=== lc3b_fetch_unit ===
--- src/rtl/lc3b_fetch_unit.sv ---
// lc3b_fetch_unit: LC-3b instruction fetch stage (PC owner, memory read handshake, valid/ready hand-off to the IR).
// Ports: clk, reset_n (async active-low); redirect/redirect_pc (new PC, squashes current fetch);
//        mem_read/mem_address -> memory, mem_resp/mem_rdata <- memory (resp is a one-cycle pulse);
//        ir_valid/ir_data/ir_pc_next -> IR stage, ir_ready <- IR stage; misalign (sticky odd-target flag).
// Optional: define FETCH_ALIGN_CHECK_EN to force redirect targets even and flag odd ones on misalign.
module lc3b_fetch_unit #(
  parameter logic [15:0] RESET_PC = 16'h0000,
  parameter logic [15:0] PC_INC   = 16'd2
) (
  input  logic        clk,
  input  logic        reset_n,
  input  logic        redirect,
  input  logic [15:0] redirect_pc,
  output logic        mem_read,
  output logic [15:0] mem_address,
  input  logic        mem_resp,
  input  logic [15:0] mem_rdata,
  output logic        ir_valid,
  input  logic        ir_ready,
  output logic [15:0] ir_data,
  output logic [15:0] ir_pc_next,
  output logic        misalign
);
  localparam logic [1:0] S_IDLE  = 2'd0;
  localparam logic [1:0] S_REQ   = 2'd1;
  localparam logic [1:0] S_HOLD  = 2'd2;
  localparam logic [1:0] S_DRAIN = 2'd3;
  logic [1:0]  state;
  logic [15:0] pc, fetch_addr, pending_pc, tgt, nxt;
`ifdef FETCH_ALIGN_CHECK_EN
  logic mis;
  assign tgt = {redirect_pc[15:1], 1'b0};
  assign misalign = mis;
  always_ff @(posedge clk or negedge reset_n)
    if (!reset_n) mis <= 1'b0;
    else if (redirect && redirect_pc[0]) mis <= 1'b1;
`else
  assign tgt = redirect_pc;
  assign misalign = 1'b0;
`endif
  assign nxt         = fetch_addr + PC_INC;
  assign mem_read    = (state == S_REQ) || (state == S_DRAIN);
  assign mem_address = fetch_addr;
  assign ir_valid    = (state == S_HOLD) && !redirect;
  // A started memory read always runs to its response; a redirect mid-read
  // parks the target in pending_pc (S_DRAIN) until the stale data arrives.
  always_ff @(posedge clk or negedge reset_n)
    if (!reset_n) begin
      state      <= S_IDLE;
      pc         <= RESET_PC;
      fetch_addr <= RESET_PC;
      pending_pc <= RESET_PC;
      ir_data    <= '0;
      ir_pc_next <= '0;
    end else begin
      case (state)
        S_IDLE:
          if (redirect) pc <= tgt;
          else begin
            fetch_addr <= pc;
            state      <= S_REQ;
          end
        S_REQ:
          if (mem_resp && !redirect) begin
            ir_data    <= mem_rdata;
            ir_pc_next <= nxt;
            pc         <= nxt;
            state      <= S_HOLD;
          end else if (mem_resp) begin
            pc    <= tgt;
            state <= S_IDLE;
          end else if (redirect) begin
            pending_pc <= tgt;
            state      <= S_DRAIN;
          end
        S_DRAIN:
          if (mem_resp) begin
            pc    <= redirect ? tgt : pending_pc;
            state <= S_IDLE;
          end else if (redirect) pending_pc <= tgt;
        S_HOLD:
          if (redirect) begin
            pc    <= tgt;
            state <= S_IDLE;
          end else if (ir_ready) state <= S_IDLE;
      endcase
    end
endmodule
--- config.mk ---
export PLATFORM = sky130hd
export DESIGN_NAME = lc3b_fetch_unit
export DESIGN_NICKNAME = d
export VERILOG_FILES = /design/src/rtl/lc3b_fetch_unit.sv
export SDC_FILE = /design/constraint.sdc
export NUM_CORES = 1
export LEC_CHECK = 0
export ABC_AREA = 1
export CORE_MARGIN = 2
export CORE_UTILIZATION = 40
export DETAILED_ROUTE_END_ITERATION = 8
export GPL_ROUTABILITY_DRIVEN = 0
export PLACE_DENSITY = 0.66
export REMOVE_ABC_BUFFERS = 1
export SLEW_MARGIN = 20
export SYNTH_ARGS = -nofsm -noshare
export SYNTH_HDL_FRONTEND = slang
export SYNTH_SLANG_ARGS = --single-unit
--- constraint.sdc ---
create_clock -name clk -period 1.54 [get_ports clk]
set_input_delay 0.154 -clock clk [delete_from_list [all_inputs] [get_ports clk]]
set_output_delay 0.154 -clock clk [all_outputs]
set_load 0.005 [all_outputs]
==> lc3b_fetch_unit/class_map.png <==
Scale bar: 20 um.
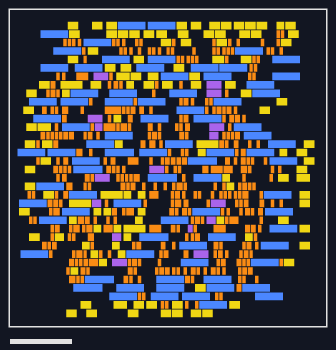
class	colour	cells	share of their area
remaining logic cells	orange	378	33%
registers	blue	82	41%
clock drivers and dummy loads	purple	16	3.6%
remaining buffers and delay cells	yellow	119	23%

==> lc3b_fetch_unit/placed.png <==
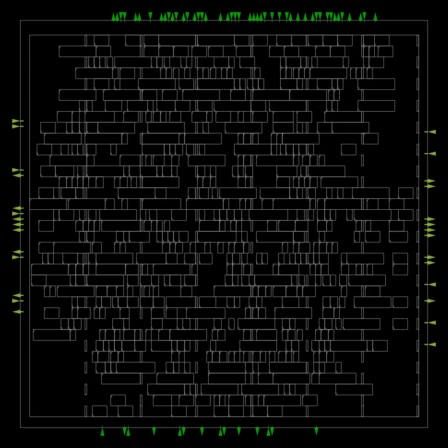
Core Util, Final: 56.8%
fraction of area in registers: 39.3%
placement row count: 35

==> stage by stage <==
step           total power, W  setup slack [ns]  cells
3_3_place_gp          0.00823            -0.112    703
3_5_place_dp          0.00837            -0.179    703
6_report              0.00992            0.0480    724
5_1_grt                0.0108           -0.0316    724
2_1_floorplan         0.00586            -0.410    460
4_1_cts               0.00996           0.00570    723
==> final timing paths <==
kind / to / start / slack, ns
worst max-delay path: mem_address[9] / mem_address[9] / 0.05
max in group asynchronous: pc[10] / reset_n / 0.69
worst min-delay path: ir_pc_next[2] / reset_n / 0.25
worst max register to register: pc[8] / mem_address[1] / 0.08
min in group clk: ir_data[11] / mem_rdata[11] / 0.32
worst min register to register: ir_pc_next[8] / ir_pc_next[8] / 0.48
==> final cells by class <==
class	count	area [um^2]	area share [%]
sequential	82	2060	39.3
multi-input combinational	342	1520	29.0
timing repair buffer	119	1180	22.6
tap	129	161	3.08
clock buffer	10	138	2.62
inverter	36	135	2.57
clock inverter	6	47.5	0.906
==> what timing repair did <==
action | in CTS | in global routing
buffers inserted | 4 | 1
hold buffers | 1 | 0
endpoints found under the setup margin | 8 | 18
endpoints found under the hold margin | 25 | 0
resized | 8 | 13
==> results.sh <==
# yosys + openroad results
export IMPL_top_cell_area_share_pct=53.9
export IMPL_fmax_mhz=670
export IMPL_critPathRequiredTime_ns=1.39
export IMPL_outcome="finished, final reports clean"
export IMPL_finalCritPeriodShare_pct=96.9
export IMPL_clock_skew_ns=0.0136
export IMPL_ios=88
export IMPL_ys_seq_elements=82
export IMPL_power_leader="combinational cells"
export IMPL_synth_most_common_cell="nand2_1"
export IMPL_ys_cells=482
export IMPL_hold_violations=0
export IMPL_critPathLaunchType="flop"
export IMPL_htreeDepth=3
export IMPL_ys_warn_count=0
export IMPL_edf_count=0
export IMPL_core_area_um2=9240
export IMPL_grt_overflow=0
export IMPL_drv_slew=0
export IMPL_antenna_found_initial=0
export IMPL_critical_path_class="reg -> out"
export IMPL_dr_max_layer_used="met4"
export IMPL_internal_power_w=0.00624
export IMPL_grt_use_met1_pct=27.4

=== counter_cmd_scheduler ===
<file path="config.mk">
export PLATFORM = sky130hd
export DESIGN_NAME = counter_cmd_scheduler
export DESIGN_NICKNAME = d
export VERILOG_FILES = /design/src/rtl/counter_cmd_scheduler.sv
export SDC_FILE = /design/constraint.sdc
export NUM_CORES = 1
export LEC_CHECK = 0
export CORE_UTILIZATION = 48
export CTS_CLUSTER_SIZE = 10
export DETAILED_ROUTE_END_ITERATION = 10
export PLACE_DENSITY = 0.75
export SLEW_MARGIN = 10
export SYNTH_ARGS = -nofsm -noshare
export SYNTH_HDL_FRONTEND = slang
export SYNTH_SLANG_ARGS = --single-unit
</file>
<file path="constraint.sdc">
create_clock -name clk -period 1.65 [get_ports clk]
set_input_delay 0.4125 -clock clk [delete_from_list [all_inputs] [get_ports clk]]
set_output_delay 0.4125 -clock clk [all_outputs]
set_load 0.01 [all_outputs]
</file>
<file path="src/rtl/counter_cmd_scheduler.sv">
// counter_cmd_scheduler: edge-detects up/down requests from N requesters and serves them round-robin as count/de_count pulses.
// Latency: 2 clocks from request rise to pulse; at most one pulse every GAP+2 clocks.
// Backpressure: none upstream; a command waits in its pending flag, and repeat edges merge into it. Build option: COUNTER_SCHED_WRAP_EN.
module counter_cmd_scheduler #(
    parameter int N   = 2,
    parameter int GAP = 2
) (
    input  logic         clk,
    input  logic         reset,
    input  logic [N-1:0] req_inc,
    input  logic [N-1:0] req_dec,
    input  logic [3:0]   counter_value,
    output logic         count,
    output logic         de_count,
    output logic [N-1:0] grant,
    output logic         busy,
    output logic         drop
);

    localparam int PW = (N > 1) ? $clog2(N) : 1;
    localparam int GW = (GAP > 1) ? $clog2(GAP) : 1;

    typedef enum logic [1:0] {
        S_IDLE  = 2'd0,
        S_ISSUE = 2'd1,
        S_WAIT  = 2'd2
    } state_t;

    state_t          state, state_nxt;
    logic [PW-1:0]   ptr, ptr_nxt;
    logic [PW-1:0]   sel, sel_nxt;
    logic            sel_inc, sel_inc_nxt;
    logic [GW-1:0]   gap_cnt, gap_nxt;
    logic [N-1:0]    req_inc_q, req_dec_q;
    logic [N-1:0]    pend_inc, pend_dec;
    logic [N-1:0]    clr_inc, clr_dec;
    logic            count_nxt, de_count_nxt, drop_nxt;
    logic [N-1:0]    grant_nxt;
    logic            found;
    logic [PW-1:0]   pick;
    logic [PW-1:0]   cand;
    int              idx;
    logic            at_max, at_min;

`ifdef COUNTER_SCHED_WRAP_EN
    // Wrapping build: the counter is allowed to roll over, so nothing is ever rejected.
    logic unused_counter_value;
    assign unused_counter_value = ^counter_value;
    assign at_max = 1'b0;
    assign at_min = 1'b0;
`else
    assign at_max = (counter_value == 4'hF);
    assign at_min = (counter_value == 4'h0);
`endif

    // Round-robin successor of a requester index.
    function automatic logic [PW-1:0] next_ptr(input logic [PW-1:0] p);
        if (int'(p) >= N - 1) begin
            return '0;
        end
        return p + 1'b1;
    endfunction

    // Next-state and next-output logic: pick in IDLE, retire in ISSUE, settle in WAIT.
    always_comb begin
        state_nxt    = state;
        ptr_nxt      = ptr;
        sel_nxt      = sel;
        sel_inc_nxt  = sel_inc;
        gap_nxt      = gap_cnt;
        clr_inc      = '0;
        clr_dec      = '0;
        count_nxt    = 1'b0;
        de_count_nxt = 1'b0;
        drop_nxt     = 1'b0;
        grant_nxt    = '0;
        found        = 1'b0;
        pick         = '0;
        cand         = '0;
        idx          = 0;

        // First pending requester at or after ptr, wrapping around.
        for (int j = 0; j < N; j++) begin
            idx = int'(ptr) + j;
            if (idx >= N) begin
                idx = idx - N;
            end
            cand = PW'(idx);
            if (!found && (pend_inc[cand] || pend_dec[cand])) begin
                found = 1'b1;
                pick  = cand;
            end
        end

        case (state)
            S_IDLE: begin
                if (found) begin
                    if (pend_inc[pick] && pend_dec[pick]) begin
                        // Opposing commands cancel; nothing is issued or reported.
                        clr_inc[pick] = 1'b1;
                        clr_dec[pick] = 1'b1;
                        ptr_nxt       = next_ptr(pick);
                    end else begin
                        sel_nxt         = pick;
                        sel_inc_nxt     = pend_inc[pick];
                        grant_nxt[pick] = 1'b1;
                        state_nxt       = S_ISSUE;
                        if (pend_inc[pick]) begin
                            if (at_max) drop_nxt = 1'b1;
                            else        count_nxt = 1'b1;
                        end else begin
                            if (at_min) drop_nxt = 1'b1;
                            else        de_count_nxt = 1'b1;
                        end
                    end
                end
            end
            S_ISSUE: begin
                // A fresh edge arriving on this same clock re-sets the flag below.
                if (sel_inc) clr_inc[sel] = 1'b1;
                else         clr_dec[sel] = 1'b1;
                ptr_nxt = next_ptr(sel);
                if (drop) begin
                    state_nxt = S_IDLE;
                end else begin
                    state_nxt = S_WAIT;
                    gap_nxt   = '0;
                end
            end
            S_WAIT: begin
                if (gap_cnt == GW'(GAP - 1)) begin
                    state_nxt = S_IDLE;
                end else begin
                    gap_nxt = gap_cnt + 1'b1;
                end
            end
            default: begin
                state_nxt = S_IDLE;
            end
        endcase
    end

    // State, pointer, edge history, pending flags and registered outputs.
    always_ff @(posedge clk) begin
        if (reset) begin
            state     <= S_IDLE;
            ptr       <= '0;
            sel       <= '0;
            sel_inc   <= 1'b0;
            gap_cnt   <= '0;
            req_inc_q <= '1;
            req_dec_q <= '1;
            pend_inc  <= '0;
            pend_dec  <= '0;
            count     <= 1'b0;
            de_count  <= 1'b0;
            grant     <= '0;
            busy      <= 1'b0;
            drop      <= 1'b0;
        end else begin
            state     <= state_nxt;
            ptr       <= ptr_nxt;
            sel       <= sel_nxt;
            sel_inc   <= sel_inc_nxt;
            gap_cnt   <= gap_nxt;
            req_inc_q <= req_inc;
            req_dec_q <= req_dec;
            pend_inc  <= (pend_inc & ~clr_inc) | (req_inc & ~req_inc_q);
            pend_dec  <= (pend_dec & ~clr_dec) | (req_dec & ~req_dec_q);
            count     <= count_nxt;
            de_count  <= de_count_nxt;
            grant     <= grant_nxt;
            busy      <= (state_nxt != S_IDLE);
            drop      <= drop_nxt;
        end
    end

endmodule

</file>
==> results.sh <==
# yosys + openroad results
export IMPL_outcome="finished, final reports clean"
export IMPL_edf_count=0
export IMPL_tns_ns=0
export IMPL_cts_tree="done"
export IMPL_finalCritPeriodShare_pct=96.9
export IMPL_drt_total_wl_mm=1.56
export IMPL_syn_to_final_growth_pct=27.1
export IMPL_htreeDepth=1
export IMPL_antenna_found_initial=0
export IMPL_worstReg2RegEnd="count"
export IMPL_critical_path_class="reg -> out"
export IMPL_fillCellCount=125
export IMPL_met3_length_um=47
export IMPL_power_leakage_nw=0.371
export IMPL_topCellsByArea="dfxtp_1 (51%), o31ai_1 (4.7%), o21ai_0 (3.8%), nor2_1 (3.8%), nand2b_1 (3.2%)"
-- where the power goes --
group          total (W)  switching [W]  internal [W]
Combinational   0.000195      0.0000877      0.000107
Sequential      0.000560      0.0000336      0.000527
Clock           0.000226       0.000141     0.0000849
Total           0.000981       0.000262      0.000719
-- flip-flops by register name (all words and copies together) (netlist names) --
signal	count
req_dec_q	2
busy	1
pend_dec	2
gap_cnt	1
pend_inc	2
de_count	1
sel_inc	1
grant	2
state	2
count	1
req_inc_q	2
sel	1
ptr	1
drop	1
-- kinds of logic after synthesis --
kind of cell	share of synthesized area, %
muxes	1.27
DFF	50.6
buffers and inverters	3.96
AOI/OAI and AO/OA	19.8
and+or+nand+nor	24.4
-- per-stage QoR --
| step | hold WS (ns) | instances | cell area [um^2] | power (W) |
|---|---|---|---|---|
| 2_1_floorplan | 0.391 | 84 | 791 | 0.000671 |
| 3_3_place_gp | 0.397 | 115 | 971 | 0.000751 |
| 3_5_place_dp | 0.407 | 115 | 971 | 0.000761 |
| 4_1_cts | 0.422 | 118 | 993 | 0.000978 |
| 5_1_grt | 0.429 | 118 | 1000 | 0.00103 |
| 6_report | 0.411 | 118 | 1000 | 0.000981 |
==> counter_cmd_scheduler/gates.png <==
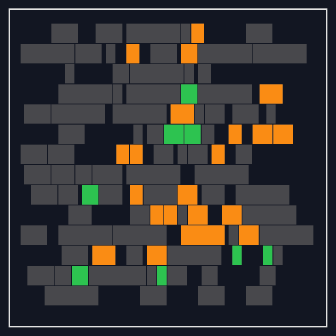
family	colour	cells
aoi and oai cells	orange	21
nand cells	green	8


=== vdf_3_a_seq_gen ===
## src/rtl/vdf_3_a_seq_gen.sv

```systemverilog
// vdf_3_a_seq_gen: stimulus transmitter and response checker for the vdf_3_a
// staggered sequence detector. Each accepted {a,b,c,d,e} token is skewed onto the
// detector drives (D/E, then C, B, A on successive cycles). The detector OUT is
// sampled while A is driven and compared against the expected result.
module vdf_3_a_seq_gen #(
   parameter int unsigned CNT_W     = 16,
   parameter int unsigned FLUSH_CYC = 3
) (
   input  logic             CLK,
   input  logic             RST_N,
   input  logic             CMD_VALID,
   output logic             CMD_READY,
   input  logic [4:0]       CMD_DATA,
   input  logic             CLR,
   output logic             A,
   output logic             B,
   output logic             C,
   output logic             D,
   output logic             E,
   input  logic             OUT_IN,
   output logic             RESP_VALID,
   output logic             RESP_EXP,
   output logic             RESP_ACT,
   output logic [CNT_W-1:0] PASS_CNT,
   output logic [CNT_W-1:0] FAIL_CNT,
   output logic             ERR,
   output logic             BUSY
);

   localparam int unsigned FLUSH_W = (FLUSH_CYC > 1) ? $clog2(FLUSH_CYC) : 1;

   typedef enum logic {
      ST_FLUSH = 1'b0,
      ST_RUN   = 1'b1
   } state_t;

   state_t             state_q, state_d;
   logic [FLUSH_W-1:0] flush_cnt_q, flush_cnt_d;
   logic               ready_q, ready_d;

   // Pipeline stage k holds the token whose stage-k drive is on the pins this cycle.
   logic               s1_v_q, s1_v_d;
   logic [2:0]         s1_abc_q, s1_abc_d;
   logic               s1_exp_q, s1_exp_d;
   logic               s2_v_q, s2_v_d;
   logic [1:0]         s2_ab_q, s2_ab_d;
   logic               s2_exp_q, s2_exp_d;
   logic               s3_v_q, s3_v_d;
   logic               s3_a_q, s3_a_d;
   logic               s3_exp_q, s3_exp_d;
   logic               s4_v_q, s4_v_d;
   logic               s4_exp_q, s4_exp_d;

   logic               a_q, a_d, b_q, b_d, c_q, c_d, d_q, d_d, e_q, e_d;
   logic               resp_valid_q, resp_valid_d;
   logic               resp_exp_q, resp_exp_d;
   logic               resp_act_q, resp_act_d;
   logic [CNT_W-1:0]   pass_cnt_q, pass_cnt_d;
   logic [CNT_W-1:0]   fail_cnt_q, fail_cnt_d;
   logic               err_q, err_d;
   logic               busy_q, busy_d;

   logic               accept;
   logic               match;

   // Next-state logic: flush FSM, skew pipeline, response and counters.
   always_comb begin
      state_d     = state_q;
      flush_cnt_d = flush_cnt_q;
      ready_d     = ready_q;

      unique case (state_q)
         ST_FLUSH: begin
            ready_d = 1'b0;
            if (flush_cnt_q == FLUSH_W'(FLUSH_CYC - 1)) begin
               state_d = ST_RUN;
               ready_d = 1'b1;
            end else begin
               flush_cnt_d = flush_cnt_q + FLUSH_W'(1);
            end
         end
         ST_RUN: begin
            ready_d = 1'b1;
         end
         default: begin
            state_d = ST_FLUSH;
            ready_d = 1'b0;
         end
      endcase

      accept = CMD_VALID & ready_q;

      // Stage 1: D/E go out straight from the accepted token.
      s1_v_d   = accept;
      s1_abc_d = CMD_DATA[4:2];
      s1_exp_d = CMD_DATA[4] & CMD_DATA[3] & CMD_DATA[2] & ~(CMD_DATA[1] & CMD_DATA[0]);
      d_d      = accept & CMD_DATA[1];
      e_d      = accept & CMD_DATA[0];

      // Stage 2: C.
      s2_v_d   = s1_v_q;
      s2_ab_d  = s1_abc_q[2:1];
      s2_exp_d = s1_exp_q;
      c_d      = s1_v_q & s1_abc_q[0];

      // Stage 3: B.
      s3_v_d   = s2_v_q;
      s3_a_d   = s2_ab_q[1];
      s3_exp_d = s2_exp_q;
      b_d      = s2_v_q & s2_ab_q[0];

      // Stage 4: A; OUT_IN is sampled at the end of this stage.
      s4_v_d   = s3_v_q;
      s4_exp_d = s3_exp_q;
      a_d      = s3_v_q & s3_a_q;

      // Response stage.
      match        = (s4_exp_q == OUT_IN);
      resp_valid_d = s4_v_q;
      resp_exp_d   = s4_v_q & s4_exp_q;
      resp_act_d   = s4_v_q & OUT_IN;

      pass_cnt_d = pass_cnt_q;
      fail_cnt_d = fail_cnt_q;
      err_d      = err_q;
      // Clear takes precedence over a coinciding response, which is then not counted.
      if (CLR) begin
         pass_cnt_d = '0;
         fail_cnt_d = '0;
         err_d      = 1'b0;
      end else if (s4_v_q) begin
         if (match) begin
            if (pass_cnt_q != '1) pass_cnt_d = pass_cnt_q + CNT_W'(1);
         end else begin
            if (fail_cnt_q != '1) fail_cnt_d = fail_cnt_q + CNT_W'(1);
            err_d = 1'b1;
         end
      end

      busy_d = s1_v_d | s2_v_d | s3_v_d | s4_v_d | resp_valid_d;
   end

   // State and output registers; reset drops in-flight tokens and re-enters flush.
   always_ff @(posedge CLK or negedge RST_N) begin
      if (!RST_N) begin
         state_q      <= ST_FLUSH;
         flush_cnt_q  <= '0;
         ready_q      <= 1'b0;
         s1_v_q       <= 1'b0;
         s1_abc_q     <= '0;
         s1_exp_q     <= 1'b0;
         s2_v_q       <= 1'b0;
         s2_ab_q      <= '0;
         s2_exp_q     <= 1'b0;
         s3_v_q       <= 1'b0;
         s3_a_q       <= 1'b0;
         s3_exp_q     <= 1'b0;
         s4_v_q       <= 1'b0;
         s4_exp_q     <= 1'b0;
         a_q          <= 1'b0;
         b_q          <= 1'b0;
         c_q          <= 1'b0;
         d_q          <= 1'b0;
         e_q          <= 1'b0;
         resp_valid_q <= 1'b0;
         resp_exp_q   <= 1'b0;
         resp_act_q   <= 1'b0;
         pass_cnt_q   <= '0;
         fail_cnt_q   <= '0;
         err_q        <= 1'b0;
         busy_q       <= 1'b0;
      end else begin
         state_q      <= state_d;
         flush_cnt_q  <= flush_cnt_d;
         ready_q      <= ready_d;
         s1_v_q       <= s1_v_d;
         s1_abc_q     <= s1_abc_d;
         s1_exp_q     <= s1_exp_d;
         s2_v_q       <= s2_v_d;
         s2_ab_q      <= s2_ab_d;
         s2_exp_q     <= s2_exp_d;
         s3_v_q       <= s3_v_d;
         s3_a_q       <= s3_a_d;
         s3_exp_q     <= s3_exp_d;
         s4_v_q       <= s4_v_d;
         s4_exp_q     <= s4_exp_d;
         a_q          <= a_d;
         b_q          <= b_d;
         c_q          <= c_d;
         d_q          <= d_d;
         e_q          <= e_d;
         resp_valid_q <= resp_valid_d;
         resp_exp_q   <= resp_exp_d;
         resp_act_q   <= resp_act_d;
         pass_cnt_q   <= pass_cnt_d;
         fail_cnt_q   <= fail_cnt_d;
         err_q        <= err_d;
         busy_q       <= busy_d;
      end
   end

   assign CMD_READY  = ready_q;
   assign A          = a_q;
   assign B          = b_q;
   assign C          = c_q;
   assign D          = d_q;
   assign E          = e_q;
   assign RESP_VALID = resp_valid_q;
   assign RESP_EXP   = resp_exp_q;
   assign RESP_ACT   = resp_act_q;
   assign PASS_CNT   = pass_cnt_q;
   assign FAIL_CNT   = fail_cnt_q;
   assign ERR        = err_q;
   assign BUSY       = busy_q;

endmodule

```

## config.mk

```make
export PLATFORM = sky130hd
export DESIGN_NAME = vdf_3_a_seq_gen
export DESIGN_NICKNAME = d
export VERILOG_FILES = /design/src/rtl/vdf_3_a_seq_gen.sv
export SDC_FILE = /design/constraint.sdc
export NUM_CORES = 1
export LEC_CHECK = 0
export ABC_CLOCK_PERIOD_IN_PS = 5000
export CAP_MARGIN = 5
export CORE_MARGIN = 5
export CORE_UTILIZATION = 50
export CTS_BUF_LIST = sky130_fd_sc_hd__clkbuf_4 sky130_fd_sc_hd__clkbuf_8
export DETAILED_ROUTE_END_ITERATION = 10
export PLACE_DENSITY = 0.78
export SETUP_SLACK_MARGIN = 0.4
export SYNTH_ARGS = -nofsm -noshare
export SYNTH_HDL_FRONTEND = slang
export SYNTH_SLANG_ARGS = --single-unit
```

## constraint.sdc

```tcl
create_clock -name CLK -period 5 [get_ports CLK]
set_input_delay 0.75 -clock CLK [delete_from_list [all_inputs] [get_ports CLK]]
set_output_delay 0.75 -clock CLK [all_outputs]
set_load 0.02 [all_outputs]
```

==> vdf_3_a_seq_gen/clock_wires.png <==
Scale bar: 20 um.
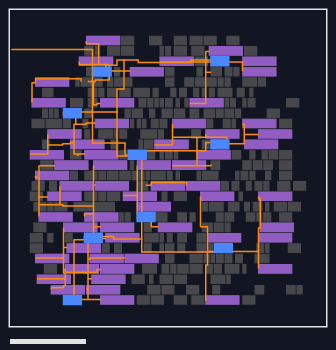
[clock-net drivers] blue | count: 9
[flip-flops] purple | count: 59
[clock wires] orange | length: 706 um
routed clock nets	10

==> vdf_3_a_seq_gen/m2.png <==
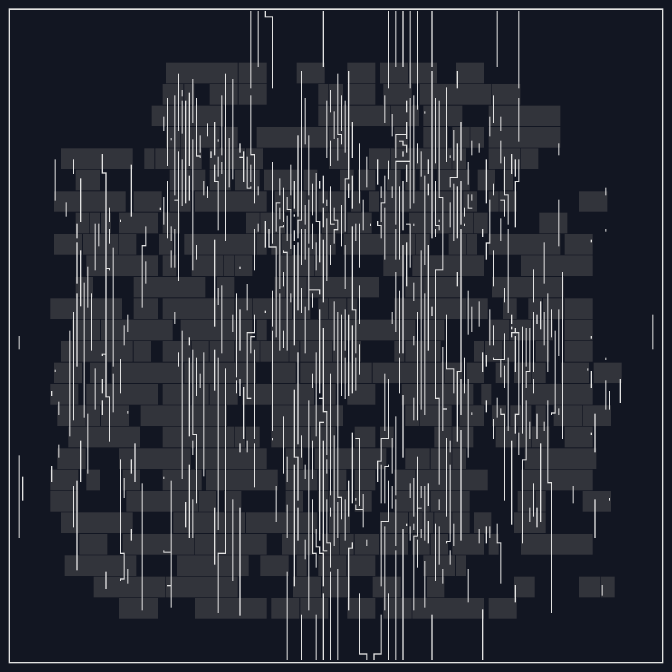
longest straight run	28.4 um
nets with wire on the layer	280

==> results.sh <==
# yosys + openroad results
export IMPL_clock_skew_ns=0.00920
export IMPL_edf_count=0
export IMPL_dp_slack_ns=2.04
export IMPL_top_logic_kind="simple AND/OR/NAND/NOR gates"
export IMPL_ys_cells=248
export IMPL_htreeDepth=3
export IMPL_hold_worst_slack_ns=0.345
export IMPL_clock_root_buffer="clkbuf_8"
export IMPL_synth_main_ff_cell="dfrtp_1"
export IMPL_final_cell_mix="dfrtp_1 (59), clkdlybuf4s50_1 (51), a21oi_1 (21)"
export IMPL_yosys_area_um2=2650
export IMPL_ys_warn_count=0
export IMPL_setup_violations_final=0
export IMPL_synth_nets=261
export IMPL_endpoint_kind="flop"
export IMPL_outcome="finished, final reports clean"
-- power groups by stage --
| stage | Combinational [W] | Clock, W | Sequential, W |
|---|---|---|---|
| CTS | 0.0000611 | 0.000455 | 0.000496 |
| global placement | 0.0000593 | 0 | 0.000504 |
| global route | 0.0000661 | 0.000481 | 0.000497 |
| detailed placement | 0.0000608 | 0 | 0.000505 |
| finish | 0.0000598 | 0.000444 | 0.000496 |
| floorplan | 0.0000197 | 0 | 0.000510 |
-- metrics by stage --
| stage | instance area (um^2) | util [%] | total power, W | cells |
|---|---|---|---|---|
| after detailed placement | 3230 | 62.9 | 0.000566 | 364 |
| after global placement | 3230 | 62.9 | 0.000564 | 364 |
| after global routing | 3440 | 66.9 | 0.00104 | 380 |
| final | 3440 | 66.9 | 0.000999 | 380 |
| after floorplan | 2650 | - | 0.000530 | 248 |
| after CTS | 3440 | 66.9 | 0.00101 | 380 |
-- final cells by class --
class                           count  share of cell area [%]
Sequential cell                    59                    43.0
Multi-Input combinational cell    173                    32.1
Timing Repair Buffer               55                    15.7
Clock buffer                        9                    3.60
Tap cell                           70                    2.55
Clock inverter                      7                    2.37
Inverter                            7                   0.764

=== tg_controller ===
==> tg_controller/placed.png <==
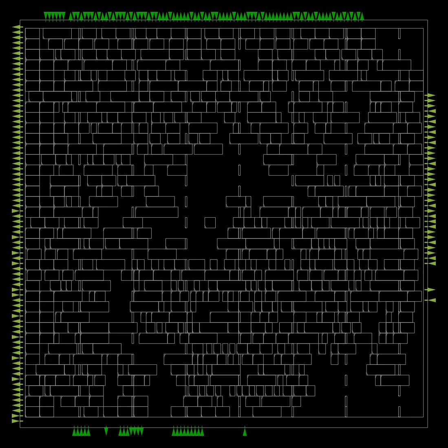
==> tg_controller/clock_wires.png <==
Scale bar: 20 um.
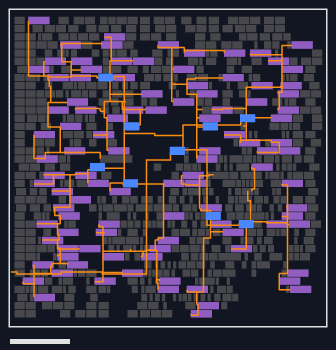
==> tg_controller/gates.png <==
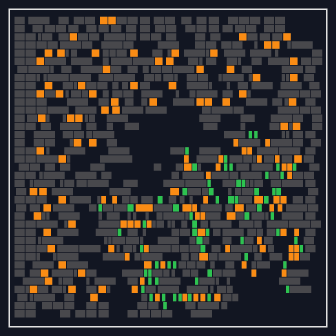
**config.mk**
```make
export PLATFORM = sky130hd
export DESIGN_NAME = tg_controller
export DESIGN_NICKNAME = d
export VERILOG_FILES = /design/src/rtl/tg_pkg.sv /design/src/rtl/tg_controller.sv
export SDC_FILE = /design/constraint.sdc
export NUM_CORES = 1
export LEC_CHECK = 0
export CAP_MARGIN = 15
export CORE_UTILIZATION = 45
export CTS_CLUSTER_SIZE = 12
export DETAILED_ROUTE_END_ITERATION = 6
export PLACE_DENSITY = 0.86
export SLEW_MARGIN = 0
export SYNTH_ARGS = -nofsm -noshare
export SYNTH_HDL_FRONTEND = slang
export SYNTH_SLANG_ARGS = --single-unit
```
**constraint.sdc**
```tcl
create_clock -name clk -period 3.65 [get_ports clk]
set_input_delay 0.73 -clock clk [delete_from_list [all_inputs] [get_ports clk]]
set_output_delay 0.73 -clock clk [all_outputs]
set_load 0.005 [all_outputs]
```
**src/rtl/tg_pkg.sv**
```systemverilog
// Shared types and defaults for the threadgroup tile controller.
//   tg_state_e : controller state encoding (IDLE/ISSUE/WAIT/OUT)
//   tg_res_t   : 16-bit signed FEDP result / partial sum
//   TG_*       : default parameter values for tg_controller
package tg_pkg;

    localparam int TG_AW     = 8;  // operand-buffer address width
    localparam int TG_KW     = 8;  // width of k_steps
    localparam int TG_RT_LAT = 3;  // rd_en to valid FEDP result, cycles
    localparam int TG_LANES  = 4;  // FEDPs per threadgroup tile

    typedef enum logic [1:0] {
        IDLE  = 2'd0,
        ISSUE = 2'd1,
        WAIT  = 2'd2,
        OUT   = 2'd3
    } tg_state_e;

    typedef logic signed [15:0] tg_res_t;

endpackage

```
**src/rtl/tg_controller.sv**
```systemverilog
// Sequencer for one threadgroup tile of four FEDPs.
// Walks k_steps 4-element chunks: each chunk issues one operand-buffer read,
// waits RT_LAT cycles for the FEDP results and captures them as the partial
// sums fed back for the next chunk. The final sums are offered on a
// valid/ready output.
// Ports:
//   clk, rstn            clock, synchronous active-low reset
//   start, k_steps,      tile request from the dispatcher (IDLE only)
//   base_addr
//   busy                 high whenever not IDLE
//   rd_en, rd_addr       read strobe/address to both operand buffers
//   psum0..3             partial sums to the FEDPs (= accumulators)
//   res0..3              FEDP results
//   out_valid/out_ready  tile result handshake
//   out_data0..3         tile results, lane n = FEDP n
// All outputs come straight from flops.
module tg_controller
    import tg_pkg::*;
#(
    parameter int AW     = TG_AW,
    parameter int KW     = TG_KW,
    parameter int RT_LAT = TG_RT_LAT
) (
    input  logic                 clk,
    input  logic                 rstn,
    input  logic                 start,
    input  logic [KW-1:0]        k_steps,
    input  logic [AW-1:0]        base_addr,
    output logic                 busy,
    output logic                 rd_en,
    output logic [AW-1:0]        rd_addr,
    output logic signed [15:0]   psum0,
    output logic signed [15:0]   psum1,
    output logic signed [15:0]   psum2,
    output logic signed [15:0]   psum3,
    input  logic signed [15:0]   res0,
    input  logic signed [15:0]   res1,
    input  logic signed [15:0]   res2,
    input  logic signed [15:0]   res3,
    output logic                 out_valid,
    input  logic                 out_ready,
    output logic signed [15:0]   out_data0,
    output logic signed [15:0]   out_data1,
    output logic signed [15:0]   out_data2,
    output logic signed [15:0]   out_data3
);

    localparam int CW = $clog2(RT_LAT + 1);

    tg_state_e               state, state_nxt;
    logic [KW-1:0]           k_reg, step;
    logic [AW-1:0]           addr_reg;
    logic [CW-1:0]           cnt;
    tg_res_t [TG_LANES-1:0]  acc;
    logic [TG_LANES-1:0][15:0] res_vec;

    logic                    capture, last;
    logic                    busy_nxt, rd_en_nxt, out_valid_nxt;
    logic [AW-1:0]           rd_addr_nxt;

    assign res_vec = {res3, res2, res1, res0};

    // Counter is loaded with RT_LAT in ISSUE and counts down through WAIT;
    // the cycle it steps 1 -> 0 is exactly RT_LAT cycles after rd_en.
    assign capture = (state == WAIT) && (cnt == CW'(1));
    assign last    = (step == k_reg - KW'(1));

    // ---------------- state register ----------------
    always_ff @(posedge clk) begin
        if (!rstn) state <= IDLE;
        else       state <= state_nxt;
    end

    // ---------------- next state ----------------
    always_comb begin
        state_nxt = state;
        case (state)
            IDLE:    if (start) state_nxt = (k_steps != '0) ? ISSUE : OUT;
            ISSUE:   state_nxt = WAIT;
            WAIT:    if (capture) state_nxt = last ? OUT : ISSUE;
            OUT:     if (out_ready) state_nxt = IDLE;
            default: state_nxt = IDLE;
        endcase
    end

    // ---------------- output decode (registered below) ----------------
    // Outputs are decoded from the next state so they appear in the same
    // cycle as the state they describe while still leaving a flop.
    always_comb begin
        busy_nxt      = (state_nxt != IDLE);
        rd_en_nxt     = (state_nxt == ISSUE);
        out_valid_nxt = (state_nxt == OUT);
        rd_addr_nxt   = rd_addr;
        if (state == IDLE && start)
            rd_addr_nxt = base_addr;
        else if (capture && !last)
            rd_addr_nxt = addr_reg + AW'(step) + AW'(1);
    end

    // ---------------- output and datapath registers ----------------
    always_ff @(posedge clk) begin
        if (!rstn) begin
            busy      <= 1'b0;
            rd_en     <= 1'b0;
            rd_addr   <= '0;
            out_valid <= 1'b0;
            k_reg     <= '0;
            addr_reg  <= '0;
            step      <= '0;
            cnt       <= '0;
            acc       <= '0;
        end else begin
            busy      <= busy_nxt;
            rd_en     <= rd_en_nxt;
            rd_addr   <= rd_addr_nxt;
            out_valid <= out_valid_nxt;
            case (state)
                IDLE: if (start) begin
                    k_reg    <= k_steps;
                    addr_reg <= base_addr;
                    step     <= '0;
                    acc      <= '0;
                end
                ISSUE: cnt <= CW'(RT_LAT);
                WAIT: begin
                    cnt <= cnt - CW'(1);
                    if (capture) begin
                        acc <= res_vec;
                        if (!last) step <= step + KW'(1);
                    end
                end
                default: ;
            endcase
        end
    end

    // Accumulators are constant from ISSUE through capture and through OUT,
    // so they serve directly as both the partial sums and the tile result.
    assign psum0     = acc[0];
    assign psum1     = acc[1];
    assign psum2     = acc[2];
    assign psum3     = acc[3];
    assign out_data0 = acc[0];
    assign out_data1 = acc[1];
    assign out_data2 = acc[2];
    assign out_data3 = acc[3];

endmodule

```
==> results.sh <==
# yosys + openroad results
export IMPL_critPathRequiredTime_ns=3.89
export IMPL_nonClkBufAreaFrac_pct=33.0
export IMPL_dieWidth_um=106
export IMPL_min_to="addr_reg[0]"
export IMPL_inverters=14
export IMPL_dr_max_layer_used="met4"
export IMPL_ios=223
export IMPL_ctsResizeCount=0
export IMPL_seq_area_um2=2060
export IMPL_critPathLaunchType="flop"
export IMPL_cts_buffers=9
export IMPL_postRouteAntennaNets=0
export IMPL_outcome="finished, final reports clean"
export IMPL_setup_violations_final=0
export IMPL_post_route_min_period_ns=2.42
export IMPL_r2r_start="k_reg[0]"
export IMPL_slew_headroom_pct=54.9
export IMPL_fp_util_pct=46.5
export IMPL_clock_skew_ns=0.0118
export IMPL_vias=4523
export IMPL_cts_tree="done"
export IMPL_placed_area_um2=6680
export IMPL_hold_path_depth=2
export IMPL_n_antenna_cell=0
export IMPL_timing_critical_path_from="k_reg[0]"
export IMPL_ff2ff_path_depth=9
Notes on tg_controller/placed.png above:
fin cells: 837
Core Util, Final: 66.5%
placement row count: 37
n_taps: 136

Notes on tg_controller/clock_wires.png above:
[flip-flops] purple | count: 103
[clock-net drivers] blue | count: 9
[clock wires] orange | length: 1160 um
routed clock nets	10
flops lie	spread over the die

Notes on tg_controller/gates.png above:
family	colour	cells
nand cells	green	63
aoi and oai cells	orange	124

cell usage after synthesis, types with 3 or more instances:
library cell	n
nand3_1	14
clkbuf_1	24
nor3_1	4
inv_1	13
a22oi_1	64
and2_1	3
dfxtp_1	103
xor2_1	4
o21ai_0	11
buf_4	64
nor2b_1	18
a31oi_1	5
ha_1	13
o22ai_1	5
o21a_1	4
buf_1	5
nor4_1	4
or3_1	3
nand2_1	45
a21o_1	4
xnor2_1	10
nor2_1	62
a21oi_1	28
mux2i_1	7
kinds of logic after synthesis:
kind of cell / Yosys count / synth area share [%]
AOI/OAI and AO/OA: 137 / 19.5
xor gates and xnor gates: 14 / 2.54
adders and majority gates: 14 / 3.79
buffers and inverters: 109 / 13.6
DFF: 103 / 42.8
muxes: 7 / 1.45
and+or+nand+nor: 167 / 16.3
how the worst max path moves through the flow:
stage / to / cells after the start / slack (ns)
after floorplan: step[7] / 10 / 1.45
after global placement: step[7] / 7 / 1.08
after detailed placement: out_data1[11] / 7 / 0.92
after CTS: rd_addr[7] / 9 / 1.23
after global routing: out_data1[11] / 9 / 1.08
final: rd_addr[7] / 9 / 1.23

=== adder_share_arbiter ===
==> adder_share_arbiter/gates.png <==
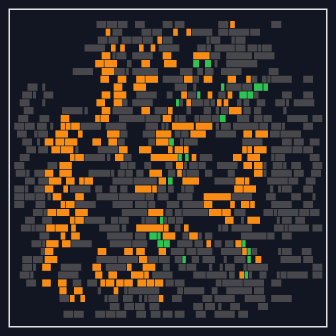
===== src/rtl/adder_share_arbiter.sv =====
// rtl/adder_share_arbiter.sv - round-robin share of one 16-bit adder between NREQ requesters
// Optional overflow flag output enabled by defining ADDER_ARB_OVF_EN.

// Fixed-width datapath adder; carry-out is intentionally not produced.
module adder_16_bit (
  input  logic [15:0] a,
  input  logic [15:0] b,
  output logic [15:0] s
);
  assign s = a + b;
endmodule

module adder_share_arbiter #(
  parameter int NREQ = 3,
  parameter int W    = 16
) (
  input  logic              CLK,
  input  logic              RST,
  input  logic [NREQ-1:0]   req,
  input  logic [NREQ*W-1:0] a_in,
  input  logic [NREQ*W-1:0] b_in,
  output logic [NREQ-1:0]   grant,
  output logic [W-1:0]      R,
  output logic              done,
`ifdef ADDER_ARB_OVF_EN
  output logic              ovf,
`endif
  output logic [1:0]        done_id
);

  typedef enum logic {IDLE, EXEC} state_t;

  state_t          state_q, state_d;
  logic [1:0]      rr_ptr_q, rr_ptr_d;
  logic [1:0]      win_q, win_d;
  logic [W-1:0]    a_q, a_d, b_q, b_d;
  logic [NREQ-1:0] grant_q, grant_d;
  logic [W-1:0]    r_q, r_d;
  logic            done_q, done_d;
  logic [1:0]      done_id_q, done_id_d;
`ifdef ADDER_ARB_OVF_EN
  logic            ovf_q, ovf_d;
`endif

  // Requests and operands widened to four lanes so a 2-bit index always selects cleanly
  logic [3:0]   req_ext;
  logic [W-1:0] a_arr [4];
  logic [W-1:0] b_arr [4];
  logic [W-1:0] sum;

  assign req_ext = 4'(req);

  for (genvar i = 0; i < 4; i++) begin : g_lane
    if (i < NREQ) begin : g_used
      assign a_arr[i] = a_in[i*W +: W];
      assign b_arr[i] = b_in[i*W +: W];
    end else begin : g_unused
      assign a_arr[i] = '0;
      assign b_arr[i] = '0;
    end
  end

  adder_16_bit u_adder (
    .a (a_q),
    .b (b_q),
    .s (sum)
  );

  // Round-robin search: the lowest offset from rr_ptr with a set request wins
  logic       found;
  logic [1:0] win_idx;
  always_comb begin
    logic [2:0] pos;
    found   = 1'b0;
    win_idx = 2'd0;
    pos     = 3'd0;
    for (int k = NREQ - 1; k >= 0; k--) begin
      pos = {1'b0, rr_ptr_q} + 3'(k);
      if (pos >= 3'(NREQ)) pos = pos - 3'(NREQ);
      if (req_ext[pos[1:0]]) begin
        found   = 1'b1;
        win_idx = pos[1:0];
      end
    end
  end

  // Next-state logic: capture winner in IDLE, produce the registered sum in EXEC
  always_comb begin
    logic [3:0] grant_ext;
    state_d   = state_q;
    rr_ptr_d  = rr_ptr_q;
    win_d     = win_q;
    a_d       = a_q;
    b_d       = b_q;
    grant_ext = 4'd0;
    r_d       = r_q;
    done_d    = 1'b0;
    done_id_d = done_id_q;
`ifdef ADDER_ARB_OVF_EN
    ovf_d     = ovf_q;
`endif
    case (state_q)
      IDLE: begin
        if (found) begin
          grant_ext[win_idx] = 1'b1;
          a_d     = a_arr[win_idx];
          b_d     = b_arr[win_idx];
          win_d   = win_idx;
          state_d = EXEC;
        end
      end
      EXEC: begin
        r_d       = sum;
        done_d    = 1'b1;
        done_id_d = win_q;
        rr_ptr_d  = (win_q == 2'(NREQ - 1)) ? 2'd0 : win_q + 2'd1;
`ifdef ADDER_ARB_OVF_EN
        ovf_d     = (a_q[W-1] == b_q[W-1]) && (sum[W-1] != a_q[W-1]);
`endif
        state_d   = IDLE;
      end
      default: state_d = IDLE;
    endcase
    grant_d = grant_ext[NREQ-1:0];
  end

  // State and registered outputs; reset wins over everything, including an in-flight add
  always_ff @(posedge CLK) begin
    if (RST) begin
      state_q   <= IDLE;
      rr_ptr_q  <= 2'd0;
      win_q     <= 2'd0;
      a_q       <= '0;
      b_q       <= '0;
      grant_q   <= '0;
      r_q       <= '0;
      done_q    <= 1'b0;
      done_id_q <= 2'd0;
`ifdef ADDER_ARB_OVF_EN
      ovf_q     <= 1'b0;
`endif
    end else begin
      state_q   <= state_d;
      rr_ptr_q  <= rr_ptr_d;
      win_q     <= win_d;
      a_q       <= a_d;
      b_q       <= b_d;
      grant_q   <= grant_d;
      r_q       <= r_d;
      done_q    <= done_d;
      done_id_q <= done_id_d;
`ifdef ADDER_ARB_OVF_EN
      ovf_q     <= ovf_d;
`endif
    end
  end

  assign grant   = grant_q;
  assign R       = r_q;
  assign done    = done_q;
  assign done_id = done_id_q;
`ifdef ADDER_ARB_OVF_EN
  assign ovf     = ovf_q;
`endif

endmodule


===== config.mk =====
export PLATFORM = sky130hd
export DESIGN_NAME = adder_share_arbiter
export DESIGN_NICKNAME = d
export VERILOG_FILES = /design/src/rtl/adder_share_arbiter.sv
export SDC_FILE = /design/constraint.sdc
export NUM_CORES = 1
export LEC_CHECK = 0
export ABC_CLOCK_PERIOD_IN_PS = 2300
export CAP_MARGIN = 20
export CORE_MARGIN = 1
export CORE_UTILIZATION = 35
export CTS_CLUSTER_SIZE = 24
export DETAILED_ROUTE_END_ITERATION = 6
export SLEW_MARGIN = 25
export SYNTH_ARGS = -nofsm -noshare
export SYNTH_HDL_FRONTEND = slang
export SYNTH_HIERARCHICAL = 1
export SYNTH_SLANG_ARGS = --single-unit

===== constraint.sdc =====
create_clock -name CLK -period 2.3 [get_ports CLK]
set_input_delay 0.345 -clock CLK [delete_from_list [all_inputs] [get_ports CLK]]
set_output_delay 0.345 -clock CLK [all_outputs]
set_load 0.005 [all_outputs]

==> results.sh <==
# yosys + openroad results
export IMPL_outcome="finished, final reports clean"
export IMPL_dieWidth_um=110
export IMPL_drive_gt1_share_pct=21.3
export IMPL_ys_warn_count=6
export IMPL_antenna_found_initial=0
export IMPL_p_per_area_nw_per_um2=843
export IMPL_viasPerCell=5.51
export IMPL_synth_nets=572
export IMPL_pwr_share_comb_pct=44.9
export IMPL_fmax_mhz=450
export IMPL_seq_share_pct=19.6
export IMPL_ios=123
export IMPL_cp_slowest_stage_delay_ns=0.37
export IMPL_power_w=0.00511
export IMPL_avgSynthCellArea_um2=8.99
export IMPL_clock_path_buffers=2
export IMPL_groute_usage_overall_pct=22.5
export IMPL_vias=4036
export IMPL_postLayoutCoreUtil_pct=54.7
export IMPL_ys_sh_aoi_pct=37.8
export IMPL_reg2reg_slack_ns=0.08
export IMPL_internal_power_w=0.00330
export IMPL_synth_main_ff_cell="dfxtp_1"
export IMPL_core_area_um2=11100
Notes on adder_share_arbiter/gates.png above:
family	colour	cells
aoi and oai cells	orange	169
nand cells	green	24

==> timing repair <==
item	4_1_cts	5_1_grt
buffers inserted	1	0
resized	2	25
hold buffers	0	0
pin swaps	2	7
setup endpoints to repair	3	40
==> power groups by stage <==
stage / clock network [W] / logic [W] / registers, W
5_1_grt: 0.00149 / 0.00250 / 0.00142
4_1_cts: 0.00144 / 0.00219 / 0.00139
3_5_place_dp: 0 / 0.00217 / 0.00141
6_report: 0.00142 / 0.00229 / 0.00140
3_3_place_gp: 0 / 0.00214 / 0.00141
2_1_floorplan: 0 / 0.00140 / 0.00135
==> metal layers <==
metal | track usage [%] | part of all wire, % | vias up
met4 | 10.1 | 2.2 | 0
li1 | - | - | 1996
met5 | 0 | 0 | -
met1 | 30.6 | 48 | 1861
met2 | 34.5 | 44 | 163
met3 | 3.73 | 6.1 | 16
==> final timing paths <==
check,start,to,cells after the start
max,rr_ptr_q[1],a_q[10],9
min,a_q[10],a_q[10],1
max reg2reg,rr_ptr_q[1],a_q[10],9
min reg2reg,a_q[10],a_q[10],1
==> sequential cells by signal, summed over array words and instances (netlist names) <==
signal,cells
done_id,2
rr_ptr_q,2
grant,3
win_q,2
state_q,1
b_q,16
R,16
done,1
a_q,16

=== alu_arbiter ===
==> alu_arbiter/placed.png <==
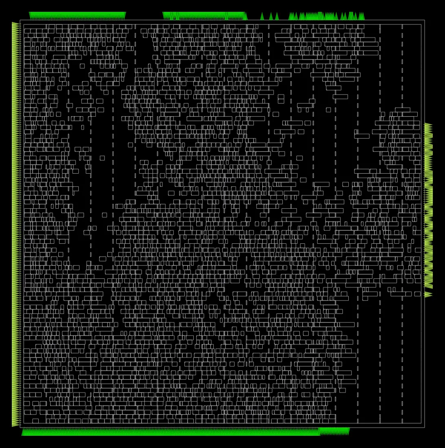
==> alu_arbiter/class_map.png <==
Scale bar: 100 um.
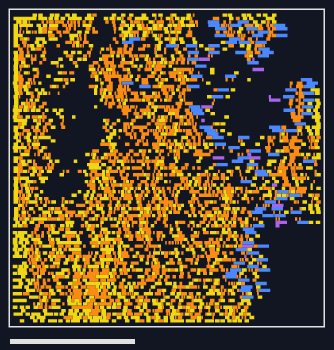
### config.mk
export PLATFORM = sky130hd
export DESIGN_NAME = alu_arbiter
export DESIGN_NICKNAME = d
export VERILOG_FILES = /design/src/rtl/alu_pkg.sv /design/src/rtl/alu.sv /design/src/rtl/alu_arbiter_rr_arbiter.sv /design/src/rtl/alu_arbiter.sv
export SDC_FILE = /design/constraint.sdc
export NUM_CORES = 1
export LEC_CHECK = 0
export CAP_MARGIN = 20
export CORE_AREA = 2 2 249 251
export CTS_CLUSTER_DIAMETER = 150
export DETAILED_ROUTE_END_ITERATION = 6
export DIE_AREA = 0 0 251 253
export MAX_ROUTING_LAYER = met4
export SYNTH_ARGS = -nofsm -noshare
export SYNTH_HDL_FRONTEND = slang
export SYNTH_SLANG_ARGS = --single-unit
### constraint.sdc
create_clock -name clk -period 7.25 [get_ports clk]
set_input_delay 1.45 -clock clk [delete_from_list [all_inputs] [get_ports clk]]
set_output_delay 1.45 -clock clk [all_outputs]
set_load 0.01 [all_outputs]
### src/rtl/alu_pkg.sv
`default_nettype none
// ============================================================================
// Module      : alu_pkg
// Description : ALU condition-code encodings and the op legality check shared
//               by the alu and the issue-side decoder.
// Revision    : 1.0 - initial release
// ============================================================================
package alu_pkg;

    localparam logic [3:0] ALU_AND = 4'b0000;
    localparam logic [3:0] ALU_OR  = 4'b0001;
    localparam logic [3:0] ALU_ADD = 4'b0010;
    localparam logic [3:0] ALU_SUB = 4'b0110;

    function automatic logic op_legal(input logic [3:0] op);
        return (op == ALU_AND) || (op == ALU_OR) || (op == ALU_ADD) || (op == ALU_SUB);
    endfunction

endpackage
`default_nettype wire

### src/rtl/alu.sv
`default_nettype none
// ============================================================================
// Module      : alu
// Description : Combinational AND/OR/ADD/SUB unit. Illegal op codes yield a
//               zero result with o_legal low, so no X ever leaves this block.
// Revision    : 1.0 - initial release
// ============================================================================
module alu
    import alu_pkg::*;
#(
    parameter int DATA_WIDTH    = 64,
    parameter int OPCODE_LENGTH = 4
) (
    input  logic [DATA_WIDTH-1:0]    i_srca,
    input  logic [DATA_WIDTH-1:0]    i_srcb,
    input  logic [OPCODE_LENGTH-1:0] i_op,
    output logic [DATA_WIDTH-1:0]    o_result,
    output logic                     o_legal
);

    // Op codes wider than the ALUCC field are legal only when the upper bits are zero.
    always_comb begin
        o_result = '0;
        o_legal  = op_legal(i_op[3:0]) && ((i_op >> 4) == '0);
        if (o_legal) begin
            case (i_op[3:0])
                ALU_AND: o_result = i_srca & i_srcb;
                ALU_OR:  o_result = i_srca | i_srcb;
                ALU_ADD: o_result = i_srca + i_srcb;
                ALU_SUB: o_result = i_srca - i_srcb;
                default: o_result = '0;
            endcase
        end
    end

endmodule
`default_nettype wire

### src/rtl/alu_arbiter_rr_arbiter.sv
`default_nettype none
// ============================================================================
// Module      : rr_arbiter
// Description : Combinational round-robin search starting at i_ptr with wrap;
//               returns a one-hot grant and the winner index.
// Revision    : 1.0 - initial release
// ============================================================================
module rr_arbiter #(
    parameter int NUM_REQ = 4,
    parameter int TAG_W   = $clog2(NUM_REQ)
) (
    input  logic [NUM_REQ-1:0] i_req,
    input  logic [TAG_W-1:0]   i_ptr,
    output logic [NUM_REQ-1:0] o_grant,
    output logic [TAG_W-1:0]   o_idx,
    output logic               o_any
);

    always_comb begin
        logic [TAG_W-1:0] w_j;
        o_grant = '0;
        o_idx   = '0;
        o_any   = 1'b0;
        w_j     = '0;
        for (int i = 0; i < NUM_REQ; i++) begin
            w_j = TAG_W'((int'(i_ptr) + i) % NUM_REQ);
            if (!o_any && i_req[w_j]) begin
                o_any      = 1'b1;
                o_idx      = w_j;
                o_grant[w_j] = 1'b1;
            end
        end
    end

endmodule
`default_nettype wire

### src/rtl/alu_arbiter.sv
`default_nettype none
// ============================================================================
// Module      : alu_arbiter
// Description : Round-robin sharing of one alu among NUM_REQ requesters with a
//               registered, tagged valid/ready result port and delivery counter.
// Revision    : 1.0 - initial release
// ============================================================================
module alu_arbiter
    import alu_pkg::*;
#(
    parameter int DATA_WIDTH    = 64,
    parameter int OPCODE_LENGTH = 4,
    parameter int NUM_REQ       = 4,
    parameter int CNT_W         = 32,
    localparam int TAG_W        = $clog2(NUM_REQ)
) (
    input  logic                             clk,
    input  logic                             rst,
    input  logic [NUM_REQ-1:0]               req_valid,
    output logic [NUM_REQ-1:0]               req_ready,
    input  logic [NUM_REQ*DATA_WIDTH-1:0]    req_srca,
    input  logic [NUM_REQ*DATA_WIDTH-1:0]    req_srcb,
    input  logic [NUM_REQ*OPCODE_LENGTH-1:0] req_op,
    output logic                             res_valid,
    input  logic                             res_ready,
    output logic [DATA_WIDTH-1:0]            res_data,
    output logic [TAG_W-1:0]                 res_tag,
    output logic                             res_err,
    output logic [CNT_W-1:0]                 ops_done
);

    logic [TAG_W-1:0]         r_rr_ptr;
    logic                     r_res_valid;
    logic [DATA_WIDTH-1:0]    r_res_data;
    logic [TAG_W-1:0]         r_res_tag;
    logic                     r_res_err;
    logic [CNT_W-1:0]         r_ops_done;

    logic [NUM_REQ-1:0]       w_grant;
    logic [TAG_W-1:0]         w_idx;
    logic                     w_any;
    logic                     w_can_accept;
    logic                     w_accept;
    logic [DATA_WIDTH-1:0]    w_srca;
    logic [DATA_WIDTH-1:0]    w_srcb;
    logic [OPCODE_LENGTH-1:0] w_op;
    logic [DATA_WIDTH-1:0]    w_alu_result;
    logic                     w_alu_legal;

    rr_arbiter #(
        .NUM_REQ (NUM_REQ),
        .TAG_W   (TAG_W)
    ) u_rr_arbiter (
        .i_req   (req_valid),
        .i_ptr   (r_rr_ptr),
        .o_grant (w_grant),
        .o_idx   (w_idx),
        .o_any   (w_any)
    );

    assign w_srca = req_srca[int'(w_idx)*DATA_WIDTH +: DATA_WIDTH];
    assign w_srcb = req_srcb[int'(w_idx)*DATA_WIDTH +: DATA_WIDTH];
    assign w_op   = req_op[int'(w_idx)*OPCODE_LENGTH +: OPCODE_LENGTH];

    alu #(
        .DATA_WIDTH    (DATA_WIDTH),
        .OPCODE_LENGTH (OPCODE_LENGTH)
    ) u_alu (
        .i_srca   (w_srca),
        .i_srcb   (w_srcb),
        .i_op     (w_op),
        .o_result (w_alu_result),
        .o_legal  (w_alu_legal)
    );

    // A full output register may still accept if it drains on the same edge.
    assign w_can_accept = !r_res_valid || res_ready;
    assign w_accept     = w_any && w_can_accept;
    assign req_ready    = w_grant & {NUM_REQ{w_can_accept && !rst}};

    always_ff @(posedge clk or posedge rst) begin
        if (rst) begin
            r_rr_ptr    <= '0;
            r_res_valid <= 1'b0;
            r_res_data  <= '0;
            r_res_tag   <= '0;
            r_res_err   <= 1'b0;
            r_ops_done  <= '0;
        end else begin
            if (w_accept) begin
                r_res_valid <= 1'b1;
                r_res_data  <= w_alu_legal ? w_alu_result : '0;
                r_res_tag   <= w_idx;
                r_res_err   <= !w_alu_legal;
                r_rr_ptr    <= (w_idx == TAG_W'(NUM_REQ - 1)) ? '0 : w_idx + 1'b1;
            end else if (res_ready) begin
                r_res_valid <= 1'b0;
            end
            if (r_res_valid && res_ready) begin
                r_ops_done <= r_ops_done + 1'b1;
            end
        end
    end

    assign res_valid = r_res_valid;
    assign res_data  = r_res_data;
    assign res_tag   = r_res_tag;
    assign res_err   = r_res_err;
    assign ops_done  = r_ops_done;

endmodule
`default_nettype wire

==> results.sh <==
# yosys + openroad results
export IMPL_post_dp_hpwl_mm=76.3
export IMPL_synth_main_ff_cell="dfrtp_1"
export IMPL_groute_usage_overall_pct=28.1
export IMPL_hold_path_depth=1
export IMPL_ys_sh_simple_pct=29.6
export IMPL_outcome="finished, final reports clean"
export IMPL_finalCritPeriodShare_pct=97.4
export IMPL_dp_cells=4041
export IMPL_clk_insertion_delay_late_ns=0.37
export IMPL_async_flop_share_pct=100
export IMPL_cp_slowest_cell="or4b_4"
export IMPL_syn_inst=2232
export IMPL_hold_path_class="reg -> reg"
export IMPL_post_route_min_period_ns=7.06
export IMPL_min_to="ops_done[31]"
export IMPL_setup_violations_final=0
export IMPL_path_max_fanout=7
export IMPL_ios=639
export IMPL_final_nets=3900
export IMPL_final_cell_mix="clkdlybuf4s50_1 (634), buf_4 (541), nand2_1 (437)"
export IMPL_r2r_start="r_rr_ptr[1]"
export IMPL_critPathLaunchType="primary input"
export IMPL_tightest_slew_ns=1.09
export IMPL_endpoint_kind="flop"
export IMPL_reg2reg_slack_ns=0.32
## Picture notes: alu_arbiter/placed.png
Core Util, Final: 45.5%
fraction of area in registers: 9.20%
flip-flops: 102
n_taps: 790

## Picture notes: alu_arbiter/class_map.png
class	colour	cells	share of their area
registers	blue	102	9.5%
remaining logic cells	orange	1974	49%
remaining buffers and delay cells	yellow	1202	41%
clock drivers and dummy loads	purple	16	1.0%

-- cell type report --
cell class                      instances  area [um^2]  area share (%)
Multi-Input combinational cell       1927        12900            46.3
Timing Repair Buffer                 1202        10800            39.1
Sequential cell                       102         2550            9.20
Tap cell                              790          988            3.56
Clock buffer                           12          236           0.852
Inverter                               46          193           0.694
Clock inverter                          4         36.3           0.131
Antenna cell                           12         30.0           0.108
Timing Repair inverter                  1         11.3          0.0406
-- layer usage --
| metal | GRT usage (%) | up-vias | wire [um] |
|---|---|---|---|
| met2 | 44.1 | 836 | 41700 |
| met1 | 38.4 | 9862 | 41500 |
| met5 | - | - | 0 |
| li1 | - | 10200 | - |
| met3 | 4.52 | 71 | 6740 |
| met4 | 4.86 | 0 | 1230 |
-- sequential cells by signal, indices dropped and copies added (netlist names) --
signal,count
res_tag,2
ops_done,32
res_valid,1
res_data,64
r_rr_ptr,2
res_err,1

=== reset_sequencer ===
==> reset_sequencer/placed.png <==
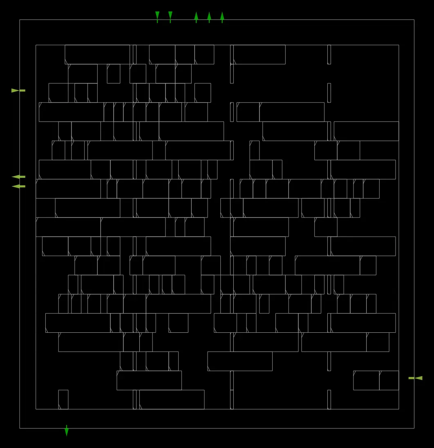
==> reset_sequencer/clock_wires.png <==
Scale bar: 20 um.
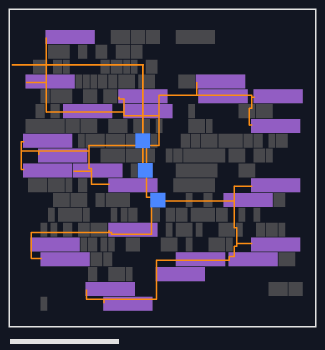
**config.mk**
```make
export PLATFORM = sky130hd
export DESIGN_NAME = reset_sequencer
export DESIGN_NICKNAME = d
export VERILOG_FILES = /design/src/rtl/reset_sequencer.sv
export SDC_FILE = /design/constraint.sdc
export NUM_CORES = 1
export LEC_CHECK = 0
export CORE_AREA = 2 2 54 56
export DETAILED_ROUTE_END_ITERATION = 8
export DIE_AREA = 0 0 56 58
export PLACE_DENSITY = 0.77
export SYNTH_ARGS = -nofsm -noshare
export SYNTH_HDL_FRONTEND = slang
export SYNTH_SLANG_ARGS = --single-unit
```
**constraint.sdc**
```tcl
create_clock -name clk -period 2.1 [get_ports clk]
set_input_delay 0.42 -clock clk [delete_from_list [all_inputs] [get_ports clk]]
set_output_delay 0.42 -clock clk [all_outputs]
set_load 0.05 [all_outputs]
```
**src/rtl/reset_sequencer.sv**
```systemverilog
// reset_sequencer: initiator side of the ILI9341 RESX hardware-reset handshake.
// Define RST_SEQ_TIMEOUT_EN to add a watchdog on the WAIT states (ERROR on expiry).
module reset_sequencer #(
    parameter int unsigned PULSES      = 1,
    parameter int unsigned SETTLE_CYC  = 800_000,
    parameter int unsigned TIMEOUT_CYC = 200_000
) (
    input  logic clk,
    input  logic rst,
    input  logic i_start,
    output logic o_reset_ena,
    output logic o_reset_val,
    input  logic i_reset_sent,
    output logic o_busy,
    output logic o_done,
    output logic o_ready,
    output logic o_error
);

    localparam int unsigned PW = $clog2(PULSES + 1);
    localparam int unsigned SW = $clog2(SETTLE_CYC + 1);
    localparam logic [PW-1:0] PULSES_W    = PW'(PULSES);
    localparam logic [SW-1:0] SETTLE_LAST = SW'(SETTLE_CYC - 1);

    typedef enum logic [2:0] {
        IDLE,
        REQ_LOW,
        WAIT_LOW,
        REQ_HIGH,
        WAIT_HIGH,
        SETTLE,
        DONE,
        ERROR
    } state_t;

    state_t        state, state_nxt;
    logic [PW-1:0] pair_cnt;
    logic [PW-1:0] pair_nxt;
    logic [SW-1:0] settle_cnt;
    logic          ready_q;
    logic          start_accept;
    logic          settle_last;
    logic          wd_expired;

    assign start_accept = i_start && !o_busy;
    assign settle_last  = (state == SETTLE) && (settle_cnt == SETTLE_LAST);
    assign pair_nxt     = pair_cnt + PW'(1);

    // NOTE: every signal written in always_comb gets a default first, so no path can infer a latch.
    always_comb begin
        state_nxt = state;
        case (state)
            IDLE, DONE, ERROR: begin
                if (i_start)             state_nxt = REQ_LOW;
                else if (state == DONE)  state_nxt = IDLE;
            end
            REQ_LOW:  state_nxt = WAIT_LOW;
            WAIT_LOW: begin
                if (i_reset_sent)        state_nxt = REQ_HIGH;
                else if (wd_expired)     state_nxt = ERROR;
            end
            REQ_HIGH: state_nxt = WAIT_HIGH;
            WAIT_HIGH: begin
                if (i_reset_sent)        state_nxt = (pair_nxt < PULSES_W) ? REQ_LOW : SETTLE;
                else if (wd_expired)     state_nxt = ERROR;
            end
            SETTLE: begin
                if (settle_last)         state_nxt = DONE;
            end
            default:  state_nxt = IDLE;
        endcase
    end

    // NOTE: sequential state uses non-blocking assignments so every register samples pre-edge values.
    always_ff @(posedge clk or negedge rst) begin
        if (!rst) begin
            state      <= IDLE;
            pair_cnt   <= '0;
            settle_cnt <= '0;
            ready_q    <= 1'b0;
        end else begin
            state <= state_nxt;

            if (start_accept)
                pair_cnt <= '0;
            else if (state == WAIT_HIGH && i_reset_sent)
                pair_cnt <= pair_nxt;

            // Counts only while settling; the terminal value SETTLE_CYC still fits, so no wrap.
            if (state == SETTLE)
                settle_cnt <= settle_cnt + SW'(1);
            else
                settle_cnt <= '0;

            if (start_accept)
                ready_q <= 1'b0;
            else if (settle_last)
                ready_q <= 1'b1;
        end
    end

`ifdef RST_SEQ_TIMEOUT_EN
    localparam int unsigned WW = $clog2(TIMEOUT_CYC + 1);
    localparam logic [WW-1:0] WD_LAST = WW'(TIMEOUT_CYC - 1);

    logic [WW-1:0] wd_cnt;
    logic          in_wait;

    assign in_wait = (state == WAIT_LOW) || (state == WAIT_HIGH);

    // Each WAIT state is preceded by a REQ state, so clearing outside WAIT clears on entry.
    always_ff @(posedge clk or negedge rst) begin
        if (!rst)
            wd_cnt <= '0;
        else if (in_wait)
            wd_cnt <= wd_cnt + WW'(1);
        else
            wd_cnt <= '0;
    end

    assign wd_expired = in_wait && (wd_cnt == WD_LAST);
    assign o_error    = (state == ERROR);
`else
    logic unused_timeout;

    assign unused_timeout = |TIMEOUT_CYC;
    assign wd_expired     = 1'b0;
    assign o_error        = 1'b0;
`endif

    assign o_reset_ena = (state == REQ_LOW) || (state == REQ_HIGH);
    assign o_reset_val = !((state == REQ_LOW) || (state == WAIT_LOW));
    assign o_busy      = !((state == IDLE) || (state == DONE) || (state == ERROR));
    assign o_done      = (state == DONE);
    assign o_ready     = ready_q;

endmodule

```
==> results.sh <==
# yosys + openroad results
export IMPL_outcome="finished, final reports clean"
export IMPL_p_seq_w=0.000646
export IMPL_fin_area_um2=1540
export IMPL_ys_cells=143
export IMPL_portBuffers=8
export IMPL_buffers=10
export IMPL_sequentialPowerShare_pct=44.2
export IMPL_final_cells=182
export IMPL_routabilityCongestion=0.832
export IMPL_htreeDepth=1
export IMPL_cp_slowest_cell="dfrtp_1"
export IMPL_post_dp_hpwl_mm=1.89
export IMPL_finalCritPeriodShare_pct=92.1
export IMPL_power_leakage_nw=0.635
export IMPL_viasPerCell=5.66
export IMPL_crit_path_end="o_busy"
export IMPL_fmax_mhz=517
export IMPL_xor_share_pct=9.41
export IMPL_postLayoutCoreUtil_pct=57.8
export IMPL_syn_to_final_growth_pct=10.1
export IMPL_final_cell_mix="dfrtp_1 (25), nor2_1 (20), xnor2_1 (12)"
export IMPL_path_cells="nor3_1, a21oi_1, buf_12"
export IMPL_adder_share_pct=0.896
export IMPL_largest_reg_flops=20
export IMPL_dp_slack_ns=0.347
export IMPL_clock_root_buffer="clkbuf_4"
About reset_sequencer/placed.png:
fraction of area in registers: 40.7%
placement row count: 19

About reset_sequencer/clock_wires.png:
[clock-net drivers] blue | count: 3
[clock wires] orange | length: 288 um
[flip-flops] purple | count: 25
routed clock nets	4

## worst max-delay path, delay by kind of cell, from the launching register on
kind,cells,cell delay [ns]
and+or+nand+nor,1,0.08
AOI/OAI and AO/OA,1,0.30
buffers and inverters,1,0.18
DFF,1,0.63
## cell usage after synthesis (all sizes together)
| cell type | count |
|---|---|
| dfrtp | 25 |
| o221a | 1 |
| and4bb | 1 |
| nand2b | 2 |
| xnor2 | 12 |
| nor4 | 4 |
| nor2b | 1 |
| inv | 9 |
| xor2 | 3 |
| clkbuf | 3 |
| nand4b | 1 |
| o22a | 1 |
| a22oi | 1 |
| mux2 | 1 |
| nor2 | 20 |
| a21o | 1 |
| nand3 | 7 |
| a31o | 4 |
| a21oi | 6 |
| or2 | 1 |
| nand3b | 1 |
| a211oi | 2 |
| and3 | 2 |
| nand4 | 8 |
| nor4b | 1 |
| nand2 | 6 |
| ha | 1 |
| or3 | 1 |
| conb | 1 |
| o21ai | 5 |
| buf | 3 |
| nor3 | 8 |
## layer usage
metal  up-vias  global-route usage (%)  share of wire (%)
met5         -                       0                  0
met4         0                    5.10               0.75
met3         2                    2.46                2.2
met2         9                    27.6                 48
met1       505                    25.1                 49
li1        514                       -                  -

=== param_shift_register ===
## src/rtl/param_shift_register.sv

```systemverilog
// param_shift_register: WIDTH-bit register with load, single-step shift/rotate and a multi-position shift engine.
module param_shift_register #(
  parameter int WIDTH = 8,
  parameter logic [WIDTH-1:0] RESET_VALUE = {WIDTH{1'b0}},
  parameter int CNT_W = $clog2(WIDTH + 1)
) (
  input  logic             clk,
  input  logic             rst,
  input  logic             en,
  input  logic [1:0]       mode,
  input  logic             rotate,
  input  logic             sin,
  input  logic [WIDTH-1:0] D,
  input  logic             start,
  input  logic [CNT_W-1:0] amount,
  input  logic             dir,
  output logic [WIDTH-1:0] Q,
  output logic [WIDTH-1:0] Qp,
  output logic             sout,
  output logic             busy,
  output logic             done
);
  typedef enum logic {IDLE, SHIFT} state_t;
  state_t           r_state;
  logic [CNT_W-1:0] r_cnt;
  logic             r_dir, r_rot, r_sout, r_busy, r_done;
  logic [WIDTH-1:0] r_q;
  logic             w_dir, w_rot, w_in, w_out;
  logic [WIDTH-1:0] w_shifted;
  // single steps use live controls (mode[0] is the direction); the engine uses latched ones
  always_comb begin
    w_dir     = (r_state == SHIFT) ? r_dir : mode[0];
    w_rot     = (r_state == SHIFT) ? r_rot : rotate;
    w_out     = w_dir ? r_q[WIDTH-1] : r_q[0];
    w_in      = w_rot ? w_out : sin;
    w_shifted = w_dir ? {r_q[WIDTH-2:0], w_in} : {w_in, r_q[WIDTH-1:1]};
  end
  always_ff @(posedge clk) begin
    if (rst) begin
      r_state <= IDLE;
      r_cnt   <= '0;
      r_dir   <= 1'b0;
      r_rot   <= 1'b0;
      r_q     <= RESET_VALUE;
      r_sout  <= 1'b0;
      r_busy  <= 1'b0;
      r_done  <= 1'b0;
    end else begin
      r_done <= 1'b0;
      if (r_state == IDLE) begin
        if (start && amount != '0) begin
          r_dir   <= dir;
          r_rot   <= rotate;
          r_cnt   <= amount;
          r_busy  <= 1'b1;
          r_state <= SHIFT;
        end else if (start) begin
          r_done <= 1'b1;
        end else if (en && mode == 2'b01) begin
          r_q <= D;
        end else if (en && mode[1]) begin
          r_q    <= w_shifted;
          r_sout <= w_out;
        end
      end else begin
        r_q    <= w_shifted;
        r_sout <= w_out;
        r_cnt  <= r_cnt - 1'b1;
        if (r_cnt == CNT_W'(1)) begin
          r_state <= IDLE;
          r_busy  <= 1'b0;
          r_done  <= 1'b1;
        end
      end
    end
  end
  assign Q    = r_q;
  assign Qp   = ~r_q;
  assign sout = r_sout;
  assign busy = r_busy;
  assign done = r_done;
endmodule

```

## config.mk

```make
export PLATFORM = sky130hd
export DESIGN_NAME = param_shift_register
export DESIGN_NICKNAME = d
export VERILOG_FILES = /design/src/rtl/param_shift_register.sv
export SDC_FILE = /design/constraint.sdc
export NUM_CORES = 1
export LEC_CHECK = 0
export CAP_MARGIN = 20
export CELL_PAD_IN_SITES_DETAIL_PLACEMENT = 1
export CELL_PAD_IN_SITES_GLOBAL_PLACEMENT = 2
export CORE_MARGIN = 2
export CORE_UTILIZATION = 27
export CTS_BUF_LIST = sky130_fd_sc_hd__clkbuf_16
export CTS_CLUSTER_DIAMETER = 150
export DETAILED_ROUTE_END_ITERATION = 16
export PLACE_DENSITY = 0.86
export SLEW_MARGIN = 20
export SYNTH_ARGS = -nofsm -noshare
export SYNTH_HDL_FRONTEND = slang
export SYNTH_SLANG_ARGS = --single-unit
```

## constraint.sdc

```tcl
create_clock -name clk -period 2.65 [get_ports clk]
set_input_delay 0.795 -clock clk [delete_from_list [all_inputs] [get_ports clk]]
set_output_delay 0.795 -clock clk [all_outputs]
set_load 0.02 [all_outputs]
```

==> param_shift_register/placed.png <==
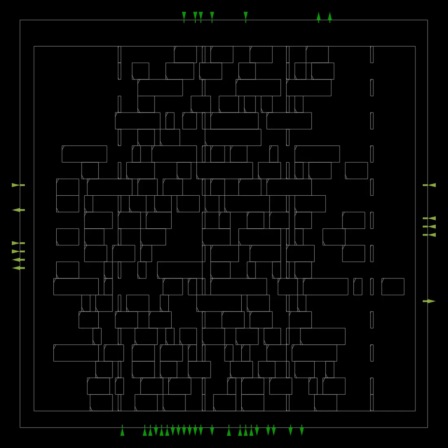
fin cells: 197
n_taps: 48
flip-flops: 18
core area: 3740 um^2

==> results.sh <==
# yosys + openroad results
export IMPL_clock_skew_ns=0.000816
export IMPL_top_area_cell="dfxtp_1"
export IMPL_routabilityCongestion=0.754
export IMPL_cts_tree="done"
export IMPL_post_dp_hpwl_mm=2.32
export IMPL_worstReg2RegEnd="Q[7]"
export IMPL_synth_cell_types=34
export IMPL_postCtsHoldBufs=0
export IMPL_drtIter0Drc=16
export IMPL_groute_usage_overall_pct=15.0
export IMPL_top_cells_by_count="dfxtp_1 (18), inv_1 (12), nor2_1 (12)"
export IMPL_postRouteAntennaNets=0
export IMPL_drive_gt1_share_pct=9.40
export IMPL_grt_overflow=0
export IMPL_grt_pass1_wl_mm=5.08
export IMPL_outcome="finished, final reports clean"
export IMPL_fp_util_pct=28.5
export IMPL_hold_violations=0
export IMPL_layout_area_comb_um2=606
export IMPL_async_flop_share_pct=0
export IMPL_avgSynthCellArea_um2=9.62
export IMPL_dieWidth_um=66.9
## critical path, cell delays in order
cell and delay [ns]:
clkdlybuf4s50_1 0.58, nand2b_4 0.24, o21bai_4 0.33, o32ai_1 0.17, a211oi_2 0.20
## cells by family after synthesis
logic type | after synthesis | share of synthesized area [%]
compound gates | 32 | 24.6
simple gates | 26 | 16.2
buf+inv | 19 | 9.50
flops | 18 | 33.8
mux | 13 | 12.8
fa+ha+maj | 2 | 2.34
xor+xnor | 1 | 0.821
## metrics by stage
step	setup WS, ns	cell area (um^2)	total power (W)	utilization [%]
final	0.505	1560	0.000849	41.5
after global routing	0.418	1560	0.000888	41.5
after detailed placement	0.260	1480	0.000550	39.4
after CTS	0.508	1560	0.000856	41.5
after global placement	0.295	1480	0.000544	39.4
after floorplan	0.965	1070	0.000458	-
## layer usage
layer / up-vias / GRT usage (%)
met2: 16 / 25.8
li1: 488 / -
met5: - / 0
met3: 2 / 2.87
met1: 482 / 17.7
met4: 0 / 7.65
## where the power goes
part	total (W)	internal [W]	switching, W
combinational	0.000229	0.000117	0.000112
sequential	0.000314	0.000293	0.0000215
clock	0.000305	0.000201	0.000104
total	0.000849	0.000611	0.000238

=== microstep_phase_tracker ===
### src/rtl/microstep_pkg.sv
// Shared definitions for the microstepper: phase width, resolution codes and
// the microstep increment helper used by the tracker and the config block.
package microstep_pkg;

  localparam int POS_W          = 8;
  localparam int MAX_USTEP_CODE = 6;

  typedef logic [2:0]       ustep_code_t;
  typedef logic [POS_W-1:0] pos_t;

  // Direction as seen after synchronization.
  typedef enum logic {
    DIR_DEC = 1'b0,
    DIR_INC = 1'b1
  } dir_t;

  // Phase increment for one microstep: 64 >> code, codes above 6 clamp to 6.
  function automatic pos_t ustep_inc(input ustep_code_t code);
    ustep_code_t c;
    c = (code > ustep_code_t'(MAX_USTEP_CODE)) ? ustep_code_t'(MAX_USTEP_CODE) : code;
    return pos_t'(8'd64 >> c);
  endfunction

endpackage

### src/rtl/step_edge_sync.sv
// Two-flop synchronizers for STEP and DIR plus a rising-edge detector on the
// synchronized STEP. step_evt is a registered one-cycle pulse and dir_s is
// registered alongside it so both arrive together.
module step_edge_sync (
  input  logic clk,
  input  logic resetn,
  input  logic step,
  input  logic dir,
  output logic step_evt,
  output logic dir_s
);

  logic [1:0] step_sync;
  logic [1:0] dir_sync;
  logic       step_prev;

  // Synchronize, remember the previous level and register the rising edge.
  // NOTE: sequential state uses non-blocking assignments so every flop samples
  // the pre-edge value of its neighbours, which is what makes the chain a chain.
  always_ff @(posedge clk or negedge resetn) begin
    if (!resetn) begin
      step_sync <= '0;
      dir_sync  <= '0;
      step_prev <= 1'b0;
      step_evt  <= 1'b0;
      dir_s     <= 1'b0;
    end else begin
      step_sync <= {step_sync[0], step};
      dir_sync  <= {dir_sync[0], dir};
      step_prev <= step_sync[1];
      step_evt  <= step_sync[1] & ~step_prev;
      dir_s     <= dir_sync[1];
    end
  end

endmodule

### src/rtl/microstep_phase_tracker.sv
// Step/direction front end: turns synchronized STEP edges into the 8-bit
// electrical phase, keeps a signed step count and drops steps that arrive
// faster than MIN_GAP cycles apart, flagging them in a sticky overrun bit.
module microstep_phase_tracker
  import microstep_pkg::*;
#(
  parameter int               MIN_GAP   = 4,
  parameter int               CNT_W     = 32,
  parameter logic [POS_W-1:0] RESET_POS = 8'd0
) (
  input  logic                    clk,
  input  logic                    resetn,
  input  logic                    step,
  input  logic                    dir,
  input  logic                    enable,
  input  logic [2:0]              usteps,
  input  logic                    clear_fault,
  output logic [POS_W-1:0]        pos,
  output logic                    pos_valid,
  output logic signed [CNT_W-1:0] step_count,
  output logic                    step_overrun
);

  localparam int GAP_W = (MIN_GAP < 2) ? 1 : $clog2(MIN_GAP + 1);

  logic             step_evt;
  logic             dir_s;
  logic [GAP_W-1:0] gap;
  logic             gap_ok;
  logic             accept;
  logic             reject;
  pos_t             inc;
  pos_t             low_mask;
  pos_t             base;
  pos_t             pos_next;

  step_edge_sync u_sync (
    .clk      (clk),
    .resetn   (resetn),
    .step     (step),
    .dir      (dir),
    .step_evt (step_evt),
    .dir_s    (dir_s)
  );

  // With MIN_GAP = 0 the counter stays at 0 and every edge passes.
  assign gap_ok = (gap >= GAP_W'(MIN_GAP));
  assign accept = step_evt & enable & gap_ok;
  assign reject = step_evt & enable & ~gap_ok;

  // Next phase: snap to the current resolution grid, then move one microstep.
  // Moving down from an off-grid position only floors to the grid.
  // NOTE: every always_comb output gets a default first so no path can hold a
  // stale value, which is what would otherwise infer a latch.
  always_comb begin
    inc      = ustep_inc(ustep_code_t'(usteps));
    low_mask = inc - pos_t'(1);
    base     = pos & ~low_mask;
    pos_next = base;
    if (dir_t'(dir_s) == DIR_INC) begin
      pos_next = base + inc;
    end else if ((pos & low_mask) == '0) begin
      pos_next = base - inc;
    end
  end

  // Rate guard: cycles since the last accepted step, saturating at MIN_GAP.
  always_ff @(posedge clk or negedge resetn) begin
    if (!resetn) begin
      gap <= GAP_W'(MIN_GAP);
    end else if (accept) begin
      gap <= '0;
    end else if (gap < GAP_W'(MIN_GAP)) begin
      gap <= gap + GAP_W'(1);
    end
  end

  // Phase, strobe and signed count move together on an accepted step.
  always_ff @(posedge clk or negedge resetn) begin
    if (!resetn) begin
      pos        <= RESET_POS;
      pos_valid  <= 1'b0;
      step_count <= '0;
    end else begin
      pos_valid <= accept;
      if (accept) begin
        pos <= pos_next;
        if (dir_t'(dir_s) == DIR_INC) begin
          step_count <= step_count + CNT_W'(1);
        end else begin
          step_count <= step_count - CNT_W'(1);
        end
      end
    end
  end

  // Sticky overrun flag; a dropped step in the same cycle beats the clear.
  always_ff @(posedge clk or negedge resetn) begin
    if (!resetn) begin
      step_overrun <= 1'b0;
    end else if (reject) begin
      step_overrun <= 1'b1;
    end else if (clear_fault) begin
      step_overrun <= 1'b0;
    end
  end

endmodule

### config.mk
export PLATFORM = sky130hd
export DESIGN_NAME = microstep_phase_tracker
export DESIGN_NICKNAME = d
export VERILOG_FILES = /design/src/rtl/microstep_pkg.sv /design/src/rtl/step_edge_sync.sv /design/src/rtl/microstep_phase_tracker.sv
export SDC_FILE = /design/constraint.sdc
export NUM_CORES = 1
export LEC_CHECK = 0
export ABC_AREA = 1
export CAP_MARGIN = 20
export CORE_ASPECT_RATIO = 0.7
export CORE_MARGIN = 3
export CORE_UTILIZATION = 41
export DETAILED_ROUTE_END_ITERATION = 10
export GPL_ROUTABILITY_DRIVEN = 1
export HOLD_SLACK_MARGIN = 0.05
export PLACE_DENSITY_LB_ADDON = 0.3
export SYNTH_ARGS = -nofsm -noshare
export SYNTH_HDL_FRONTEND = slang
export SYNTH_HIERARCHICAL = 1
export SYNTH_SLANG_ARGS = --single-unit
### constraint.sdc
create_clock -name clk -period 3.1 [get_ports clk]
set_clock_uncertainty 0.1 [all_clocks]
set_input_delay 0.62 -clock clk [delete_from_list [all_inputs] [get_ports clk]]
set_output_delay 0.62 -clock clk [all_outputs]
set_load 0.01 [all_outputs]
==> microstep_phase_tracker/clock_wires.png <==
Scale bar: 50 um.
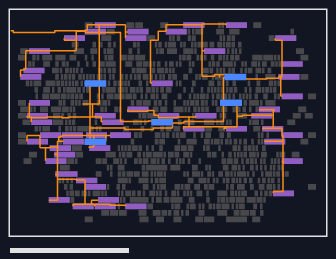
[flip-flops] purple | count: 52
[clock wires] orange | length: 820 um
[clock-net drivers] blue | count: 5
routed clock nets	6

==> results.sh <==
# yosys + openroad results
export IMPL_cts_buffers=5
export IMPL_sh_comb_area_pct=52.0
export IMPL_tightest_slew_ns=0.524
export IMPL_adder_share_pct=12.2
export IMPL_cts_sinks=52
export IMPL_outcome="finished, final reports clean"
export IMPL_vdd_drop_max_uv=483
export IMPL_lay_top_count="nand2_1"
export IMPL_clock_root_buffer="clkbuf_16"
export IMPL_ctsResizeCount=13
export IMPL_post_route_min_period_ns=2.84
export IMPL_top_logic_kind="simple AND/OR/NAND/NOR gates"
export IMPL_dp_slack_ns=-0.561
export IMPL_chip_area_um2=12600
export IMPL_grt_use_met3_pct=4.05
==> microstep_phase_tracker/class_map.png <==
Scale bar: 50 um.
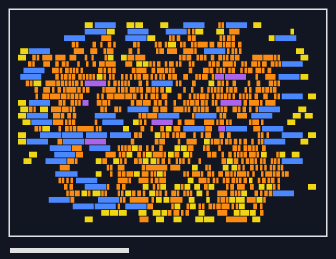
class	colour	cells	share of their area
remaining buffers and delay cells	yellow	111	17%
clock drivers and dummy loads	purple	8	2.7%
registers	blue	52	23%
remaining logic cells	orange	627	58%

## critical path: stages
cell      delay, ns
clkbuf_2       0.12
ha_4           0.19
inv_2          0.09
nand2_2        0.07
inv_1          0.08
ha_2           0.19
inv_1          0.05
nand2_1        0.07
nand2_2        0.08
nor2_4         0.15
ha_4           0.22
nor2_1         0.09
nand2_1        0.08
nand2_1        0.06
nand2_1        0.06
nand2_1        0.06
nand2_1        0.06
nand2_2        0.09
nand2_1        0.05
nand2_1        0.06
nand2_1        0.05
nand2_1        0.05
nand2_1        0.06
nand2_1        0.06
nand2_1        0.06
nand2_1        0.06
inv_1          0.03
## how the worst min path moves through the flow
stage	endpoint	from	slack [ns]	cells past startpoint
after floorplan	gap[0]	resetn	0.22	0
after global placement	u_sync/step_sync[1]	u_sync/step_sync[0]	0.23	0
after detailed placement	u_sync/dir_s	u_sync/dir_sync[1]	0.24	0
after CTS	step_count[21]	resetn	0.21	1
after global routing	step_overrun	resetn	0.23	1
final	step_count[21]	resetn	0.19	1
## power breakdown
part	switching (W)	leakage, nW	total [W]	internal [W]
Combinational	0.00198	2.31	0.00353	0.00154
Sequential	0.000278	0.644	0.00123	0.000950
Clock	0.000284	0.0719	0.000592	0.000307

=== reg_file_dump ===
==> reg_file_dump/gates.png <==
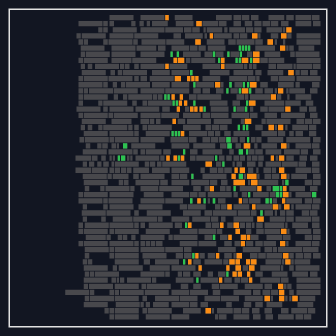
==> reg_file_dump/placed.png <==
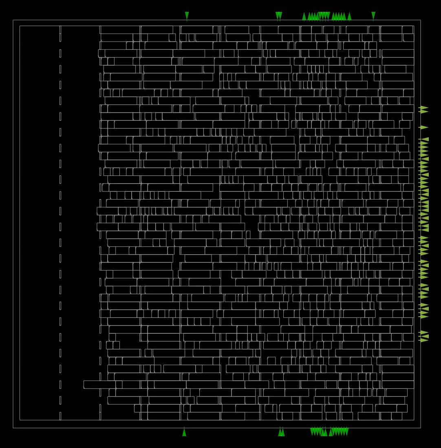
==> reg_file_dump/clock_wires.png <==
Scale bar: 50 um.
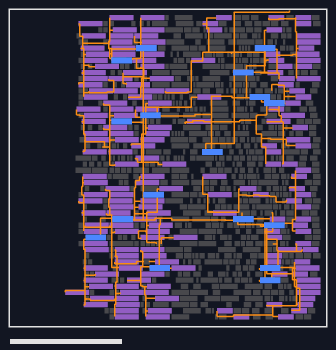
===== src/rtl/reg_file_dump.sv =====
// R x N register file: two 1-cycle registered read ports with write bypass, plus a dump streamer.
// Dump words are snapshots taken when the word is loaded; dump_ready low holds the word and index.
module reg_file_dump #(
  parameter int N = 16,
  parameter int R = 8,
  parameter int A = 3
) (
  input  logic         clk,
  input  logic         rst,
  input  logic         wr_en,
  input  logic [A-1:0] wr_addr,
  input  logic [N-1:0] wr_data,
  input  logic [A-1:0] rd_addr_a,
  output logic [N-1:0] rd_data_a,
  input  logic [A-1:0] rd_addr_b,
  output logic [N-1:0] rd_data_b,
  input  logic         dump_start,
  output logic         dump_valid,
  input  logic         dump_ready,
  output logic [A-1:0] dump_addr,
  output logic [N-1:0] dump_data,
  output logic         dump_busy
);

  typedef enum logic {IDLE, SEND} state_t;

  state_t       state;
  logic [N-1:0] regs [R];
  logic [A-1:0] dump_sel;
  logic [N-1:0] byp_a, byp_b, byp_dump;
  logic         last_word;

  // Index of the word the dump loads next: reg 0 on start, otherwise the successor.
  always_comb begin
    dump_sel = (state == IDLE) ? '0 : dump_addr + A'(1);
    byp_a    = (wr_en && wr_addr == rd_addr_a) ? wr_data : regs[rd_addr_a];
    byp_b    = (wr_en && wr_addr == rd_addr_b) ? wr_data : regs[rd_addr_b];
    byp_dump = (wr_en && wr_addr == dump_sel)  ? wr_data : regs[dump_sel];
  end

  assign last_word = (dump_addr == A'(R - 1));

  always_ff @(posedge clk) begin
    if (rst) begin
      for (int i = 0; i < R; i++) regs[i] <= '0;
      rd_data_a  <= '0;
      rd_data_b  <= '0;
      dump_addr  <= '0;
      dump_data  <= '0;
      dump_valid <= 1'b0;
      dump_busy  <= 1'b0;
      state      <= IDLE;
    end else begin
      if (wr_en) regs[wr_addr] <= wr_data;
      rd_data_a <= byp_a;
      rd_data_b <= byp_b;
      case (state)
        IDLE: begin
          if (dump_start) begin
            state      <= SEND;
            dump_addr  <= '0;
            dump_data  <= byp_dump;
            dump_valid <= 1'b1;
            dump_busy  <= 1'b1;
          end
        end
        SEND: begin
          if (dump_valid && dump_ready) begin
            if (last_word) begin
              state      <= IDLE;
              dump_valid <= 1'b0;
              dump_busy  <= 1'b0;
            end else begin
              dump_addr <= dump_sel;
              dump_data <= byp_dump;
            end
          end
        end
        default: state <= IDLE;
      endcase
    end
  end

endmodule


===== config.mk =====
export PLATFORM = sky130hd
export DESIGN_NAME = reg_file_dump
export DESIGN_NICKNAME = d
export VERILOG_FILES = /design/src/rtl/reg_file_dump.sv
export SDC_FILE = /design/constraint.sdc
export NUM_CORES = 1
export LEC_CHECK = 0
export CAP_MARGIN = 20
export CORE_MARGIN = 2
export CORE_UTILIZATION = 53
export CTS_CLUSTER_DIAMETER = 30
export CTS_CLUSTER_SIZE = 28
export DETAILED_ROUTE_END_ITERATION = 7
export PLACE_DENSITY = 0.81
export SKIP_CTS_REPAIR_TIMING = 1
export SYNTH_ARGS = -nofsm -noshare
export SYNTH_HDL_FRONTEND = slang
export SYNTH_SLANG_ARGS = --single-unit

===== constraint.sdc =====
create_clock -name clk -period 2.15 [get_ports clk]
set_input_delay 0.215 -clock clk [delete_from_list [all_inputs] [get_ports clk]]
set_output_delay 0.215 -clock clk [all_outputs]
set_load 0.01 [all_outputs]

==> results.sh <==
# yosys + openroad results
export IMPL_endpoint_kind="flop"
export IMPL_edf_count=128
export IMPL_async_flop_share_pct=0
export IMPL_hold_start="dump_data[0]"
export IMPL_drv_slew=0
export IMPL_ys_seq_share_pct=49.5
export IMPL_portBuffers=82
export IMPL_ys_sh_simple_pct=15.1
export IMPL_drc_errors=0
export IMPL_outcome="finished, final reports clean"
export IMPL_cts_sinks=181
export IMPL_rsz0062_at_grt="yes"
export IMPL_final_nets=917
export IMPL_synth_most_common_cell="and2_1"
export IMPL_cp_slowest_stage_delay_ns=0.39
export IMPL_min_to="dump_data[0]"
export IMPL_clock_root_buffer="clkbuf_16"
export IMPL_worst_path_buf_inv=2
## Picture notes: reg_file_dump/gates.png
family	colour	cells
nand cells	green	70
aoi and oai cells	orange	105

## Picture notes: reg_file_dump/placed.png
placement row count: 50
Core Util, Final: 64.3%
core area: 18500 um^2
fraction of area in registers: 41.2%
n_taps: 234

## Picture notes: reg_file_dump/clock_wires.png
[clock-net drivers] blue | count: 17
[flip-flops] purple | count: 181
[clock wires] orange | length: 1900 um
routed clock nets	18
flops lie	spread over the die

-- flip-flops by register name, summed over array words and instances (netlist names) --
name	flops
rd_data_a	16
dump_busy	1
dump_data	16
rd_data_b	16
regs	128
dump_addr	3
state	1
-- kinds of logic after synthesis --
group / after synthesis
adder cells (fa/ha/maj): 2
XOR/XNOR: 6
AND-OR/OR-AND: 137
AND/OR/NAND/NOR: 281
buffers and inverters: 89
flip-flops: 181
multiplexers: 121
-- report_power, final --
part / switching, W / total (W) / internal, W
Combinational: 0.000675 / 0.00142 / 0.000745
Sequential: 0.000228 / 0.00422 / 0.00399
Clock: 0.00149 / 0.00316 / 0.00167
-- final cells by class --
cell class                      count  area share, %
Multi-Input combinational cell    547           39.0
Inverter                            1         0.0315
Clock inverter                     15           1.50
Tap cell                          234           2.46
Sequential cell                   181           41.2
Clock buffer                       17           3.57
Timing Repair Buffer              137           12.2
-- per-layer routing --
layer	up-vias	GRT usage (%)	wire, um
met2	563	40.0	11900
met4	0	6.26	299
met1	3553	41.9	11100
li1	3215	-	-
met3	33	6.76	3620
met5	-	0	0

=== uart_tx_mmio ===
===== src/rtl/uart_tx_mmio.sv =====
// uart_tx_mmio: memory-mapped UART transmitter.
//   Bus writes to TXDATA queue bytes in a TX FIFO; a framing FSM pops them
//   and serialises start / 8 data bits (LSB first) / [parity] / stop on tx.
//   Register map (offset = Adr[3:2]):
//     0 TXDATA   W: push Data_out[7:0]; reads 0
//     1 STATUS   R: [0]busy [1]full [2]empty [3]overflow [7:4]count(sat 15)
//                   [8]parity supported; W: 1 to bit3 clears overflow
//     2 BAUD_DIV R/W [15:0] clk cycles per bit; 0 is stored as 1
//     3 -        reads 0, writes ignored
// Optional feature: define UART_PARITY_EN to add an even-parity bit.
// Ports:
//   clk, rst       clock, synchronous active-high reset
//   Adr, MemWrite  core byte address and write strobe
//   Data_out       core write data
//   sel            block decode (Adr[31:4] matches BASE_ADDR[31:4])
//   rd_data        combinational read data, 0 when not selected / unmapped
//   tx             serial line, idle high
module uart_tx_mmio #(
    parameter logic [31:0] BASE_ADDR   = 32'h1000_0000,
    parameter int          FIFO_DEPTH  = 8,
    parameter logic [15:0] DEFAULT_DIV = 16'd434
) (
    input  logic        clk,
    input  logic        rst,
    input  logic [31:0] Adr,
    input  logic        MemWrite,
    input  logic [31:0] Data_out,
    output logic        sel,
    output logic [31:0] rd_data,
    output logic        tx
);

    localparam int PW = $clog2(FIFO_DEPTH);
    localparam int CW = PW + 1;

`ifdef UART_PARITY_EN
    localparam logic PAR_EN = 1'b1;
`else
    localparam logic PAR_EN = 1'b0;
`endif

    typedef enum logic [2:0] {IDLE, START, DATA, PARITY, STOP} state_t;

    state_t         state, state_n;
    logic [7:0]     mem [FIFO_DEPTH];
    logic [PW-1:0]  wptr, rptr;
    logic [CW-1:0]  cnt;
    logic           overflow;
    logic [15:0]    baud_div;
    logic [15:0]    div_lat;
    logic [15:0]    timer;
    logic [7:0]     shift;
    logic [2:0]     bit_idx;
    logic           par;

    logic           wr_en, push, push_ok, pop, full, empty, busy, timer_zero;
    logic [1:0]     offset;
    logic [3:0]     cnt_sat;
    logic [31:0]    cnt_ext;
    logic           unused_ok;

    assign unused_ok = ^{Data_out[31:16], Adr[1:0]};

    // ---------------- bus decode ----------------
    assign sel     = (Adr[31:4] == BASE_ADDR[31:4]);
    assign offset  = Adr[3:2];
    assign wr_en   = sel & MemWrite;
    assign push    = wr_en && (offset == 2'd0);

    assign full    = (cnt == CW'(FIFO_DEPTH));
    assign empty   = (cnt == '0);
    assign busy    = (state != IDLE);
    // A push into a full FIFO is still honoured when a pop frees a slot
    // on the same edge.
    assign push_ok = push && (!full || pop);

    assign cnt_ext = 32'(cnt);
    assign cnt_sat = (cnt_ext > 32'd15) ? 4'hF : cnt_ext[3:0];

    always_comb begin
        rd_data = 32'd0;
        if (sel) begin
            case (offset)
                2'd1:    rd_data = {23'd0, PAR_EN, cnt_sat, overflow, empty, full, busy};
                2'd2:    rd_data = {16'd0, baud_div};
                default: rd_data = 32'd0;
            endcase
        end
    end

    // ---------------- registers and FIFO ----------------
    always_ff @(posedge clk) begin
        if (rst) begin
            wptr     <= '0;
            rptr     <= '0;
            cnt      <= '0;
            overflow <= 1'b0;
            baud_div <= DEFAULT_DIV;
        end else begin
            if (push_ok) begin
                mem[wptr] <= Data_out[7:0];
                wptr      <= wptr + PW'(1);
            end
            if (pop)
                rptr <= rptr + PW'(1);
            cnt <= cnt + CW'(push_ok) - CW'(pop);

            if (wr_en && (offset == 2'd1) && Data_out[3])
                overflow <= 1'b0;
            if (push && !push_ok)
                overflow <= 1'b1;

            if (wr_en && (offset == 2'd2))
                baud_div <= (Data_out[15:0] == 16'd0) ? 16'd1 : Data_out[15:0];
        end
    end

    // ---------------- framing FSM ----------------
    assign timer_zero = (timer == 16'd0);

    always_ff @(posedge clk) begin
        if (rst) begin
            state   <= IDLE;
            div_lat <= DEFAULT_DIV;
            timer   <= '0;
            shift   <= '0;
            bit_idx <= '0;
            par     <= 1'b0;
        end else begin
            state <= state_n;
            if (pop) begin
                // Divider is captured per frame so mid-frame writes wait.
                shift   <= mem[rptr];
                par     <= ^mem[rptr];
                div_lat <= baud_div;
                timer   <= baud_div - 16'd1;
                bit_idx <= '0;
            end else if (state != IDLE) begin
                if (timer_zero) begin
                    timer <= div_lat - 16'd1;
                    if (state == DATA) begin
                        shift   <= shift >> 1;
                        bit_idx <= bit_idx + 3'd1;
                    end
                end else begin
                    timer <= timer - 16'd1;
                end
            end
        end
    end

    always_comb begin
        state_n = state;
        pop     = 1'b0;
        tx      = 1'b1;
        case (state)
            IDLE: begin
                if (!empty) begin
                    pop     = 1'b1;
                    state_n = START;
                end
            end
            START: begin
                tx = 1'b0;
                if (timer_zero) state_n = DATA;
            end
            DATA: begin
                tx = shift[0];
                if (timer_zero && (bit_idx == 3'd7)) begin
`ifdef UART_PARITY_EN
                    state_n = PARITY;
`else
                    state_n = STOP;
`endif
                end
            end
`ifdef UART_PARITY_EN
            PARITY: begin
                tx = par;
                if (timer_zero) state_n = STOP;
            end
`endif
            STOP: begin
                if (timer_zero) state_n = IDLE;
            end
            default: state_n = IDLE;
        endcase
    end

endmodule

===== config.mk =====
export PLATFORM = sky130hd
export DESIGN_NAME = uart_tx_mmio
export DESIGN_NICKNAME = d
export VERILOG_FILES = /design/src/rtl/uart_tx_mmio.sv
export SDC_FILE = /design/constraint.sdc
export NUM_CORES = 1
export LEC_CHECK = 0
export CORE_MARGIN = 3
export CORE_UTILIZATION = 62
export DETAILED_ROUTE_END_ITERATION = 6
export DONT_BUFFER_PORTS = 1
export PLACE_DENSITY = 0.78
export SLEW_MARGIN = 5
export SYNTH_ARGS = -nofsm -noshare
export SYNTH_HDL_FRONTEND = slang
export SYNTH_SLANG_ARGS = --single-unit
export TNS_END_PERCENT = 100

===== constraint.sdc =====
create_clock -name clk -period 3.5 [get_ports clk]
set_input_delay 0.7 -clock clk [delete_from_list [all_inputs] [get_ports clk]]
set_output_delay 0.7 -clock clk [all_outputs]
set_load 0.05 [all_outputs]

==> uart_tx_mmio/class_map.png <==
Scale bar: 20 um.
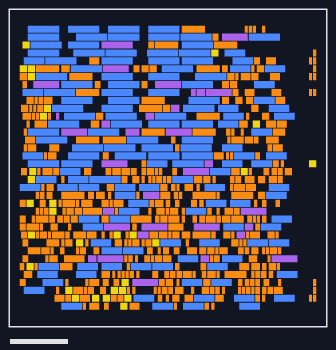
class	colour	cells	share of their area
remaining buffers and delay cells	yellow	30	3.2%
remaining logic cells	orange	411	40%
clock drivers and dummy loads	purple	32	8.0%
registers	blue	140	48%

==> uart_tx_mmio/clock_wires.png <==
Scale bar: 20 um.
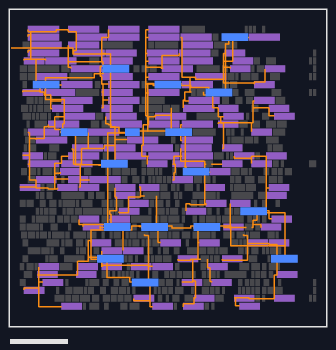
[clock wires] orange | length: 1490 um
[clock-net drivers] blue | count: 17
[flip-flops] purple | count: 140
routed clock nets	18

==> results.sh <==
# yosys + openroad results
export IMPL_cp_top_family="simple AND/OR/NAND/NOR gates"
export IMPL_vdd_drop_max_uv=493
export IMPL_critical_path_class="reg -> reg"
export IMPL_seq_area_um2=3440
export IMPL_ys_sh_simple_pct=16.5
export IMPL_ff2ff_path_depth=6
export IMPL_top_logic_kind="simple AND/OR/NAND/NOR gates"
export IMPL_outcome="finished, final reports clean"
export IMPL_postCtsHoldBufs=0
export IMPL_comb_cells=402
export IMPL_topCellsByArea="edfxtp_1 (29%), dfxtp_1 (23%), mux4_2 (5.5%), nor2_1 (3.9%), mux2i_1 (3.5%)"
export IMPL_routabilityCongestion=0.855
export IMPL_sh_comb_area_pct=39.0
export IMPL_syn_to_final_growth_pct=11.6
export IMPL_dp_slack_ns=0.543
export IMPL_min_to="wptr[0]"
export IMPL_adder_share_pct=2.80
export IMPL_p_seq_w=0.00211
export IMPL_layout_area_comb_um2=2840
export IMPL_htreeDepth=4
export IMPL_pwr_share_clk_pct=29.8
export IMPL_power_w=0.00573
export IMPL_arrival_ns=3.12
## sequential cells by signal, indices dropped and copies added, names as in the netlist, named ones only
register  cells
mem          64
wptr          3
shift         8
baud_div     16
div_lat      16
state         3
cnt           4
timer        16
bit_idx       3
overflow      1
rptr          3
## cell usage in the layout, fill, tap and decap left out, types with 11 or more instances in the layout
cell	count
nor4_1	13
and3_1	11
mux4_2	16
clkbuf_16	16
nor2b_1	14
nor3_1	14
nor2_1	67
a211oi_1	23
a21oi_1	27
nand2_1	41
ha_1	13
dfxtp_1	76
buf_4	30
conb_1	16
edfxtp_1	64
o21ai_0	13
mux2i_1	23
## cell usage after synthesis (5+ instances only)
cell / instances
mux2i_1: 23
mux4_2: 16
nor2b_1: 14
buf_1: 6
inv_1: 9
xnor2_1: 8
or3_1: 7
o21bai_1: 5
o21ai_0: 13
buf_4: 16
a311oi_1: 10
nor4_1: 13
nor2_1: 68
nand3_1: 5
nor3_1: 14
dfxtp_1: 76
a22oi_1: 8
ha_1: 13
a211oi_1: 23
clkbuf_1: 22
nand4_1: 8
buf_2: 8
and3_1: 11
a211o_1: 7
nand2_1: 41
edfxtp_1: 64
a21oi_1: 27

=== alu_issue_ctrl ===
==> alu_issue_ctrl/m2.png <==
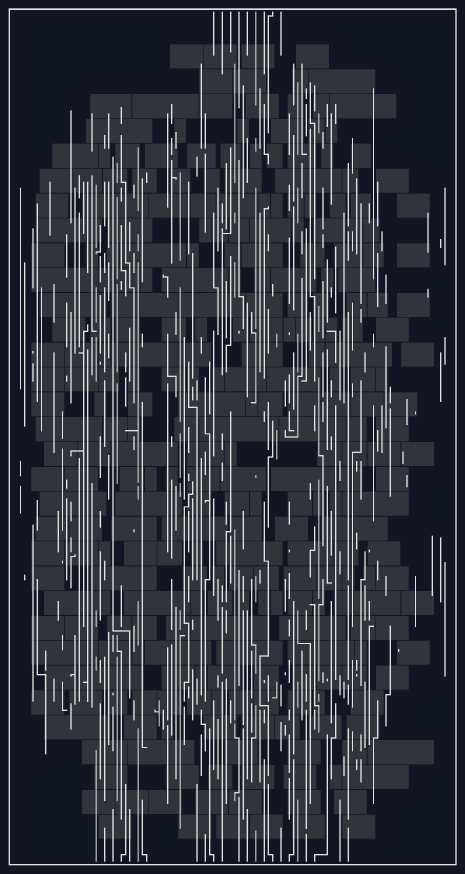
==> alu_issue_ctrl/clock_wires.png <==
Scale bar: 10 um.
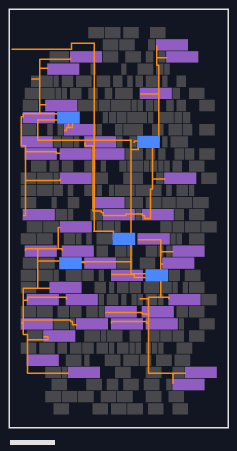
<file path="config.mk">
export PLATFORM = sky130hd
export DESIGN_NAME = alu_issue_ctrl
export DESIGN_NICKNAME = d
export VERILOG_FILES = /design/src/rtl/alu_issue_pkg.sv /design/src/rtl/alu_func_decode.sv /design/src/rtl/alu_issue_ctrl.sv
export SDC_FILE = /design/constraint.sdc
export NUM_CORES = 1
export LEC_CHECK = 0
export CORE_ASPECT_RATIO = 2
export CORE_MARGIN = 2
export CORE_UTILIZATION = 52
export CTS_BUF_LIST = sky130_fd_sc_hd__clkbuf_8
export DETAILED_ROUTE_END_ITERATION = 16
export HOLD_SLACK_MARGIN = 0.15
export PLACE_DENSITY = 0.88
export SLEW_MARGIN = 20
export SYNTH_ARGS = -nofsm -noshare
export SYNTH_HDL_FRONTEND = slang
export SYNTH_SLANG_ARGS = --single-unit
</file>
<file path="constraint.sdc">
create_clock -name clk -period 4.7 [get_ports clk]
set_input_delay 0.94 -clock clk [delete_from_list [all_inputs] [get_ports clk]]
set_output_delay 0.94 -clock clk [all_outputs]
set_load 0.02 [all_outputs]
</file>
<file path="src/rtl/alu_issue_pkg.sv">
// Shared definitions for the ALU issue controller: function codes, ALU control
// encodings, FSM states and a helper that flags signed-overflow-reporting functions.
package alu_issue_pkg;

  localparam logic [2:0] FUNC_AND  = 3'b000;
  localparam logic [2:0] FUNC_OR   = 3'b001;
  localparam logic [2:0] FUNC_ADD  = 3'b010;
  localparam logic [2:0] FUNC_SUB  = 3'b011;
  localparam logic [2:0] FUNC_SLT  = 3'b100;
  localparam logic [2:0] FUNC_NOR  = 3'b101;
  localparam logic [2:0] FUNC_MUL  = 3'b110;
  localparam logic [2:0] FUNC_RSVD = 3'b111;

  localparam logic [1:0] ALU_OP_AND = 2'b00;
  localparam logic [1:0] ALU_OP_OR  = 2'b01;
  localparam logic [1:0] ALU_OP_ADD = 2'b10;
  localparam logic [1:0] ALU_OP_SLT = 2'b11;

  typedef enum logic [1:0] {
    IDLE = 2'd0,
    EXEC = 2'd1,
    MUL  = 2'd2,
    RESP = 2'd3
  } state_t;

  // Only the adder-based functions report a meaningful signed overflow.
  function automatic logic func_has_ovf(input logic [2:0] f);
    return (f == FUNC_ADD) || (f == FUNC_SUB) || (f == FUNC_SLT);
  endfunction

endpackage

</file>
<file path="src/rtl/alu_func_decode.sv">
// Combinational decode of a function code into the ripple ALU's Ainvert/Binvert/op.
// MUL maps to ADD (used per iteration); reserved maps to AND.
module alu_func_decode
  import alu_issue_pkg::*;
(
  input  logic [2:0] func,
  output logic       ainvert,
  output logic       binvert,
  output logic [1:0] op
);

  always_comb begin
    ainvert = 1'b0;
    binvert = 1'b0;
    op      = ALU_OP_AND;
    case (func)
      FUNC_AND: op = ALU_OP_AND;
      FUNC_OR:  op = ALU_OP_OR;
      FUNC_ADD: op = ALU_OP_ADD;
      FUNC_SUB: begin
        binvert = 1'b1;
        op      = ALU_OP_ADD;
      end
      FUNC_SLT: begin
        binvert = 1'b1;
        op      = ALU_OP_SLT;
      end
      FUNC_NOR: begin
        ainvert = 1'b1;
        binvert = 1'b1;
        op      = ALU_OP_AND;
      end
      FUNC_MUL: op = ALU_OP_ADD;
      default:  op = ALU_OP_AND;
    endcase
  end

endmodule

</file>
<file path="src/rtl/alu_issue_ctrl.sv">
// Command-side controller for the external 8-bit ripple ALU: single-cycle ops and shift-add MUL.
// Optional sticky overflow flag with clear input when ALU_ISSUE_STICKY_OVF_EN is defined.
module alu_issue_ctrl
  import alu_issue_pkg::*;
#(
  parameter int DATA_W   = 8,
  parameter int MUL_ITER = 8
) (
  input  logic              clk,
  input  logic              rst_n,
  input  logic              cmd_valid,
  output logic              cmd_ready,
  input  logic [2:0]        cmd_func,
  input  logic [DATA_W-1:0] cmd_a,
  input  logic [DATA_W-1:0] cmd_b,
  output logic              rsp_valid,
  input  logic              rsp_ready,
  output logic [DATA_W-1:0] rsp_result,
  output logic              rsp_zero,
  output logic              rsp_ovf,
  output logic [DATA_W-1:0] alu_src1,
  output logic [DATA_W-1:0] alu_src2,
  output logic              alu_ainvert,
  output logic              alu_binvert,
  output logic [1:0]        alu_op,
  input  logic [DATA_W-1:0] alu_result,
  input  logic              alu_zero,
  input  logic              alu_overflow
`ifdef ALU_ISSUE_STICKY_OVF_EN
  ,
  input  logic              ovf_clr,
  output logic              ovf_sticky
`endif
);

  localparam int CNT_W = (MUL_ITER > 1) ? $clog2(MUL_ITER) : 1;
  localparam logic [CNT_W-1:0] CNT_LAST = CNT_W'(MUL_ITER - 1);

  state_t            state, state_nxt;
  logic [2:0]        func_q;
  logic [2:0]        func_sel;
  // mcand/mplier double as the latched A/B operands for single-cycle ops.
  logic [DATA_W-1:0] mcand_q, mplier_q, acc_q;
  logic [CNT_W-1:0]  cnt_q;
  logic              mul_last;
  logic              capture_ovf;

  alu_func_decode u_decode (
    .func    (func_sel),
    .ainvert (alu_ainvert),
    .binvert (alu_binvert),
    .op      (alu_op)
  );

  assign mul_last = (cnt_q == CNT_LAST);

  always_comb begin
    state_nxt = state;
    cmd_ready = 1'b0;
    rsp_valid = 1'b0;
    func_sel  = FUNC_RSVD;
    alu_src1  = '0;
    alu_src2  = '0;
    case (state)
      IDLE: begin
        cmd_ready = 1'b1;
        if (cmd_valid) state_nxt = (cmd_func == FUNC_MUL) ? MUL : EXEC;
      end
      EXEC: begin
        func_sel = func_q;
        if (func_q != FUNC_RSVD) begin
          alu_src1 = mcand_q;
          alu_src2 = mplier_q;
        end
        state_nxt = RESP;
      end
      MUL: begin
        func_sel = FUNC_MUL;
        alu_src1 = acc_q;
        alu_src2 = mplier_q[0] ? mcand_q : '0;
        if (mul_last) state_nxt = RESP;
      end
      RESP: begin
        rsp_valid = 1'b1;
        if (rsp_ready) state_nxt = IDLE;
      end
      default: state_nxt = IDLE;
    endcase
  end

  assign capture_ovf = (state == EXEC) && func_has_ovf(func_q) && alu_overflow;

  always_ff @(posedge clk) begin
    if (!rst_n) begin
      state      <= IDLE;
      func_q     <= '0;
      mcand_q    <= '0;
      mplier_q   <= '0;
      acc_q      <= '0;
      cnt_q      <= '0;
      rsp_result <= '0;
      rsp_zero   <= 1'b0;
      rsp_ovf    <= 1'b0;
    end else begin
      state <= state_nxt;
      case (state)
        IDLE: begin
          if (cmd_valid) begin
            func_q   <= cmd_func;
            mcand_q  <= cmd_a;
            mplier_q <= cmd_b;
            acc_q    <= '0;
            cnt_q    <= '0;
          end
        end
        EXEC: begin
          if (func_q == FUNC_RSVD) begin
            rsp_result <= '0;
            rsp_zero   <= 1'b1;
            rsp_ovf    <= 1'b0;
          end else begin
            rsp_result <= alu_result;
            rsp_zero   <= alu_zero;
            rsp_ovf    <= capture_ovf;
          end
        end
        MUL: begin
          acc_q    <= alu_result;
          mcand_q  <= {mcand_q[DATA_W-2:0], 1'b0};
          mplier_q <= {1'b0, mplier_q[DATA_W-1:1]};
          cnt_q    <= cnt_q + 1'b1;
          if (mul_last) begin
            rsp_result <= alu_result;
            rsp_zero   <= (alu_result == '0);
            rsp_ovf    <= 1'b0;
          end
        end
        default: ;
      endcase
    end
  end

`ifdef ALU_ISSUE_STICKY_OVF_EN
  // A new overflow capture beats a clear issued in the same cycle.
  always_ff @(posedge clk) begin
    if (!rst_n)           ovf_sticky <= 1'b0;
    else if (capture_ovf) ovf_sticky <= 1'b1;
    else if (ovf_clr)     ovf_sticky <= 1'b0;
  end
`endif

endmodule

</file>
==> results.sh <==
# yosys + openroad results
export IMPL_outcome="finished, final reports clean"
export IMPL_postCtsSetupBuffers=0
export IMPL_crit_path_end="alu_op[0]"
export IMPL_layout_area_comb_um2=1120
export IMPL_rsz0062_at_grt="no"
export IMPL_final_cells=345
export IMPL_critical_path_class="reg -> out"
export IMPL_cts_sinks=42
export IMPL_xor_share_pct=0
export IMPL_tightest_slew_ns=0.650
export IMPL_synth_cell_types=33
export IMPL_ctsResizeCount=0
export IMPL_routabilityCongestion=0.843
export IMPL_slew_headroom_pct=56.4
export IMPL_cp_slowest_stage_delay_ns=0.62
export IMPL_tool_warnings=30
export IMPL_lay_top_count="clkdlybuf4s50_1"
export IMPL_fin_ws_ns=0.941
export IMPL_rows=32
Notes on alu_issue_ctrl/m2.png above:
longest straight run	51.8 um
main direction	vertical
nets with wire on the layer	294
wire length on this layer	2940 um
share of all routed wire	55%

Notes on alu_issue_ctrl/clock_wires.png above:
[clock-net drivers] blue | count: 5
[clock wires] orange | length: 509 um
[flip-flops] purple | count: 42
routed clock nets	6

[metal layers]
metal  global-route usage, %  share of wire (%)
met3                    5.11                4.6
met5                       0                  0
met4                    10.2                2.4
met2                    45.5                 55
met1                    26.6                 38
[through the flow]
stage               total power (W)  cell area (um^2)
floorplan                  0.000988              2080
global placement            0.00119              2720
detailed placement          0.00120              2720
CTS                         0.00144              2810
global route                0.00153              2810
finish                      0.00144              2810
[cell type report]
cell class / count / share of cell area, %
multi-input cells: 170 / 40.0
repair buffers: 67 / 23.6
clock inverters: 2 / 0.312
well taps: 51 / 2.27
clock buffers: 6 / 2.94
inverters: 7 / 0.935
flip-flops and latches: 42 / 29.9
[state kept, by name (all words and copies together) (netlist names)]
signal / cells
mcand_q: 8
rsp_ovf: 1
mplier_q: 8
rsp_zero: 1
cnt_q: 3
func_q: 3
rsp_result: 8
state: 2
acc_q: 8
[power breakdown]
| group | switching [W] | internal (W) |
|---|---|---|
| logic | 0.000408 | 0.000294 |
| registers | 0.0000663 | 0.000436 |
| clock network | 0.000120 | 0.000116 |
| total | 0.000594 | 0.000847 |

=== store_buffer ===
==> store_buffer/gates.png <==
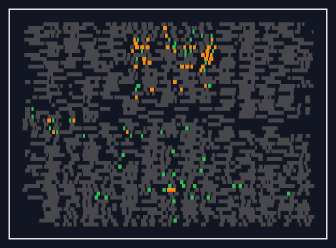
==> store_buffer/clock_wires.png <==
Scale bar: 50 um.
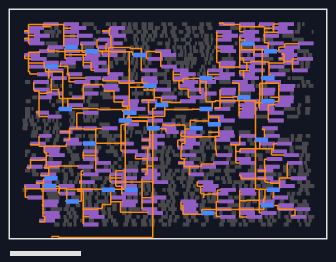
## config.mk

```make
export PLATFORM = sky130hd
export DESIGN_NAME = store_buffer
export DESIGN_NICKNAME = d
export VERILOG_FILES = /design/src/rtl/store_buffer.sv
export SDC_FILE = /design/constraint.sdc
export NUM_CORES = 1
export LEC_CHECK = 0
export CELL_PAD_IN_SITES_DETAIL_PLACEMENT = 1
export CELL_PAD_IN_SITES_GLOBAL_PLACEMENT = 1
export CORE_ASPECT_RATIO = 0.7
export CORE_MARGIN = 8
export CORE_UTILIZATION = 42
export DETAILED_ROUTE_END_ITERATION = 16
export PLACE_DENSITY_LB_ADDON = 0.25
export SLEW_MARGIN = 10
export SYNTH_ARGS = -nofsm -noshare
export SYNTH_HDL_FRONTEND = slang
export SYNTH_SLANG_ARGS = --single-unit
```

## constraint.sdc

```tcl
create_clock -name clk_i -period 3.4 [get_ports clk_i]
set_clock_uncertainty 0.15 [all_clocks]
set_input_delay 0.85 -clock clk_i [delete_from_list [all_inputs] [get_ports clk_i]]
set_output_delay 0.85 -clock clk_i [all_outputs]
set_load 0.01 [all_outputs]
```

## src/rtl/store_buffer.sv

```systemverilog
// Store buffer: aligns byte/halfword/word stores onto memory byte lanes, queues them
// in a small FIFO for the memory write port, and flags loads that hit a pending store.
module store_buffer #(
   parameter int DEPTH = 4,
   parameter int CW    = $clog2(DEPTH) + 1
) (
   input  logic          clk_i,
   input  logic          rst_ni,
   input  logic          st_valid_i,
   output logic          st_ready_o,
   input  logic [31:0]   st_addr_i,
   input  logic [31:0]   st_data_i,
   input  logic [1:0]    st_size_i,
   output logic          st_misaligned_o,
   output logic          mem_wr_en_o,
   output logic [31:0]   mem_wr_addr_o,
   output logic [31:0]   mem_wr_data_o,
   output logic [3:0]    mem_wr_be_o,
   input  logic          mem_wr_ready_i,
   input  logic          ld_check_en_i,
   input  logic [31:0]   ld_check_addr_i,
   output logic          ld_hazard_o,
   output logic          empty_o,
   output logic [CW-1:0] count_o
);

   localparam int PW = CW - 1;
   localparam logic [1:0] SZ_BYTE = 2'b00;
   localparam logic [1:0] SZ_HALF = 2'b01;
   localparam logic [1:0] SZ_WORD = 2'b10;

   function automatic logic is_legal(input logic [1:0] size, input logic [1:0] a);
      case (size)
         SZ_BYTE: is_legal = 1'b1;
         SZ_HALF: is_legal = ~a[0];
         SZ_WORD: is_legal = (a == 2'b00);
         default: is_legal = 1'b0;
      endcase
   endfunction

   function automatic logic [31:0] steer_data(input logic [1:0] size, input logic [1:0] a,
                                              input logic [31:0] d);
      case (size)
         SZ_BYTE: steer_data = {24'b0, d[7:0]} << {a, 3'b000};
         SZ_HALF: steer_data = {16'b0, d[15:0]} << {a[1], 4'b0000};
         default: steer_data = d;
      endcase
   endfunction

   function automatic logic [3:0] steer_be(input logic [1:0] size, input logic [1:0] a);
      case (size)
         SZ_BYTE: steer_be = 4'b0001 << a;
         SZ_HALF: steer_be = 4'b0011 << a;
         default: steer_be = 4'b1111;
      endcase
   endfunction

   logic [PW-1:0] wr_ptr, rd_ptr;
   logic [CW-1:0] count_q;
   logic          empty_q;
   logic          misaligned_q;
   logic [DEPTH-1:0] ent_vld;
   logic [29:0]   ent_addr [DEPTH];
   logic [31:0]   ent_data [DEPTH];
   logic [3:0]    ent_be   [DEPTH];

   logic accept, legal, push, pop, hit;
   logic unused_ld_low;

   assign unused_ld_low = ^ld_check_addr_i[1:0];

   // Ready depends only on occupancy so a full buffer never accepts, even while popping.
   assign st_ready_o  = (count_q != CW'(DEPTH));
   assign accept      = st_valid_i && st_ready_o;
   assign legal       = is_legal(st_size_i, st_addr_i[1:0]);
   assign push        = accept && legal;
   assign mem_wr_en_o = ~empty_q;
   assign pop         = mem_wr_en_o && mem_wr_ready_i;

   assign st_misaligned_o = misaligned_q;
   assign empty_o         = empty_q;
   assign count_o         = count_q;

   always_ff @(posedge clk_i or negedge rst_ni) begin
      if (!rst_ni) begin
         wr_ptr       <= '0;
         rd_ptr       <= '0;
         count_q      <= '0;
         empty_q      <= 1'b1;
         misaligned_q <= 1'b0;
         ent_vld      <= '0;
      end else begin
         misaligned_q <= accept && !legal;
         if (pop) begin
            ent_vld[rd_ptr] <= 1'b0;
            rd_ptr          <= rd_ptr + PW'(1);
         end
         if (push) begin
            ent_vld[wr_ptr] <= 1'b1;
            wr_ptr          <= wr_ptr + PW'(1);
         end
         case ({push, pop})
            2'b10: begin
               count_q <= count_q + CW'(1);
               empty_q <= 1'b0;
            end
            2'b01: begin
               count_q <= count_q - CW'(1);
               empty_q <= (count_q == CW'(1));
            end
            default: ;
         endcase
      end
   end

   // Entry payload carries no reset; validity is tracked by ent_vld/count.
   always_ff @(posedge clk_i) begin
      if (push) begin
         ent_addr[wr_ptr] <= st_addr_i[31:2];
         ent_data[wr_ptr] <= steer_data(st_size_i, st_addr_i[1:0], st_data_i);
         ent_be[wr_ptr]   <= steer_be(st_size_i, st_addr_i[1:0]);
      end
   end

   always_comb begin
      mem_wr_addr_o = '0;
      mem_wr_data_o = '0;
      mem_wr_be_o   = '0;
      if (!empty_q) begin
         mem_wr_addr_o = {ent_addr[rd_ptr], 2'b00};
         mem_wr_data_o = ent_data[rd_ptr];
         mem_wr_be_o   = ent_be[rd_ptr];
      end
   end

   // Word-granular match against every buffered entry, including the head being drained.
   always_comb begin
      hit = 1'b0;
      for (int i = 0; i < DEPTH; i++) begin
         if (ent_vld[i] && (ent_addr[i] == ld_check_addr_i[31:2])) hit = 1'b1;
      end
      ld_hazard_o = ld_check_en_i && hit;
   end

endmodule

```

==> results.sh <==
# yosys + openroad results
export IMPL_outcome="finished with violations"
export IMPL_failed_checks="setup timing"
export IMPL_arrival_ns=2.42
export IMPL_grt_busiest_layer="met2"
export IMPL_fmax_mhz=292
export IMPL_dr_max_layer_used="met5"
export IMPL_fillCellCount=2774
export IMPL_dr_wl_met2_mm=16.7
export IMPL_antenna_found_initial=2
export IMPL_edf_count=264
export IMPL_clk_insertion_delay_late_ns=0.54
export IMPL_core_area_um2=29800
export IMPL_rsz0062_at_grt="yes"
export IMPL_postLayoutCoreUtil_pct=55.8
export IMPL_fin_ws_ns=-0.0245
export IMPL_topCellsByArea="edfxtp_1 (63%), mux4_2 (12%), xnor2_1 (5.6%), and2_1 (3.9%), xor2_1 (3.1%)"
export IMPL_setup_violations_final=1
About store_buffer/gates.png:
family	colour	cells
aoi and oai cells	orange	43
nand cells	green	55

About store_buffer/clock_wires.png:
[flip-flops] purple | count: 277
[clock-net drivers] blue | count: 29
[clock wires] orange | length: 3330 um
routed clock nets	30
flops lie	spread over the die

## placed cells by master, fill, tap and decap left out, types with 5 or more instances in the layout
cell	synthesis	routed
a22o_1	8	8
clkbuf_2	0	13
nand4_1	24	24
clkdlybuf4s15_1	0	25
inv_1	10	9
o21ai_0	15	15
dfrtp_1	12	10
clkinv_1	0	6
clkbuf_16	0	31
nor4_1	16	9
xnor2_1	80	60
dlymetal6s2s_1	0	12
buf_16	0	5
clkbuf_1	29	6
dlygate4sd2_1	0	46
o21ai_1	5	5
xnor2_2	0	19
nand2_1	28	28
buf_4	2	67
clkdlybuf4s50_1	0	77
edfxtp_1	264	264
buf_12	4	14
mux4_2	66	66
nor4_2	0	5
clkinvlp_4	0	5
xor2_1	45	45
and2_1	78	74
a22oi_1	16	16
ha_1	13	13
## worst paths after layout
path                              endpoint  cells past startpoint                start  slack (ns)
max reg2reg                ent_data[2][25]                      8           count_o[0]        1.27
max                            ld_hazard_o                      8  ld_check_addr_i[24]       -0.02
min in group asynchronous  st_misaligned_o                      1               rst_ni        0.57
min                             ent_vld[0]                      1           ent_vld[0]        0.34
max in group asynchronous        rd_ptr[0]                      1               rst_ni        2.01
min reg2reg                     ent_vld[0]                      1           ent_vld[0]        0.34

=== side_request_unit ===
$ cat config.mk
export PLATFORM = sky130hd
export DESIGN_NAME = side_request_unit
export DESIGN_NICKNAME = d
export VERILOG_FILES = /design/src/rtl/side_request_unit.sv
export SDC_FILE = /design/constraint.sdc
export NUM_CORES = 1
export LEC_CHECK = 0
export CAP_MARGIN = 5
export CORE_MARGIN = 8
export CORE_UTILIZATION = 35
export CTS_CLUSTER_DIAMETER = 30
export CTS_CLUSTER_SIZE = 16
export DETAILED_ROUTE_END_ITERATION = 8
export REMOVE_ABC_BUFFERS = 1
export SETUP_SLACK_MARGIN = 0.5
export SYNTH_ARGS = -nofsm -noshare
export SYNTH_HDL_FRONTEND = slang
export SYNTH_SLANG_ARGS = --single-unit
$ cat constraint.sdc
create_clock -name clk -period 1.85 [get_ports clk]
set_input_delay 0.185 -clock clk [delete_from_list [all_inputs] [get_ports clk]]
set_output_delay 0.185 -clock clk [all_outputs]
set_load 0.1 [all_outputs]
$ cat src/rtl/side_request_unit.sv
// Side-road request front end: debounces a raw button and holds one request per press until serviced.
// Latency: button rises DEBOUNCE_CYCLES+1 edges after btn_raw settles high; other flags update on their triggering edge.
// Backpressure: the request is held until side_yellow is seen; presses arriving while a request is open are dropped.
module side_request_unit #(
  parameter int unsigned DEBOUNCE_CYCLES = 4,
  parameter int unsigned MAX_MISS        = 2
) (
  input  logic       clk,
  input  logic       rst,
  input  logic       i_btn_raw,
  input  logic       i_main_green,
  input  logic       i_side_yellow,
  input  logic       i_side_green,
  output logic       o_button,
  output logic       o_req_pending,
  output logic       o_served_pulse,
  output logic [7:0] o_req_count,
  output logic       o_fault
);

  localparam logic [0:0] DB_UP   = 1'b0;
  localparam logic [0:0] DB_DOWN = 1'b1;

  localparam logic [1:0] S_IDLE    = 2'd0;
  localparam logic [1:0] S_PENDING = 2'd1;
  localparam logic [1:0] S_SERVING = 2'd2;
  localparam logic [1:0] S_GREEN   = 2'd3;

  // The D-th stable sample is the one presented while the counter holds D-1.
  localparam logic [7:0] DB_LAST   = 8'(DEBOUNCE_CYCLES - 1);
  localparam logic [3:0] MISS_MAX  = 4'(MAX_MISS);
  localparam logic [3:0] MISS_LAST = 4'(MAX_MISS - 1);

  logic [1:0] r_sync;
  logic [0:0] r_db_state;
  logic [7:0] r_db_cnt;
  logic [1:0] r_state;
  logic [3:0] r_miss;
  logic [7:0] r_count;
  logic       r_fault;
  logic       r_served;

  logic       w_btn_s;
  logic       w_db_last;
  logic       w_press_evt;

  assign w_btn_s     = r_sync[1];
  assign w_db_last   = (r_db_cnt == DB_LAST);
  // Press is flagged while the final qualifying sample is presented; it lasts one cycle
  // because the same edge moves the debouncer into DOWN_WAIT.
  assign w_press_evt = (r_db_state == DB_UP) && w_btn_s && w_db_last;

  // Two-flop synchronizer for the asynchronous button.
  always_ff @(posedge clk or posedge rst) begin
    if (rst) begin
      r_sync <= 2'b00;
    end else begin
      r_sync <= {r_sync[0], i_btn_raw};
    end
  end

  // Debounce: count consecutive stable samples toward press, then toward release.
  always_ff @(posedge clk or posedge rst) begin
    if (rst) begin
      r_db_state <= DB_UP;
      r_db_cnt   <= 8'd0;
    end else if (r_db_state == DB_UP) begin
      if (!w_btn_s) begin
        r_db_cnt <= 8'd0;
      end else if (w_db_last) begin
        r_db_state <= DB_DOWN;
        r_db_cnt   <= 8'd0;
      end else begin
        r_db_cnt <= r_db_cnt + 8'd1;
      end
    end else begin
      if (w_btn_s) begin
        r_db_cnt <= 8'd0;
      end else if (w_db_last) begin
        r_db_state <= DB_UP;
        r_db_cnt   <= 8'd0;
      end else begin
        r_db_cnt <= r_db_cnt + 8'd1;
      end
    end
  end

  // Request tracking: latch, watch for ignored main-green cycles, follow side service.
  always_ff @(posedge clk or posedge rst) begin
    if (rst) begin
      r_state  <= S_IDLE;
      r_miss   <= 4'd0;
      r_count  <= 8'd0;
      r_fault  <= 1'b0;
      r_served <= 1'b0;
    end else begin
      r_served <= 1'b0;
      case (r_state)
        S_IDLE: begin
          if (w_press_evt) begin
            r_state <= S_PENDING;
            r_miss  <= 4'd0;
            if (r_count != 8'hFF) begin
              r_count <= r_count + 8'd1;
            end
          end
        end
        S_PENDING: begin
          // Service start takes priority over counting a miss in the same cycle.
          if (i_side_yellow) begin
            r_state <= S_SERVING;
          end else if (i_main_green && (r_miss != MISS_MAX)) begin
            r_miss <= r_miss + 4'd1;
            if (r_miss == MISS_LAST) begin
              r_fault <= 1'b1;
            end
          end
        end
        S_SERVING: begin
          if (i_side_green) begin
            r_state <= S_GREEN;
          end else if (!i_side_yellow) begin
            // Yellow vanished without green: service aborted, no completion pulse.
            r_state <= S_IDLE;
          end
        end
        S_GREEN: begin
          if (!i_side_green) begin
            r_state  <= S_IDLE;
            r_served <= 1'b1;
          end
        end
        default: r_state <= S_IDLE;
      endcase
    end
  end

  assign o_button       = (r_state == S_PENDING);
  assign o_req_pending  = (r_state != S_IDLE);
  assign o_served_pulse = r_served;
  assign o_req_count    = r_count;
  assign o_fault        = r_fault;

endmodule

==> side_request_unit/placed.png <==
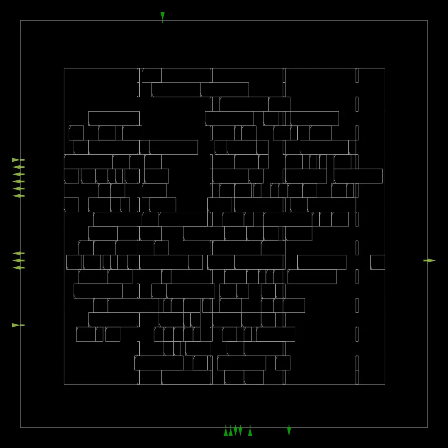
Fillers: 330
fin cells: 205

==> results.sh <==
# yosys + openroad results
export IMPL_post_route_min_period_ns=1.57
export IMPL_drc_errors=0
export IMPL_htreeDepth=1
export IMPL_ys_seq_share_pct=51.8
export IMPL_rows=22
export IMPL_top_cells_by_count="dfrtp_1 (27), nor2_1 (12), xor2_1 (10)"
export IMPL_grt_busiest_layer="met2"
export IMPL_synth_cell_types=32
export IMPL_ys_cells=119
export IMPL_drtIter0Drc=47
export IMPL_dieWidth_um=77.1
export IMPL_grt_use_met3_pct=3.61
export IMPL_outcome="finished, final reports clean"
export IMPL_path_max_fanout=6
export IMPL_pwr_share_comb_pct=51.2
export IMPL_p_per_area_nw_per_um2=1310
export IMPL_async_flop_share_pct=100
export IMPL_ff2ff_path_depth=4
export IMPL_grt_max_degree=28
export IMPL_slew_headroom_pct=74.0
export IMPL_clock_skew_ns=0.00397
export IMPL_internal_power_w=0.00131
export IMPL_dr_pass1_iters=4
export IMPL_ctsResizeCount=19
export IMPL_groute_usage_overall_pct=9.93
export IMPL_adder_share_pct=5.75
export IMPL_setup_violations_final=0
export IMPL_clk_insertion_delay_late_ns=0.28
export IMPL_netlist_area_um2=1310
export IMPL_tool_warnings=30
==> side_request_unit/clock_wires.png <==
Scale bar: 20 um.
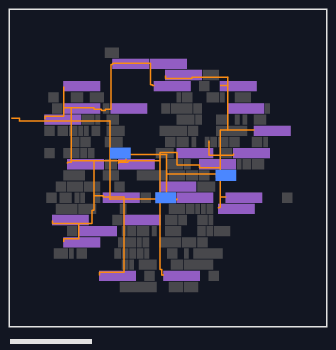
[clock-net drivers] blue | count: 3
[clock wires] orange | length: 379 um
[flip-flops] purple | count: 27
routed clock nets	4

[final timing paths]
kind | from | end | slack (ns)
worst min-delay path | rst | o_req_count[1] | 0.25
max in group asynchronous | rst | r_miss[0] | 1.32
worst max-delay path | r_state[0] | o_req_count[1] | 0.28
worst max register to register | r_state[0] | o_req_count[1] | 0.28
worst min register to register | r_sync[0] | r_sync[1] | 0.36
min in group clk | i_btn_raw | r_sync[0] | 0.33
[tightest hold or removal path: cells and delay by family]
kind     cells  cell delay [ns]
buf+inv      3             0.76
[routing by layer]
metal	share of wire (%)	vias up	wire length, um
met5	0	-	0
met4	1.0	0	29
met3	3.5	5	98
met2	48	14	1350
met1	47	523	1310
li1	-	493	-
[metrics by stage]
stage	setup slack [ns]	hold slack, ns	cells	TNS (ns)	cell area [um^2]
after floorplan	-0.211	0.216	119	-1.25	1310
after global placement	0.189	0.332	191	0	1580
after detailed placement	0.117	0.335	191	0	1580
after CTS	0.287	0.267	202	0	1760
after global routing	0.193	0.283	205	0	1820
final	0.278	0.252	205	0	1820
[layout make-up]
type	instances	area, um^2
clock buffers	4	45.0
fillers	330	1820
inverters	8	30.0
multi-input cells	84	703
flip-flops and latches	27	677
well taps	48	60.1
repair buffers	34	300

=== truth_table_prober ===
==> truth_table_prober/class_map.png <==
Scale bar: 20 um.
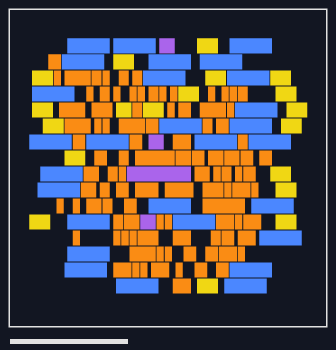
## config.mk

```make
export PLATFORM = sky130hd
export DESIGN_NAME = truth_table_prober
export DESIGN_NICKNAME = d
export VERILOG_FILES = /design/src/rtl/truth_probe_pkg.sv /design/src/rtl/truth_table_prober_settle_timer.sv /design/src/rtl/truth_table_prober.sv
export SDC_FILE = /design/constraint.sdc
export NUM_CORES = 1
export LEC_CHECK = 0
export CAP_MARGIN = 30
export CORE_MARGIN = 3
export CORE_UTILIZATION = 56
export DETAILED_ROUTE_END_ITERATION = 8
export PLACE_DENSITY = 0.82
export SYNTH_ARGS = -nofsm -noshare
export SYNTH_HDL_FRONTEND = slang
export SYNTH_SLANG_ARGS = --single-unit
```

## constraint.sdc

```tcl
create_clock -name clk -period 2.7 [get_ports clk]
set_clock_uncertainty 0.1 [all_clocks]
set_input_delay 0.27 -clock clk [delete_from_list [all_inputs] [get_ports clk]]
set_output_delay 0.27 -clock clk [all_outputs]
set_load 0.01 [all_outputs]
```

## src/rtl/truth_probe_pkg.sv

```systemverilog
// Shared types and widths for the truth-table prober and its settle timer.
package truth_probe_pkg;

   typedef enum logic [1:0] {
      IDLE,
      SETTLE,
      SAMPLE,
      DONE
   } state_e;

   localparam int unsigned NUM_COMBOS = 4;
   localparam int unsigned IDX_W      = 2;
   localparam int unsigned CNT_W      = 8;

endpackage

```

## src/rtl/truth_table_prober_settle_timer.sv

```systemverilog
// Settle-time counter: counts enabled cycles and flags the last settle cycle.
module settle_timer
   import truth_probe_pkg::*;
#(
   parameter int unsigned SETTLE_CYCLES = 1
) (
   input  logic clk,
   input  logic reset,
   input  logic clear,
   input  logic enable,
   output logic expired
);

   localparam logic [CNT_W-1:0] TERMINAL = CNT_W'(SETTLE_CYCLES - 1);

   logic [CNT_W-1:0] cnt_q;
   logic [CNT_W-1:0] cnt_d;

   always_comb begin
      cnt_d = cnt_q;
      if (clear) begin
         cnt_d = '0;
      end else if (enable) begin
         cnt_d = cnt_q + 1'b1;
      end
   end

   always_ff @(posedge clk) begin
      if (reset) begin
         cnt_q <= '0;
      end else begin
         cnt_q <= cnt_d;
      end
   end

   assign expired = (cnt_q == TERMINAL);

endmodule

```

## src/rtl/truth_table_prober.sv

```systemverilog
// Drives all four (x,y) combinations into a 2-input block, samples z after a
// settle delay, and publishes the captured truth table against EXPECTED.
module truth_table_prober
   import truth_probe_pkg::*;
#(
   parameter int unsigned            SETTLE_CYCLES = 1,
   parameter logic [NUM_COMBOS-1:0]  EXPECTED      = 4'b1101
) (
   input  logic                  clk,
   input  logic                  reset,
   input  logic                  start,
   input  logic                  abort,
   input  logic                  z_in,
   output logic                  x_out,
   output logic                  y_out,
   output logic                  busy,
   output logic                  done,
   output logic                  result_valid,
   output logic [NUM_COMBOS-1:0] truth_table,
   output logic                  match,
   output logic [NUM_COMBOS-1:0] mismatch_mask
);

   state_e                state_q, state_d;
   logic [IDX_W-1:0]      idx_q, idx_d;
   logic [NUM_COMBOS-1:0] shadow_q, shadow_d;
   logic [NUM_COMBOS-1:0] tt_q, tt_d;
   logic [NUM_COMBOS-1:0] mm_q, mm_d;
   logic                  match_q, match_d;
   logic                  valid_q, valid_d;
   logic                  x_q, x_d;
   logic                  y_q, y_d;
   logic                  busy_q, busy_d;
   logic                  done_q, done_d;
   logic                  timer_clear;
   logic                  timer_expired;
   logic                  active_d;

   settle_timer #(
      .SETTLE_CYCLES(SETTLE_CYCLES)
   ) u_settle_timer (
      .clk    (clk),
      .reset  (reset),
      .clear  (timer_clear),
      .enable (state_q == SETTLE),
      .expired(timer_expired)
   );

   always_comb begin
      state_d     = state_q;
      idx_d       = idx_q;
      shadow_d    = shadow_q;
      tt_d        = tt_q;
      mm_d        = mm_q;
      match_d     = match_q;
      valid_d     = valid_q;
      timer_clear = 1'b1;

      case (state_q)
         IDLE: begin
            if (start) begin
               state_d = SETTLE;
               idx_d   = '0;
               valid_d = 1'b0;
            end
         end
         SETTLE: begin
            if (abort) begin
               state_d  = IDLE;
               idx_d    = '0;
               shadow_d = '0;
            end else begin
               timer_clear = timer_expired;
               if (timer_expired) begin
                  state_d = SAMPLE;
               end
            end
         end
         SAMPLE: begin
            if (abort) begin
               state_d  = IDLE;
               idx_d    = '0;
               shadow_d = '0;
            end else begin
               shadow_d[idx_q] = z_in;
               // Publish from shadow_d so the final sample lands in the DONE-cycle outputs.
               if (idx_q == IDX_W'(NUM_COMBOS - 1)) begin
                  state_d = DONE;
                  tt_d    = shadow_d;
                  mm_d    = shadow_d ^ EXPECTED;
                  match_d = (shadow_d == EXPECTED);
                  valid_d = 1'b1;
               end else begin
                  state_d = SETTLE;
                  idx_d   = idx_q + 1'b1;
               end
            end
         end
         DONE: begin
            state_d  = IDLE;
            idx_d    = '0;
            shadow_d = '0;
         end
         default: state_d = IDLE;
      endcase

      // Outputs are registered from next-state so they align with the state they describe.
      active_d = (state_d == SETTLE) || (state_d == SAMPLE);
      x_d      = active_d & idx_d[1];
      y_d      = active_d & idx_d[0];
      busy_d   = active_d;
      done_d   = (state_d == DONE);
   end

   always_ff @(posedge clk) begin
      if (reset) begin
         state_q  <= IDLE;
         idx_q    <= '0;
         shadow_q <= '0;
         tt_q     <= '0;
         mm_q     <= '0;
         match_q  <= 1'b0;
         valid_q  <= 1'b0;
         x_q      <= 1'b0;
         y_q      <= 1'b0;
         busy_q   <= 1'b0;
         done_q   <= 1'b0;
      end else begin
         state_q  <= state_d;
         idx_q    <= idx_d;
         shadow_q <= shadow_d;
         tt_q     <= tt_d;
         mm_q     <= mm_d;
         match_q  <= match_d;
         valid_q  <= valid_d;
         x_q      <= x_d;
         y_q      <= y_d;
         busy_q   <= busy_d;
         done_q   <= done_d;
      end
   end

   assign x_out         = x_q;
   assign y_out         = y_q;
   assign busy          = busy_q;
   assign done          = done_q;
   assign result_valid  = valid_q;
   assign truth_table   = tt_q;
   assign match         = match_q;
   assign mismatch_mask = mm_q;

endmodule

```

==> results.sh <==
# yosys + openroad results
export IMPL_slew_headroom_pct=66.1
export IMPL_p_per_area_nw_per_um2=497
export IMPL_groute_usage_overall_pct=19.5
export IMPL_adder_share_pct=2.94
export IMPL_arrival_ns=2.11
export IMPL_cts_sinks=28
export IMPL_path_clk_slew_ns=0.15
export IMPL_cp_slowest_stage_delay_ns=0.37
export IMPL_viasPerCell=5.59
export IMPL_drc_errors=0
export IMPL_hold_worst_slack_ns=0.365
export IMPL_largest_reg_flops=8
export IMPL_outcome="finished, final reports clean"
export IMPL_clk_insertion_delay_late_ns=0.33
export IMPL_tightest_slew_ns=0.506
export IMPL_fin_ws_ns=0.724
export IMPL_top_cells_by_count="dfxtp_1 (28), nor2_1 (19), nand2_1 (13)"
export IMPL_vias=995
export IMPL_crit_top_cell="ha_1"
export IMPL_ys_seq_elements=28
export IMPL_pwr_share_comb_pct=5.6
export IMPL_postCtsHoldBufs=0
export IMPL_final_cells=178
export IMPL_power_w=0.000734
export IMPL_sequentialPowerShare_pct=57.5
export IMPL_tool_warnings=27
export IMPL_routabilityCongestion=0.810
## Picture notes: truth_table_prober/class_map.png
class	colour	cells	share of their area
remaining logic cells	orange	100	44%
remaining buffers and delay cells	yellow	19	13%
clock drivers and dummy loads	purple	4	3.6%
registers	blue	28	39%

power by group through the flow:
stage,Combinational (W),Sequential [W],Clock [W]
2_1_floorplan,0.0000318,0.000428,0
3_3_place_gp,0.0000401,0.000430,0
3_5_place_dp,0.0000410,0.000431,0
4_1_cts,0.0000410,0.000422,0.000279
5_1_grt,0.0000459,0.000422,0.000285
6_report,0.0000413,0.000422,0.000271
final timing paths:
| path | slack [ns] | end | from | cells past startpoint |
|---|---|---|---|---|
| worst max register to register | 0.72 | y_out | u_settle_timer.cnt_q[0] | 8 |
| worst max-delay path | 0.72 | y_out | u_settle_timer.cnt_q[0] | 8 |
| worst min register to register | 0.37 | match | match | 2 |
| worst min-delay path | 0.37 | match | match | 2 |
final cells by class:
class | instances | area share, %
Clock inverter | 1 | 2.04
Timing Repair Buffer | 19 | 12.7
Multi-Input combinational cell | 97 | 42.7
Clock buffer | 3 | 1.53
Tap cell | 27 | 2.29
Inverter | 3 | 0.763
Sequential cell | 28 | 38.0

=== fetch_unit_flat ===
### src/rtl/fetch_unit_pkg.sv
// Shared types and constants for the instruction fetch unit.
package fetch_unit_pkg;

    // Fetch sequencer states, 2-bit encoding.
    typedef enum logic [1:0] {
        ST_IDLE  = 2'd0,
        ST_FETCH = 2'd1,
        ST_HOLD  = 2'd2
    } fetch_state_e;

    // All-zero word decodes as sll $0,$0,0 and is used as the pipeline bubble.
    localparam logic [31:0] NOP_WORD = 32'h0000_0000;
    localparam logic [31:0] PC_STEP  = 32'd4;

    // Instruction field bit positions.
    localparam int OP_MSB    = 31;
    localparam int OP_LSB    = 26;
    localparam int RS_MSB    = 25;
    localparam int RS_LSB    = 21;
    localparam int RT_MSB    = 20;
    localparam int RT_LSB    = 16;
    localparam int RD_MSB    = 15;
    localparam int RD_LSB    = 11;
    localparam int IMM_MSB   = 15;
    localparam int IMM_LSB   = 0;
    localparam int FUNCT_MSB = 5;
    localparam int FUNCT_LSB = 0;

    // Instruction addresses are always word aligned.
    function automatic logic [31:0] word_align(input logic [31:0] addr);
        return addr & 32'hFFFF_FFFC;
    endfunction

endpackage

### src/rtl/fetch_unit_if.sv
// Instruction memory request/response bus between the fetch unit and memory.
interface fetch_unit_if;
    logic        imem_req;
    logic [31:0] imem_addr;
    logic        imem_ack;
    logic [31:0] imem_rdata;

    modport master (
        output imem_req,
        output imem_addr,
        input  imem_ack,
        input  imem_rdata
    );

    modport slave (
        input  imem_req,
        input  imem_addr,
        output imem_ack,
        output imem_rdata
    );
endinterface

### src/rtl/fetch_unit_if_id_reg.sv
// Fetch/decode pipeline register: holds one instruction and its PC+4.
module fetch_unit_if_id_reg
    import fetch_unit_pkg::*;
(
    input  logic        clk,
    input  logic        rst,
    input  logic        load,
    input  logic        flush,
    input  logic        valid_in,
    input  logic [31:0] instr_in,
    input  logic [31:0] pc_plus4_in,
    output logic        valid_out,
    output logic [31:0] instr_out,
    output logic [31:0] pc_plus4_out
);
    logic        valid_d, valid_q;
    logic [31:0] instr_d, instr_q;
    logic [31:0] pc4_d, pc4_q;

    // Flush beats load; an invalid load writes a clean bubble; otherwise hold.
    always_comb begin
        valid_d = valid_q;
        instr_d = instr_q;
        pc4_d   = pc4_q;
        if (flush) begin
            valid_d = 1'b0;
            instr_d = NOP_WORD;
            pc4_d   = '0;
        end else if (load) begin
            valid_d = valid_in;
            instr_d = valid_in ? instr_in : NOP_WORD;
            pc4_d   = valid_in ? pc_plus4_in : '0;
        end
    end

    // Register update with synchronous reset to a bubble.
    always_ff @(posedge clk) begin
        if (rst) begin
            valid_q <= 1'b0;
            instr_q <= NOP_WORD;
            pc4_q   <= '0;
        end else begin
            valid_q <= valid_d;
            instr_q <= instr_d;
            pc4_q   <= pc4_d;
        end
    end

    assign valid_out    = valid_q;
    assign instr_out    = instr_q;
    assign pc_plus4_out = pc4_q;

endmodule

### src/rtl/fetch_unit.sv
// Instruction fetch unit: PC, fetch sequencer, skid buffer, decode register.
//
// state    | meaning
// ---------+---------------------------------------------------------------
// ST_IDLE  | first cycle out of reset, no request issued
// ST_FETCH | request outstanding at PC; an ack advances PC
// ST_HOLD  | acked word parked in skid buffer while downstream stalls
module fetch_unit
    import fetch_unit_pkg::*;
#(
    parameter logic [31:0] RESET_PC = 32'h0000_0000
)
(
    input  logic         clk,
    input  logic         rst,
    fetch_unit_if.master imem,
    input  logic         stall,
    input  logic         branch_taken,
    input  logic [31:0]  branch_target,
    output logic         instr_valid,
    output logic [5:0]   instr_op,
    output logic [4:0]   instr_rs,
    output logic [4:0]   instr_rt,
    output logic [4:0]   instr_rd,
    output logic [15:0]  instr_imm,
    output logic [5:0]   instr_funct,
    output logic [31:0]  pc_plus4
);
    fetch_state_e state_d, state_q;
    logic [31:0]  pc_d, pc_q;
    logic [31:0]  skid_instr_d, skid_instr_q;
    logic [31:0]  skid_pc4_d, skid_pc4_q;
    logic         req_d, req_q;
    logic [31:0]  pc_inc;

    logic         dec_load;
    logic         dec_flush;
    logic         dec_valid_in;
    logic [31:0]  dec_instr_in;
    logic [31:0]  dec_pc4_in;
    logic [31:0]  dec_instr;

    assign pc_inc = pc_q + PC_STEP;

    // Next-state, PC, skid buffer and decode-register control.
    always_comb begin
        state_d      = state_q;
        pc_d         = pc_q;
        skid_instr_d = skid_instr_q;
        skid_pc4_d   = skid_pc4_q;
        dec_load     = 1'b0;
        dec_flush    = 1'b0;
        dec_valid_in = 1'b0;
        dec_instr_in = NOP_WORD;
        dec_pc4_in   = '0;
        if (branch_taken) begin
            // Redirect wins over stall and ack; any word in flight is dropped.
            pc_d         = word_align(branch_target);
            state_d      = ST_FETCH;
            skid_instr_d = NOP_WORD;
            skid_pc4_d   = '0;
            dec_flush    = 1'b1;
        end else begin
            case (state_q)
                ST_IDLE: state_d = ST_FETCH;
                ST_FETCH: begin
                    if (imem.imem_ack) begin
                        pc_d = pc_inc;
                        if (stall) begin
                            skid_instr_d = imem.imem_rdata;
                            skid_pc4_d   = pc_inc;
                            state_d      = ST_HOLD;
                        end else begin
                            dec_load     = 1'b1;
                            dec_valid_in = 1'b1;
                            dec_instr_in = imem.imem_rdata;
                            dec_pc4_in   = pc_inc;
                        end
                    end else if (!stall) begin
                        // Downstream took the held instruction and nothing new arrived.
                        dec_load = 1'b1;
                    end
                end
                ST_HOLD: begin
                    if (!stall) begin
                        dec_load     = 1'b1;
                        dec_valid_in = 1'b1;
                        dec_instr_in = skid_instr_q;
                        dec_pc4_in   = skid_pc4_q;
                        skid_instr_d = NOP_WORD;
                        skid_pc4_d   = '0;
                        state_d      = ST_FETCH;
                    end
                end
                default: state_d = ST_IDLE;
            endcase
        end
        req_d = (state_d == ST_FETCH);
    end

    // Sequencer state, PC, skid buffer and registered request.
    always_ff @(posedge clk) begin
        if (rst) begin
            state_q      <= ST_IDLE;
            pc_q         <= word_align(RESET_PC);
            skid_instr_q <= NOP_WORD;
            skid_pc4_q   <= '0;
            req_q        <= 1'b0;
        end else begin
            state_q      <= state_d;
            pc_q         <= pc_d;
            skid_instr_q <= skid_instr_d;
            skid_pc4_q   <= skid_pc4_d;
            req_q        <= req_d;
        end
    end

    fetch_unit_if_id_reg u_if_id_reg (
        .clk          (clk),
        .rst          (rst),
        .load         (dec_load),
        .flush        (dec_flush),
        .valid_in     (dec_valid_in),
        .instr_in     (dec_instr_in),
        .pc_plus4_in  (dec_pc4_in),
        .valid_out    (instr_valid),
        .instr_out    (dec_instr),
        .pc_plus4_out (pc_plus4)
    );

    assign imem.imem_req  = req_q;
    assign imem.imem_addr = pc_q;

    assign instr_op    = dec_instr[OP_MSB:OP_LSB];
    assign instr_rs    = dec_instr[RS_MSB:RS_LSB];
    assign instr_rt    = dec_instr[RT_MSB:RT_LSB];
    assign instr_rd    = dec_instr[RD_MSB:RD_LSB];
    assign instr_imm   = dec_instr[IMM_MSB:IMM_LSB];
    assign instr_funct = dec_instr[FUNCT_MSB:FUNCT_LSB];

endmodule

### src/flat_wrapper.sv
// flat-port wrapper written by rule: the top's interface ports become plain ports
module fetch_unit_flat import fetch_unit_pkg::*;
#(
    parameter logic [31:0] RESET_PC = 32'h0000_0000
)
  (clk, rst, stall, branch_taken, branch_target, instr_valid, instr_op, instr_rs, instr_rt, instr_rd, instr_imm, instr_funct, pc_plus4, imem_imem_req, imem_imem_addr, imem_imem_ack, imem_imem_rdata);
  fetch_unit_if imem_i ();
  input  logic clk;
  input  logic rst;
  input  logic stall;
  input  logic branch_taken;
  input  logic [31:0] branch_target;
  output logic instr_valid;
  output logic [5:0] instr_op;
  output logic [4:0] instr_rs;
  output logic [4:0] instr_rt;
  output logic [4:0] instr_rd;
  output logic [15:0] instr_imm;
  output logic [5:0] instr_funct;
  output logic [31:0] pc_plus4;
  output wire logic [$bits(imem_i.imem_req)-1:0] imem_imem_req;
  output wire logic [$bits(imem_i.imem_addr)-1:0] imem_imem_addr;
  input wire logic [$bits(imem_i.imem_ack)-1:0] imem_imem_ack;
  input wire logic [$bits(imem_i.imem_rdata)-1:0] imem_imem_rdata;
  assign imem_imem_req = imem_i.imem_req;
  assign imem_imem_addr = imem_i.imem_addr;
  assign imem_i.imem_ack = imem_imem_ack;
  assign imem_i.imem_rdata = imem_imem_rdata;
  fetch_unit #(.RESET_PC(RESET_PC)) u_core (.clk(clk), .rst(rst), .imem(imem_i), .stall(stall), .branch_taken(branch_taken), .branch_target(branch_target), .instr_valid(instr_valid), .instr_op(instr_op), .instr_rs(instr_rs), .instr_rt(instr_rt), .instr_rd(instr_rd), .instr_imm(instr_imm), .instr_funct(instr_funct), .pc_plus4(pc_plus4));
endmodule
### config.mk
export PLATFORM = sky130hd
export DESIGN_NAME = fetch_unit_flat
export DESIGN_NICKNAME = d
export VERILOG_FILES = /design/src/rtl/fetch_unit_pkg.sv /design/src/rtl/fetch_unit_if.sv /design/src/rtl/fetch_unit_if_id_reg.sv /design/src/rtl/fetch_unit.sv /design/src/flat_wrapper.sv
export SDC_FILE = /design/constraint.sdc
export NUM_CORES = 1
export LEC_CHECK = 0
export ABC_CLOCK_PERIOD_IN_PS = 3350
export CAP_MARGIN = 20
export CORE_UTILIZATION = 35
export CTS_CLUSTER_SIZE = 30
export DETAILED_ROUTE_END_ITERATION = 10
export PLACE_DENSITY = 0.64
export SLEW_MARGIN = 20
export SYNTH_ARGS = -nofsm -noshare
export SYNTH_HDL_FRONTEND = slang
export SYNTH_HIERARCHICAL = 1
export SYNTH_SLANG_ARGS = --single-unit
### constraint.sdc
create_clock -name clk -period 3.35 [get_ports clk]
set_clock_uncertainty 0.05 [all_clocks]
set_input_delay 0.67 -clock clk [delete_from_list [all_inputs] [get_ports clk]]
set_output_delay 0.67 -clock clk [all_outputs]
set_load 0.05 [all_outputs]
==> fetch_unit_flat/class_map.png <==
Scale bar: 50 um.
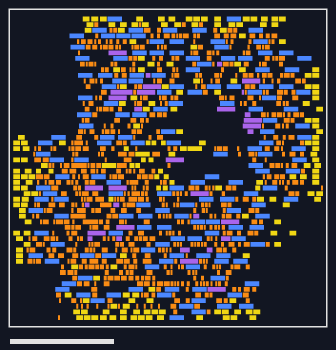
class	colour	cells	share of their area
registers	blue	160	32%
remaining buffers and delay cells	yellow	194	19%
remaining logic cells	orange	697	43%
clock drivers and dummy loads	purple	32	5.8%

==> fetch_unit_flat/m2.png <==
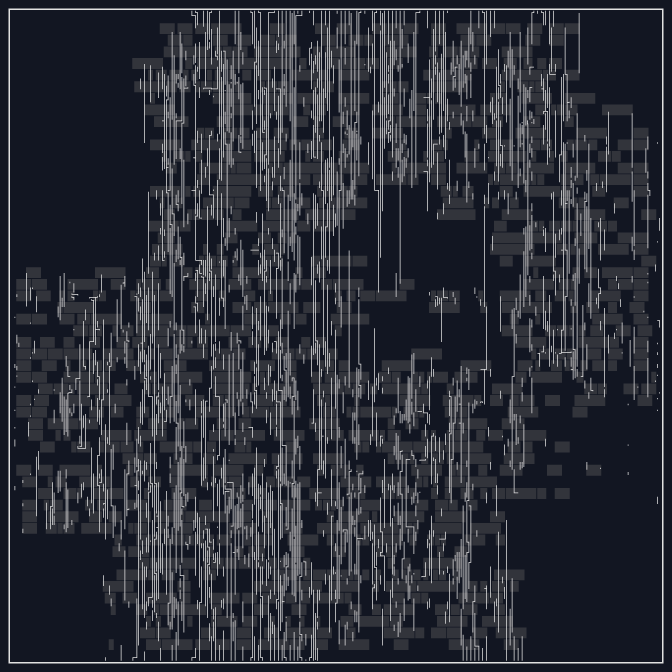
wire length on this layer	9980 um
longest straight run	63.8 um
main direction	vertical
share of all routed wire	45%

==> results.sh <==
# yosys + openroad results
export IMPL_slew_headroom_pct=47.9
export IMPL_ys_seq_elements=160
export IMPL_outcome="finished with violations"
export IMPL_r2r_start="u_core/imem.imem_addr[2]"
export IMPL_tool_warnings=31
export IMPL_die_y_um=153
export IMPL_failed_checks="DRC"
export IMPL_grt_use_met3_pct=2.99
export IMPL_p_per_area_nw_per_um2=427
export IMPL_worstReg2RegEnd="u_core/u_if_id_reg/pc_plus4_out[28]"
export IMPL_drc_errors=7
export IMPL_pwr_share_clk_pct=43.4
export IMPL_vias=7045
export IMPL_drtIter0Drc=592
export IMPL_avgSynthCellArea_um2=8.35
export IMPL_drv_slew=0
==> fetch_unit_flat/gates.png <==
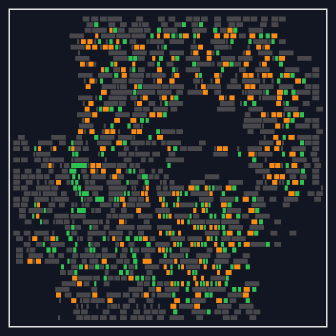
family	colour	cells
aoi and oai cells	orange	222
nand cells	green	242

==> registers in the layout (all words and copies together), names as in the netlist <==
name,cells
u_core/imem.imem_addr,30
u_core/imem.imem_req,1
u_core/skid_instr_q,32
u_core/skid_pc4_q,30
u_core/state_q,2
u_core/u_if_id_reg/instr_out,32
u_core/u_if_id_reg/pc_plus4_out,32
u_core/u_if_id_reg/valid_out,1
==> area by class of cell <==
| type | instances | area share, % |
|---|---|---|
| Tap cell | 280 | 3.40 |
| Multi-Input combinational cell | 691 | 41.0 |
| Inverter | 6 | 0.218 |
| Clock buffer | 20 | 4.43 |
| Clock inverter | 12 | 1.20 |
| Sequential cell | 160 | 31.1 |
| Timing Repair Buffer | 194 | 18.7 |
==> power by group through the flow <==
stage | sequential (W) | combinational (W) | clock [W]
3_5_place_dp | 0.00203 | 0.000500 | 0
2_1_floorplan | 0.00209 | 0.000236 | 0
3_3_place_gp | 0.00203 | 0.000497 | 0
4_1_cts | 0.00199 | 0.000502 | 0.00196
5_1_grt | 0.00200 | 0.000534 | 0.00204
6_report | 0.00199 | 0.000502 | 0.00191

=== pulse_map_player ===
==> pulse_map_player/clock_wires.png <==
Scale bar: 20 um.
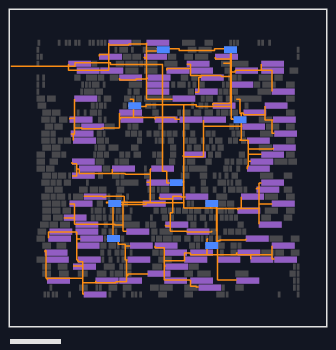
==> pulse_map_player/class_map.png <==
Scale bar: 20 um.
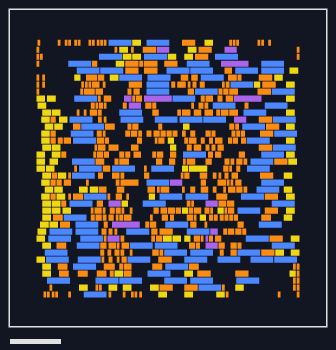
===== config.mk =====
export PLATFORM = sky130hd
export DESIGN_NAME = pulse_map_player
export DESIGN_NICKNAME = d
export VERILOG_FILES = /design/src/rtl/pulse_map_player.sv
export SDC_FILE = /design/constraint.sdc
export NUM_CORES = 1
export LEC_CHECK = 0
export CAP_MARGIN = 5
export CORE_MARGIN = 10
export CORE_UTILIZATION = 50
export DETAILED_ROUTE_END_ITERATION = 12
export PLACE_DENSITY_LB_ADDON = 0.12
export SYNTH_ARGS = -nofsm -noshare
export SYNTH_HDL_FRONTEND = slang
export SYNTH_SLANG_ARGS = --single-unit

===== constraint.sdc =====
create_clock -name clk -period 3.4 [get_ports clk]
set_clock_uncertainty 0.1 [all_clocks]
set_input_delay 0.34 -clock clk [delete_from_list [all_inputs] [get_ports clk]]
set_output_delay 0.34 -clock clk [all_outputs]
set_load 0.01 [all_outputs]

===== src/rtl/pulse_map_player.sv =====
// Scans a BRAM pulse map one slot at a time over port B, emits one pulse per
// nonzero word and clears that word so each pulse plays exactly once.
module pulse_map_player #(
  parameter int DEPTH       = 1024,
  parameter int ADDR_STEP   = 4,
  parameter int SLOT_CYCLES = 100,
  parameter int RD_LATENCY  = 1
) (
  input  logic        clk,
  input  logic        rst_n,
  input  logic        enable,
  output logic [31:0] bram_addr,
  input  logic [31:0] bram_rdata,
  output logic [31:0] bram_wdata,
  output logic        bram_we,
  output logic        bram_en,
  output logic        pulse_out,
  output logic        frame_done,
  output logic [31:0] frame_pulses,
  output logic        busy
);

  localparam int IDX_W = (DEPTH > 1) ? $clog2(DEPTH) : 1;
  localparam int TMR_W = (SLOT_CYCLES > 1) ? $clog2(SLOT_CYCLES) : 1;
  localparam logic [IDX_W-1:0] LAST_IDX  = IDX_W'(DEPTH - 1);
  localparam logic [TMR_W-1:0] LAST_TICK = TMR_W'(SLOT_CYCLES - 1);
  localparam logic [TMR_W-1:0] RD_TICK   = TMR_W'(RD_LATENCY);
  localparam logic [31:0]      STEP      = 32'(ADDR_STEP);

  typedef enum logic [2:0] {IDLE, READ, WAIT, CLEAR, HOLD} state_t;

  state_t           state, next_state;
  logic [IDX_W-1:0] idx, idx_next;
  logic [TMR_W-1:0] timer;
  logic [31:0]      count;
  logic             sample, hit, slot_end, last_slot, stop_or_wrap;

  // NOTE: every signal driven here gets a default first so no path leaves it
  // unassigned, which would otherwise infer a latch.
  always_comb begin
    next_state = state;
    sample     = 1'b0;
    slot_end   = 1'b0;
    unique case (state)
      IDLE:  if (enable) next_state = READ;
      READ:  next_state = WAIT;
      WAIT: begin
        if (timer == RD_TICK) begin
          sample     = 1'b1;
          next_state = (bram_rdata != '0) ? CLEAR : HOLD;
        end
      end
      CLEAR: next_state = HOLD;
      HOLD: begin
        if (timer == LAST_TICK) begin
          slot_end   = 1'b1;
          next_state = enable ? READ : IDLE;
        end
      end
      default: next_state = IDLE;
    endcase
  end

  assign hit          = sample && (bram_rdata != '0);
  assign last_slot    = (idx == LAST_IDX);
  assign stop_or_wrap = slot_end && (last_slot || !enable);
  assign idx_next     = slot_end ? (stop_or_wrap ? '0 : idx + 1'b1) : idx;

  // The port only ever writes zeros to clear a played word.
  assign bram_wdata = '0;
  assign busy       = (state != IDLE);

  // NOTE: sequential state uses non-blocking assignments so every register
  // samples pre-edge values regardless of statement order.
  always_ff @(posedge clk or negedge rst_n) begin
    if (!rst_n) begin
      state        <= IDLE;
      idx          <= '0;
      timer        <= '0;
      count        <= '0;
      bram_addr    <= '0;
      bram_en      <= 1'b0;
      bram_we      <= 1'b0;
      pulse_out    <= 1'b0;
      frame_done   <= 1'b0;
      frame_pulses <= '0;
    end else begin
      state <= next_state;
      idx   <= idx_next;

      // Timer sits at 0 in IDLE, so the first READ always lands on tick 0.
      if (state == IDLE || slot_end) timer <= '0;
      else                           timer <= timer + 1'b1;

      if (stop_or_wrap)                count <= '0;
      else if (hit && (count != '1))   count <= count + 1'b1;

      frame_done <= slot_end && last_slot;
      if (slot_end && last_slot) frame_pulses <= count;

      pulse_out <= hit;
      // BRAM controls are registered from the next state; CLEAR reuses the
      // address latched for READ.
      bram_en <= (next_state == READ) || (next_state == CLEAR);
      bram_we <= (next_state == CLEAR);
      if (next_state == READ) bram_addr <= 32'(idx_next) * STEP;
    end
  end

endmodule

==> results.sh <==
# yosys + openroad results
export IMPL_outcome="finished, final reports clean"
export IMPL_htreeDepth=3
export IMPL_antenna_found_initial=0
export IMPL_timing_critical_path_from="timer[2]"
export IMPL_clock_power_w=0.000990
export IMPL_ff2ff_path_depth=6
export IMPL_clk_insertion_delay_late_ns=0.38
export IMPL_cp_top_family="simple AND/OR/NAND/NOR gates"
export IMPL_path_clk_slew_ns=0.10
export IMPL_grt_busiest_layer="met2"
export IMPL_ctsResizeCount=0
export IMPL_worstReg2RegEnd="frame_pulses[2]"
export IMPL_setup_violations_final=0
export IMPL_power_leader="sequential cells"
export IMPL_topCellsByArea="dfrtp_1 (46%), mux2_4 (8.2%), buf_4 (7.8%), or4_1 (3.0%), a21oi_1 (2.8%)"
export IMPL_cts_sinks=98
export IMPL_reg2reg_slack_ns=0.46
export IMPL_endpoint_kind="flop"
export IMPL_tool_warnings=27
export IMPL_ios=136
export IMPL_tns_ns=0
export IMPL_lay_top_count="dfrtp_1"
export IMPL_swShare_pct=21.5
export IMPL_critical_path_class="reg -> reg"
export IMPL_final_nets=615
export IMPL_drive_gt1_share_pct=13.9
export IMPL_cp_slowest_stage_delay_ns=0.48
export IMPL_wl_per_cell_um=17.8
export IMPL_viasPerCell=5.59
export IMPL_vdd_drop_max_uv=189
Notes on pulse_map_player/clock_wires.png above:
[flip-flops] purple | count: 98
[clock-net drivers] blue | count: 9
[clock wires] orange | length: 1220 um
routed clock nets	10

Notes on pulse_map_player/class_map.png above:
class	colour	cells	share of their area
remaining buffers and delay cells	yellow	95	15%
remaining logic cells	orange	372	41%
registers	blue	98	40%
clock drivers and dummy loads	purple	16	4.3%

-- area by class of cell --
cell class | instances | area [um^2]
fillers | 876 | 3990
multi-input cells | 364 | 2490
flip-flops and latches | 98 | 2450
repair buffers | 95 | 928
well taps | 136 | 170
clock inverters | 6 | 138
clock buffers | 10 | 128
inverters | 8 | 30.0
-- sequential cells by signal, summed over array words and instances, names as in the netlist --
register / flops
idx: 10
frame_pulses: 32
count: 32
frame_done: 1
bram_en: 1
bram_addr: 10
state: 3
timer: 7
bram_we: 1
pulse_out: 1
-- through the flow --
stage / worst slack (ns) / std cells
2_1_floorplan: 0.885 / 542
3_3_place_gp: 0.524 / 700
3_5_place_dp: 0.468 / 700
4_1_cts: 0.455 / 717
5_1_grt: 0.362 / 717
6_report: 0.458 / 717
-- cell families (layout without fill, tap and decap cells) --
logic type | count (synthesis) | after routing | share of synthesized area, %
AOI/OAI and AO/OA | 83 | 83 | 10.1
xor gates and xnor gates | 10 | 10 | 1.65
adders and majority gates | 4 | 4 | 0.945
buffers and inverters | 80 | 119 | 10.5
DFF | 98 | 98 | 46.3
muxes | 43 | 43 | 11.1
other | 1 | 54 | 0.0708
and+or+nand+nor | 170 | 170 | 19.3

=== cp0_int_ctrl ===
==> cp0_int_ctrl/m2.png <==
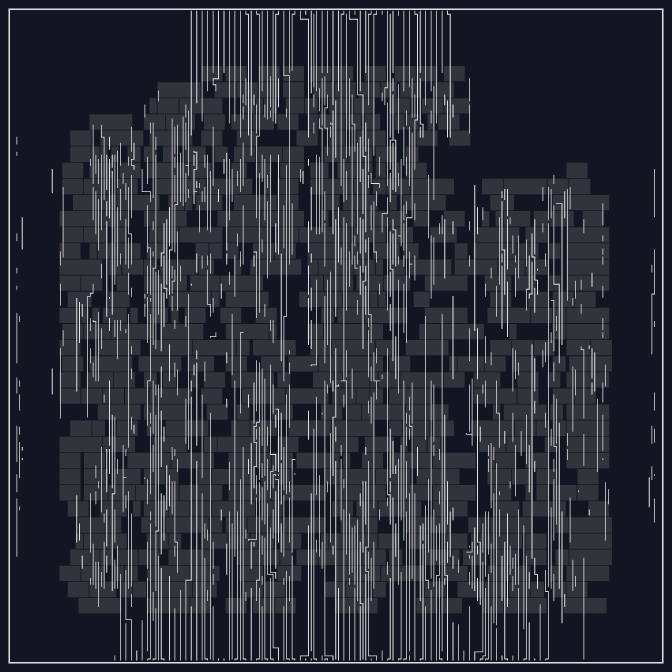
==> cp0_int_ctrl/placed.png <==
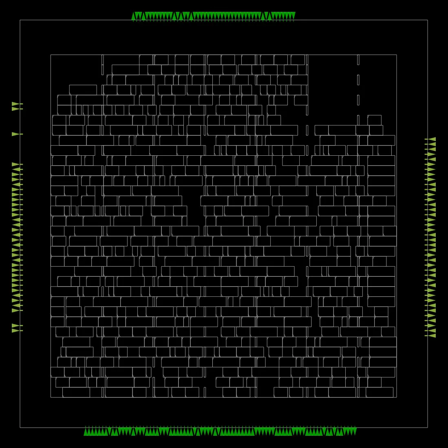
## config.mk

```make
export PLATFORM = sky130hd
export DESIGN_NAME = cp0_int_ctrl
export DESIGN_NICKNAME = d
export VERILOG_FILES = /design/src/rtl/cp0_int_ctrl.sv
export SDC_FILE = /design/constraint.sdc
export NUM_CORES = 1
export LEC_CHECK = 0
export CORE_MARGIN = 8
export CORE_UTILIZATION = 38
export CTS_BUF_LIST = sky130_fd_sc_hd__clkbuf_8 sky130_fd_sc_hd__clkbuf_16
export DETAILED_ROUTE_END_ITERATION = 16
export PLACE_DENSITY_LB_ADDON = 0.25
export REMOVE_ABC_BUFFERS = 1
export SLEW_MARGIN = 20
export SYNTH_ARGS = -nofsm -noshare
export SYNTH_HDL_FRONTEND = slang
export SYNTH_SLANG_ARGS = --single-unit
```

## constraint.sdc

```tcl
create_clock -name clk -period 3 [get_ports clk]
set_input_delay 0.45 -clock clk [delete_from_list [all_inputs] [get_ports clk]]
set_output_delay 0.45 -clock clk [all_outputs]
set_load 0.1 [all_outputs]
```

## src/rtl/cp0_int_ctrl.sv

```systemverilog
// Coprocessor-0 register file and interrupt controller for the MIPS pipeline.
// Takes hardware interrupts, flushes the pipe, and steers PC to handler and back.
module cp0_int_ctrl #(
  parameter logic [31:0] HANDLER_ADDR = 32'h0000_4180,
  parameter logic [31:0] PRID         = 32'h0000_0000
) (
  input  logic        clk,
  input  logic        reset,
  input  logic [31:0] instrM,
  input  logic [31:0] pcM,
  input  logic [31:0] pcE,
  input  logic [31:0] wdataM,
  input  logic [5:0]  hw_int,
  output logic [31:0] rdata,
  output logic        intclr,
  output logic        redirect,
  output logic [31:0] pc_redirect,
  output logic        exl
);

  localparam logic [1:0] RUN     = 2'd0;
  localparam logic [1:0] ENTER   = 2'd1;
  localparam logic [1:0] HANDLER = 2'd2;
  localparam logic [1:0] RETURN  = 2'd3;

  localparam logic [4:0] IDX_SR    = 5'd12;
  localparam logic [4:0] IDX_CAUSE = 5'd13;
  localparam logic [4:0] IDX_EPC   = 5'd14;
  localparam logic [4:0] IDX_PRID  = 5'd15;

  logic [1:0]  state;
  logic [5:0]  srIm;
  logic        srExl;
  logic        srIe;
  logic [5:0]  causeIp;
  logic [31:0] epc;

  logic        isCop0;
  logic        isMfc0;
  logic        isMtc0;
  logic        isEret;
  logic [4:0]  regIdx;
  logic        irqOk;

  assign isCop0 = instrM[31:26] == 6'b010000;
  assign isMfc0 = isCop0 && instrM[25:21] == 5'b00000;
  assign isMtc0 = isCop0 && instrM[25:21] == 5'b00100;
  assign isEret = instrM == 32'h4200_0018;
  assign regIdx = instrM[15:11];

  // mtc0/eret in MEM must commit, so a pending interrupt waits a cycle
  assign irqOk = (|(hw_int & srIm)) && srIe && !srExl
              && state == RUN && !isMtc0 && !isEret;

  assign intclr = irqOk;
  assign exl    = srExl;

  // ExcCode is only ever loaded with 0, so Cause[6:2] reads as constant 0
  always_comb begin
    rdata = 32'h0;
    unique case (regIdx)
      IDX_SR:    rdata = {16'h0, srIm, 8'h0, srExl, srIe};
      IDX_CAUSE: rdata = {16'h0, causeIp, 10'h0};
      IDX_EPC:   rdata = epc;
      IDX_PRID:  rdata = PRID;
      default:   rdata = 32'h0;
    endcase
  end

  always_comb begin
    redirect    = 1'b0;
    pc_redirect = 32'h0;
    unique case (1'b1)
      state == ENTER: begin
        redirect    = 1'b1;
        pc_redirect = HANDLER_ADDR;
      end
      state == RETURN: begin
        redirect    = 1'b1;
        pc_redirect = epc;
      end
      default: ;
    endcase
  end

  always_ff @(posedge clk) begin
    if (reset) begin
      state   <= RUN;
      srIm    <= 6'h0;
      srExl   <= 1'b0;
      srIe    <= 1'b0;
      causeIp <= 6'h0;
      epc     <= 32'h0;
    end else begin
      causeIp <= hw_int;
      if (isMtc0) begin
        if (regIdx == IDX_SR) begin
          srIm  <= wdataM[15:10];
          srExl <= wdataM[1];
          srIe  <= wdataM[0];
        end
        if (regIdx == IDX_EPC)
          epc <= wdataM;
      end
      unique case (state)
        RUN: begin
          if (irqOk) begin
            state <= ENTER;
            epc   <= (instrM != 32'h0) ? pcM : pcE;
            srExl <= 1'b1;
          end
        end
        ENTER: state <= HANDLER;
        HANDLER: begin
          if (isEret) begin
            state <= RETURN;
            srExl <= 1'b0;
          end
        end
        RETURN: state <= RUN;
        default: state <= RUN;
      endcase
    end
  end

  logic unusedMfc0;
  assign unusedMfc0 = isMfc0;

endmodule

```

==> results.sh <==
# yosys + openroad results
export IMPL_power_leader="sequential cells"
export IMPL_postRouteAntennaNets=0
export IMPL_comb_power_w=0.000498
export IMPL_p_seq_w=0.000651
export IMPL_cp_top_family="buffers and inverters"
export IMPL_seq_cell_count=48
export IMPL_cp_depth=7
export IMPL_cp_slowest_cell="or4_4"
export IMPL_grt_pass1_vias=3603
export IMPL_final_nets=686
export IMPL_wl_per_cell_um=19.0
export IMPL_outcome="finished, final reports clean"
export IMPL_async_flop_share_pct=0
export IMPL_portBuffers=202
export IMPL_hold_worst_slack_ns=0.539
export IMPL_timing_critical_path_from="instrM[12]"
export IMPL_finalCritPeriodShare_pct=91.1
export IMPL_post_dp_hpwl_mm=9.95
export IMPL_clk_insertion_delay_late_ns=0.31
export IMPL_grt_overflow=0
export IMPL_post_route_min_period_ns=2.73
About cp0_int_ctrl/m2.png:
share of all routed wire	55%
main direction	vertical
nets with wire on the layer	601
longest straight run	61.2 um

About cp0_int_ctrl/placed.png:
Core Util, Final: 72.5%
placement row count: 34
Fillers: 648

metal layers:
layer | share of wire, % | global-route usage, %
met1 | 36 | 21.0
met2 | 54 | 39.0
met3 | 6.9 | 4.53
met4 | 3.0 | 7.52
met5 | 0 | 0
worst min path at each step:
stage             start  slack (ns)        to
3_5_place_dp   state[1]        0.51  state[1]
6_report        srIm[5]        0.54   srIm[5]
2_1_floorplan  state[1]        0.48  state[1]
5_1_grt         srIm[5]        0.55   srIm[5]
4_1_cts         srIm[5]        0.54   srIm[5]
3_3_place_gp   state[1]        0.50  state[1]
Yosys cell counts, types with 3 or more instances:
master,instances,area (um^2)
nand2b_1,3,18.8
nor2b_1,6,37.5
inv_1,10,37.5
dfxtp_1,48,961
nor2_1,42,158
nor4_1,5,31.3
a22oi_1,3,22.5
and2_1,53,332
ha_1,4,50.1
nand2_1,5,18.8
mux2_1,31,349
clkbuf_4,3,22.5
buf_12,3,60.1
a211oi_2,30,375
a222oi_1,6,60.1
mux2i_1,40,400
clkbuf_1,11,41.3
buf_4,5,37.5
a21o_1,3,22.5
sequential cells by signal, indices dropped and copies added, names as in the netlist:
name	flops
causeIp	6
epc	32
exl	1
srIe	1
srIm	6
state	2

=== decoder_arbiter ===
--- src/rtl/decoder_pkg.sv ---
// decoder_pkg: shared states, widths and round-robin index helper for decoder_arbiter
package decoder_pkg;
  localparam int NUM_REQ = 3;
  localparam int SEL_W = 2;
  localparam logic [SEL_W-1:0] SEL_NONE = 2'd0;
  typedef enum logic [1:0] {IDLE, GRANT, GAP} state_t;
  function automatic logic [SEL_W-1:0] next_idx(input logic [SEL_W-1:0] i);
    return (i == 2'd2) ? 2'd0 : i + 2'd1;
  endfunction
endpackage

--- src/rtl/decoder_arbiter_rr_pick.sv ---
// rr_pick: combinational 3-way round-robin picker scanning last+1, last+2, last+3 (mod 3)
module rr_pick
  import decoder_pkg::*;
(
  input  logic [NUM_REQ-1:0] req,
  input  logic [SEL_W-1:0]   last,
  output logic               found,
  output logic [SEL_W-1:0]   index
);
  logic [SEL_W-1:0] c0, c1;
  assign c0 = next_idx(last);
  assign c1 = next_idx(c0);
  assign found = |req;
  assign index = req[c0] ? c0 : req[c1] ? c1 : last;
endmodule

--- src/rtl/decoder_arbiter.sv ---
// decoder_arbiter: round-robin arbiter driving a 2-bit decoder select with a dead gap between grants.
// Define DECODER_ARBITER_TIMEOUT_EN to add a MAX_HOLD grant limit with per-requester lockout.
module decoder_arbiter
  import decoder_pkg::*;
#(
  parameter int GAP_CYCLES = 1,
  parameter int MAX_HOLD = 16
) (
  input  logic               clk,
  input  logic               rst,
  input  logic [NUM_REQ-1:0] req,
  output logic [NUM_REQ-1:0] gnt,
  output logic [SEL_W-1:0]   sel,
  output logic               busy,
  output logic               timeout
);
  state_t state, state_n;
  logic [SEL_W-1:0] owner, owner_n, last, last_n, index;
  logic [3:0] gap_cnt, gap_n;
  logic [NUM_REQ-1:0] eff;
  logic found, expire, timeout_q, timeout_n;
`ifdef DECODER_ARBITER_TIMEOUT_EN
  logic [7:0] hold_cnt, hold_n;
  logic [NUM_REQ-1:0] lock, lock_n;
  assign eff = req & ~lock;
  assign expire = hold_cnt == 8'(MAX_HOLD);
  always_comb begin
    hold_n = (state_n == GRANT) ? ((state == GRANT) ? hold_cnt + 8'd1 : 8'd1) : 8'd0;
    lock_n = (lock | (timeout_n ? 3'(1) << owner : 3'd0)) & req;
  end
  always_ff @(posedge clk or posedge rst)
    if (rst) begin
      hold_cnt <= '0;
      lock <= '0;
    end else begin
      hold_cnt <= hold_n;
      lock <= lock_n;
    end
`else
  assign eff = req;
  assign expire = 1'b0;
`endif
  rr_pick u_pick (.req(eff), .last(last), .found(found), .index(index));
  // The final gap cycle arbitrates directly so GAP_CYCLES=1 leaves exactly one dead cycle.
  always_comb begin
    state_n = state;
    owner_n = owner;
    last_n = last;
    gap_n = gap_cnt;
    timeout_n = 1'b0;
    if (state == GRANT && (!req[owner] || expire)) begin
      state_n = GAP;
      gap_n = 4'd1;
      timeout_n = expire & req[owner];
    end else if (state == IDLE || (state == GAP && gap_cnt == 4'(GAP_CYCLES))) begin
      state_n = found ? GRANT : IDLE;
      owner_n = found ? index : owner;
      last_n = found ? index : last;
      gap_n = 4'd0;
    end else if (state == GAP) begin
      gap_n = gap_cnt + 4'd1;
    end
  end
  always_ff @(posedge clk or posedge rst)
    if (rst) begin
      state <= IDLE;
      owner <= '0;
      last <= 2'd2;
      gap_cnt <= '0;
      timeout_q <= 1'b0;
    end else begin
      state <= state_n;
      owner <= owner_n;
      last <= last_n;
      gap_cnt <= gap_n;
      timeout_q <= timeout_n;
    end
  assign gnt = (state == GRANT) ? 3'(1) << owner : '0;
  assign sel = (state == GRANT) ? owner + 2'd1 : SEL_NONE;
  assign busy = state != IDLE;
  assign timeout = timeout_q;
endmodule

--- config.mk ---
export PLATFORM = sky130hd
export DESIGN_NAME = decoder_arbiter
export DESIGN_NICKNAME = d
export VERILOG_FILES = /design/src/rtl/decoder_pkg.sv /design/src/rtl/decoder_arbiter_rr_pick.sv /design/src/rtl/decoder_arbiter.sv
export SDC_FILE = /design/constraint.sdc
export NUM_CORES = 1
export LEC_CHECK = 0
export CORE_MARGIN = 3
export CORE_UTILIZATION = 45
export CTS_CLUSTER_DIAMETER = 50
export DETAILED_ROUTE_END_ITERATION = 8
export PLACE_DENSITY = 0.71
export REMOVE_ABC_BUFFERS = 1
export SLEW_MARGIN = 0
export SYNTH_ARGS = -nofsm -noshare
export SYNTH_HDL_FRONTEND = slang
export SYNTH_SLANG_ARGS = --single-unit
--- constraint.sdc ---
create_clock -name clk -period 4.1 [get_ports clk]
set_input_delay 0.41 -clock clk [delete_from_list [all_inputs] [get_ports clk]]
set_output_delay 0.41 -clock clk [all_outputs]
set_load 0.03 [all_outputs]
==> decoder_arbiter/m2.png <==
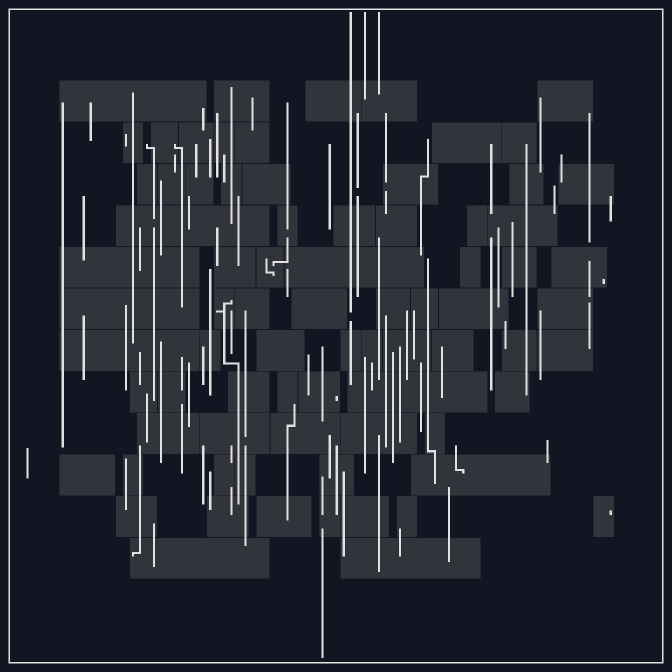
wire length on this layer	490 um
share of all routed wire	46%
main direction	vertical
nets with wire on the layer	72
longest straight run	22.4 um

==> decoder_arbiter/placed.png <==
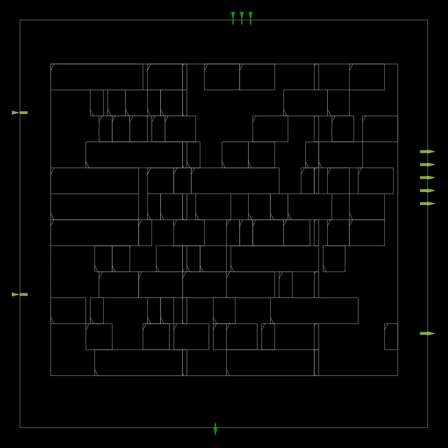
fin cells: 91
flip-flops: 9
placement row count: 12
Fillers: 104
n_taps: 14

==> results.sh <==
# yosys + openroad results
export IMPL_cp_slowest_stage_delay_ns=0.66
export IMPL_cp_slowest_cell="clkdlybuf4s50_1"
export IMPL_dp_slack_ns=2.04
export IMPL_cp_top_family="buffers and inverters"
export IMPL_critPathRequiredTime_ns=3.69
export IMPL_sequentialPowerShare_pct=32.8
export IMPL_critPathLaunchType="flop"
export IMPL_post_route_min_period_ns=2.34
export IMPL_clock_root_buffer="clkbuf_4"
export IMPL_setup_violations_final=0
export IMPL_outcome="finished, final reports clean"
export IMPL_ys_seq_elements=9
export IMPL_dp_cells=87
export IMPL_p_seq_w=0.000179
export IMPL_drt_total_wl_mm=1.08
export IMPL_placed_area_um2=716
==> decoder_arbiter/class_map.png <==
Scale bar: 10 um.
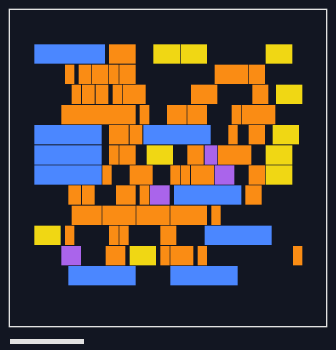
class	colour	cells	share of their area
registers	blue	9	31%
clock drivers and dummy loads	purple	4	3.8%
remaining buffers and delay cells	yellow	10	14%
remaining logic cells	orange	54	51%

state kept, by name (all words and copies together), names as in the netlist:
signal,cells
state,2
gap_cnt,4
last,1
owner,2
path summary, 6_finish.rpt:
| check | to | from | slack, ns | depth (start not counted) |
|---|---|---|---|---|
| max | sel[1] | owner[0] | 1.76 | 4 |
| min | gap_cnt[0] | rst | 0.40 | 2 |
| max reg2reg | owner[1] | gap_cnt[1] | 2.44 | 6 |
| min reg2reg | last[1] | last[1] | 0.53 | 2 |
| max in group asynchronous | last[1] | rst | 3.39 | 2 |
| min in group clk | last[1] | last[1] | 0.53 | 2 |
routing by layer:
layer | wire [um] | track usage [%]
met1 | 505 | 18.3
met3 | 67 | 6.36
met2 | 490 | 22.5
met4 | 12 | 5.59
met5 | 0 | 0
final cells by class:
class                           count  area, um^2
Inverter                            4        15.0
Sequential cell                     9         226
Tap cell                           14        17.5
Clock inverter                      1        5.00
Timing Repair Buffer               10         100
Multi-Input combinational cell     50         357
Clock buffer                        3        22.5
Fill cell                         104         443
cell usage after synthesis (all sizes together) (2+ instances only):
cell type / count
and2: 6
nor2b: 2
o21ai: 3
ha: 5
inv: 4
xor2: 2
dfrtp: 8
and2b: 2
a21oi: 2
nor2: 6
nand2: 8

=== prince_inv_sbox_layer_masked ===
==> prince_inv_sbox_layer_masked/placed.png <==
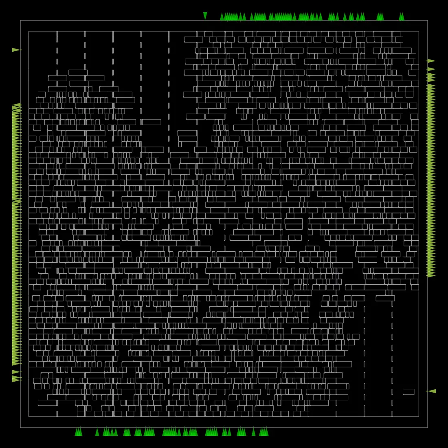
==> prince_inv_sbox_layer_masked/gates.png <==
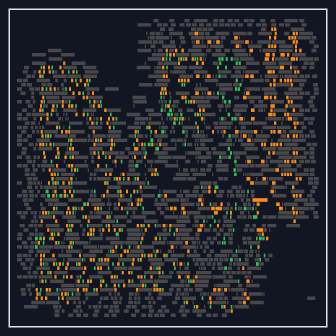
**config.mk**
```make
export PLATFORM = sky130hd
export DESIGN_NAME = prince_inv_sbox_layer_masked
export DESIGN_NICKNAME = d
export VERILOG_FILES = /design/src/rtl/prince_inv_sbox_layer_masked.sv
export SDC_FILE = /design/constraint.sdc
export NUM_CORES = 1
export LEC_CHECK = 0
export CORE_MARGIN = 4
export CORE_UTILIZATION = 40
export CTS_CLUSTER_SIZE = 10
export DETAILED_ROUTE_END_ITERATION = 12
export GPL_TIMING_DRIVEN = 0
export PLACE_DENSITY = 0.63
export SYNTH_ARGS = -nofsm -noshare
export SYNTH_HDL_FRONTEND = slang
export SYNTH_SLANG_ARGS = --single-unit
```
**constraint.sdc**
```tcl
create_clock -name clk -period 4.5 [get_ports clk]
set_input_delay 1.35 -clock clk [delete_from_list [all_inputs] [get_ports clk]]
set_output_delay 1.35 -clock clk [all_outputs]
set_load 0.03 [all_outputs]
```
**src/rtl/prince_inv_sbox_layer_masked.sv**
```systemverilog
// Two-share masked PRINCE inverse S-box layer, one nibble per cycle.
// Ports: clk/rst_n, in_* input handshake+shares, rand_in/rand_req, out_* result.
module prince_inv_sbox_layer_masked #(
   parameter int NIBBLES = 16,
   parameter int RAND_W  = 18
) (
   input  logic              clk,
   input  logic              rst_n,
   input  logic              in_valid,
   output logic              in_ready,
   input  logic [63:0]       in_share1,
   input  logic [63:0]       in_share2,
   input  logic [RAND_W-1:0] rand_in,
   output logic              rand_req,
   output logic              out_valid,
   input  logic              out_ready,
   output logic [63:0]       out_share1,
   output logic [63:0]       out_share2
);

   typedef enum logic [1:0] {
      S_IDLE,
      S_RUN,
      S_DRAIN,
      S_DONE
   } state_t;

   function automatic logic [3:0] sinv(input logic [3:0] x);
      logic [3:0] y;
      case (x)
         4'h0: y = 4'hB;
         4'h1: y = 4'h7;
         4'h2: y = 4'h3;
         4'h3: y = 4'h2;
         4'h4: y = 4'hF;
         4'h5: y = 4'hD;
         4'h6: y = 4'h8;
         4'h7: y = 4'h9;
         4'h8: y = 4'hA;
         4'h9: y = 4'h6;
         4'hA: y = 4'h4;
         4'hB: y = 4'h0;
         4'hC: y = 4'h5;
         4'hD: y = 4'hE;
         4'hE: y = 4'hC;
         default: y = 4'h1;
      endcase
      return y;
   endfunction

   // Algebraic normal form of one output bit (Moebius transform of its
   // truth table); bit u is the coefficient of monomial prod_{i in u} x_i.
   function automatic logic [15:0] anf_bit(input int j);
      logic [15:0] c;
      logic [3:0]  v;
      for (int u = 0; u < 16; u++) begin
         v    = sinv(4'(u));
         c[u] = v[j];
      end
      for (int i = 0; i < 4; i++) begin
         for (int u = 0; u < 16; u++) begin
            if (((u >> i) & 1) == 1) begin
               c[u] = c[u] ^ c[u ^ (1 << i)];
            end
         end
      end
      return c;
   endfunction

   localparam logic [3:0][15:0] ANF = {
      anf_bit(3), anf_bit(2), anf_bit(1), anf_bit(0)
   };

   // Coefficient multiplying monomial a^T when expanding f(a ^ b):
   // XOR over ANF terms U containing T of prod_{i in U\T} b_i.
   function automatic logic gterm(
      input int         j,
      input int         t,
      input logic [3:0] b
   );
      logic       g;
      logic [3:0] tt;
      logic [3:0] uu;
      g  = 1'b0;
      tt = 4'(t);
      for (int u = 0; u < 16; u++) begin
         uu = 4'(u);
         if (((uu & tt) == tt) && ANF[j][u]) begin
            g = g ^ (&(b | ~(uu & ~tt)));
         end
      end
      return g;
   endfunction

   state_t       r_state;
   logic [3:0]   r_cnt;
   logic [63:0]  r_sh1;
   logic [63:0]  r_sh2;
   logic [63:0]  r_out1;
   logic [63:0]  r_out2;
   logic [14:1]  r_m0;
   logic [14:1]  r_m1;
   logic [3:0]   r_b;
   logic         r_cvld;
   logic [3:0]   r_cidx;

   logic [3:0]   w_rm;
   logic [3:0]   w_a;
   logic [3:0]   w_b;
   logic [14:1]  w_m0;
   logic [14:1]  w_m1;
   logic [3:0]   w_y1;
   logic [3:0]   w_y2;
   logic         w_g;

   // The same fresh mask refreshes both shares, so their XOR is unchanged
   // while each share path only ever sees its own input share.
   assign w_rm = rand_in[17:14];
   assign w_a  = r_sh1[3:0] ^ w_rm;
   assign w_b  = r_sh2[3:0] ^ w_rm;

   // Stage 0: monomials of share 1 (index = variable subset), each split
   // into two shares with one fresh random bit.
   always_comb begin
      w_m0 = '0;
      w_m1 = '0;
      for (int t = 1; t < 15; t++) begin
         w_m1[t] = rand_in[t-1];
         w_m0[t] = (&(w_a | ~4'(t))) ^ rand_in[t-1];
      end
   end

   // Stage 1: f(a^b) = f(b) ^ XOR_T a^T * g_T(b); each monomial share
   // contributes to its own output share.
   always_comb begin
      w_y1 = '0;
      w_y2 = sinv(r_b);
      w_g  = 1'b0;
      for (int j = 0; j < 4; j++) begin
         for (int t = 1; t < 15; t++) begin
            w_g     = gterm(j, t, r_b);
            w_y1[j] = w_y1[j] ^ (r_m0[t] & w_g);
            w_y2[j] = w_y2[j] ^ (r_m1[t] & w_g);
         end
      end
   end

   always_ff @(posedge clk or negedge rst_n) begin
      if (!rst_n) begin
         r_state <= S_IDLE;
         r_cnt   <= '0;
         r_sh1   <= '0;
         r_sh2   <= '0;
         r_out1  <= '0;
         r_out2  <= '0;
         r_m0    <= '0;
         r_m1    <= '0;
         r_b     <= '0;
         r_cvld  <= 1'b0;
         r_cidx  <= '0;
      end else begin
         r_cvld <= 1'b0;
         if (r_cvld) begin
            r_out1[{r_cidx, 2'b00} +: 4] <= w_y1;
            r_out2[{r_cidx, 2'b00} +: 4] <= w_y2;
         end
         unique case (r_state)
            S_IDLE: begin
               if (in_valid) begin
                  r_sh1   <= in_share1;
                  r_sh2   <= in_share2;
                  r_cnt   <= '0;
                  r_out1  <= '0;
                  r_out2  <= '0;
                  r_state <= S_RUN;
               end
            end
            S_RUN: begin
               r_m0   <= w_m0;
               r_m1   <= w_m1;
               r_b    <= w_b;
               r_cvld <= 1'b1;
               r_cidx <= r_cnt;
               r_sh1  <= r_sh1 >> 4;
               r_sh2  <= r_sh2 >> 4;
               r_cnt  <= r_cnt + 4'd1;
               if (r_cnt == 4'(NIBBLES - 1)) begin
                  r_state <= S_DRAIN;
               end
            end
            S_DRAIN: begin
               r_sh1   <= '0;
               r_sh2   <= '0;
               r_m0    <= '0;
               r_m1    <= '0;
               r_b     <= '0;
               r_state <= S_DONE;
            end
            S_DONE: begin
               if (out_ready) begin
                  r_state <= S_IDLE;
               end
            end
            default: r_state <= S_IDLE;
         endcase
      end
   end

   assign in_ready   = (r_state == S_IDLE);
   assign rand_req   = (r_state == S_RUN);
   assign out_valid  = (r_state == S_DONE);
   assign out_share1 = r_out1;
   assign out_share2 = r_out2;

endmodule
```
==> results.sh <==
# yosys + openroad results
export IMPL_outcome="finished, final reports clean"
export IMPL_clock_root_buffer="clkbuf_16"
export IMPL_largest_cell_class="sequential cells"
export IMPL_crit_path_end="r_sh2[40]"
export IMPL_vias=12800
export IMPL_critical_path_class="in -> reg"
export IMPL_nClkBuffers=46
export IMPL_critPathRequiredTime_ns=4.93
export IMPL_path_cells="clkdlybuf4s50_1, nand2b_1, nand2b_1, buf_2, clkbuf_1, clkbuf_1, clkbuf_1, nand2_1, o21ai_0"
export IMPL_final_cell_mix="dfrtp_1 (299), clkdlybuf4s50_1 (279), o21ai_0 (219)"
export IMPL_r2r_start="r_b[0]"
export IMPL_final_cells=2403
export IMPL_async_flop_share_pct=100
export IMPL_min_to="r_sh1[34]"
export IMPL_top_area_cell="dfrtp_1"
export IMPL_comb_cells=1146
export IMPL_cts_tree="done"
export IMPL_grt_pass1_vias=12800
export IMPL_final_nets=2092
export IMPL_drc_errors=0
export IMPL_netlist_area_um2=14900
export IMPL_wl_per_cell_um=18.7
export IMPL_hold_worst_slack_ns=0.473
export IMPL_post_route_min_period_ns=3.88
export IMPL_grt_use_met3_pct=4.54
export IMPL_power_leakage_nw=8.00
export IMPL_tool_warnings=39
Notes on prince_inv_sbox_layer_masked/placed.png above:
core area: 36700 um^2
placement row count: 70

Notes on prince_inv_sbox_layer_masked/gates.png above:
family	colour	cells
nand cells	green	255
aoi and oai cells	orange	477

==> cell usage after synthesis (all sizes together), types with 3 or more instances <==
master,instances
xor2,18
nand2b,18
nand4,3
buf,22
a211oi,36
nor2b,138
o22ai,19
o21ai,221
xnor3,10
or2,3
xnor2,73
and2,5
ha,19
inv,39
nor2,80
mux2,4
clkbuf,96
and3,4
mux2i,20
a21oi,193
nor3,8
dfrtp,299
o2111a,15
nand3,36
nand2,195
==> sequential cells by signal (all words and copies together) (netlist names) <==
name / flops
out_share1: 64
out_share2: 64
r_sh1: 64
r_sh2: 64
r_m0: 14
r_m1: 14
r_b: 4
r_cidx: 4
r_cnt: 4
r_state: 2
r_cvld: 1
==> logic make-up (layout without fill, tap and decap cells) <==
group           Yosys count  in the layout  share of synthesized area (%)
other cells               0              1                              0
buf+inv                 157            489                           4.31
xor+xnor                102            102                           7.16
flops                   299            299                           50.1
simple gates            501            501                           16.2
compound gates          499            499                           18.9
fa+ha+maj                19             19                           1.59
mux                      25             25                           1.79
==> report_power, final <==
group | total (W) | switching [W] | internal [W]
Combinational | 0.0103 | 0.00685 | 0.00348
Sequential | 0.00413 | 0.000607 | 0.00353
Clock | 0.00276 | 0.00111 | 0.00164

=== conv_kxk_weight_bank ===
===== src/rtl/conv_kxk_weight_bank.sv =====
// Weight bank for a KxK convolution engine: collects serial taps into sets and
// serves whole sets to the MAC array in FIFO or round-robin replay order.
module conv_kxk_weight_bank #(
  parameter int DATA_WIDTH     = 32,
  parameter int KERNEL_SIZE    = 9,
  parameter int TAP_CNT_WIDTH  = 4,
  parameter int NUM_SETS       = 4,
  parameter int SET_ADDR_WIDTH = 2
) (
  input  logic                              clk,
  input  logic                              reset,
  input  logic                              valid_in,
  input  logic [DATA_WIDTH-1:0]             in,
  output logic                              in_ready,
  input  logic                              load_weights,
  input  logic                              replay_mode,
  output logic [KERNEL_SIZE*DATA_WIDTH-1:0] weights_out,
  output logic                              valid_out,
  output logic                              load_err,
  output logic [SET_ADDR_WIDTH:0]           set_count,
  output logic                              full,
  output logic                              empty
);

  localparam int SET_W = KERNEL_SIZE * DATA_WIDTH;
  localparam int CNT_W = SET_ADDR_WIDTH + 1;
  localparam logic [TAP_CNT_WIDTH-1:0]  LAST_TAP = TAP_CNT_WIDTH'(KERNEL_SIZE - 1);
  localparam logic [TAP_CNT_WIDTH-1:0]  TAP_ONE  = TAP_CNT_WIDTH'(1);
  localparam logic [SET_ADDR_WIDTH-1:0] PTR_ONE  = SET_ADDR_WIDTH'(1);
  localparam logic [CNT_W-1:0]          CNT_ONE  = CNT_W'(1);
  localparam logic [CNT_W-1:0]          FULL_CNT = CNT_W'(NUM_SETS);

  logic [TAP_CNT_WIDTH-1:0]  tap_cnt_q, tap_cnt_d;
  logic [SET_ADDR_WIDTH-1:0] wr_ptr_q, wr_ptr_d;
  logic [SET_ADDR_WIDTH-1:0] head_q, head_d;
  logic [SET_ADDR_WIDTH-1:0] offset_q, offset_d;
  logic [CNT_W-1:0]          set_count_q, set_count_d;
  logic [DATA_WIDTH-1:0]     coll_q [KERNEL_SIZE-1];
  logic [DATA_WIDTH-1:0]     coll_d [KERNEL_SIZE-1];
  logic [SET_W-1:0]          bank_q [NUM_SETS];
  logic [SET_W-1:0]          bank_d [NUM_SETS];
  logic [SET_W-1:0]          weights_q, weights_d;
  logic                      valid_q, valid_d;
  logic                      load_err_q, load_err_d;
  logic                      mode_q, mode_d;

  logic                      accept, commit, do_load, pop;
  logic [SET_ADDR_WIDTH-1:0] eff_offset, rd_idx;
  logic [SET_W-1:0]          commit_set;

  assign full        = (set_count_q == FULL_CNT);
  assign empty       = (set_count_q == '0);
  assign in_ready    = ~full;
  assign set_count   = set_count_q;
  assign weights_out = weights_q;
  assign valid_out   = valid_q;
  assign load_err    = load_err_q;

  always_comb begin
    accept  = valid_in && !full;
    commit  = accept && (tap_cnt_q == LAST_TAP);
    do_load = load_weights && !empty;
    pop     = do_load && !replay_mode;
    // A mode switch restarts replay from the head, even for a load issued that cycle.
    eff_offset = (replay_mode != mode_q) ? '0 : offset_q;
    rd_idx     = head_q + eff_offset;

    commit_set = '0;
    for (int i = 0; i < KERNEL_SIZE - 1; i++) commit_set[i*DATA_WIDTH +: DATA_WIDTH] = coll_q[i];
    commit_set[(KERNEL_SIZE-1)*DATA_WIDTH +: DATA_WIDTH] = in;

    for (int i = 0; i < KERNEL_SIZE - 1; i++) begin
      coll_d[i] = coll_q[i];
      if (accept && tap_cnt_q == TAP_CNT_WIDTH'(i)) coll_d[i] = in;
    end
    for (int s = 0; s < NUM_SETS; s++) begin
      bank_d[s] = bank_q[s];
      if (commit && wr_ptr_q == SET_ADDR_WIDTH'(s)) bank_d[s] = commit_set;
    end

    tap_cnt_d = tap_cnt_q;
    if (commit)      tap_cnt_d = '0;
    else if (accept) tap_cnt_d = tap_cnt_q + TAP_ONE;

    wr_ptr_d = commit ? wr_ptr_q + PTR_ONE : wr_ptr_q;
    head_d   = pop ? head_q + PTR_ONE : head_q;

    set_count_d = set_count_q;
    if (commit && !pop)      set_count_d = set_count_q + CNT_ONE;
    else if (pop && !commit) set_count_d = set_count_q - CNT_ONE;

    // Wrap uses the pre-commit count so a set landing this cycle joins the next pass.
    offset_d = eff_offset;
    if (do_load && replay_mode)
      offset_d = ((CNT_W'(eff_offset) + CNT_ONE) >= set_count_q) ? '0 : eff_offset + PTR_ONE;

    mode_d     = replay_mode;
    weights_d  = do_load ? bank_q[rd_idx] : weights_q;
    valid_d    = do_load;
    load_err_d = load_weights && empty;
  end

  always_ff @(posedge clk) begin
    if (reset) begin
      tap_cnt_q   <= '0;
      wr_ptr_q    <= '0;
      head_q      <= '0;
      offset_q    <= '0;
      set_count_q <= '0;
      for (int i = 0; i < KERNEL_SIZE - 1; i++) coll_q[i] <= '0;
      weights_q   <= '0;
      valid_q     <= 1'b0;
      load_err_q  <= 1'b0;
      mode_q      <= 1'b0;
    end else begin
      tap_cnt_q   <= tap_cnt_d;
      wr_ptr_q    <= wr_ptr_d;
      head_q      <= head_d;
      offset_q    <= offset_d;
      set_count_q <= set_count_d;
      coll_q      <= coll_d;
      weights_q   <= weights_d;
      valid_q     <= valid_d;
      load_err_q  <= load_err_d;
      mode_q      <= mode_d;
    end
  end

  // Bank contents are pure data; the pointers alone decide what is valid.
  always_ff @(posedge clk) begin
    bank_q <= bank_d;
  end

endmodule


===== config.mk =====
export PLATFORM = sky130hd
export DESIGN_NAME = conv_kxk_weight_bank
export DESIGN_NICKNAME = d
export VERILOG_FILES = /design/src/rtl/conv_kxk_weight_bank.sv
export SDC_FILE = /design/constraint.sdc
export NUM_CORES = 2
export LEC_CHECK = 0
export ABC_AREA = 0
export CORE_AREA = 2 2 273 410
export DETAILED_ROUTE_END_ITERATION = 10
export DIE_AREA = 0 0 275 412
export GPL_ROUTABILITY_DRIVEN = 0
export PLACE_DENSITY = 0.74
export SYNTH_ARGS = -nofsm -noshare
export SYNTH_HDL_FRONTEND = slang
export SYNTH_SLANG_ARGS = --single-unit

===== constraint.sdc =====
create_clock -name clk -period 16.86 [get_ports clk]
set_clock_uncertainty 0.15 [all_clocks]
set_input_delay 3.372 -clock clk [delete_from_list [all_inputs] [get_ports clk]]
set_output_delay 3.372 -clock clk [all_outputs]
set_load 0.05 [all_outputs]

==> conv_kxk_weight_bank/clock_wires.png <==
Scale bar: 100 um.
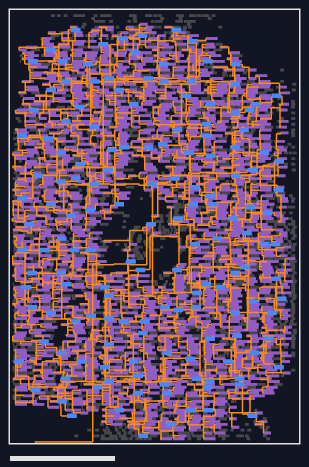
[clock-net drivers] blue | count: 152
[clock wires] orange | length: 17000 um
[flip-flops] purple | count: 1712
routed clock nets	153
flops lie	spread over the die

==> conv_kxk_weight_bank/m2.png <==
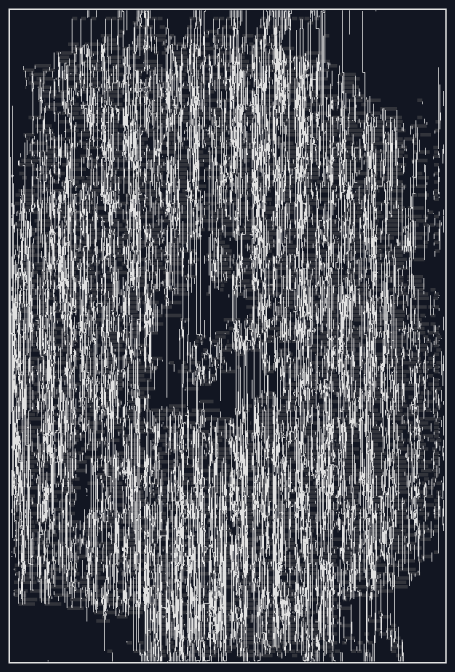
longest straight run	193 um
nets with wire on the layer	3230

==> results.sh <==
# yosys + openroad results
export IMPL_clock_path_buffers=3
export IMPL_finalCritPeriodShare_pct=42.7
export IMPL_p_per_area_nw_per_um2=116
export IMPL_outcome="finished, final reports clean"
export IMPL_tns_ns=0
export IMPL_inverters=10
export IMPL_lay_top_count="edfxtp_1"
export IMPL_largest_reg_flops=1152
export IMPL_fmax_mhz=139
export IMPL_hold_worst_slack_ns=0.327
export IMPL_synth_cell_types=39
export IMPL_cp_slowest_stage_delay_ns=0.95
export IMPL_path_cells="clkdlybuf4s50_1, nand2b_1, nor2_1, and2_4, buf_4, buf_4"
export IMPL_ys_cells=3411
export IMPL_cp_top_family="buffers and inverters"
export IMPL_r2r_start="set_count[1]"
export IMPL_max_cap_viol_count=0
export IMPL_dieWidth_um=275
export IMPL_drv_slew=0
export IMPL_postLayoutCoreUtil_pct=63.2
export IMPL_seq_area_um2=45800
export IMPL_dp_slack_ns=8.82
export IMPL_placed_area_um2=64300
==> metal layers <==
layer | part of all wire, % | routed length, um
met3 | 8.9 | 12600
met5 | 0.018 | 25
met1 | 37 | 53300
met2 | 50 | 71400
met4 | 3.6 | 5170
==> kinds of logic after synthesis <==
kind of cell	Yosys count	synth area share (%)
AOI/OAI and AO/OA	558	6.49
muxes	291	10.9
buffers and inverters	256	1.99
adders and majority gates	14	0.305
and+or+nand+nor	571	3.77
DFF	1712	76.4
xor gates and xnor gates	9	0.163
==> synth_stat cells (all sizes together) <==
library cell / n
and2: 7
a21o: 1
a311oi: 1
or3: 1
and3: 10
nor3: 1
fa: 1
nand3: 11
nor2b: 3
nor3b: 1
nand2: 519
clkbuf: 131
inv: 10
o31ai: 1
dfxtp: 560
a22oi: 1
ha: 13
o21ai: 2
mux4: 288
nor2: 14
xor2: 5
a41oi: 1
buf: 115
and3b: 1
nand3b: 1
xnor2: 4
a21oi: 262
a22o: 288
nand2b: 2
edfxtp: 1152
mux2i: 3
o31a: 1

=== prog_loader ===
<file path="src/rtl/prog_loader.sv">
// Program memory boot loader: receives a framed byte stream
// and writes 16-bit words into program memory from address 0.
module prog_loader #(
   parameter int WIDTH  = 16,
   parameter int NWORDS = 1024,
   localparam int AW    = $clog2(NWORDS)
) (
   input  logic             clk,
   input  logic             reset,
   input  logic             start,
   input  logic [7:0]       byte_in,
   input  logic             byte_valid,
   output logic             byte_ready,
   input  logic [AW-1:0]    cpu_a,
   output logic [AW-1:0]    mem_a,
   output logic             mem_we,
   output logic [WIDTH-1:0] mem_wd,
   output logic             cpu_hold,
   output logic             busy,
   output logic             done,
   output logic             error,
   output logic [15:0]      words_loaded
);

   typedef enum logic [3:0] {
      S_IDLE, S_LEN_HI, S_LEN_LO, S_DATA_HI, S_DATA_LO,
      S_WRITE, S_CHECK, S_DONE, S_ERROR
   } state_t;

   state_t           state_q, state_d;
   logic [15:0]      len_q, len_d;
   logic [15:0]      cnt_q, cnt_d;
   logic [AW-1:0]    waddr_q, waddr_d;
   logic [7:0]       chk_q, chk_d;
   logic [WIDTH-1:0] wd_q, wd_d;
   logic             acc;
   logic [16:0]      len_new;

   assign acc     = byte_valid && byte_ready;
   assign len_new = {1'b0, len_q[15:8], byte_in};

   always_ff @(posedge clk) begin
      if (!reset) begin
         state_q <= S_IDLE;
         len_q   <= '0;
         cnt_q   <= '0;
         waddr_q <= '0;
         chk_q   <= '0;
         wd_q    <= '0;
      end else begin
         state_q <= state_d;
         len_q   <= len_d;
         cnt_q   <= cnt_d;
         waddr_q <= waddr_d;
         chk_q   <= chk_d;
         wd_q    <= wd_d;
      end
   end

   always_comb begin
      state_d = state_q;
      len_d   = len_q;
      cnt_d   = cnt_q;
      waddr_d = waddr_q;
      chk_d   = chk_q;
      wd_d    = wd_q;
      unique case (state_q)
         S_IDLE, S_DONE, S_ERROR: begin
            if (start) begin
               state_d = S_LEN_HI;
               cnt_d   = '0;
               waddr_d = '0;
               chk_d   = '0;
            end
         end
         S_LEN_HI: begin
            if (acc) begin
               len_d   = {byte_in, len_q[7:0]};
               state_d = S_LEN_LO;
            end
         end
         S_LEN_LO: begin
            if (acc) begin
               len_d = len_new[15:0];
               if (len_new > 17'(NWORDS))
                  state_d = S_ERROR;
               else if (len_new == '0)
                  state_d = S_CHECK;
               else
                  state_d = S_DATA_HI;
            end
         end
         S_DATA_HI: begin
            if (acc) begin
               wd_d[15:8] = byte_in;
               chk_d      = chk_q ^ byte_in;
               state_d    = S_DATA_LO;
            end
         end
         S_DATA_LO: begin
            if (acc) begin
               wd_d[7:0] = byte_in;
               chk_d     = chk_q ^ byte_in;
               state_d   = S_WRITE;
            end
         end
         S_WRITE: begin
            waddr_d = waddr_q + AW'(1);
            cnt_d   = cnt_q + 16'd1;
            state_d = (cnt_q + 16'd1 == len_q) ? S_CHECK : S_DATA_HI;
         end
         S_CHECK: begin
            if (acc)
               state_d = (byte_in == chk_q) ? S_DONE : S_ERROR;
         end
         default: state_d = S_IDLE;
      endcase
   end

   always_comb begin
      busy       = 1'b0;
      byte_ready = 1'b0;
      done       = 1'b0;
      error      = 1'b0;
      unique case (state_q)
         S_LEN_HI, S_LEN_LO, S_DATA_HI, S_DATA_LO, S_CHECK: begin
            busy       = 1'b1;
            byte_ready = 1'b1;
         end
         S_WRITE: busy  = 1'b1;
         S_DONE:  done  = 1'b1;
         S_ERROR: error = 1'b1;
         default: ;
      endcase
   end

   // Reset gates the strobe so a WRITE caught by reset never lands.
   assign mem_we       = (state_q == S_WRITE) && reset;
   assign mem_a        = busy ? waddr_q : cpu_a;
   assign mem_wd       = wd_q;
   assign cpu_hold     = busy || error;
   assign words_loaded = cnt_q;

endmodule

</file>
<file path="config.mk">
export PLATFORM = sky130hd
export DESIGN_NAME = prog_loader
export DESIGN_NICKNAME = d
export VERILOG_FILES = /design/src/rtl/prog_loader.sv
export SDC_FILE = /design/constraint.sdc
export NUM_CORES = 1
export LEC_CHECK = 0
export CAP_MARGIN = 20
export CORE_MARGIN = 4
export CORE_UTILIZATION = 50
export DETAILED_ROUTE_END_ITERATION = 6
export PLACE_DENSITY = 0.78
export SLEW_MARGIN = 0
export SYNTH_ARGS = -nofsm -noshare
export SYNTH_HDL_FRONTEND = slang
export SYNTH_SLANG_ARGS = --single-unit
</file>
<file path="constraint.sdc">
create_clock -name clk -period 2.7 [get_ports clk]
set_clock_uncertainty 0.1 [all_clocks]
set_input_delay 0.54 -clock clk [delete_from_list [all_inputs] [get_ports clk]]
set_output_delay 0.54 -clock clk [all_outputs]
set_load 0.1 [all_outputs]
</file>
==> prog_loader/clock_wires.png <==
Scale bar: 20 um.
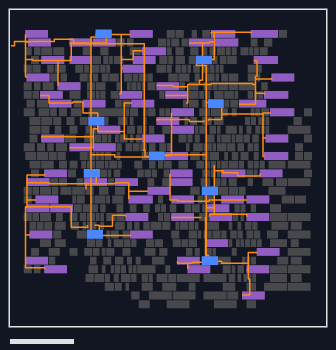
[clock wires] orange | length: 929 um
[clock-net drivers] blue | count: 9
[flip-flops] purple | count: 70
flops lie	spread over the die
routed clock nets	10

==> prog_loader/class_map.png <==
Scale bar: 20 um.
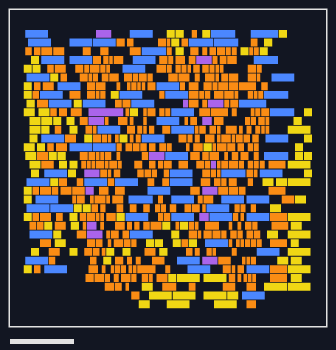
class	colour	cells	share of their area
remaining logic cells	orange	404	49%
clock drivers and dummy loads	purple	16	3.8%
registers	blue	70	27%
remaining buffers and delay cells	yellow	105	20%

==> prog_loader/placed.png <==
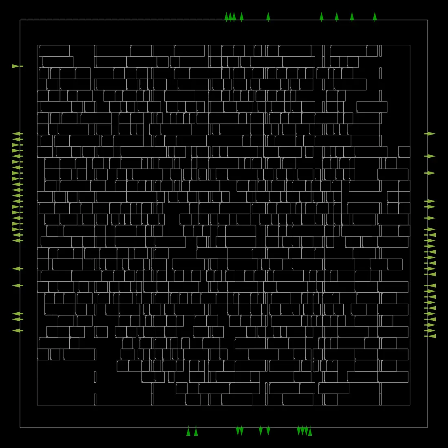
Core Util, Final: 68.6%
fin cells: 697
core area: 7850 um^2

==> results.sh <==
# yosys + openroad results
export IMPL_timing_critical_path_from="byte_in[4]"
export IMPL_hold_worst_slack_ns=0.402
export IMPL_critPathLaunchType="primary input"
export IMPL_grt_overflow=0
export IMPL_crit_path_end="state_q[0]"
export IMPL_fillCellCount=647
export IMPL_cts_tree="done"
export IMPL_post_route_min_period_ns=2.54
export IMPL_rows=32
export IMPL_cp_top_family="simple AND/OR/NAND/NOR gates"
export IMPL_post_dp_hpwl_mm=8.06
export IMPL_drv_slew=0
export IMPL_groute_usage_overall_pct=22.8
export IMPL_cts_sinks=70
export IMPL_critical_path_class="in -> reg"
export IMPL_grt_pass1_vias=3799
export IMPL_outcome="finished, final reports clean"
export IMPL_ys_sh_aoi_pct=18.5
export IMPL_hold_start="waddr_q[5]"
export IMPL_grt_pass1_wl_mm=18.3
export IMPL_xor_share_pct=6.84
export IMPL_path_clk_slew_ns=0.08
export IMPL_synth_main_ff_cell="dfxtp_1"
export IMPL_dr_max_layer_used="met4"
export IMPL_cp_depth=7
export IMPL_rsz0062_at_grt="no"
export IMPL_vias=4024
## where the power goes
| group | switching [W] | total [W] | internal (W) |
|---|---|---|---|
| Sequential | 0.0000815 | 0.00117 | 0.00109 |
| Clock | 0.000434 | 0.000863 | 0.000429 |
| Combinational | 0.00176 | 0.00284 | 0.00108 |
| Total | 0.00228 | 0.00488 | 0.00260 |
## cells in the mapped netlist (all sizes together) (3+ instances only)
cell	instances	area (um^2)
dfxtp	70	1400
o21ai	45	225
nand2	42	158
nor2b	40	253
nor2	34	130
clkbuf	28	105
a21boi	24	180
a21oi	23	115
xnor2	21	184
mux2i	18	180
nand3	15	75.1
nor3	13	70.1
and3	11	70.1
xor2	11	96.3
inv	10	37.5
mux2	10	113
nand4	10	62.6
buf	9	43.8
nand3b	9	67.6
a31oi	8	50.1
or4	6	48.8
and2	5	31.3
nor4	4	25.0
o21a	4	30.0
nand2b	3	18.8
or3	3	18.8
## layout make-up
class	instances	area (um^2)	area share, %
inverter	10	37.5	0.697
timing repair buffer	105	1040	19.3
multi-input combinational	394	2560	47.5
tap	102	128	2.37
clock inverter	7	73.8	1.37
sequential	70	1420	26.4
clock buffer	9	124	2.30

=== blackbox_check_sequencer ===
File: src/rtl/blackbox_seq_pkg.sv
// rtl/blackbox_seq_pkg.sv - shared types for the black-box check sequencer
package blackbox_seq_pkg;

    localparam int MODE_W = 2;

    typedef enum logic [MODE_W-1:0] {
        INVERT   = 2'd0,
        PASS     = 2'd1,
        REGISTER = 2'd2,
        CONSTANT = 2'd3
    } mode_e;

    typedef enum logic [1:0] {
        IDLE  = 2'd0,
        RUN   = 2'd1,
        DRAIN = 2'd2,
        DONE  = 2'd3
    } state_e;

endpackage

File: src/rtl/blackbox_expect_model.sv
// rtl/blackbox_expect_model.sv - reference model of the selected 1-bit DUT flavour
module blackbox_expect_model
    import blackbox_seq_pkg::*;
#(
    parameter logic CONST_VALUE = 1'b1
) (
    input  logic  clock,
    input  logic  reset,
    input  mode_e mode,
    input  logic  stimulus,
    output logic  expected
);

    logic prev_q;

    // Delay flop runs every cycle so DRAIN sees the last RUN stimulus.
    always_ff @(posedge clock) begin
        if (reset) begin
            prev_q <= 1'b0;
        end else begin
            prev_q <= stimulus;
        end
    end

    always_comb begin
        expected = CONST_VALUE;
        case (mode)
            INVERT:   expected = ~stimulus;
            PASS:     expected = stimulus;
            REGISTER: expected = prev_q;
            default:  expected = CONST_VALUE;
        endcase
    end

endmodule

File: src/rtl/blackbox_check_sequencer.sv
// rtl/blackbox_check_sequencer.sv - drives a fixed pattern into a 1-bit DUT and checks it; BLACKBOX_SEQ_STOP_ON_FAIL_EN ends a run at the first mismatch
module blackbox_check_sequencer
    import blackbox_seq_pkg::*;
#(
    parameter int                     NUM_VECTORS = 8,
    parameter logic [NUM_VECTORS-1:0] PATTERN     = 8'hB2,
    parameter logic                   CONST_VALUE = 1'b1,
    localparam int                    CW          = $clog2(NUM_VECTORS + 1),
    localparam int                    IW          = $clog2(NUM_VECTORS)
) (
    input  logic              clock,
    input  logic              reset,
    input  logic              start,
    input  logic [MODE_W-1:0] mode,
    output logic              dut_in,
    input  logic              dut_out,
    output logic              busy,
    output logic              done,
    output logic              pass,
    output logic [CW-1:0]     err_count,
    output logic [IW-1:0]     fail_index
);

    localparam logic [IW-1:0] LAST_IDX = IW'(NUM_VECTORS - 1);

    state_e        state_q, state_d;
    mode_e         mode_q;
    logic [IW-1:0] idx_q;
    logic [IW-1:0] vec;
    logic          cmp_en;
    logic          expected;
    logic          mismatch;
    logic [CW-1:0] err_d;

    blackbox_expect_model #(
        .CONST_VALUE (CONST_VALUE)
    ) u_model (
        .clock    (clock),
        .reset    (reset),
        .mode     (mode_q),
        .stimulus (dut_in),
        .expected (expected)
    );

    always_comb begin
        dut_in = 1'b0;
        if (state_q == RUN && mode_q != CONSTANT) begin
            dut_in = PATTERN[idx_q];
        end
    end

    // REGISTER mode checks one cycle late: skip idx 0, add the DRAIN cycle.
    always_comb begin
        cmp_en = 1'b0;
        vec    = idx_q;
        if (state_q == RUN) begin
            if (mode_q == REGISTER) begin
                cmp_en = (idx_q != '0);
                vec    = idx_q - 1'b1;
            end else begin
                cmp_en = 1'b1;
            end
        end else if (state_q == DRAIN && mode_q == REGISTER) begin
            cmp_en = 1'b1;
            vec    = LAST_IDX;
        end
    end

    assign mismatch = cmp_en && (dut_out != expected);
    assign err_d    = err_count + CW'(mismatch);

    always_comb begin
        state_d = state_q;
        case (state_q)
            IDLE:  if (start) state_d = RUN;
            RUN: begin
                if (idx_q == LAST_IDX) state_d = DRAIN;
`ifdef BLACKBOX_SEQ_STOP_ON_FAIL_EN
                if (mismatch) state_d = DONE;
`endif
            end
            DRAIN: state_d = DONE;
            DONE:  state_d = IDLE;
            default: state_d = IDLE;
        endcase
    end

    always_ff @(posedge clock) begin
        if (reset) begin
            state_q    <= IDLE;
            mode_q     <= INVERT;
            idx_q      <= '0;
            busy       <= 1'b0;
            done       <= 1'b0;
            pass       <= 1'b0;
            err_count  <= '0;
            fail_index <= '0;
        end else begin
            state_q <= state_d;
            busy    <= (state_d == RUN) || (state_d == DRAIN);
            done    <= (state_d == DONE);
            if (state_q == IDLE && start) begin
                mode_q     <= mode_e'(mode);
                idx_q      <= '0;
                err_count  <= '0;
                fail_index <= '0;
                pass       <= 1'b0;
            end else begin
                if (state_q == RUN) idx_q <= idx_q + 1'b1;
                if (mismatch) begin
                    err_count <= err_d;
                    if (err_count == '0) fail_index <= vec;
                end
                if (state_d == DONE) pass <= (err_d == '0);
            end
        end
    end

endmodule
File: config.mk
export PLATFORM = sky130hd
export DESIGN_NAME = blackbox_check_sequencer
export DESIGN_NICKNAME = d
export VERILOG_FILES = /design/src/rtl/blackbox_seq_pkg.sv /design/src/rtl/blackbox_expect_model.sv /design/src/rtl/blackbox_check_sequencer.sv
export SDC_FILE = /design/constraint.sdc
export NUM_CORES = 1
export LEC_CHECK = 0
export ABC_AREA = 0
export CAP_MARGIN = 0
export CORE_MARGIN = 1.5
export CORE_UTILIZATION = 45
export CTS_CLUSTER_SIZE = 16
export DETAILED_ROUTE_END_ITERATION = 10
export GPL_TIMING_DRIVEN = 0
export PLACE_DENSITY = 0.75
export SLEW_MARGIN = 0
export SYNTH_ARGS = -nofsm -noshare
export SYNTH_HDL_FRONTEND = slang
export SYNTH_HIERARCHICAL = 1
export SYNTH_SLANG_ARGS = --single-unit
File: constraint.sdc
create_clock -name clock -period 2.7 [get_ports clock]
set_input_delay 0.81 -clock clock [delete_from_list [all_inputs] [get_ports clock]]
set_output_delay 0.81 -clock clock [all_outputs]
set_load 0.005 [all_outputs]
==> blackbox_check_sequencer/placed.png <==
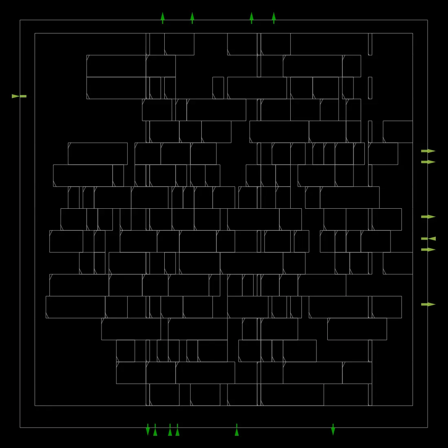
fin cells: 167
placement row count: 17
core area: 2170 um^2
Core Util, Final: 59.9%
flip-flops: 19

==> blackbox_check_sequencer/gates.png <==
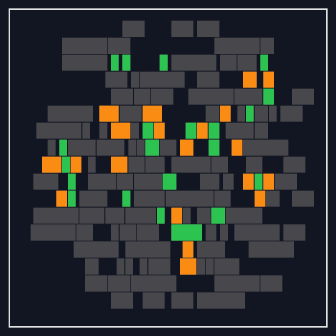
family	colour	cells
nand cells	green	21
aoi and oai cells	orange	20

==> results.sh <==
# yosys + openroad results
export IMPL_dp_slack_ns=-0.302
export IMPL_clock_path_buffers=2
export IMPL_clock_power_w=0.000141
export IMPL_fin_ws_ns=0.137
export IMPL_dieWidth_um=50.6
export IMPL_critical_path_class="reg -> reg"
export IMPL_final_nets=152
export IMPL_sequentialPowerShare_pct=55.1
export IMPL_hold_path_class="reg -> reg"
export IMPL_met2_usage_pct=27.6
export IMPL_dr_wl_met2_um=903
export IMPL_netlist_area_um2=1020
export IMPL_path_max_fanout=10
export IMPL_wl_per_cell_um=11.4
export IMPL_clock_skew_ns=0.00776
export IMPL_switching_power_w=0.000138
export IMPL_topCellsByArea="dfxtp_1 (37%), ha_1 (7.4%), mux2i_1 (6.9%), nor2_1 (4.8%), nand2_1 (4.4%)"
export IMPL_outcome="finished, final reports clean"
export IMPL_htreeDepth=1
export IMPL_portBuffers=16
export IMPL_synthMuxAreaShare_pct=6.87
export IMPL_routabilityCongestion=0.804
export IMPL_xor_share_pct=2.58
export IMPL_comb_power_w=0.0000995
export IMPL_power_w=0.000535
export IMPL_grt_max_degree=11
export IMPL_grt_pass1_wl_mm=3.30
==> blackbox_check_sequencer/class_map.png <==
Scale bar: 20 um.
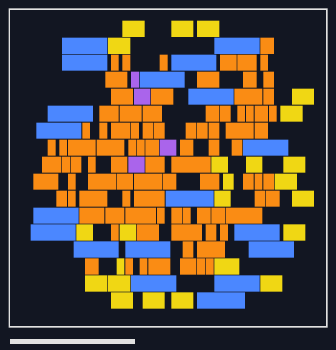
class	colour	cells	share of their area
registers	blue	19	30%
clock drivers and dummy loads	purple	4	2.1%
remaining buffers and delay cells	yellow	24	17%
remaining logic cells	orange	92	50%

-- final cells by class --
class	count	area share, %
buffer	4	2.12
clock buffer	4	2.02
inverter	3	0.866
multi-input combinational	89	48.2
sequential	19	29.5
tap	28	2.69
timing repair buffer	20	14.6
-- worst paths after layout --
path,to,cells past startpoint,start,slack (ns)
setup / recovery,pass,13,state_q[0],0.14
hold / removal,fail_index[1],2,fail_index[1],0.47
setup reg to reg,pass,13,state_q[0],0.14
hold reg to reg,fail_index[1],2,fail_index[1],0.47
-- worst max-delay path: stages (launching register included) --
cell and delay (ns):
dfxtp_2 0.37, buf_6 0.13, nor2b_4 0.18, and3_4 0.21, xor2_1 0.07, mux2i_2 0.26, xnor2_2 0.16, nor2_1 0.06
ha_1 0.20, ha_1 0.21, and2_1 0.17, a21oi_1 0.14, o22ai_1 0.09, a32o_1 0.20
-- timing repair --
action                                  4_1_cts  5_1_grt
pin swaps                                     1        1
resized                                       5        3
buffers inserted                              1        3
endpoints found under the setup margin        3        2
-- sequential cells by signal, indices dropped and copies added (netlist names), named ones only --
signal          cells
busy                1
done                1
err_count           4
fail_index          3
idx_q               3
mode_q              2
pass                1
state_q             2
u_model/prev_q      1

=== led_pattern_sequencer ===
### src/rtl/led_seq_pkg.sv
// Shared types and default timing for the LED pattern sequencer.
package led_seq_pkg;

    typedef enum logic [1:0] {
        CHASE  = 2'b00,
        BOUNCE = 2'b01,
        BLINK  = 2'b10,
        FILL   = 2'b11
    } mode_e;

    typedef enum logic {
        UP   = 1'b0,
        DOWN = 1'b1
    } dir_e;

    localparam int DEF_DELAY_SLOW = 10_000_000;
    localparam int DEF_DELAY_FAST = 100_000;

endpackage

### src/rtl/led_pattern_sequencer_tick_prescaler.sv
// Step-rate prescaler: counts enabled cycles and fires one tick per step.
// The slow/fast choice is only reloaded on a tick, so a step is never cut short.
module tick_prescaler #(
    parameter int CTR_W      = 24,
    parameter int DELAY_SLOW = 10_000_000,
    parameter int DELAY_FAST = 100_000
) (
    input  logic clk,
    input  logic rst,
    input  logic enable,
    input  logic speed_s,
    output logic tick
);

    if (DELAY_SLOW < 2 || DELAY_FAST < 2) begin : g_bad_delay
        $error("tick_prescaler: DELAY_SLOW and DELAY_FAST must be >= 2");
    end
    if (CTR_W < 32 && ((DELAY_SLOW - 1) >= (1 << CTR_W) || (DELAY_FAST - 1) >= (1 << CTR_W))) begin : g_bad_ctr_w
        $error("tick_prescaler: CTR_W too narrow for the configured delays");
    end

    localparam logic [CTR_W-1:0] LAST_SLOW = CTR_W'(DELAY_SLOW - 1);
    localparam logic [CTR_W-1:0] LAST_FAST = CTR_W'(DELAY_FAST - 1);

    logic [CTR_W-1:0] ctr_reg;
    logic             fast_reg;   // active delay: 1 = DELAY_FAST, 0 = DELAY_SLOW
    logic [CTR_W-1:0] last_cnt;

    assign last_cnt = fast_reg ? LAST_FAST : LAST_SLOW;
    assign tick     = enable && (ctr_reg == last_cnt);

    always_ff @(posedge clk) begin
        if (rst) begin
            ctr_reg  <= '0;
            fast_reg <= 1'b0;
        end else if (tick) begin
            ctr_reg  <= '0;
            fast_reg <= speed_s;
        end else if (enable) begin
            ctr_reg  <= ctr_reg + CTR_W'(1);
        end
    end

endmodule

### src/rtl/led_pattern_sequencer.sv
// N-wide LED bank driver with chase, bounce, blink and fill patterns,
// a per-step toggle pin and a one-cycle step strobe.
module led_pattern_sequencer
    import led_seq_pkg::*;
#(
    parameter int N_LEDS     = 8,
    parameter int DELAY_SLOW = DEF_DELAY_SLOW,
    parameter int DELAY_FAST = DEF_DELAY_FAST,
    parameter int CTR_W      = 24
) (
    input  logic              clk,
    input  logic              rst,
    input  logic              enable,
    input  logic              speed,
    input  logic [1:0]        mode,
    output logic [N_LEDS-1:0] led,
    output logic              toggle_out,
    output logic              step_pulse
);

    if (N_LEDS < 2) begin : g_bad_n_leds
        $error("led_pattern_sequencer: N_LEDS must be >= 2");
    end

    localparam int                PW       = $clog2(N_LEDS + 1);
    localparam logic [PW-1:0]     POS_LAST = PW'(N_LEDS - 1);
    localparam logic [PW-1:0]     POS_FULL = PW'(N_LEDS);
    localparam logic [N_LEDS-1:0] LED_ONE  = N_LEDS'(1);

    logic speed_meta_reg;
    logic speed_s_reg;
    logic tick;

    always_ff @(posedge clk) begin
        if (rst) begin
            speed_meta_reg <= 1'b0;
            speed_s_reg    <= 1'b0;
        end else begin
            speed_meta_reg <= speed;
            speed_s_reg    <= speed_meta_reg;
        end
    end

    tick_prescaler #(
        .CTR_W      (CTR_W),
        .DELAY_SLOW (DELAY_SLOW),
        .DELAY_FAST (DELAY_FAST)
    ) u_prescaler (
        .clk     (clk),
        .rst     (rst),
        .enable  (enable),
        .speed_s (speed_s_reg),
        .tick    (tick)
    );

    mode_e             mode_act_reg;
    dir_e              dir_reg;
    logic [PW-1:0]     pos_reg;
    logic              blink_ph_reg;
    logic [N_LEDS-1:0] led_reg;
    logic              toggle_reg;
    logic              step_pulse_reg;

    mode_e             mode_sel;
    logic [PW-1:0]     chase_next;
    logic [PW-1:0]     bounce_next;
    logic [PW-1:0]     fill_next;
    dir_e              bounce_dir_next;
    logic [N_LEDS-1:0] chase_frame;
    logic [N_LEDS-1:0] bounce_frame;
    logic [N_LEDS-1:0] fill_frame;

    assign mode_sel = mode_e'(mode);

    always_comb begin
        chase_next      = (pos_reg == POS_LAST) ? '0 : pos_reg + PW'(1);
        fill_next       = (pos_reg == POS_FULL) ? '0 : pos_reg + PW'(1);
        bounce_next     = (dir_reg == UP) ? pos_reg + PW'(1) : pos_reg - PW'(1);
        bounce_dir_next = dir_reg;
        // Turn around on arrival so the endpoint frame is shown only once.
        if (dir_reg == UP && bounce_next == POS_LAST)
            bounce_dir_next = DOWN;
        else if (dir_reg == DOWN && bounce_next == '0)
            bounce_dir_next = UP;
    end

    for (genvar gi = 0; gi < N_LEDS; gi++) begin : g_frame
        assign chase_frame[gi]  = (chase_next == PW'(gi));
        assign bounce_frame[gi] = (bounce_next == PW'(gi));
        assign fill_frame[gi]   = (PW'(gi) < fill_next);
    end

    always_ff @(posedge clk) begin
        if (rst) begin
            mode_act_reg   <= CHASE;
            dir_reg        <= UP;
            pos_reg        <= '0;
            blink_ph_reg   <= 1'b0;
            led_reg        <= LED_ONE;
            toggle_reg     <= 1'b0;
            step_pulse_reg <= 1'b0;
        end else begin
            step_pulse_reg <= tick;
            if (tick) begin
                toggle_reg <= ~toggle_reg;
                if (mode_sel != mode_act_reg) begin
                    mode_act_reg <= mode_sel;
                    pos_reg      <= '0;
                    dir_reg      <= UP;
                    blink_ph_reg <= 1'b0;
                    led_reg      <= (mode_sel == CHASE || mode_sel == BOUNCE) ? LED_ONE : '0;
                end else begin
                    case (mode_act_reg)
                        CHASE: begin
                            pos_reg <= chase_next;
                            led_reg <= chase_frame;
                        end
                        BOUNCE: begin
                            pos_reg <= bounce_next;
                            dir_reg <= bounce_dir_next;
                            led_reg <= bounce_frame;
                        end
                        BLINK: begin
                            blink_ph_reg <= ~blink_ph_reg;
                            led_reg      <= blink_ph_reg ? '0 : '1;
                        end
                        default: begin
                            pos_reg <= fill_next;
                            led_reg <= fill_frame;
                        end
                    endcase
                end
            end
        end
    end

    assign led        = led_reg;
    assign toggle_out = toggle_reg;
    assign step_pulse = step_pulse_reg;

endmodule
### config.mk
export PLATFORM = sky130hd
export DESIGN_NAME = led_pattern_sequencer
export DESIGN_NICKNAME = d
export VERILOG_FILES = /design/src/rtl/led_seq_pkg.sv /design/src/rtl/led_pattern_sequencer_tick_prescaler.sv /design/src/rtl/led_pattern_sequencer.sv
export SDC_FILE = /design/constraint.sdc
export NUM_CORES = 1
export LEC_CHECK = 0
export ABC_AREA = 1
export CORE_MARGIN = 10
export CORE_UTILIZATION = 40
export DETAILED_ROUTE_END_ITERATION = 8
export GPL_ROUTABILITY_DRIVEN = 0
export GPL_TIMING_DRIVEN = 0
export PLACE_DENSITY = 0.67
export SYNTH_ARGS = -nofsm -noshare
export SYNTH_HDL_FRONTEND = slang
export SYNTH_SLANG_ARGS = --single-unit
### constraint.sdc
create_clock -name clk -period 3.9 [get_ports clk]
set_clock_uncertainty 0.1 [all_clocks]
set_input_delay 0.585 -clock clk [delete_from_list [all_inputs] [get_ports clk]]
set_output_delay 0.585 -clock clk [all_outputs]
set_load 0.02 [all_outputs]
==> results.sh <==
# yosys + openroad results
export IMPL_fp_util_pct=41.5
export IMPL_clock_path_buffers=2
export IMPL_die_y_um=104
export IMPL_final_nets=466
export IMPL_met1_length_mm=2.98
export IMPL_final_cell_mix="nand2_1 (109), nor2_1 (60), inv_1 (47)"
export IMPL_grt_max_degree=15
export IMPL_ios=16
export IMPL_n_antenna_cell=0
export IMPL_dieWidth_um=104
export IMPL_antenna_found_initial=0
export IMPL_dp_cells=542
export IMPL_hold_worst_slack_ns=0.309
export IMPL_internal_power_w=0.000618
export IMPL_fin_ws_ns=1.63
export IMPL_sequentialPowerShare_pct=57.9
export IMPL_drtIter0Drc=76
export IMPL_cts_tree="done"
export IMPL_outcome="finished, final reports clean"
export IMPL_vdd_drop_max_uv=100
export IMPL_critical_path_class="reg -> reg"
export IMPL_ys_seq_elements=45
export IMPL_comb_power_w=0.0000321
export IMPL_top_cell_area_share_pct=31.8
export IMPL_syn_to_final_growth_pct=12.2
export IMPL_syn_inst=433
export IMPL_largest_reg_flops=24
[worst max-delay path, stage by stage (launching register included)]
cell     delay [ns]
dfxtp_1        0.36
buf_2          0.20
inv_1          0.18
ha_1           0.41
inv_1          0.14
nand2_1        0.08
nand2_1        0.10
nand3_1        0.08
a21oi_1        0.18
nand2_1        0.07
nand3_1        0.07
nand3_1        0.12
a21oi_2        0.13
[routing by layer]
metal / vias up / global-route usage [%]
met5: - / 0
met2: 30 / 21.9
met4: 0 / 3.18
li1: 1417 / -
met3: 10 / 2.91
met1: 1198 / 13.9
[area by class of cell]
class / count / area (um^2)
fill: 714 / 3650
inverter: 56 / 215
timing repair buffer: 13 / 130
buffer: 8 / 56.3
sequential: 45 / 901
multi-input combinational: 324 / 1660
clock inverter: 2 / 13.8
tap: 96 / 120
clock buffer: 6 / 82.6
[path summary, 6_finish.rpt]
check,start,to,slack [ns],depth (start not counted)
hold / removal,speed_meta_reg,speed_s_reg,0.31,2
setup / recovery,pos_reg[0],led[0],1.63,12
hold reg to reg,speed_meta_reg,speed_s_reg,0.31,2
setup reg to reg,pos_reg[0],led[0],1.63,12
==> led_pattern_sequencer/class_map.png <==
Scale bar: 20 um.
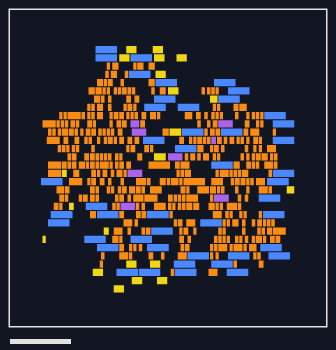
class	colour	cells	share of their area
remaining logic cells	orange	380	61%
clock drivers and dummy loads	purple	8	3.1%
registers	blue	45	29%
remaining buffers and delay cells	yellow	21	6.1%

==> led_pattern_sequencer/gates.png <==
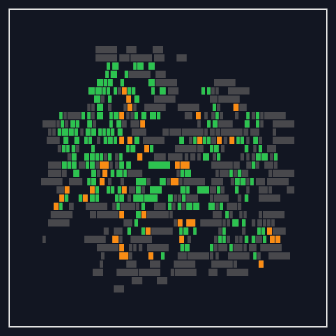
family	colour	cells
aoi and oai cells	orange	40
nand cells	green	181


=== ofm_port_arbiter ===
==> ofm_port_arbiter/class_map.png <==
Scale bar: 100 um.
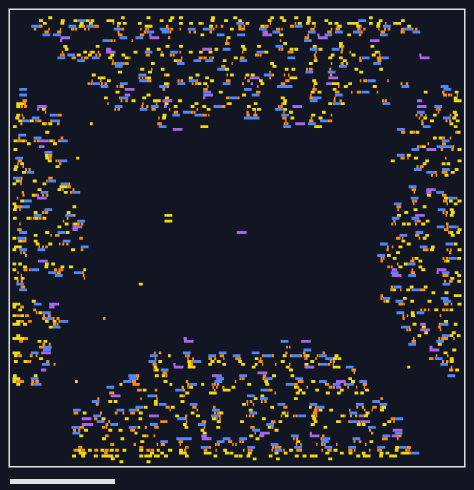
==> ofm_port_arbiter/clock_wires.png <==
Scale bar: 100 um.
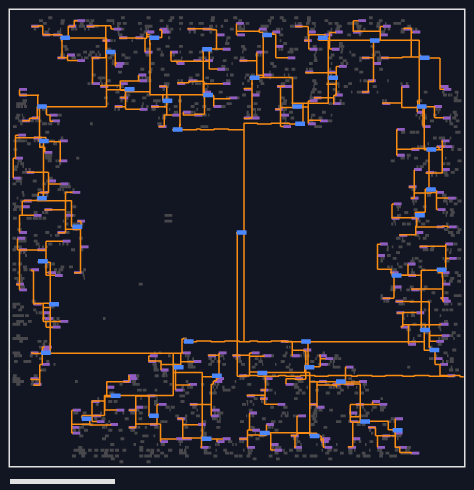
==> ofm_port_arbiter/placed.png <==
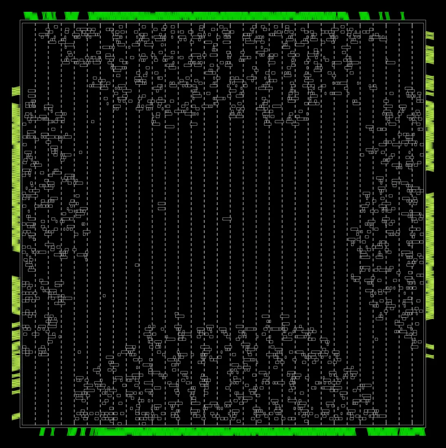
**config.mk**
```make
export PLATFORM = sky130hd
export DESIGN_NAME = ofm_port_arbiter
export DESIGN_NICKNAME = d
export VERILOG_FILES = /design/src/rtl/ofm_port_arbiter.sv
export SDC_FILE = /design/constraint.sdc
export NUM_CORES = 1
export LEC_CHECK = 0
export CAP_MARGIN = 0
export CELL_PAD_IN_SITES_DETAIL_PLACEMENT = 0
export CELL_PAD_IN_SITES_GLOBAL_PLACEMENT = 1
export CORE_AREA = 2 2 429 431
export DETAILED_ROUTE_END_ITERATION = 10
export DIE_AREA = 0 0 431 433
export PLACE_DENSITY_LB_ADDON = 0.1
export SLEW_MARGIN = 5
export SYNTH_ARGS = -nofsm -noshare
export SYNTH_HDL_FRONTEND = slang
export SYNTH_SLANG_ARGS = --single-unit
```
**constraint.sdc**
```tcl
create_clock -name clk -period 4.55 [get_ports clk]
set_clock_uncertainty 0.15 [all_clocks]
set_input_delay 1.1375 -clock clk [delete_from_list [all_inputs] [get_ports clk]]
set_output_delay 1.1375 -clock clk [all_outputs]
set_load 0.02 [all_outputs]
```
**src/rtl/ofm_port_arbiter.sv**
```systemverilog
// ofm_port_arbiter: shares one single-port OFM RAM between the FU write-out
// path and the next-layer IFM read path. One RAM command per cycle, registered
// toward the RAM; read data returns RD_LATENCY cycles after the command.
// Optional macro OFM_ARB_STARVE_GUARD_EN adds a read starvation guard
// (wait counter + FORCE_RD state); without it writes always win.
module ofm_port_arbiter #(
   parameter int ADDR_WIDTH  = 22,
   parameter int INOUT_WIDTH = 256,
   parameter int RD_LATENCY  = 1,
   parameter int MAX_WAIT    = 8
) (
   input  logic                   clk,
   input  logic                   rst,
   input  logic                   hold,
   input  logic                   wr_valid,
   output logic                   wr_ready,
   input  logic [ADDR_WIDTH-1:0]  wr_addr,
   input  logic [INOUT_WIDTH-1:0] wr_data,
   input  logic [4:0]             wr_size,
   input  logic                   rd_valid,
   output logic                   rd_ready,
   input  logic [ADDR_WIDTH-1:0]  rd_addr,
   output logic                   rd_data_valid,
   output logic [INOUT_WIDTH-1:0] rd_data,
   output logic                   ram_en,
   output logic                   ram_we,
   output logic [ADDR_WIDTH-1:0]  ram_addr,
   output logic [INOUT_WIDTH-1:0] ram_wdata,
   output logic [4:0]             ram_wsize,
   input  logic [INOUT_WIDTH-1:0] ram_rdata,
   output logic                   idle
);

   // In-flight reads top out at RD_LATENCY + 1 (pipe full plus one accepted).
   localparam int CNT_W = $clog2(RD_LATENCY + 2);

   logic                  grant_ok;
   logic                  force_rd;
   logic                  wr_acc;
   logic                  rd_acc;
   logic [RD_LATENCY-1:0] vld_pipe;
   logic [CNT_W-1:0]      inflight;

`ifdef OFM_ARB_STARVE_GUARD_EN
   typedef enum logic [1:0] {
      GRANT_FREE = 2'd0,
      HOLD       = 2'd1,
      FORCE_RD   = 2'd2
   } arb_state_t;

   localparam logic [7:0] MAX_W = 8'(MAX_WAIT);

   arb_state_t state, state_nxt;
   logic [7:0] wait_cnt, wait_nxt;

   assign force_rd = (state == FORCE_RD);
`else
   typedef enum logic {
      GRANT_FREE = 1'b0,
      HOLD       = 1'b1
   } arb_state_t;

   arb_state_t state, state_nxt;

   assign force_rd = 1'b0;
`endif

   // Handshake: nothing is granted under hold or reset; writes win unless a
   // forced read is pending.
   always_comb begin
      grant_ok = !rst && !hold;
      rd_ready = grant_ok && rd_valid && (!wr_valid || force_rd);
      wr_ready = grant_ok && wr_valid && !(force_rd && rd_valid);
      wr_acc   = wr_valid && wr_ready;
      rd_acc   = rd_valid && rd_ready;
   end

`ifdef OFM_ARB_STARVE_GUARD_EN
   // Next-state and starvation counter; counter saturates at MAX_WAIT, the
   // cycle it gets there the arbiter moves to FORCE_RD.
   always_comb begin
      state_nxt = state;
      wait_nxt  = wait_cnt;
      if (!rd_valid || rd_acc)
         wait_nxt = 8'd0;
      else if (!hold && wait_cnt != MAX_W)
         wait_nxt = wait_cnt + 8'd1;
      case (state)
         GRANT_FREE: begin
            if (hold)
               state_nxt = HOLD;
            else if (wait_nxt == MAX_W)
               state_nxt = FORCE_RD;
         end
         HOLD: begin
            if (!hold)
               state_nxt = (wait_nxt == MAX_W) ? FORCE_RD : GRANT_FREE;
         end
         FORCE_RD: begin
            // Under hold the force stays armed; otherwise the read went out
            // (or was withdrawn) this cycle.
            if (!hold)
               state_nxt = GRANT_FREE;
         end
         default: state_nxt = GRANT_FREE;
      endcase
   end

   // State and wait counter registers.
   always_ff @(posedge clk) begin
      if (rst) begin
         state    <= GRANT_FREE;
         wait_cnt <= 8'd0;
      end else begin
         state    <= state_nxt;
         wait_cnt <= wait_nxt;
      end
   end
`else
   // Next-state: only tracks hold; grants are pure write priority.
   always_comb begin
      state_nxt = state;
      case (state)
         GRANT_FREE: if (hold)  state_nxt = HOLD;
         HOLD:       if (!hold) state_nxt = GRANT_FREE;
         default:    state_nxt = GRANT_FREE;
      endcase
   end

   // State register.
   always_ff @(posedge clk) begin
      if (rst)
         state <= GRANT_FREE;
      else
         state <= state_nxt;
   end
`endif

   // Registered RAM command; address/data/size hold when nothing is accepted.
   always_ff @(posedge clk) begin
      if (rst) begin
         ram_en    <= 1'b0;
         ram_we    <= 1'b0;
         ram_addr  <= '0;
         ram_wdata <= '0;
         ram_wsize <= '0;
      end else if (wr_acc) begin
         ram_en    <= 1'b1;
         ram_we    <= 1'b1;
         ram_addr  <= wr_addr;
         ram_wdata <= wr_data;
         ram_wsize <= wr_size;
      end else if (rd_acc) begin
         ram_en    <= 1'b1;
         ram_we    <= 1'b0;
         ram_addr  <= rd_addr;
      end else begin
         ram_en    <= 1'b0;
      end
   end

   // Read-return valid shift register, one stage per cycle of RAM latency.
   always_ff @(posedge clk) begin
      if (rst) begin
         vld_pipe <= '0;
      end else begin
         vld_pipe[0] <= ram_en && !ram_we;
         for (int i = 1; i < RD_LATENCY; i++)
            vld_pipe[i] <= vld_pipe[i-1];
      end
   end

   assign rd_data_valid = vld_pipe[RD_LATENCY-1];
   assign rd_data       = ram_rdata;

   // In-flight read count: +1 on acceptance, -1 on return.
   always_ff @(posedge clk) begin
      if (rst)
         inflight <= '0;
      else if (rd_acc && !rd_data_valid)
         inflight <= inflight + 1'b1;
      else if (!rd_acc && rd_data_valid)
         inflight <= inflight - 1'b1;
   end

   assign idle = (inflight == '0) && !ram_en;

endmodule

```
==> results.sh <==
# yosys + openroad results
export IMPL_outcome="finished, final reports clean"
export IMPL_viasPerCell=2.53
export IMPL_path_max_fanout=3
export IMPL_drv_slew=0
export IMPL_reg2reg_slack_ns=3.16
export IMPL_hold_start="ram_wdata[115]"
export IMPL_top_logic_kind="simple AND/OR/NAND/NOR gates"
export IMPL_clock_path_buffers=3
export IMPL_dieWidth_um=431
export IMPL_max_cap_viol_count=0
export IMPL_cts_sinks=288
export IMPL_synthMuxAreaShare_pct=1.73
export IMPL_largest_reg_flops=256
export IMPL_rsz0062_at_grt="no"
export IMPL_ys_warn_count=0
export IMPL_async_flop_share_pct=0
export IMPL_topCellsByArea="dfxtp_1 (45%), buf_4 (16%), nand2b_1 (13%), o21ai_0 (10%), nand2_1 (7.7%)"
Notes on ofm_port_arbiter/class_map.png above:
class	colour	cells	share of their area
clock drivers and dummy loads	purple	82	8.5%
remaining logic cells	orange	869	25%
registers	blue	288	32%
remaining buffers and delay cells	yellow	615	34%

Notes on ofm_port_arbiter/clock_wires.png above:
[flip-flops] purple | count: 288
[clock-net drivers] blue | count: 47
[clock wires] orange | length: 7530 um
routed clock nets	48
flops lie	spread over the die

Notes on ofm_port_arbiter/placed.png above:
fraction of area in registers: 27.5%
Fillers: 20800
Core Util, Final: 11.5%
placement row count: 157

==> critical path: stages <==
cell and delay (ns):
clkdlybuf4s50_1 0.49, inv_1 0.08, nor4_1 0.25, clkdlybuf4s50_1 0.65
==> synth_stat cells, types with 4 or more instances <==
library cell	count
clkbuf_2	11
a211oi_1	22
buf_2	17
a21oi_1	24
nand2_1	261
buf_4	275
mux2i_1	22
o21ai_0	262
nand2b_1	262
dfxtp_1	288
buf_6	4
clkbuf_1	49
==> stage by stage <==
step | instances | utilization (%) | cell area [um^2] | hold slack [ns]
6_report | 4240 | 11.5 | 21000 | 0.321
5_1_grt | 4239 | 11.5 | 21000 | 0.342
4_1_cts | 4239 | 11.5 | 21000 | 0.326
3_5_place_dp | 4157 | 10.7 | 19500 | 0.313
3_3_place_gp | 4157 | 10.7 | 19500 | 0.310
2_1_floorplan | 1513 | - | 12700 | 0.309
==> layout make-up <==
type,instances,share of cell area (%)
sequential,288,27.5
multi-input combinational,867,21.7
clock inverter,8,0.352
clock buffer,74,6.90
timing repair buffer,615,29.3
tap,2385,14.2
inverter,2,0.0358
antenna,1,0.0119

=== vend_dispense_ctrl_flat ===
`src/rtl/vend_dispense_ctrl_if.sv`:
```
// Signal bundle between the vending core/dispense mechanics and vend_dispense_ctrl.
// master: the environment (core requests and sensors); slave: the controller.
interface vend_dispense_ctrl_if;
    logic       out;
    logic [1:0] change;
    logic       drop_sense;
    logic       coin_sense;
    logic       motor_on;
    logic       hopper_pulse;
    logic       busy;
    logic       q_full;
    logic       overflow;
    logic       fault;

    modport master (
        output out, change, drop_sense, coin_sense,
        input  motor_on, hopper_pulse, busy, q_full, overflow, fault
    );

    modport slave (
        input  out, change, drop_sense, coin_sense,
        output motor_on, hopper_pulse, busy, q_full, overflow, fault
    );
endinterface

```
`src/rtl/vend_dispense_ctrl.sv`:
```
// vend_dispense_ctrl: queues vend/change transactions from the vending core and
// drives the product motor and coin hopper, waiting on sensor acknowledgement.
// Optional feature macro DISPENSE_TIMEOUT_EN: adds a sensor-wait timeout that
// parks the block in FAULT; without it the sensor waits are unbounded and
// fault is tied low.
//
// state       | meaning
// ------------+------------------------------------------------------------
// IDLE        | no transaction in progress; pops the queue head when present
// MOTOR       | motor running, waiting for drop_sense
// HOPPER      | eject solenoid pulsed for PULSE_LEN cycles
// HOPPER_WAIT | waiting for coin_sense for the coin just ejected
// FAULT       | sensor timeout; actuators off, left only through rst
module vend_dispense_ctrl #(
    parameter int QDEPTH    = 4,
    parameter int PULSE_LEN = 4,
    parameter int TIMEOUT   = 1000
) (
    input  logic                 clk,
    input  logic                 rst,
    vend_dispense_ctrl_if.slave  bus
);

    localparam logic [2:0] S_IDLE        = 3'd0;
    localparam logic [2:0] S_MOTOR       = 3'd1;
    localparam logic [2:0] S_HOPPER      = 3'd2;
    localparam logic [2:0] S_HOPPER_WAIT = 3'd3;
    localparam logic [2:0] S_FAULT       = 3'd4;

    localparam int PTR_W = $clog2(QDEPTH);
    localparam int CNT_W = PTR_W + 1;
    localparam int PLS_W = $clog2(PULSE_LEN + 1);

    localparam logic [CNT_W-1:0] FULL_CNT = CNT_W'(QDEPTH);
    localparam logic [PLS_W-1:0] PLS_LOAD = PLS_W'(PULSE_LEN - 1);

    // Parameter sanity, caught at elaboration rather than as odd behaviour.
    if (QDEPTH < 2 || (QDEPTH & (QDEPTH - 1)) != 0) begin : g_bad_qdepth
        $error("QDEPTH must be a power of two >= 2");
    end
    if (PULSE_LEN < 1) begin : g_bad_pulse
        $error("PULSE_LEN must be >= 1");
    end
    if (TIMEOUT < 2) begin : g_bad_timeout
        $error("TIMEOUT must be >= 2");
    end

    // Queue entry layout: {vend, coins[1:0]}
    logic [2:0]       mem_q [QDEPTH];
    logic [2:0]       mem_d [QDEPTH];
    logic [PTR_W-1:0] wr_ptr_q, wr_ptr_d;
    logic [PTR_W-1:0] rd_ptr_q, rd_ptr_d;
    logic [CNT_W-1:0] count_q, count_d;

    logic [2:0]       state_q, state_d;
    logic [1:0]       coins_q, coins_d;
    logic [PLS_W-1:0] pulse_cnt_q, pulse_cnt_d;

    logic motor_on_q, motor_on_d;
    logic hopper_pulse_q, hopper_pulse_d;
    logic busy_q, busy_d;
    logic q_full_q, q_full_d;
    logic overflow_q, overflow_d;
    logic fault_q, fault_d;

    logic       txn_valid;
    logic       q_is_full;
    logic       q_is_empty;
    logic       push;
    logic       pop;
    logic [2:0] head;
    logic       tmo_expired;

    assign txn_valid  = bus.out | (bus.change != 2'b00);
    assign q_is_full  = (count_q == FULL_CNT);
    assign q_is_empty = (count_q == '0);
    // Fullness is judged at the start of the cycle, so a same-cycle pop never
    // makes room for the incoming entry.
    assign push       = txn_valid & ~q_is_full;
    assign head       = mem_q[rd_ptr_q];

`ifdef DISPENSE_TIMEOUT_EN
    localparam int TMO_W = $clog2(TIMEOUT);
    localparam logic [TMO_W-1:0] TMO_LOAD = TMO_W'(TIMEOUT - 1);

    logic [TMO_W-1:0] tmo_cnt_q, tmo_cnt_d;
    logic             tmo_entry;

    assign tmo_entry   = (state_d != state_q) &&
                         ((state_d == S_MOTOR) || (state_d == S_HOPPER_WAIT));
    // Terminal count reached on the TIMEOUT-th sensor-wait cycle.
    assign tmo_expired = (tmo_cnt_q == '0);

    // Down-counter reloaded on entry to a sensor wait, counts while waiting.
    always_comb begin
        tmo_cnt_d = tmo_cnt_q;
        if (tmo_entry) begin
            tmo_cnt_d = TMO_LOAD;
        end else if (((state_q == S_MOTOR) || (state_q == S_HOPPER_WAIT)) &&
                     (tmo_cnt_q != '0)) begin
            tmo_cnt_d = tmo_cnt_q - 1'b1;
        end
    end

    // Timeout counter register.
    always_ff @(posedge clk) begin
        if (rst) begin
            tmo_cnt_q <= '0;
        end else begin
            tmo_cnt_q <= tmo_cnt_d;
        end
    end
`else
    assign tmo_expired = 1'b0;
`endif

    // Dispense sequencing: pop, motor, then one pulse/ack round per coin.
    always_comb begin
        state_d     = state_q;
        coins_d     = coins_q;
        pulse_cnt_d = pulse_cnt_q;
        pop         = 1'b0;
        case (state_q)
            S_IDLE: begin
                if (!q_is_empty) begin
                    pop     = 1'b1;
                    coins_d = head[1:0];
                    if (head[2]) begin
                        state_d = S_MOTOR;
                    end else begin
                        state_d     = S_HOPPER;
                        pulse_cnt_d = PLS_LOAD;
                    end
                end
            end
            S_MOTOR: begin
                if (bus.drop_sense) begin
                    if (coins_q != 2'd0) begin
                        state_d     = S_HOPPER;
                        pulse_cnt_d = PLS_LOAD;
                    end else begin
                        state_d = S_IDLE;
                    end
                end else if (tmo_expired) begin
                    state_d = S_FAULT;
                end
            end
            S_HOPPER: begin
                if (pulse_cnt_q == '0) begin
                    state_d = S_HOPPER_WAIT;
                end else begin
                    pulse_cnt_d = pulse_cnt_q - 1'b1;
                end
            end
            S_HOPPER_WAIT: begin
                if (bus.coin_sense) begin
                    coins_d = coins_q - 2'd1;
                    if (coins_q == 2'd1) begin
                        state_d = S_IDLE;
                    end else begin
                        state_d     = S_HOPPER;
                        pulse_cnt_d = PLS_LOAD;
                    end
                end else if (tmo_expired) begin
                    state_d = S_FAULT;
                end
            end
            S_FAULT: begin
                state_d = S_FAULT;
            end
            default: begin
                state_d = S_IDLE;
            end
        endcase
    end

    // Circular queue bookkeeping; a push while full is dropped and flagged.
    always_comb begin
        mem_d      = mem_q;
        wr_ptr_d   = wr_ptr_q;
        rd_ptr_d   = rd_ptr_q;
        count_d    = count_q + CNT_W'(push) - CNT_W'(pop);
        overflow_d = overflow_q | (txn_valid & q_is_full);
        if (push) begin
            mem_d[wr_ptr_q] = {bus.out, bus.change};
            wr_ptr_d        = wr_ptr_q + PTR_W'(1);
        end
        if (pop) begin
            rd_ptr_d = rd_ptr_q + PTR_W'(1);
        end
    end

    // Registered outputs decoded from the next state and next occupancy.
    always_comb begin
        motor_on_d     = (state_d == S_MOTOR);
        hopper_pulse_d = (state_d == S_HOPPER);
        busy_d         = (count_d != '0) || (state_d != S_IDLE);
        q_full_d       = (count_d == FULL_CNT);
`ifdef DISPENSE_TIMEOUT_EN
        fault_d        = (state_d == S_FAULT);
`else
        fault_d        = 1'b0;
`endif
    end

    // State, queue and output registers with synchronous reset.
    always_ff @(posedge clk) begin
        if (rst) begin
            state_q        <= S_IDLE;
            coins_q        <= '0;
            pulse_cnt_q    <= '0;
            wr_ptr_q       <= '0;
            rd_ptr_q       <= '0;
            count_q        <= '0;
            for (int i = 0; i < QDEPTH; i++) begin
                mem_q[i] <= '0;
            end
            motor_on_q     <= 1'b0;
            hopper_pulse_q <= 1'b0;
            busy_q         <= 1'b0;
            q_full_q       <= 1'b0;
            overflow_q     <= 1'b0;
            fault_q        <= 1'b0;
        end else begin
            state_q        <= state_d;
            coins_q        <= coins_d;
            pulse_cnt_q    <= pulse_cnt_d;
            wr_ptr_q       <= wr_ptr_d;
            rd_ptr_q       <= rd_ptr_d;
            count_q        <= count_d;
            mem_q          <= mem_d;
            motor_on_q     <= motor_on_d;
            hopper_pulse_q <= hopper_pulse_d;
            busy_q         <= busy_d;
            q_full_q       <= q_full_d;
            overflow_q     <= overflow_d;
            fault_q        <= fault_d;
        end
    end

    assign bus.motor_on     = motor_on_q;
    assign bus.hopper_pulse = hopper_pulse_q;
    assign bus.busy         = busy_q;
    assign bus.q_full       = q_full_q;
    assign bus.overflow     = overflow_q;
    assign bus.fault        = fault_q;

endmodule

```
`src/flat_wrapper.sv`:
```
// flat-port wrapper written by rule: the top's interface ports become plain ports
module vend_dispense_ctrl_flat 
#(
    parameter int QDEPTH    = 4,
    parameter int PULSE_LEN = 4,
    parameter int TIMEOUT   = 1000
)
  (clk, rst, bus_out, bus_change, bus_drop_sense, bus_coin_sense, bus_motor_on, bus_hopper_pulse, bus_busy, bus_q_full, bus_overflow, bus_fault);
  vend_dispense_ctrl_if bus_i ();
  input  logic clk;
  input  logic rst;
  input wire logic [$bits(bus_i.out)-1:0] bus_out;
  input wire logic [$bits(bus_i.change)-1:0] bus_change;
  input wire logic [$bits(bus_i.drop_sense)-1:0] bus_drop_sense;
  input wire logic [$bits(bus_i.coin_sense)-1:0] bus_coin_sense;
  output wire logic [$bits(bus_i.motor_on)-1:0] bus_motor_on;
  output wire logic [$bits(bus_i.hopper_pulse)-1:0] bus_hopper_pulse;
  output wire logic [$bits(bus_i.busy)-1:0] bus_busy;
  output wire logic [$bits(bus_i.q_full)-1:0] bus_q_full;
  output wire logic [$bits(bus_i.overflow)-1:0] bus_overflow;
  output wire logic [$bits(bus_i.fault)-1:0] bus_fault;
  assign bus_i.out = bus_out;
  assign bus_i.change = bus_change;
  assign bus_i.drop_sense = bus_drop_sense;
  assign bus_i.coin_sense = bus_coin_sense;
  assign bus_motor_on = bus_i.motor_on;
  assign bus_hopper_pulse = bus_i.hopper_pulse;
  assign bus_busy = bus_i.busy;
  assign bus_q_full = bus_i.q_full;
  assign bus_overflow = bus_i.overflow;
  assign bus_fault = bus_i.fault;
  vend_dispense_ctrl #(.QDEPTH(QDEPTH), .PULSE_LEN(PULSE_LEN), .TIMEOUT(TIMEOUT)) u_core (.clk(clk), .rst(rst), .bus(bus_i));
endmodule
```
`config.mk`:
```
export PLATFORM = sky130hd
export DESIGN_NAME = vend_dispense_ctrl_flat
export DESIGN_NICKNAME = d
export VERILOG_FILES = /design/src/rtl/vend_dispense_ctrl_if.sv /design/src/rtl/vend_dispense_ctrl.sv /design/src/flat_wrapper.sv
export SDC_FILE = /design/constraint.sdc
export NUM_CORES = 1
export LEC_CHECK = 0
export CAP_MARGIN = 25
export CORE_AREA = 2 2 73 75
export DETAILED_ROUTE_END_ITERATION = 10
export DIE_AREA = 0 0 75 77
export GPL_TIMING_DRIVEN = 0
export PLACE_DENSITY_LB_ADDON = 0.3
export SYNTH_ARGS = -nofsm -noshare
export SYNTH_HDL_FRONTEND = slang
export SYNTH_SLANG_ARGS = --single-unit
```
`constraint.sdc`:
```
create_clock -name clk -period 5.8 [get_ports clk]
set_input_delay 1.16 -clock clk [delete_from_list [all_inputs] [get_ports clk]]
set_output_delay 1.16 -clock clk [all_outputs]
set_load 0.03 [all_outputs]
```
==> vend_dispense_ctrl_flat/placed.png <==
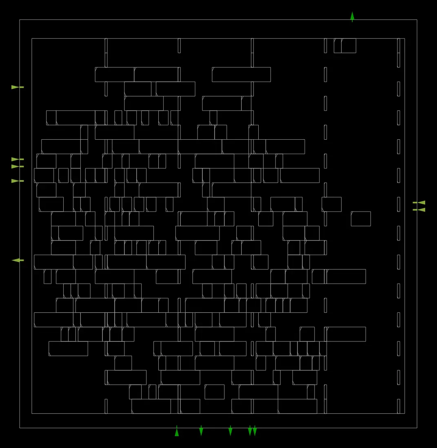
Fillers: 508
Core Util, Final: 39.4%

==> vend_dispense_ctrl_flat/clock_wires.png <==
Scale bar: 20 um.
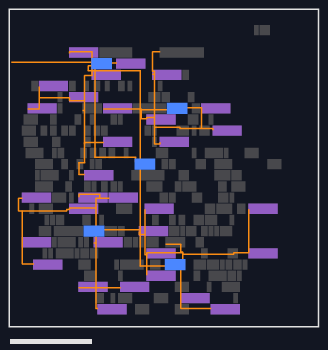
[clock wires] orange | length: 455 um
[clock-net drivers] blue | count: 5
[flip-flops] purple | count: 32
routed clock nets	6

==> results.sh <==
# yosys + openroad results
export IMPL_internal_power_w=0.000674
export IMPL_dp_cells=266
export IMPL_inverters=13
export IMPL_lay_top_count="dfxtp_1"
export IMPL_finalCritPeriodShare_pct=60.1
export IMPL_syn_to_final_growth_pct=19.8
export IMPL_cp_slowest_cell="clkdlybuf4s50_1"
export IMPL_drtIter0Drc=114
export IMPL_top_cell_area_share_pct=39.1
export IMPL_outcome="finished, final reports clean"
export IMPL_grt_max_degree=11
export IMPL_routabilityCongestion=0.825
export IMPL_async_flop_share_pct=0
export IMPL_hold_path_class="reg -> reg"
export IMPL_postRouteAntennaNets=0
export IMPL_top_area_cell="dfxtp_1"
export IMPL_worst_path_buf_inv=4
export IMPL_grt_pass1_wl_mm=6.09
export IMPL_vdd_drop_max_uv=334
export IMPL_tightest_slew_ns=0.529
export IMPL_synth_main_ff_cell="dfxtp_1"
export IMPL_drive_gt1_share_pct=10.3
export IMPL_postCtsSetupBuffers=0
routing by layer:
metal | GRT usage (%) | up-vias | part of all wire, %
met2 | 19.6 | 27 | 45
li1 | - | 682 | -
met3 | 4.34 | 7 | 5.3
met4 | 6.43 | 0 | 2.1
met1 | 18.4 | 599 | 48
met5 | 0 | - | 0
logic make-up (layout without fill, tap and decap cells):
kind of cell,after synthesis,count (layout),synth area share [%]
AND-OR/OR-AND,33,33,13.8
XOR/XNOR,5,5,2.67
adder cells (fa/ha/maj),11,11,8.86
buffers and inverters,25,44,6.18
flip-flops,32,32,39.1
multiplexers,8,8,7.40
other,1,1,0.229
AND/OR/NAND/NOR,70,70,21.8
worst register-to-register path, delay by kind of cell (launching register included):
kind	cells	cell delay, ns
XOR/XNOR	2	0.41
buffers and inverters	3	0.27
AND/OR/NAND/NOR	4	0.80
flip-flops	1	0.36
adder cells (fa/ha/maj)	3	0.84

=== pc_redirect_unit ===
File: src/rtl/pc_redirect_unit.sv
// Fetch-stage PC generator: selects reset, trap, trap-return, EX redirect or
// sequential PC, buffering redirects that arrive while fetch is stalled.
module pc_redirect_unit #(
    parameter int              XLEN         = 32,
    parameter logic [XLEN-1:0] RESET_VECTOR = '0,
    parameter int              INSTR_BYTES  = 4,
    parameter int              CAUSE_W      = 5
) (
    input  logic               clk,
    input  logic               rst,
    input  logic               StallF,
    input  logic               PCSrcE,
    input  logic [XLEN-1:0]    PCTargetE,
    input  logic               returnM,
    input  logic [XLEN-1:0]    returnadress,
    input  logic               trapM,
    input  logic               trap_is_int,
    input  logic [CAUSE_W-1:0] trap_cause,
    input  logic [XLEN-1:0]    mtvec,
    output logic [XLEN-1:0]    PCF,
    output logic [XLEN-1:0]    PCPlusF,
    output logic               redirect_pend,
    output logic               pc_misalignF
);

    typedef enum logic {
        RUN,
        HOLD
    } state_t;

    // Request priority levels; larger wins, NONE means sequential.
    localparam logic [1:0] LVL_NONE = 2'd0;
    localparam logic [1:0] LVL_BR   = 2'd1;
    localparam logic [1:0] LVL_RET  = 2'd2;
    localparam logic [1:0] LVL_TRAP = 2'd3;

    localparam logic [XLEN-1:0] ALIGN_MASK = XLEN'(INSTR_BYTES - 1);
    localparam logic [XLEN-1:0] INC        = XLEN'(INSTR_BYTES);

    state_t          state_q, state_d;
    logic [XLEN-1:0] pc_q, pc_d;
    logic [XLEN-1:0] buf_tgt_q, buf_tgt_d;
    logic [1:0]      buf_lvl_q, buf_lvl_d;
    logic            mis_q;

    logic [XLEN-1:0] trap_base;
    logic [XLEN-1:0] trap_off;
    logic [XLEN-1:0] trap_tgt;
    logic [XLEN-1:0] new_tgt;
    logic [1:0]      new_lvl;
    logic            new_wins;

    assign trap_base = {mtvec[XLEN-1:2], 2'b00};
    assign trap_off  = (mtvec[1:0] == 2'b01 && trap_is_int)
                     ? (XLEN'(trap_cause) << 2) : '0;
    assign trap_tgt  = trap_base + trap_off;

    always_comb begin
        new_lvl = LVL_NONE;
        new_tgt = '0;
        if (trapM) begin
            new_lvl = LVL_TRAP;
            new_tgt = trap_tgt;
        end else if (returnM) begin
            new_lvl = LVL_RET;
            new_tgt = returnadress;
        end else if (PCSrcE) begin
            new_lvl = LVL_BR;
            new_tgt = PCTargetE;
        end
    end

    // Equal priority counts as a win so the newest target is kept.
    assign new_wins = (new_lvl != LVL_NONE) && (new_lvl >= buf_lvl_q);

    always_comb begin
        state_d   = state_q;
        pc_d      = pc_q;
        buf_tgt_d = buf_tgt_q;
        buf_lvl_d = buf_lvl_q;
        unique case (state_q)
            RUN: begin
                if (!StallF) begin
                    pc_d = (new_lvl != LVL_NONE) ? new_tgt : PCPlusF;
                end else if (new_lvl != LVL_NONE) begin
                    buf_tgt_d = new_tgt;
                    buf_lvl_d = new_lvl;
                    state_d   = HOLD;
                end
            end
            HOLD: begin
                if (StallF) begin
                    if (new_wins) begin
                        buf_tgt_d = new_tgt;
                        buf_lvl_d = new_lvl;
                    end
                end else begin
                    pc_d      = new_wins ? new_tgt : buf_tgt_q;
                    buf_lvl_d = LVL_NONE;
                    state_d   = RUN;
                end
            end
            default: state_d = RUN;
        endcase
    end

    always_ff @(posedge clk) begin
        if (rst) begin
            state_q   <= RUN;
            pc_q      <= RESET_VECTOR;
            mis_q     <= (RESET_VECTOR & ALIGN_MASK) != '0;
            buf_tgt_q <= '0;
            buf_lvl_q <= LVL_NONE;
        end else begin
            state_q   <= state_d;
            pc_q      <= pc_d;
            mis_q     <= (pc_d & ALIGN_MASK) != '0;
            buf_tgt_q <= buf_tgt_d;
            buf_lvl_q <= buf_lvl_d;
        end
    end

    assign PCF           = pc_q;
    assign PCPlusF       = pc_q + INC;
    assign redirect_pend = (state_q == HOLD);
    assign pc_misalignF  = mis_q;

endmodule

File: config.mk
export PLATFORM = sky130hd
export DESIGN_NAME = pc_redirect_unit
export DESIGN_NICKNAME = d
export VERILOG_FILES = /design/src/rtl/pc_redirect_unit.sv
export SDC_FILE = /design/constraint.sdc
export NUM_CORES = 1
export LEC_CHECK = 0
export ABC_AREA = 1
export CAP_MARGIN = 25
export CORE_ASPECT_RATIO = 0.6
export CORE_MARGIN = 2
export CORE_UTILIZATION = 35
export DETAILED_ROUTE_END_ITERATION = 8
export MAX_ROUTING_LAYER = met4
export SLEW_MARGIN = 10
export SYNTH_ARGS = -nofsm -noshare
export SYNTH_HDL_FRONTEND = slang
export SYNTH_SLANG_ARGS = --single-unit
File: constraint.sdc
create_clock -name clk -period 2.84 [get_ports clk]
set_input_delay 0.284 -clock clk [delete_from_list [all_inputs] [get_ports clk]]
set_output_delay 0.284 -clock clk [all_outputs]
set_load 0.02 [all_outputs]
==> pc_redirect_unit/m2.png <==
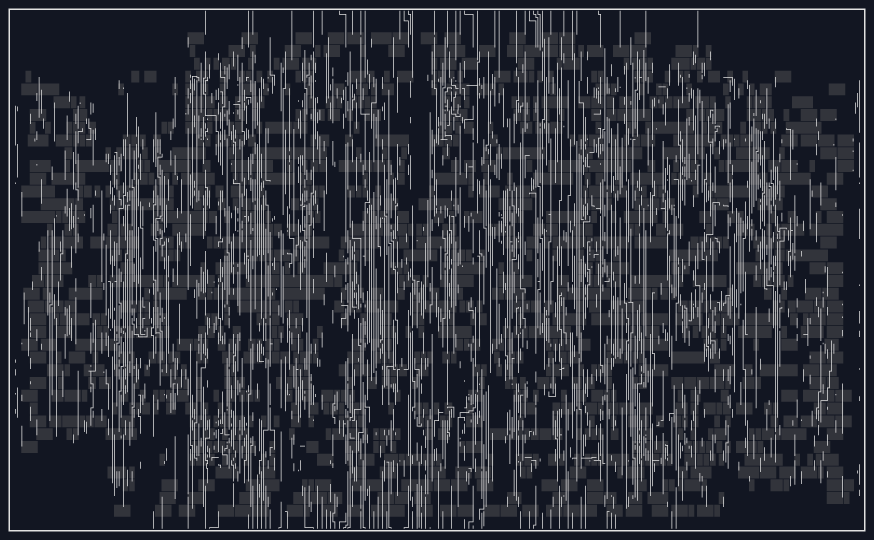
wire length on this layer	11200 um
longest straight run	42.5 um

==> results.sh <==
# yosys + openroad results
export IMPL_worst_path_buf_inv=2
export IMPL_portBuffers=173
export IMPL_ff2ff_path_depth=6
export IMPL_ys_seq_share_pct=20.5
export IMPL_rsz0062_at_grt="yes"
export IMPL_critPathRequiredTime_ns=2.56
export IMPL_fin_ws_ns=0.0946
export IMPL_placed_area_um2=8870
export IMPL_sequentialPowerShare_pct=30.7
export IMPL_hold_violations=0
export IMPL_postCtsHoldBufs=0
export IMPL_drt_total_wl_mm=28.8
export IMPL_outcome="finished, final reports clean"
export IMPL_antenna_found_initial=0
export IMPL_post_route_min_period_ns=2.75
export IMPL_dieWidth_um=182
export IMPL_dp_cells=1632
export IMPL_hold_path_depth=5
export IMPL_r2r_start="redirect_pend"
export IMPL_edf_count=0
-- cell type report --
class | instances | area (um^2) | share of cell area [%]
well taps | 240 | 300 | 3.22
repair buffers | 236 | 2240 | 24.0
inverters | 142 | 536 | 5.74
clock inverters | 3 | 68.8 | 0.737
flip-flops and latches | 68 | 1370 | 14.7
clock buffers | 13 | 260 | 2.79
multi-input cells | 948 | 4560 | 48.9
-- registers in the layout (all words and copies together), names as in the netlist --
signal	cells
PCF	32
buf_lvl_q	2
buf_tgt_q	32
pc_misalignF	1
redirect_pend	1
-- per-layer routing --
metal / vias up / share of wire, % / global-route usage, %
met1: 3896 / 49 / 41.6
met2: 398 / 39 / 39.1
met5: - / 0 / -
li1: 4288 / - / -
met3: 30 / 11 / 9.20
met4: 0 / 1.3 / 4.95
-- cell families (layout without fill, tap and decap cells) --
| kind of cell | after synthesis | after routing | share of synthesized area, % |
|---|---|---|---|
| xor+xnor | 16 | 16 | 2.11 |
| mux | 2 | 2 | 0.301 |
| simple gates | 732 | 732 | 45.9 |
| flops | 68 | 68 | 20.5 |
| fa+ha+maj | 9 | 9 | 1.81 |
| compound gates | 189 | 189 | 17.1 |
| buf+inv | 197 | 394 | 12.3 |


==> notes/layouts.md <==
Pictures saved along the way, in no particular order.

Gate-type map.
panel A
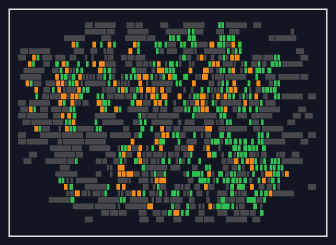
panel B
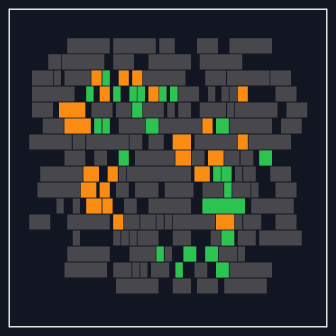
panel C
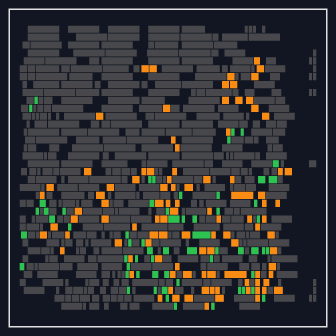
panel D
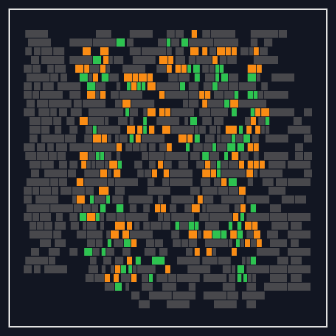
panel E
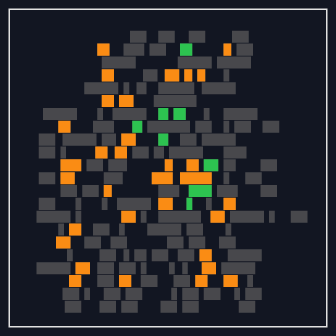
panel F
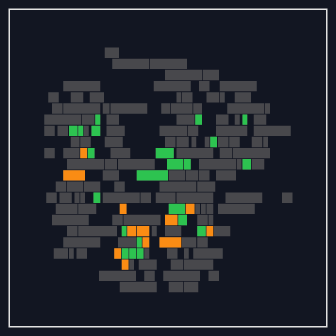
uart_tx_mmio: panel C
side_request_unit: panel F
truth_table_prober: panel B
microstep_phase_tracker: panel A
param_shift_register: panel E
prog_loader: panel D


==> screenshots <==
Gate-type map.
picture 1
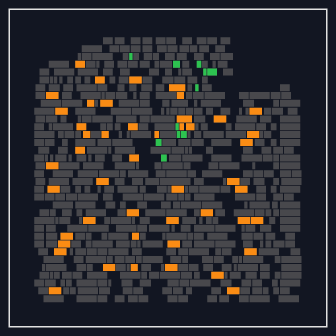
picture 2
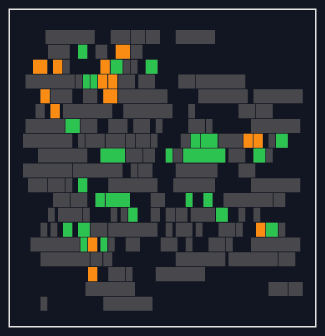
picture 3
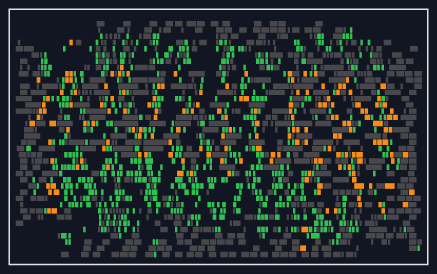
picture 4
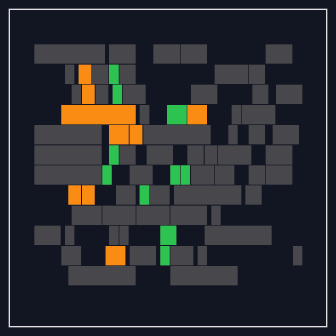
picture 5
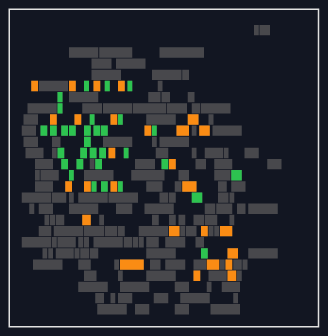
picture 6
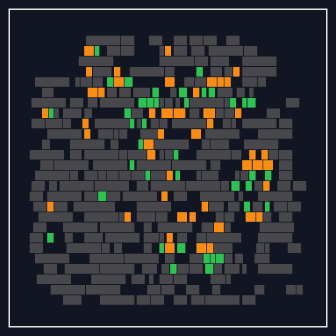
For vdf_3_a_seq_gen, see picture 6.
For cp0_int_ctrl, see picture 1.
For vend_dispense_ctrl_flat, see picture 5.
For decoder_arbiter, see picture 4.
For reset_sequencer, see picture 2.
For pc_redirect_unit, see picture 3.
- most cells: picture 3
- fewest cells: picture 4

Key to picture 1:
family	colour	cells
aoi and oai cells	orange	47
nand cells	green	11

Power and IR drop assume default switching activity.
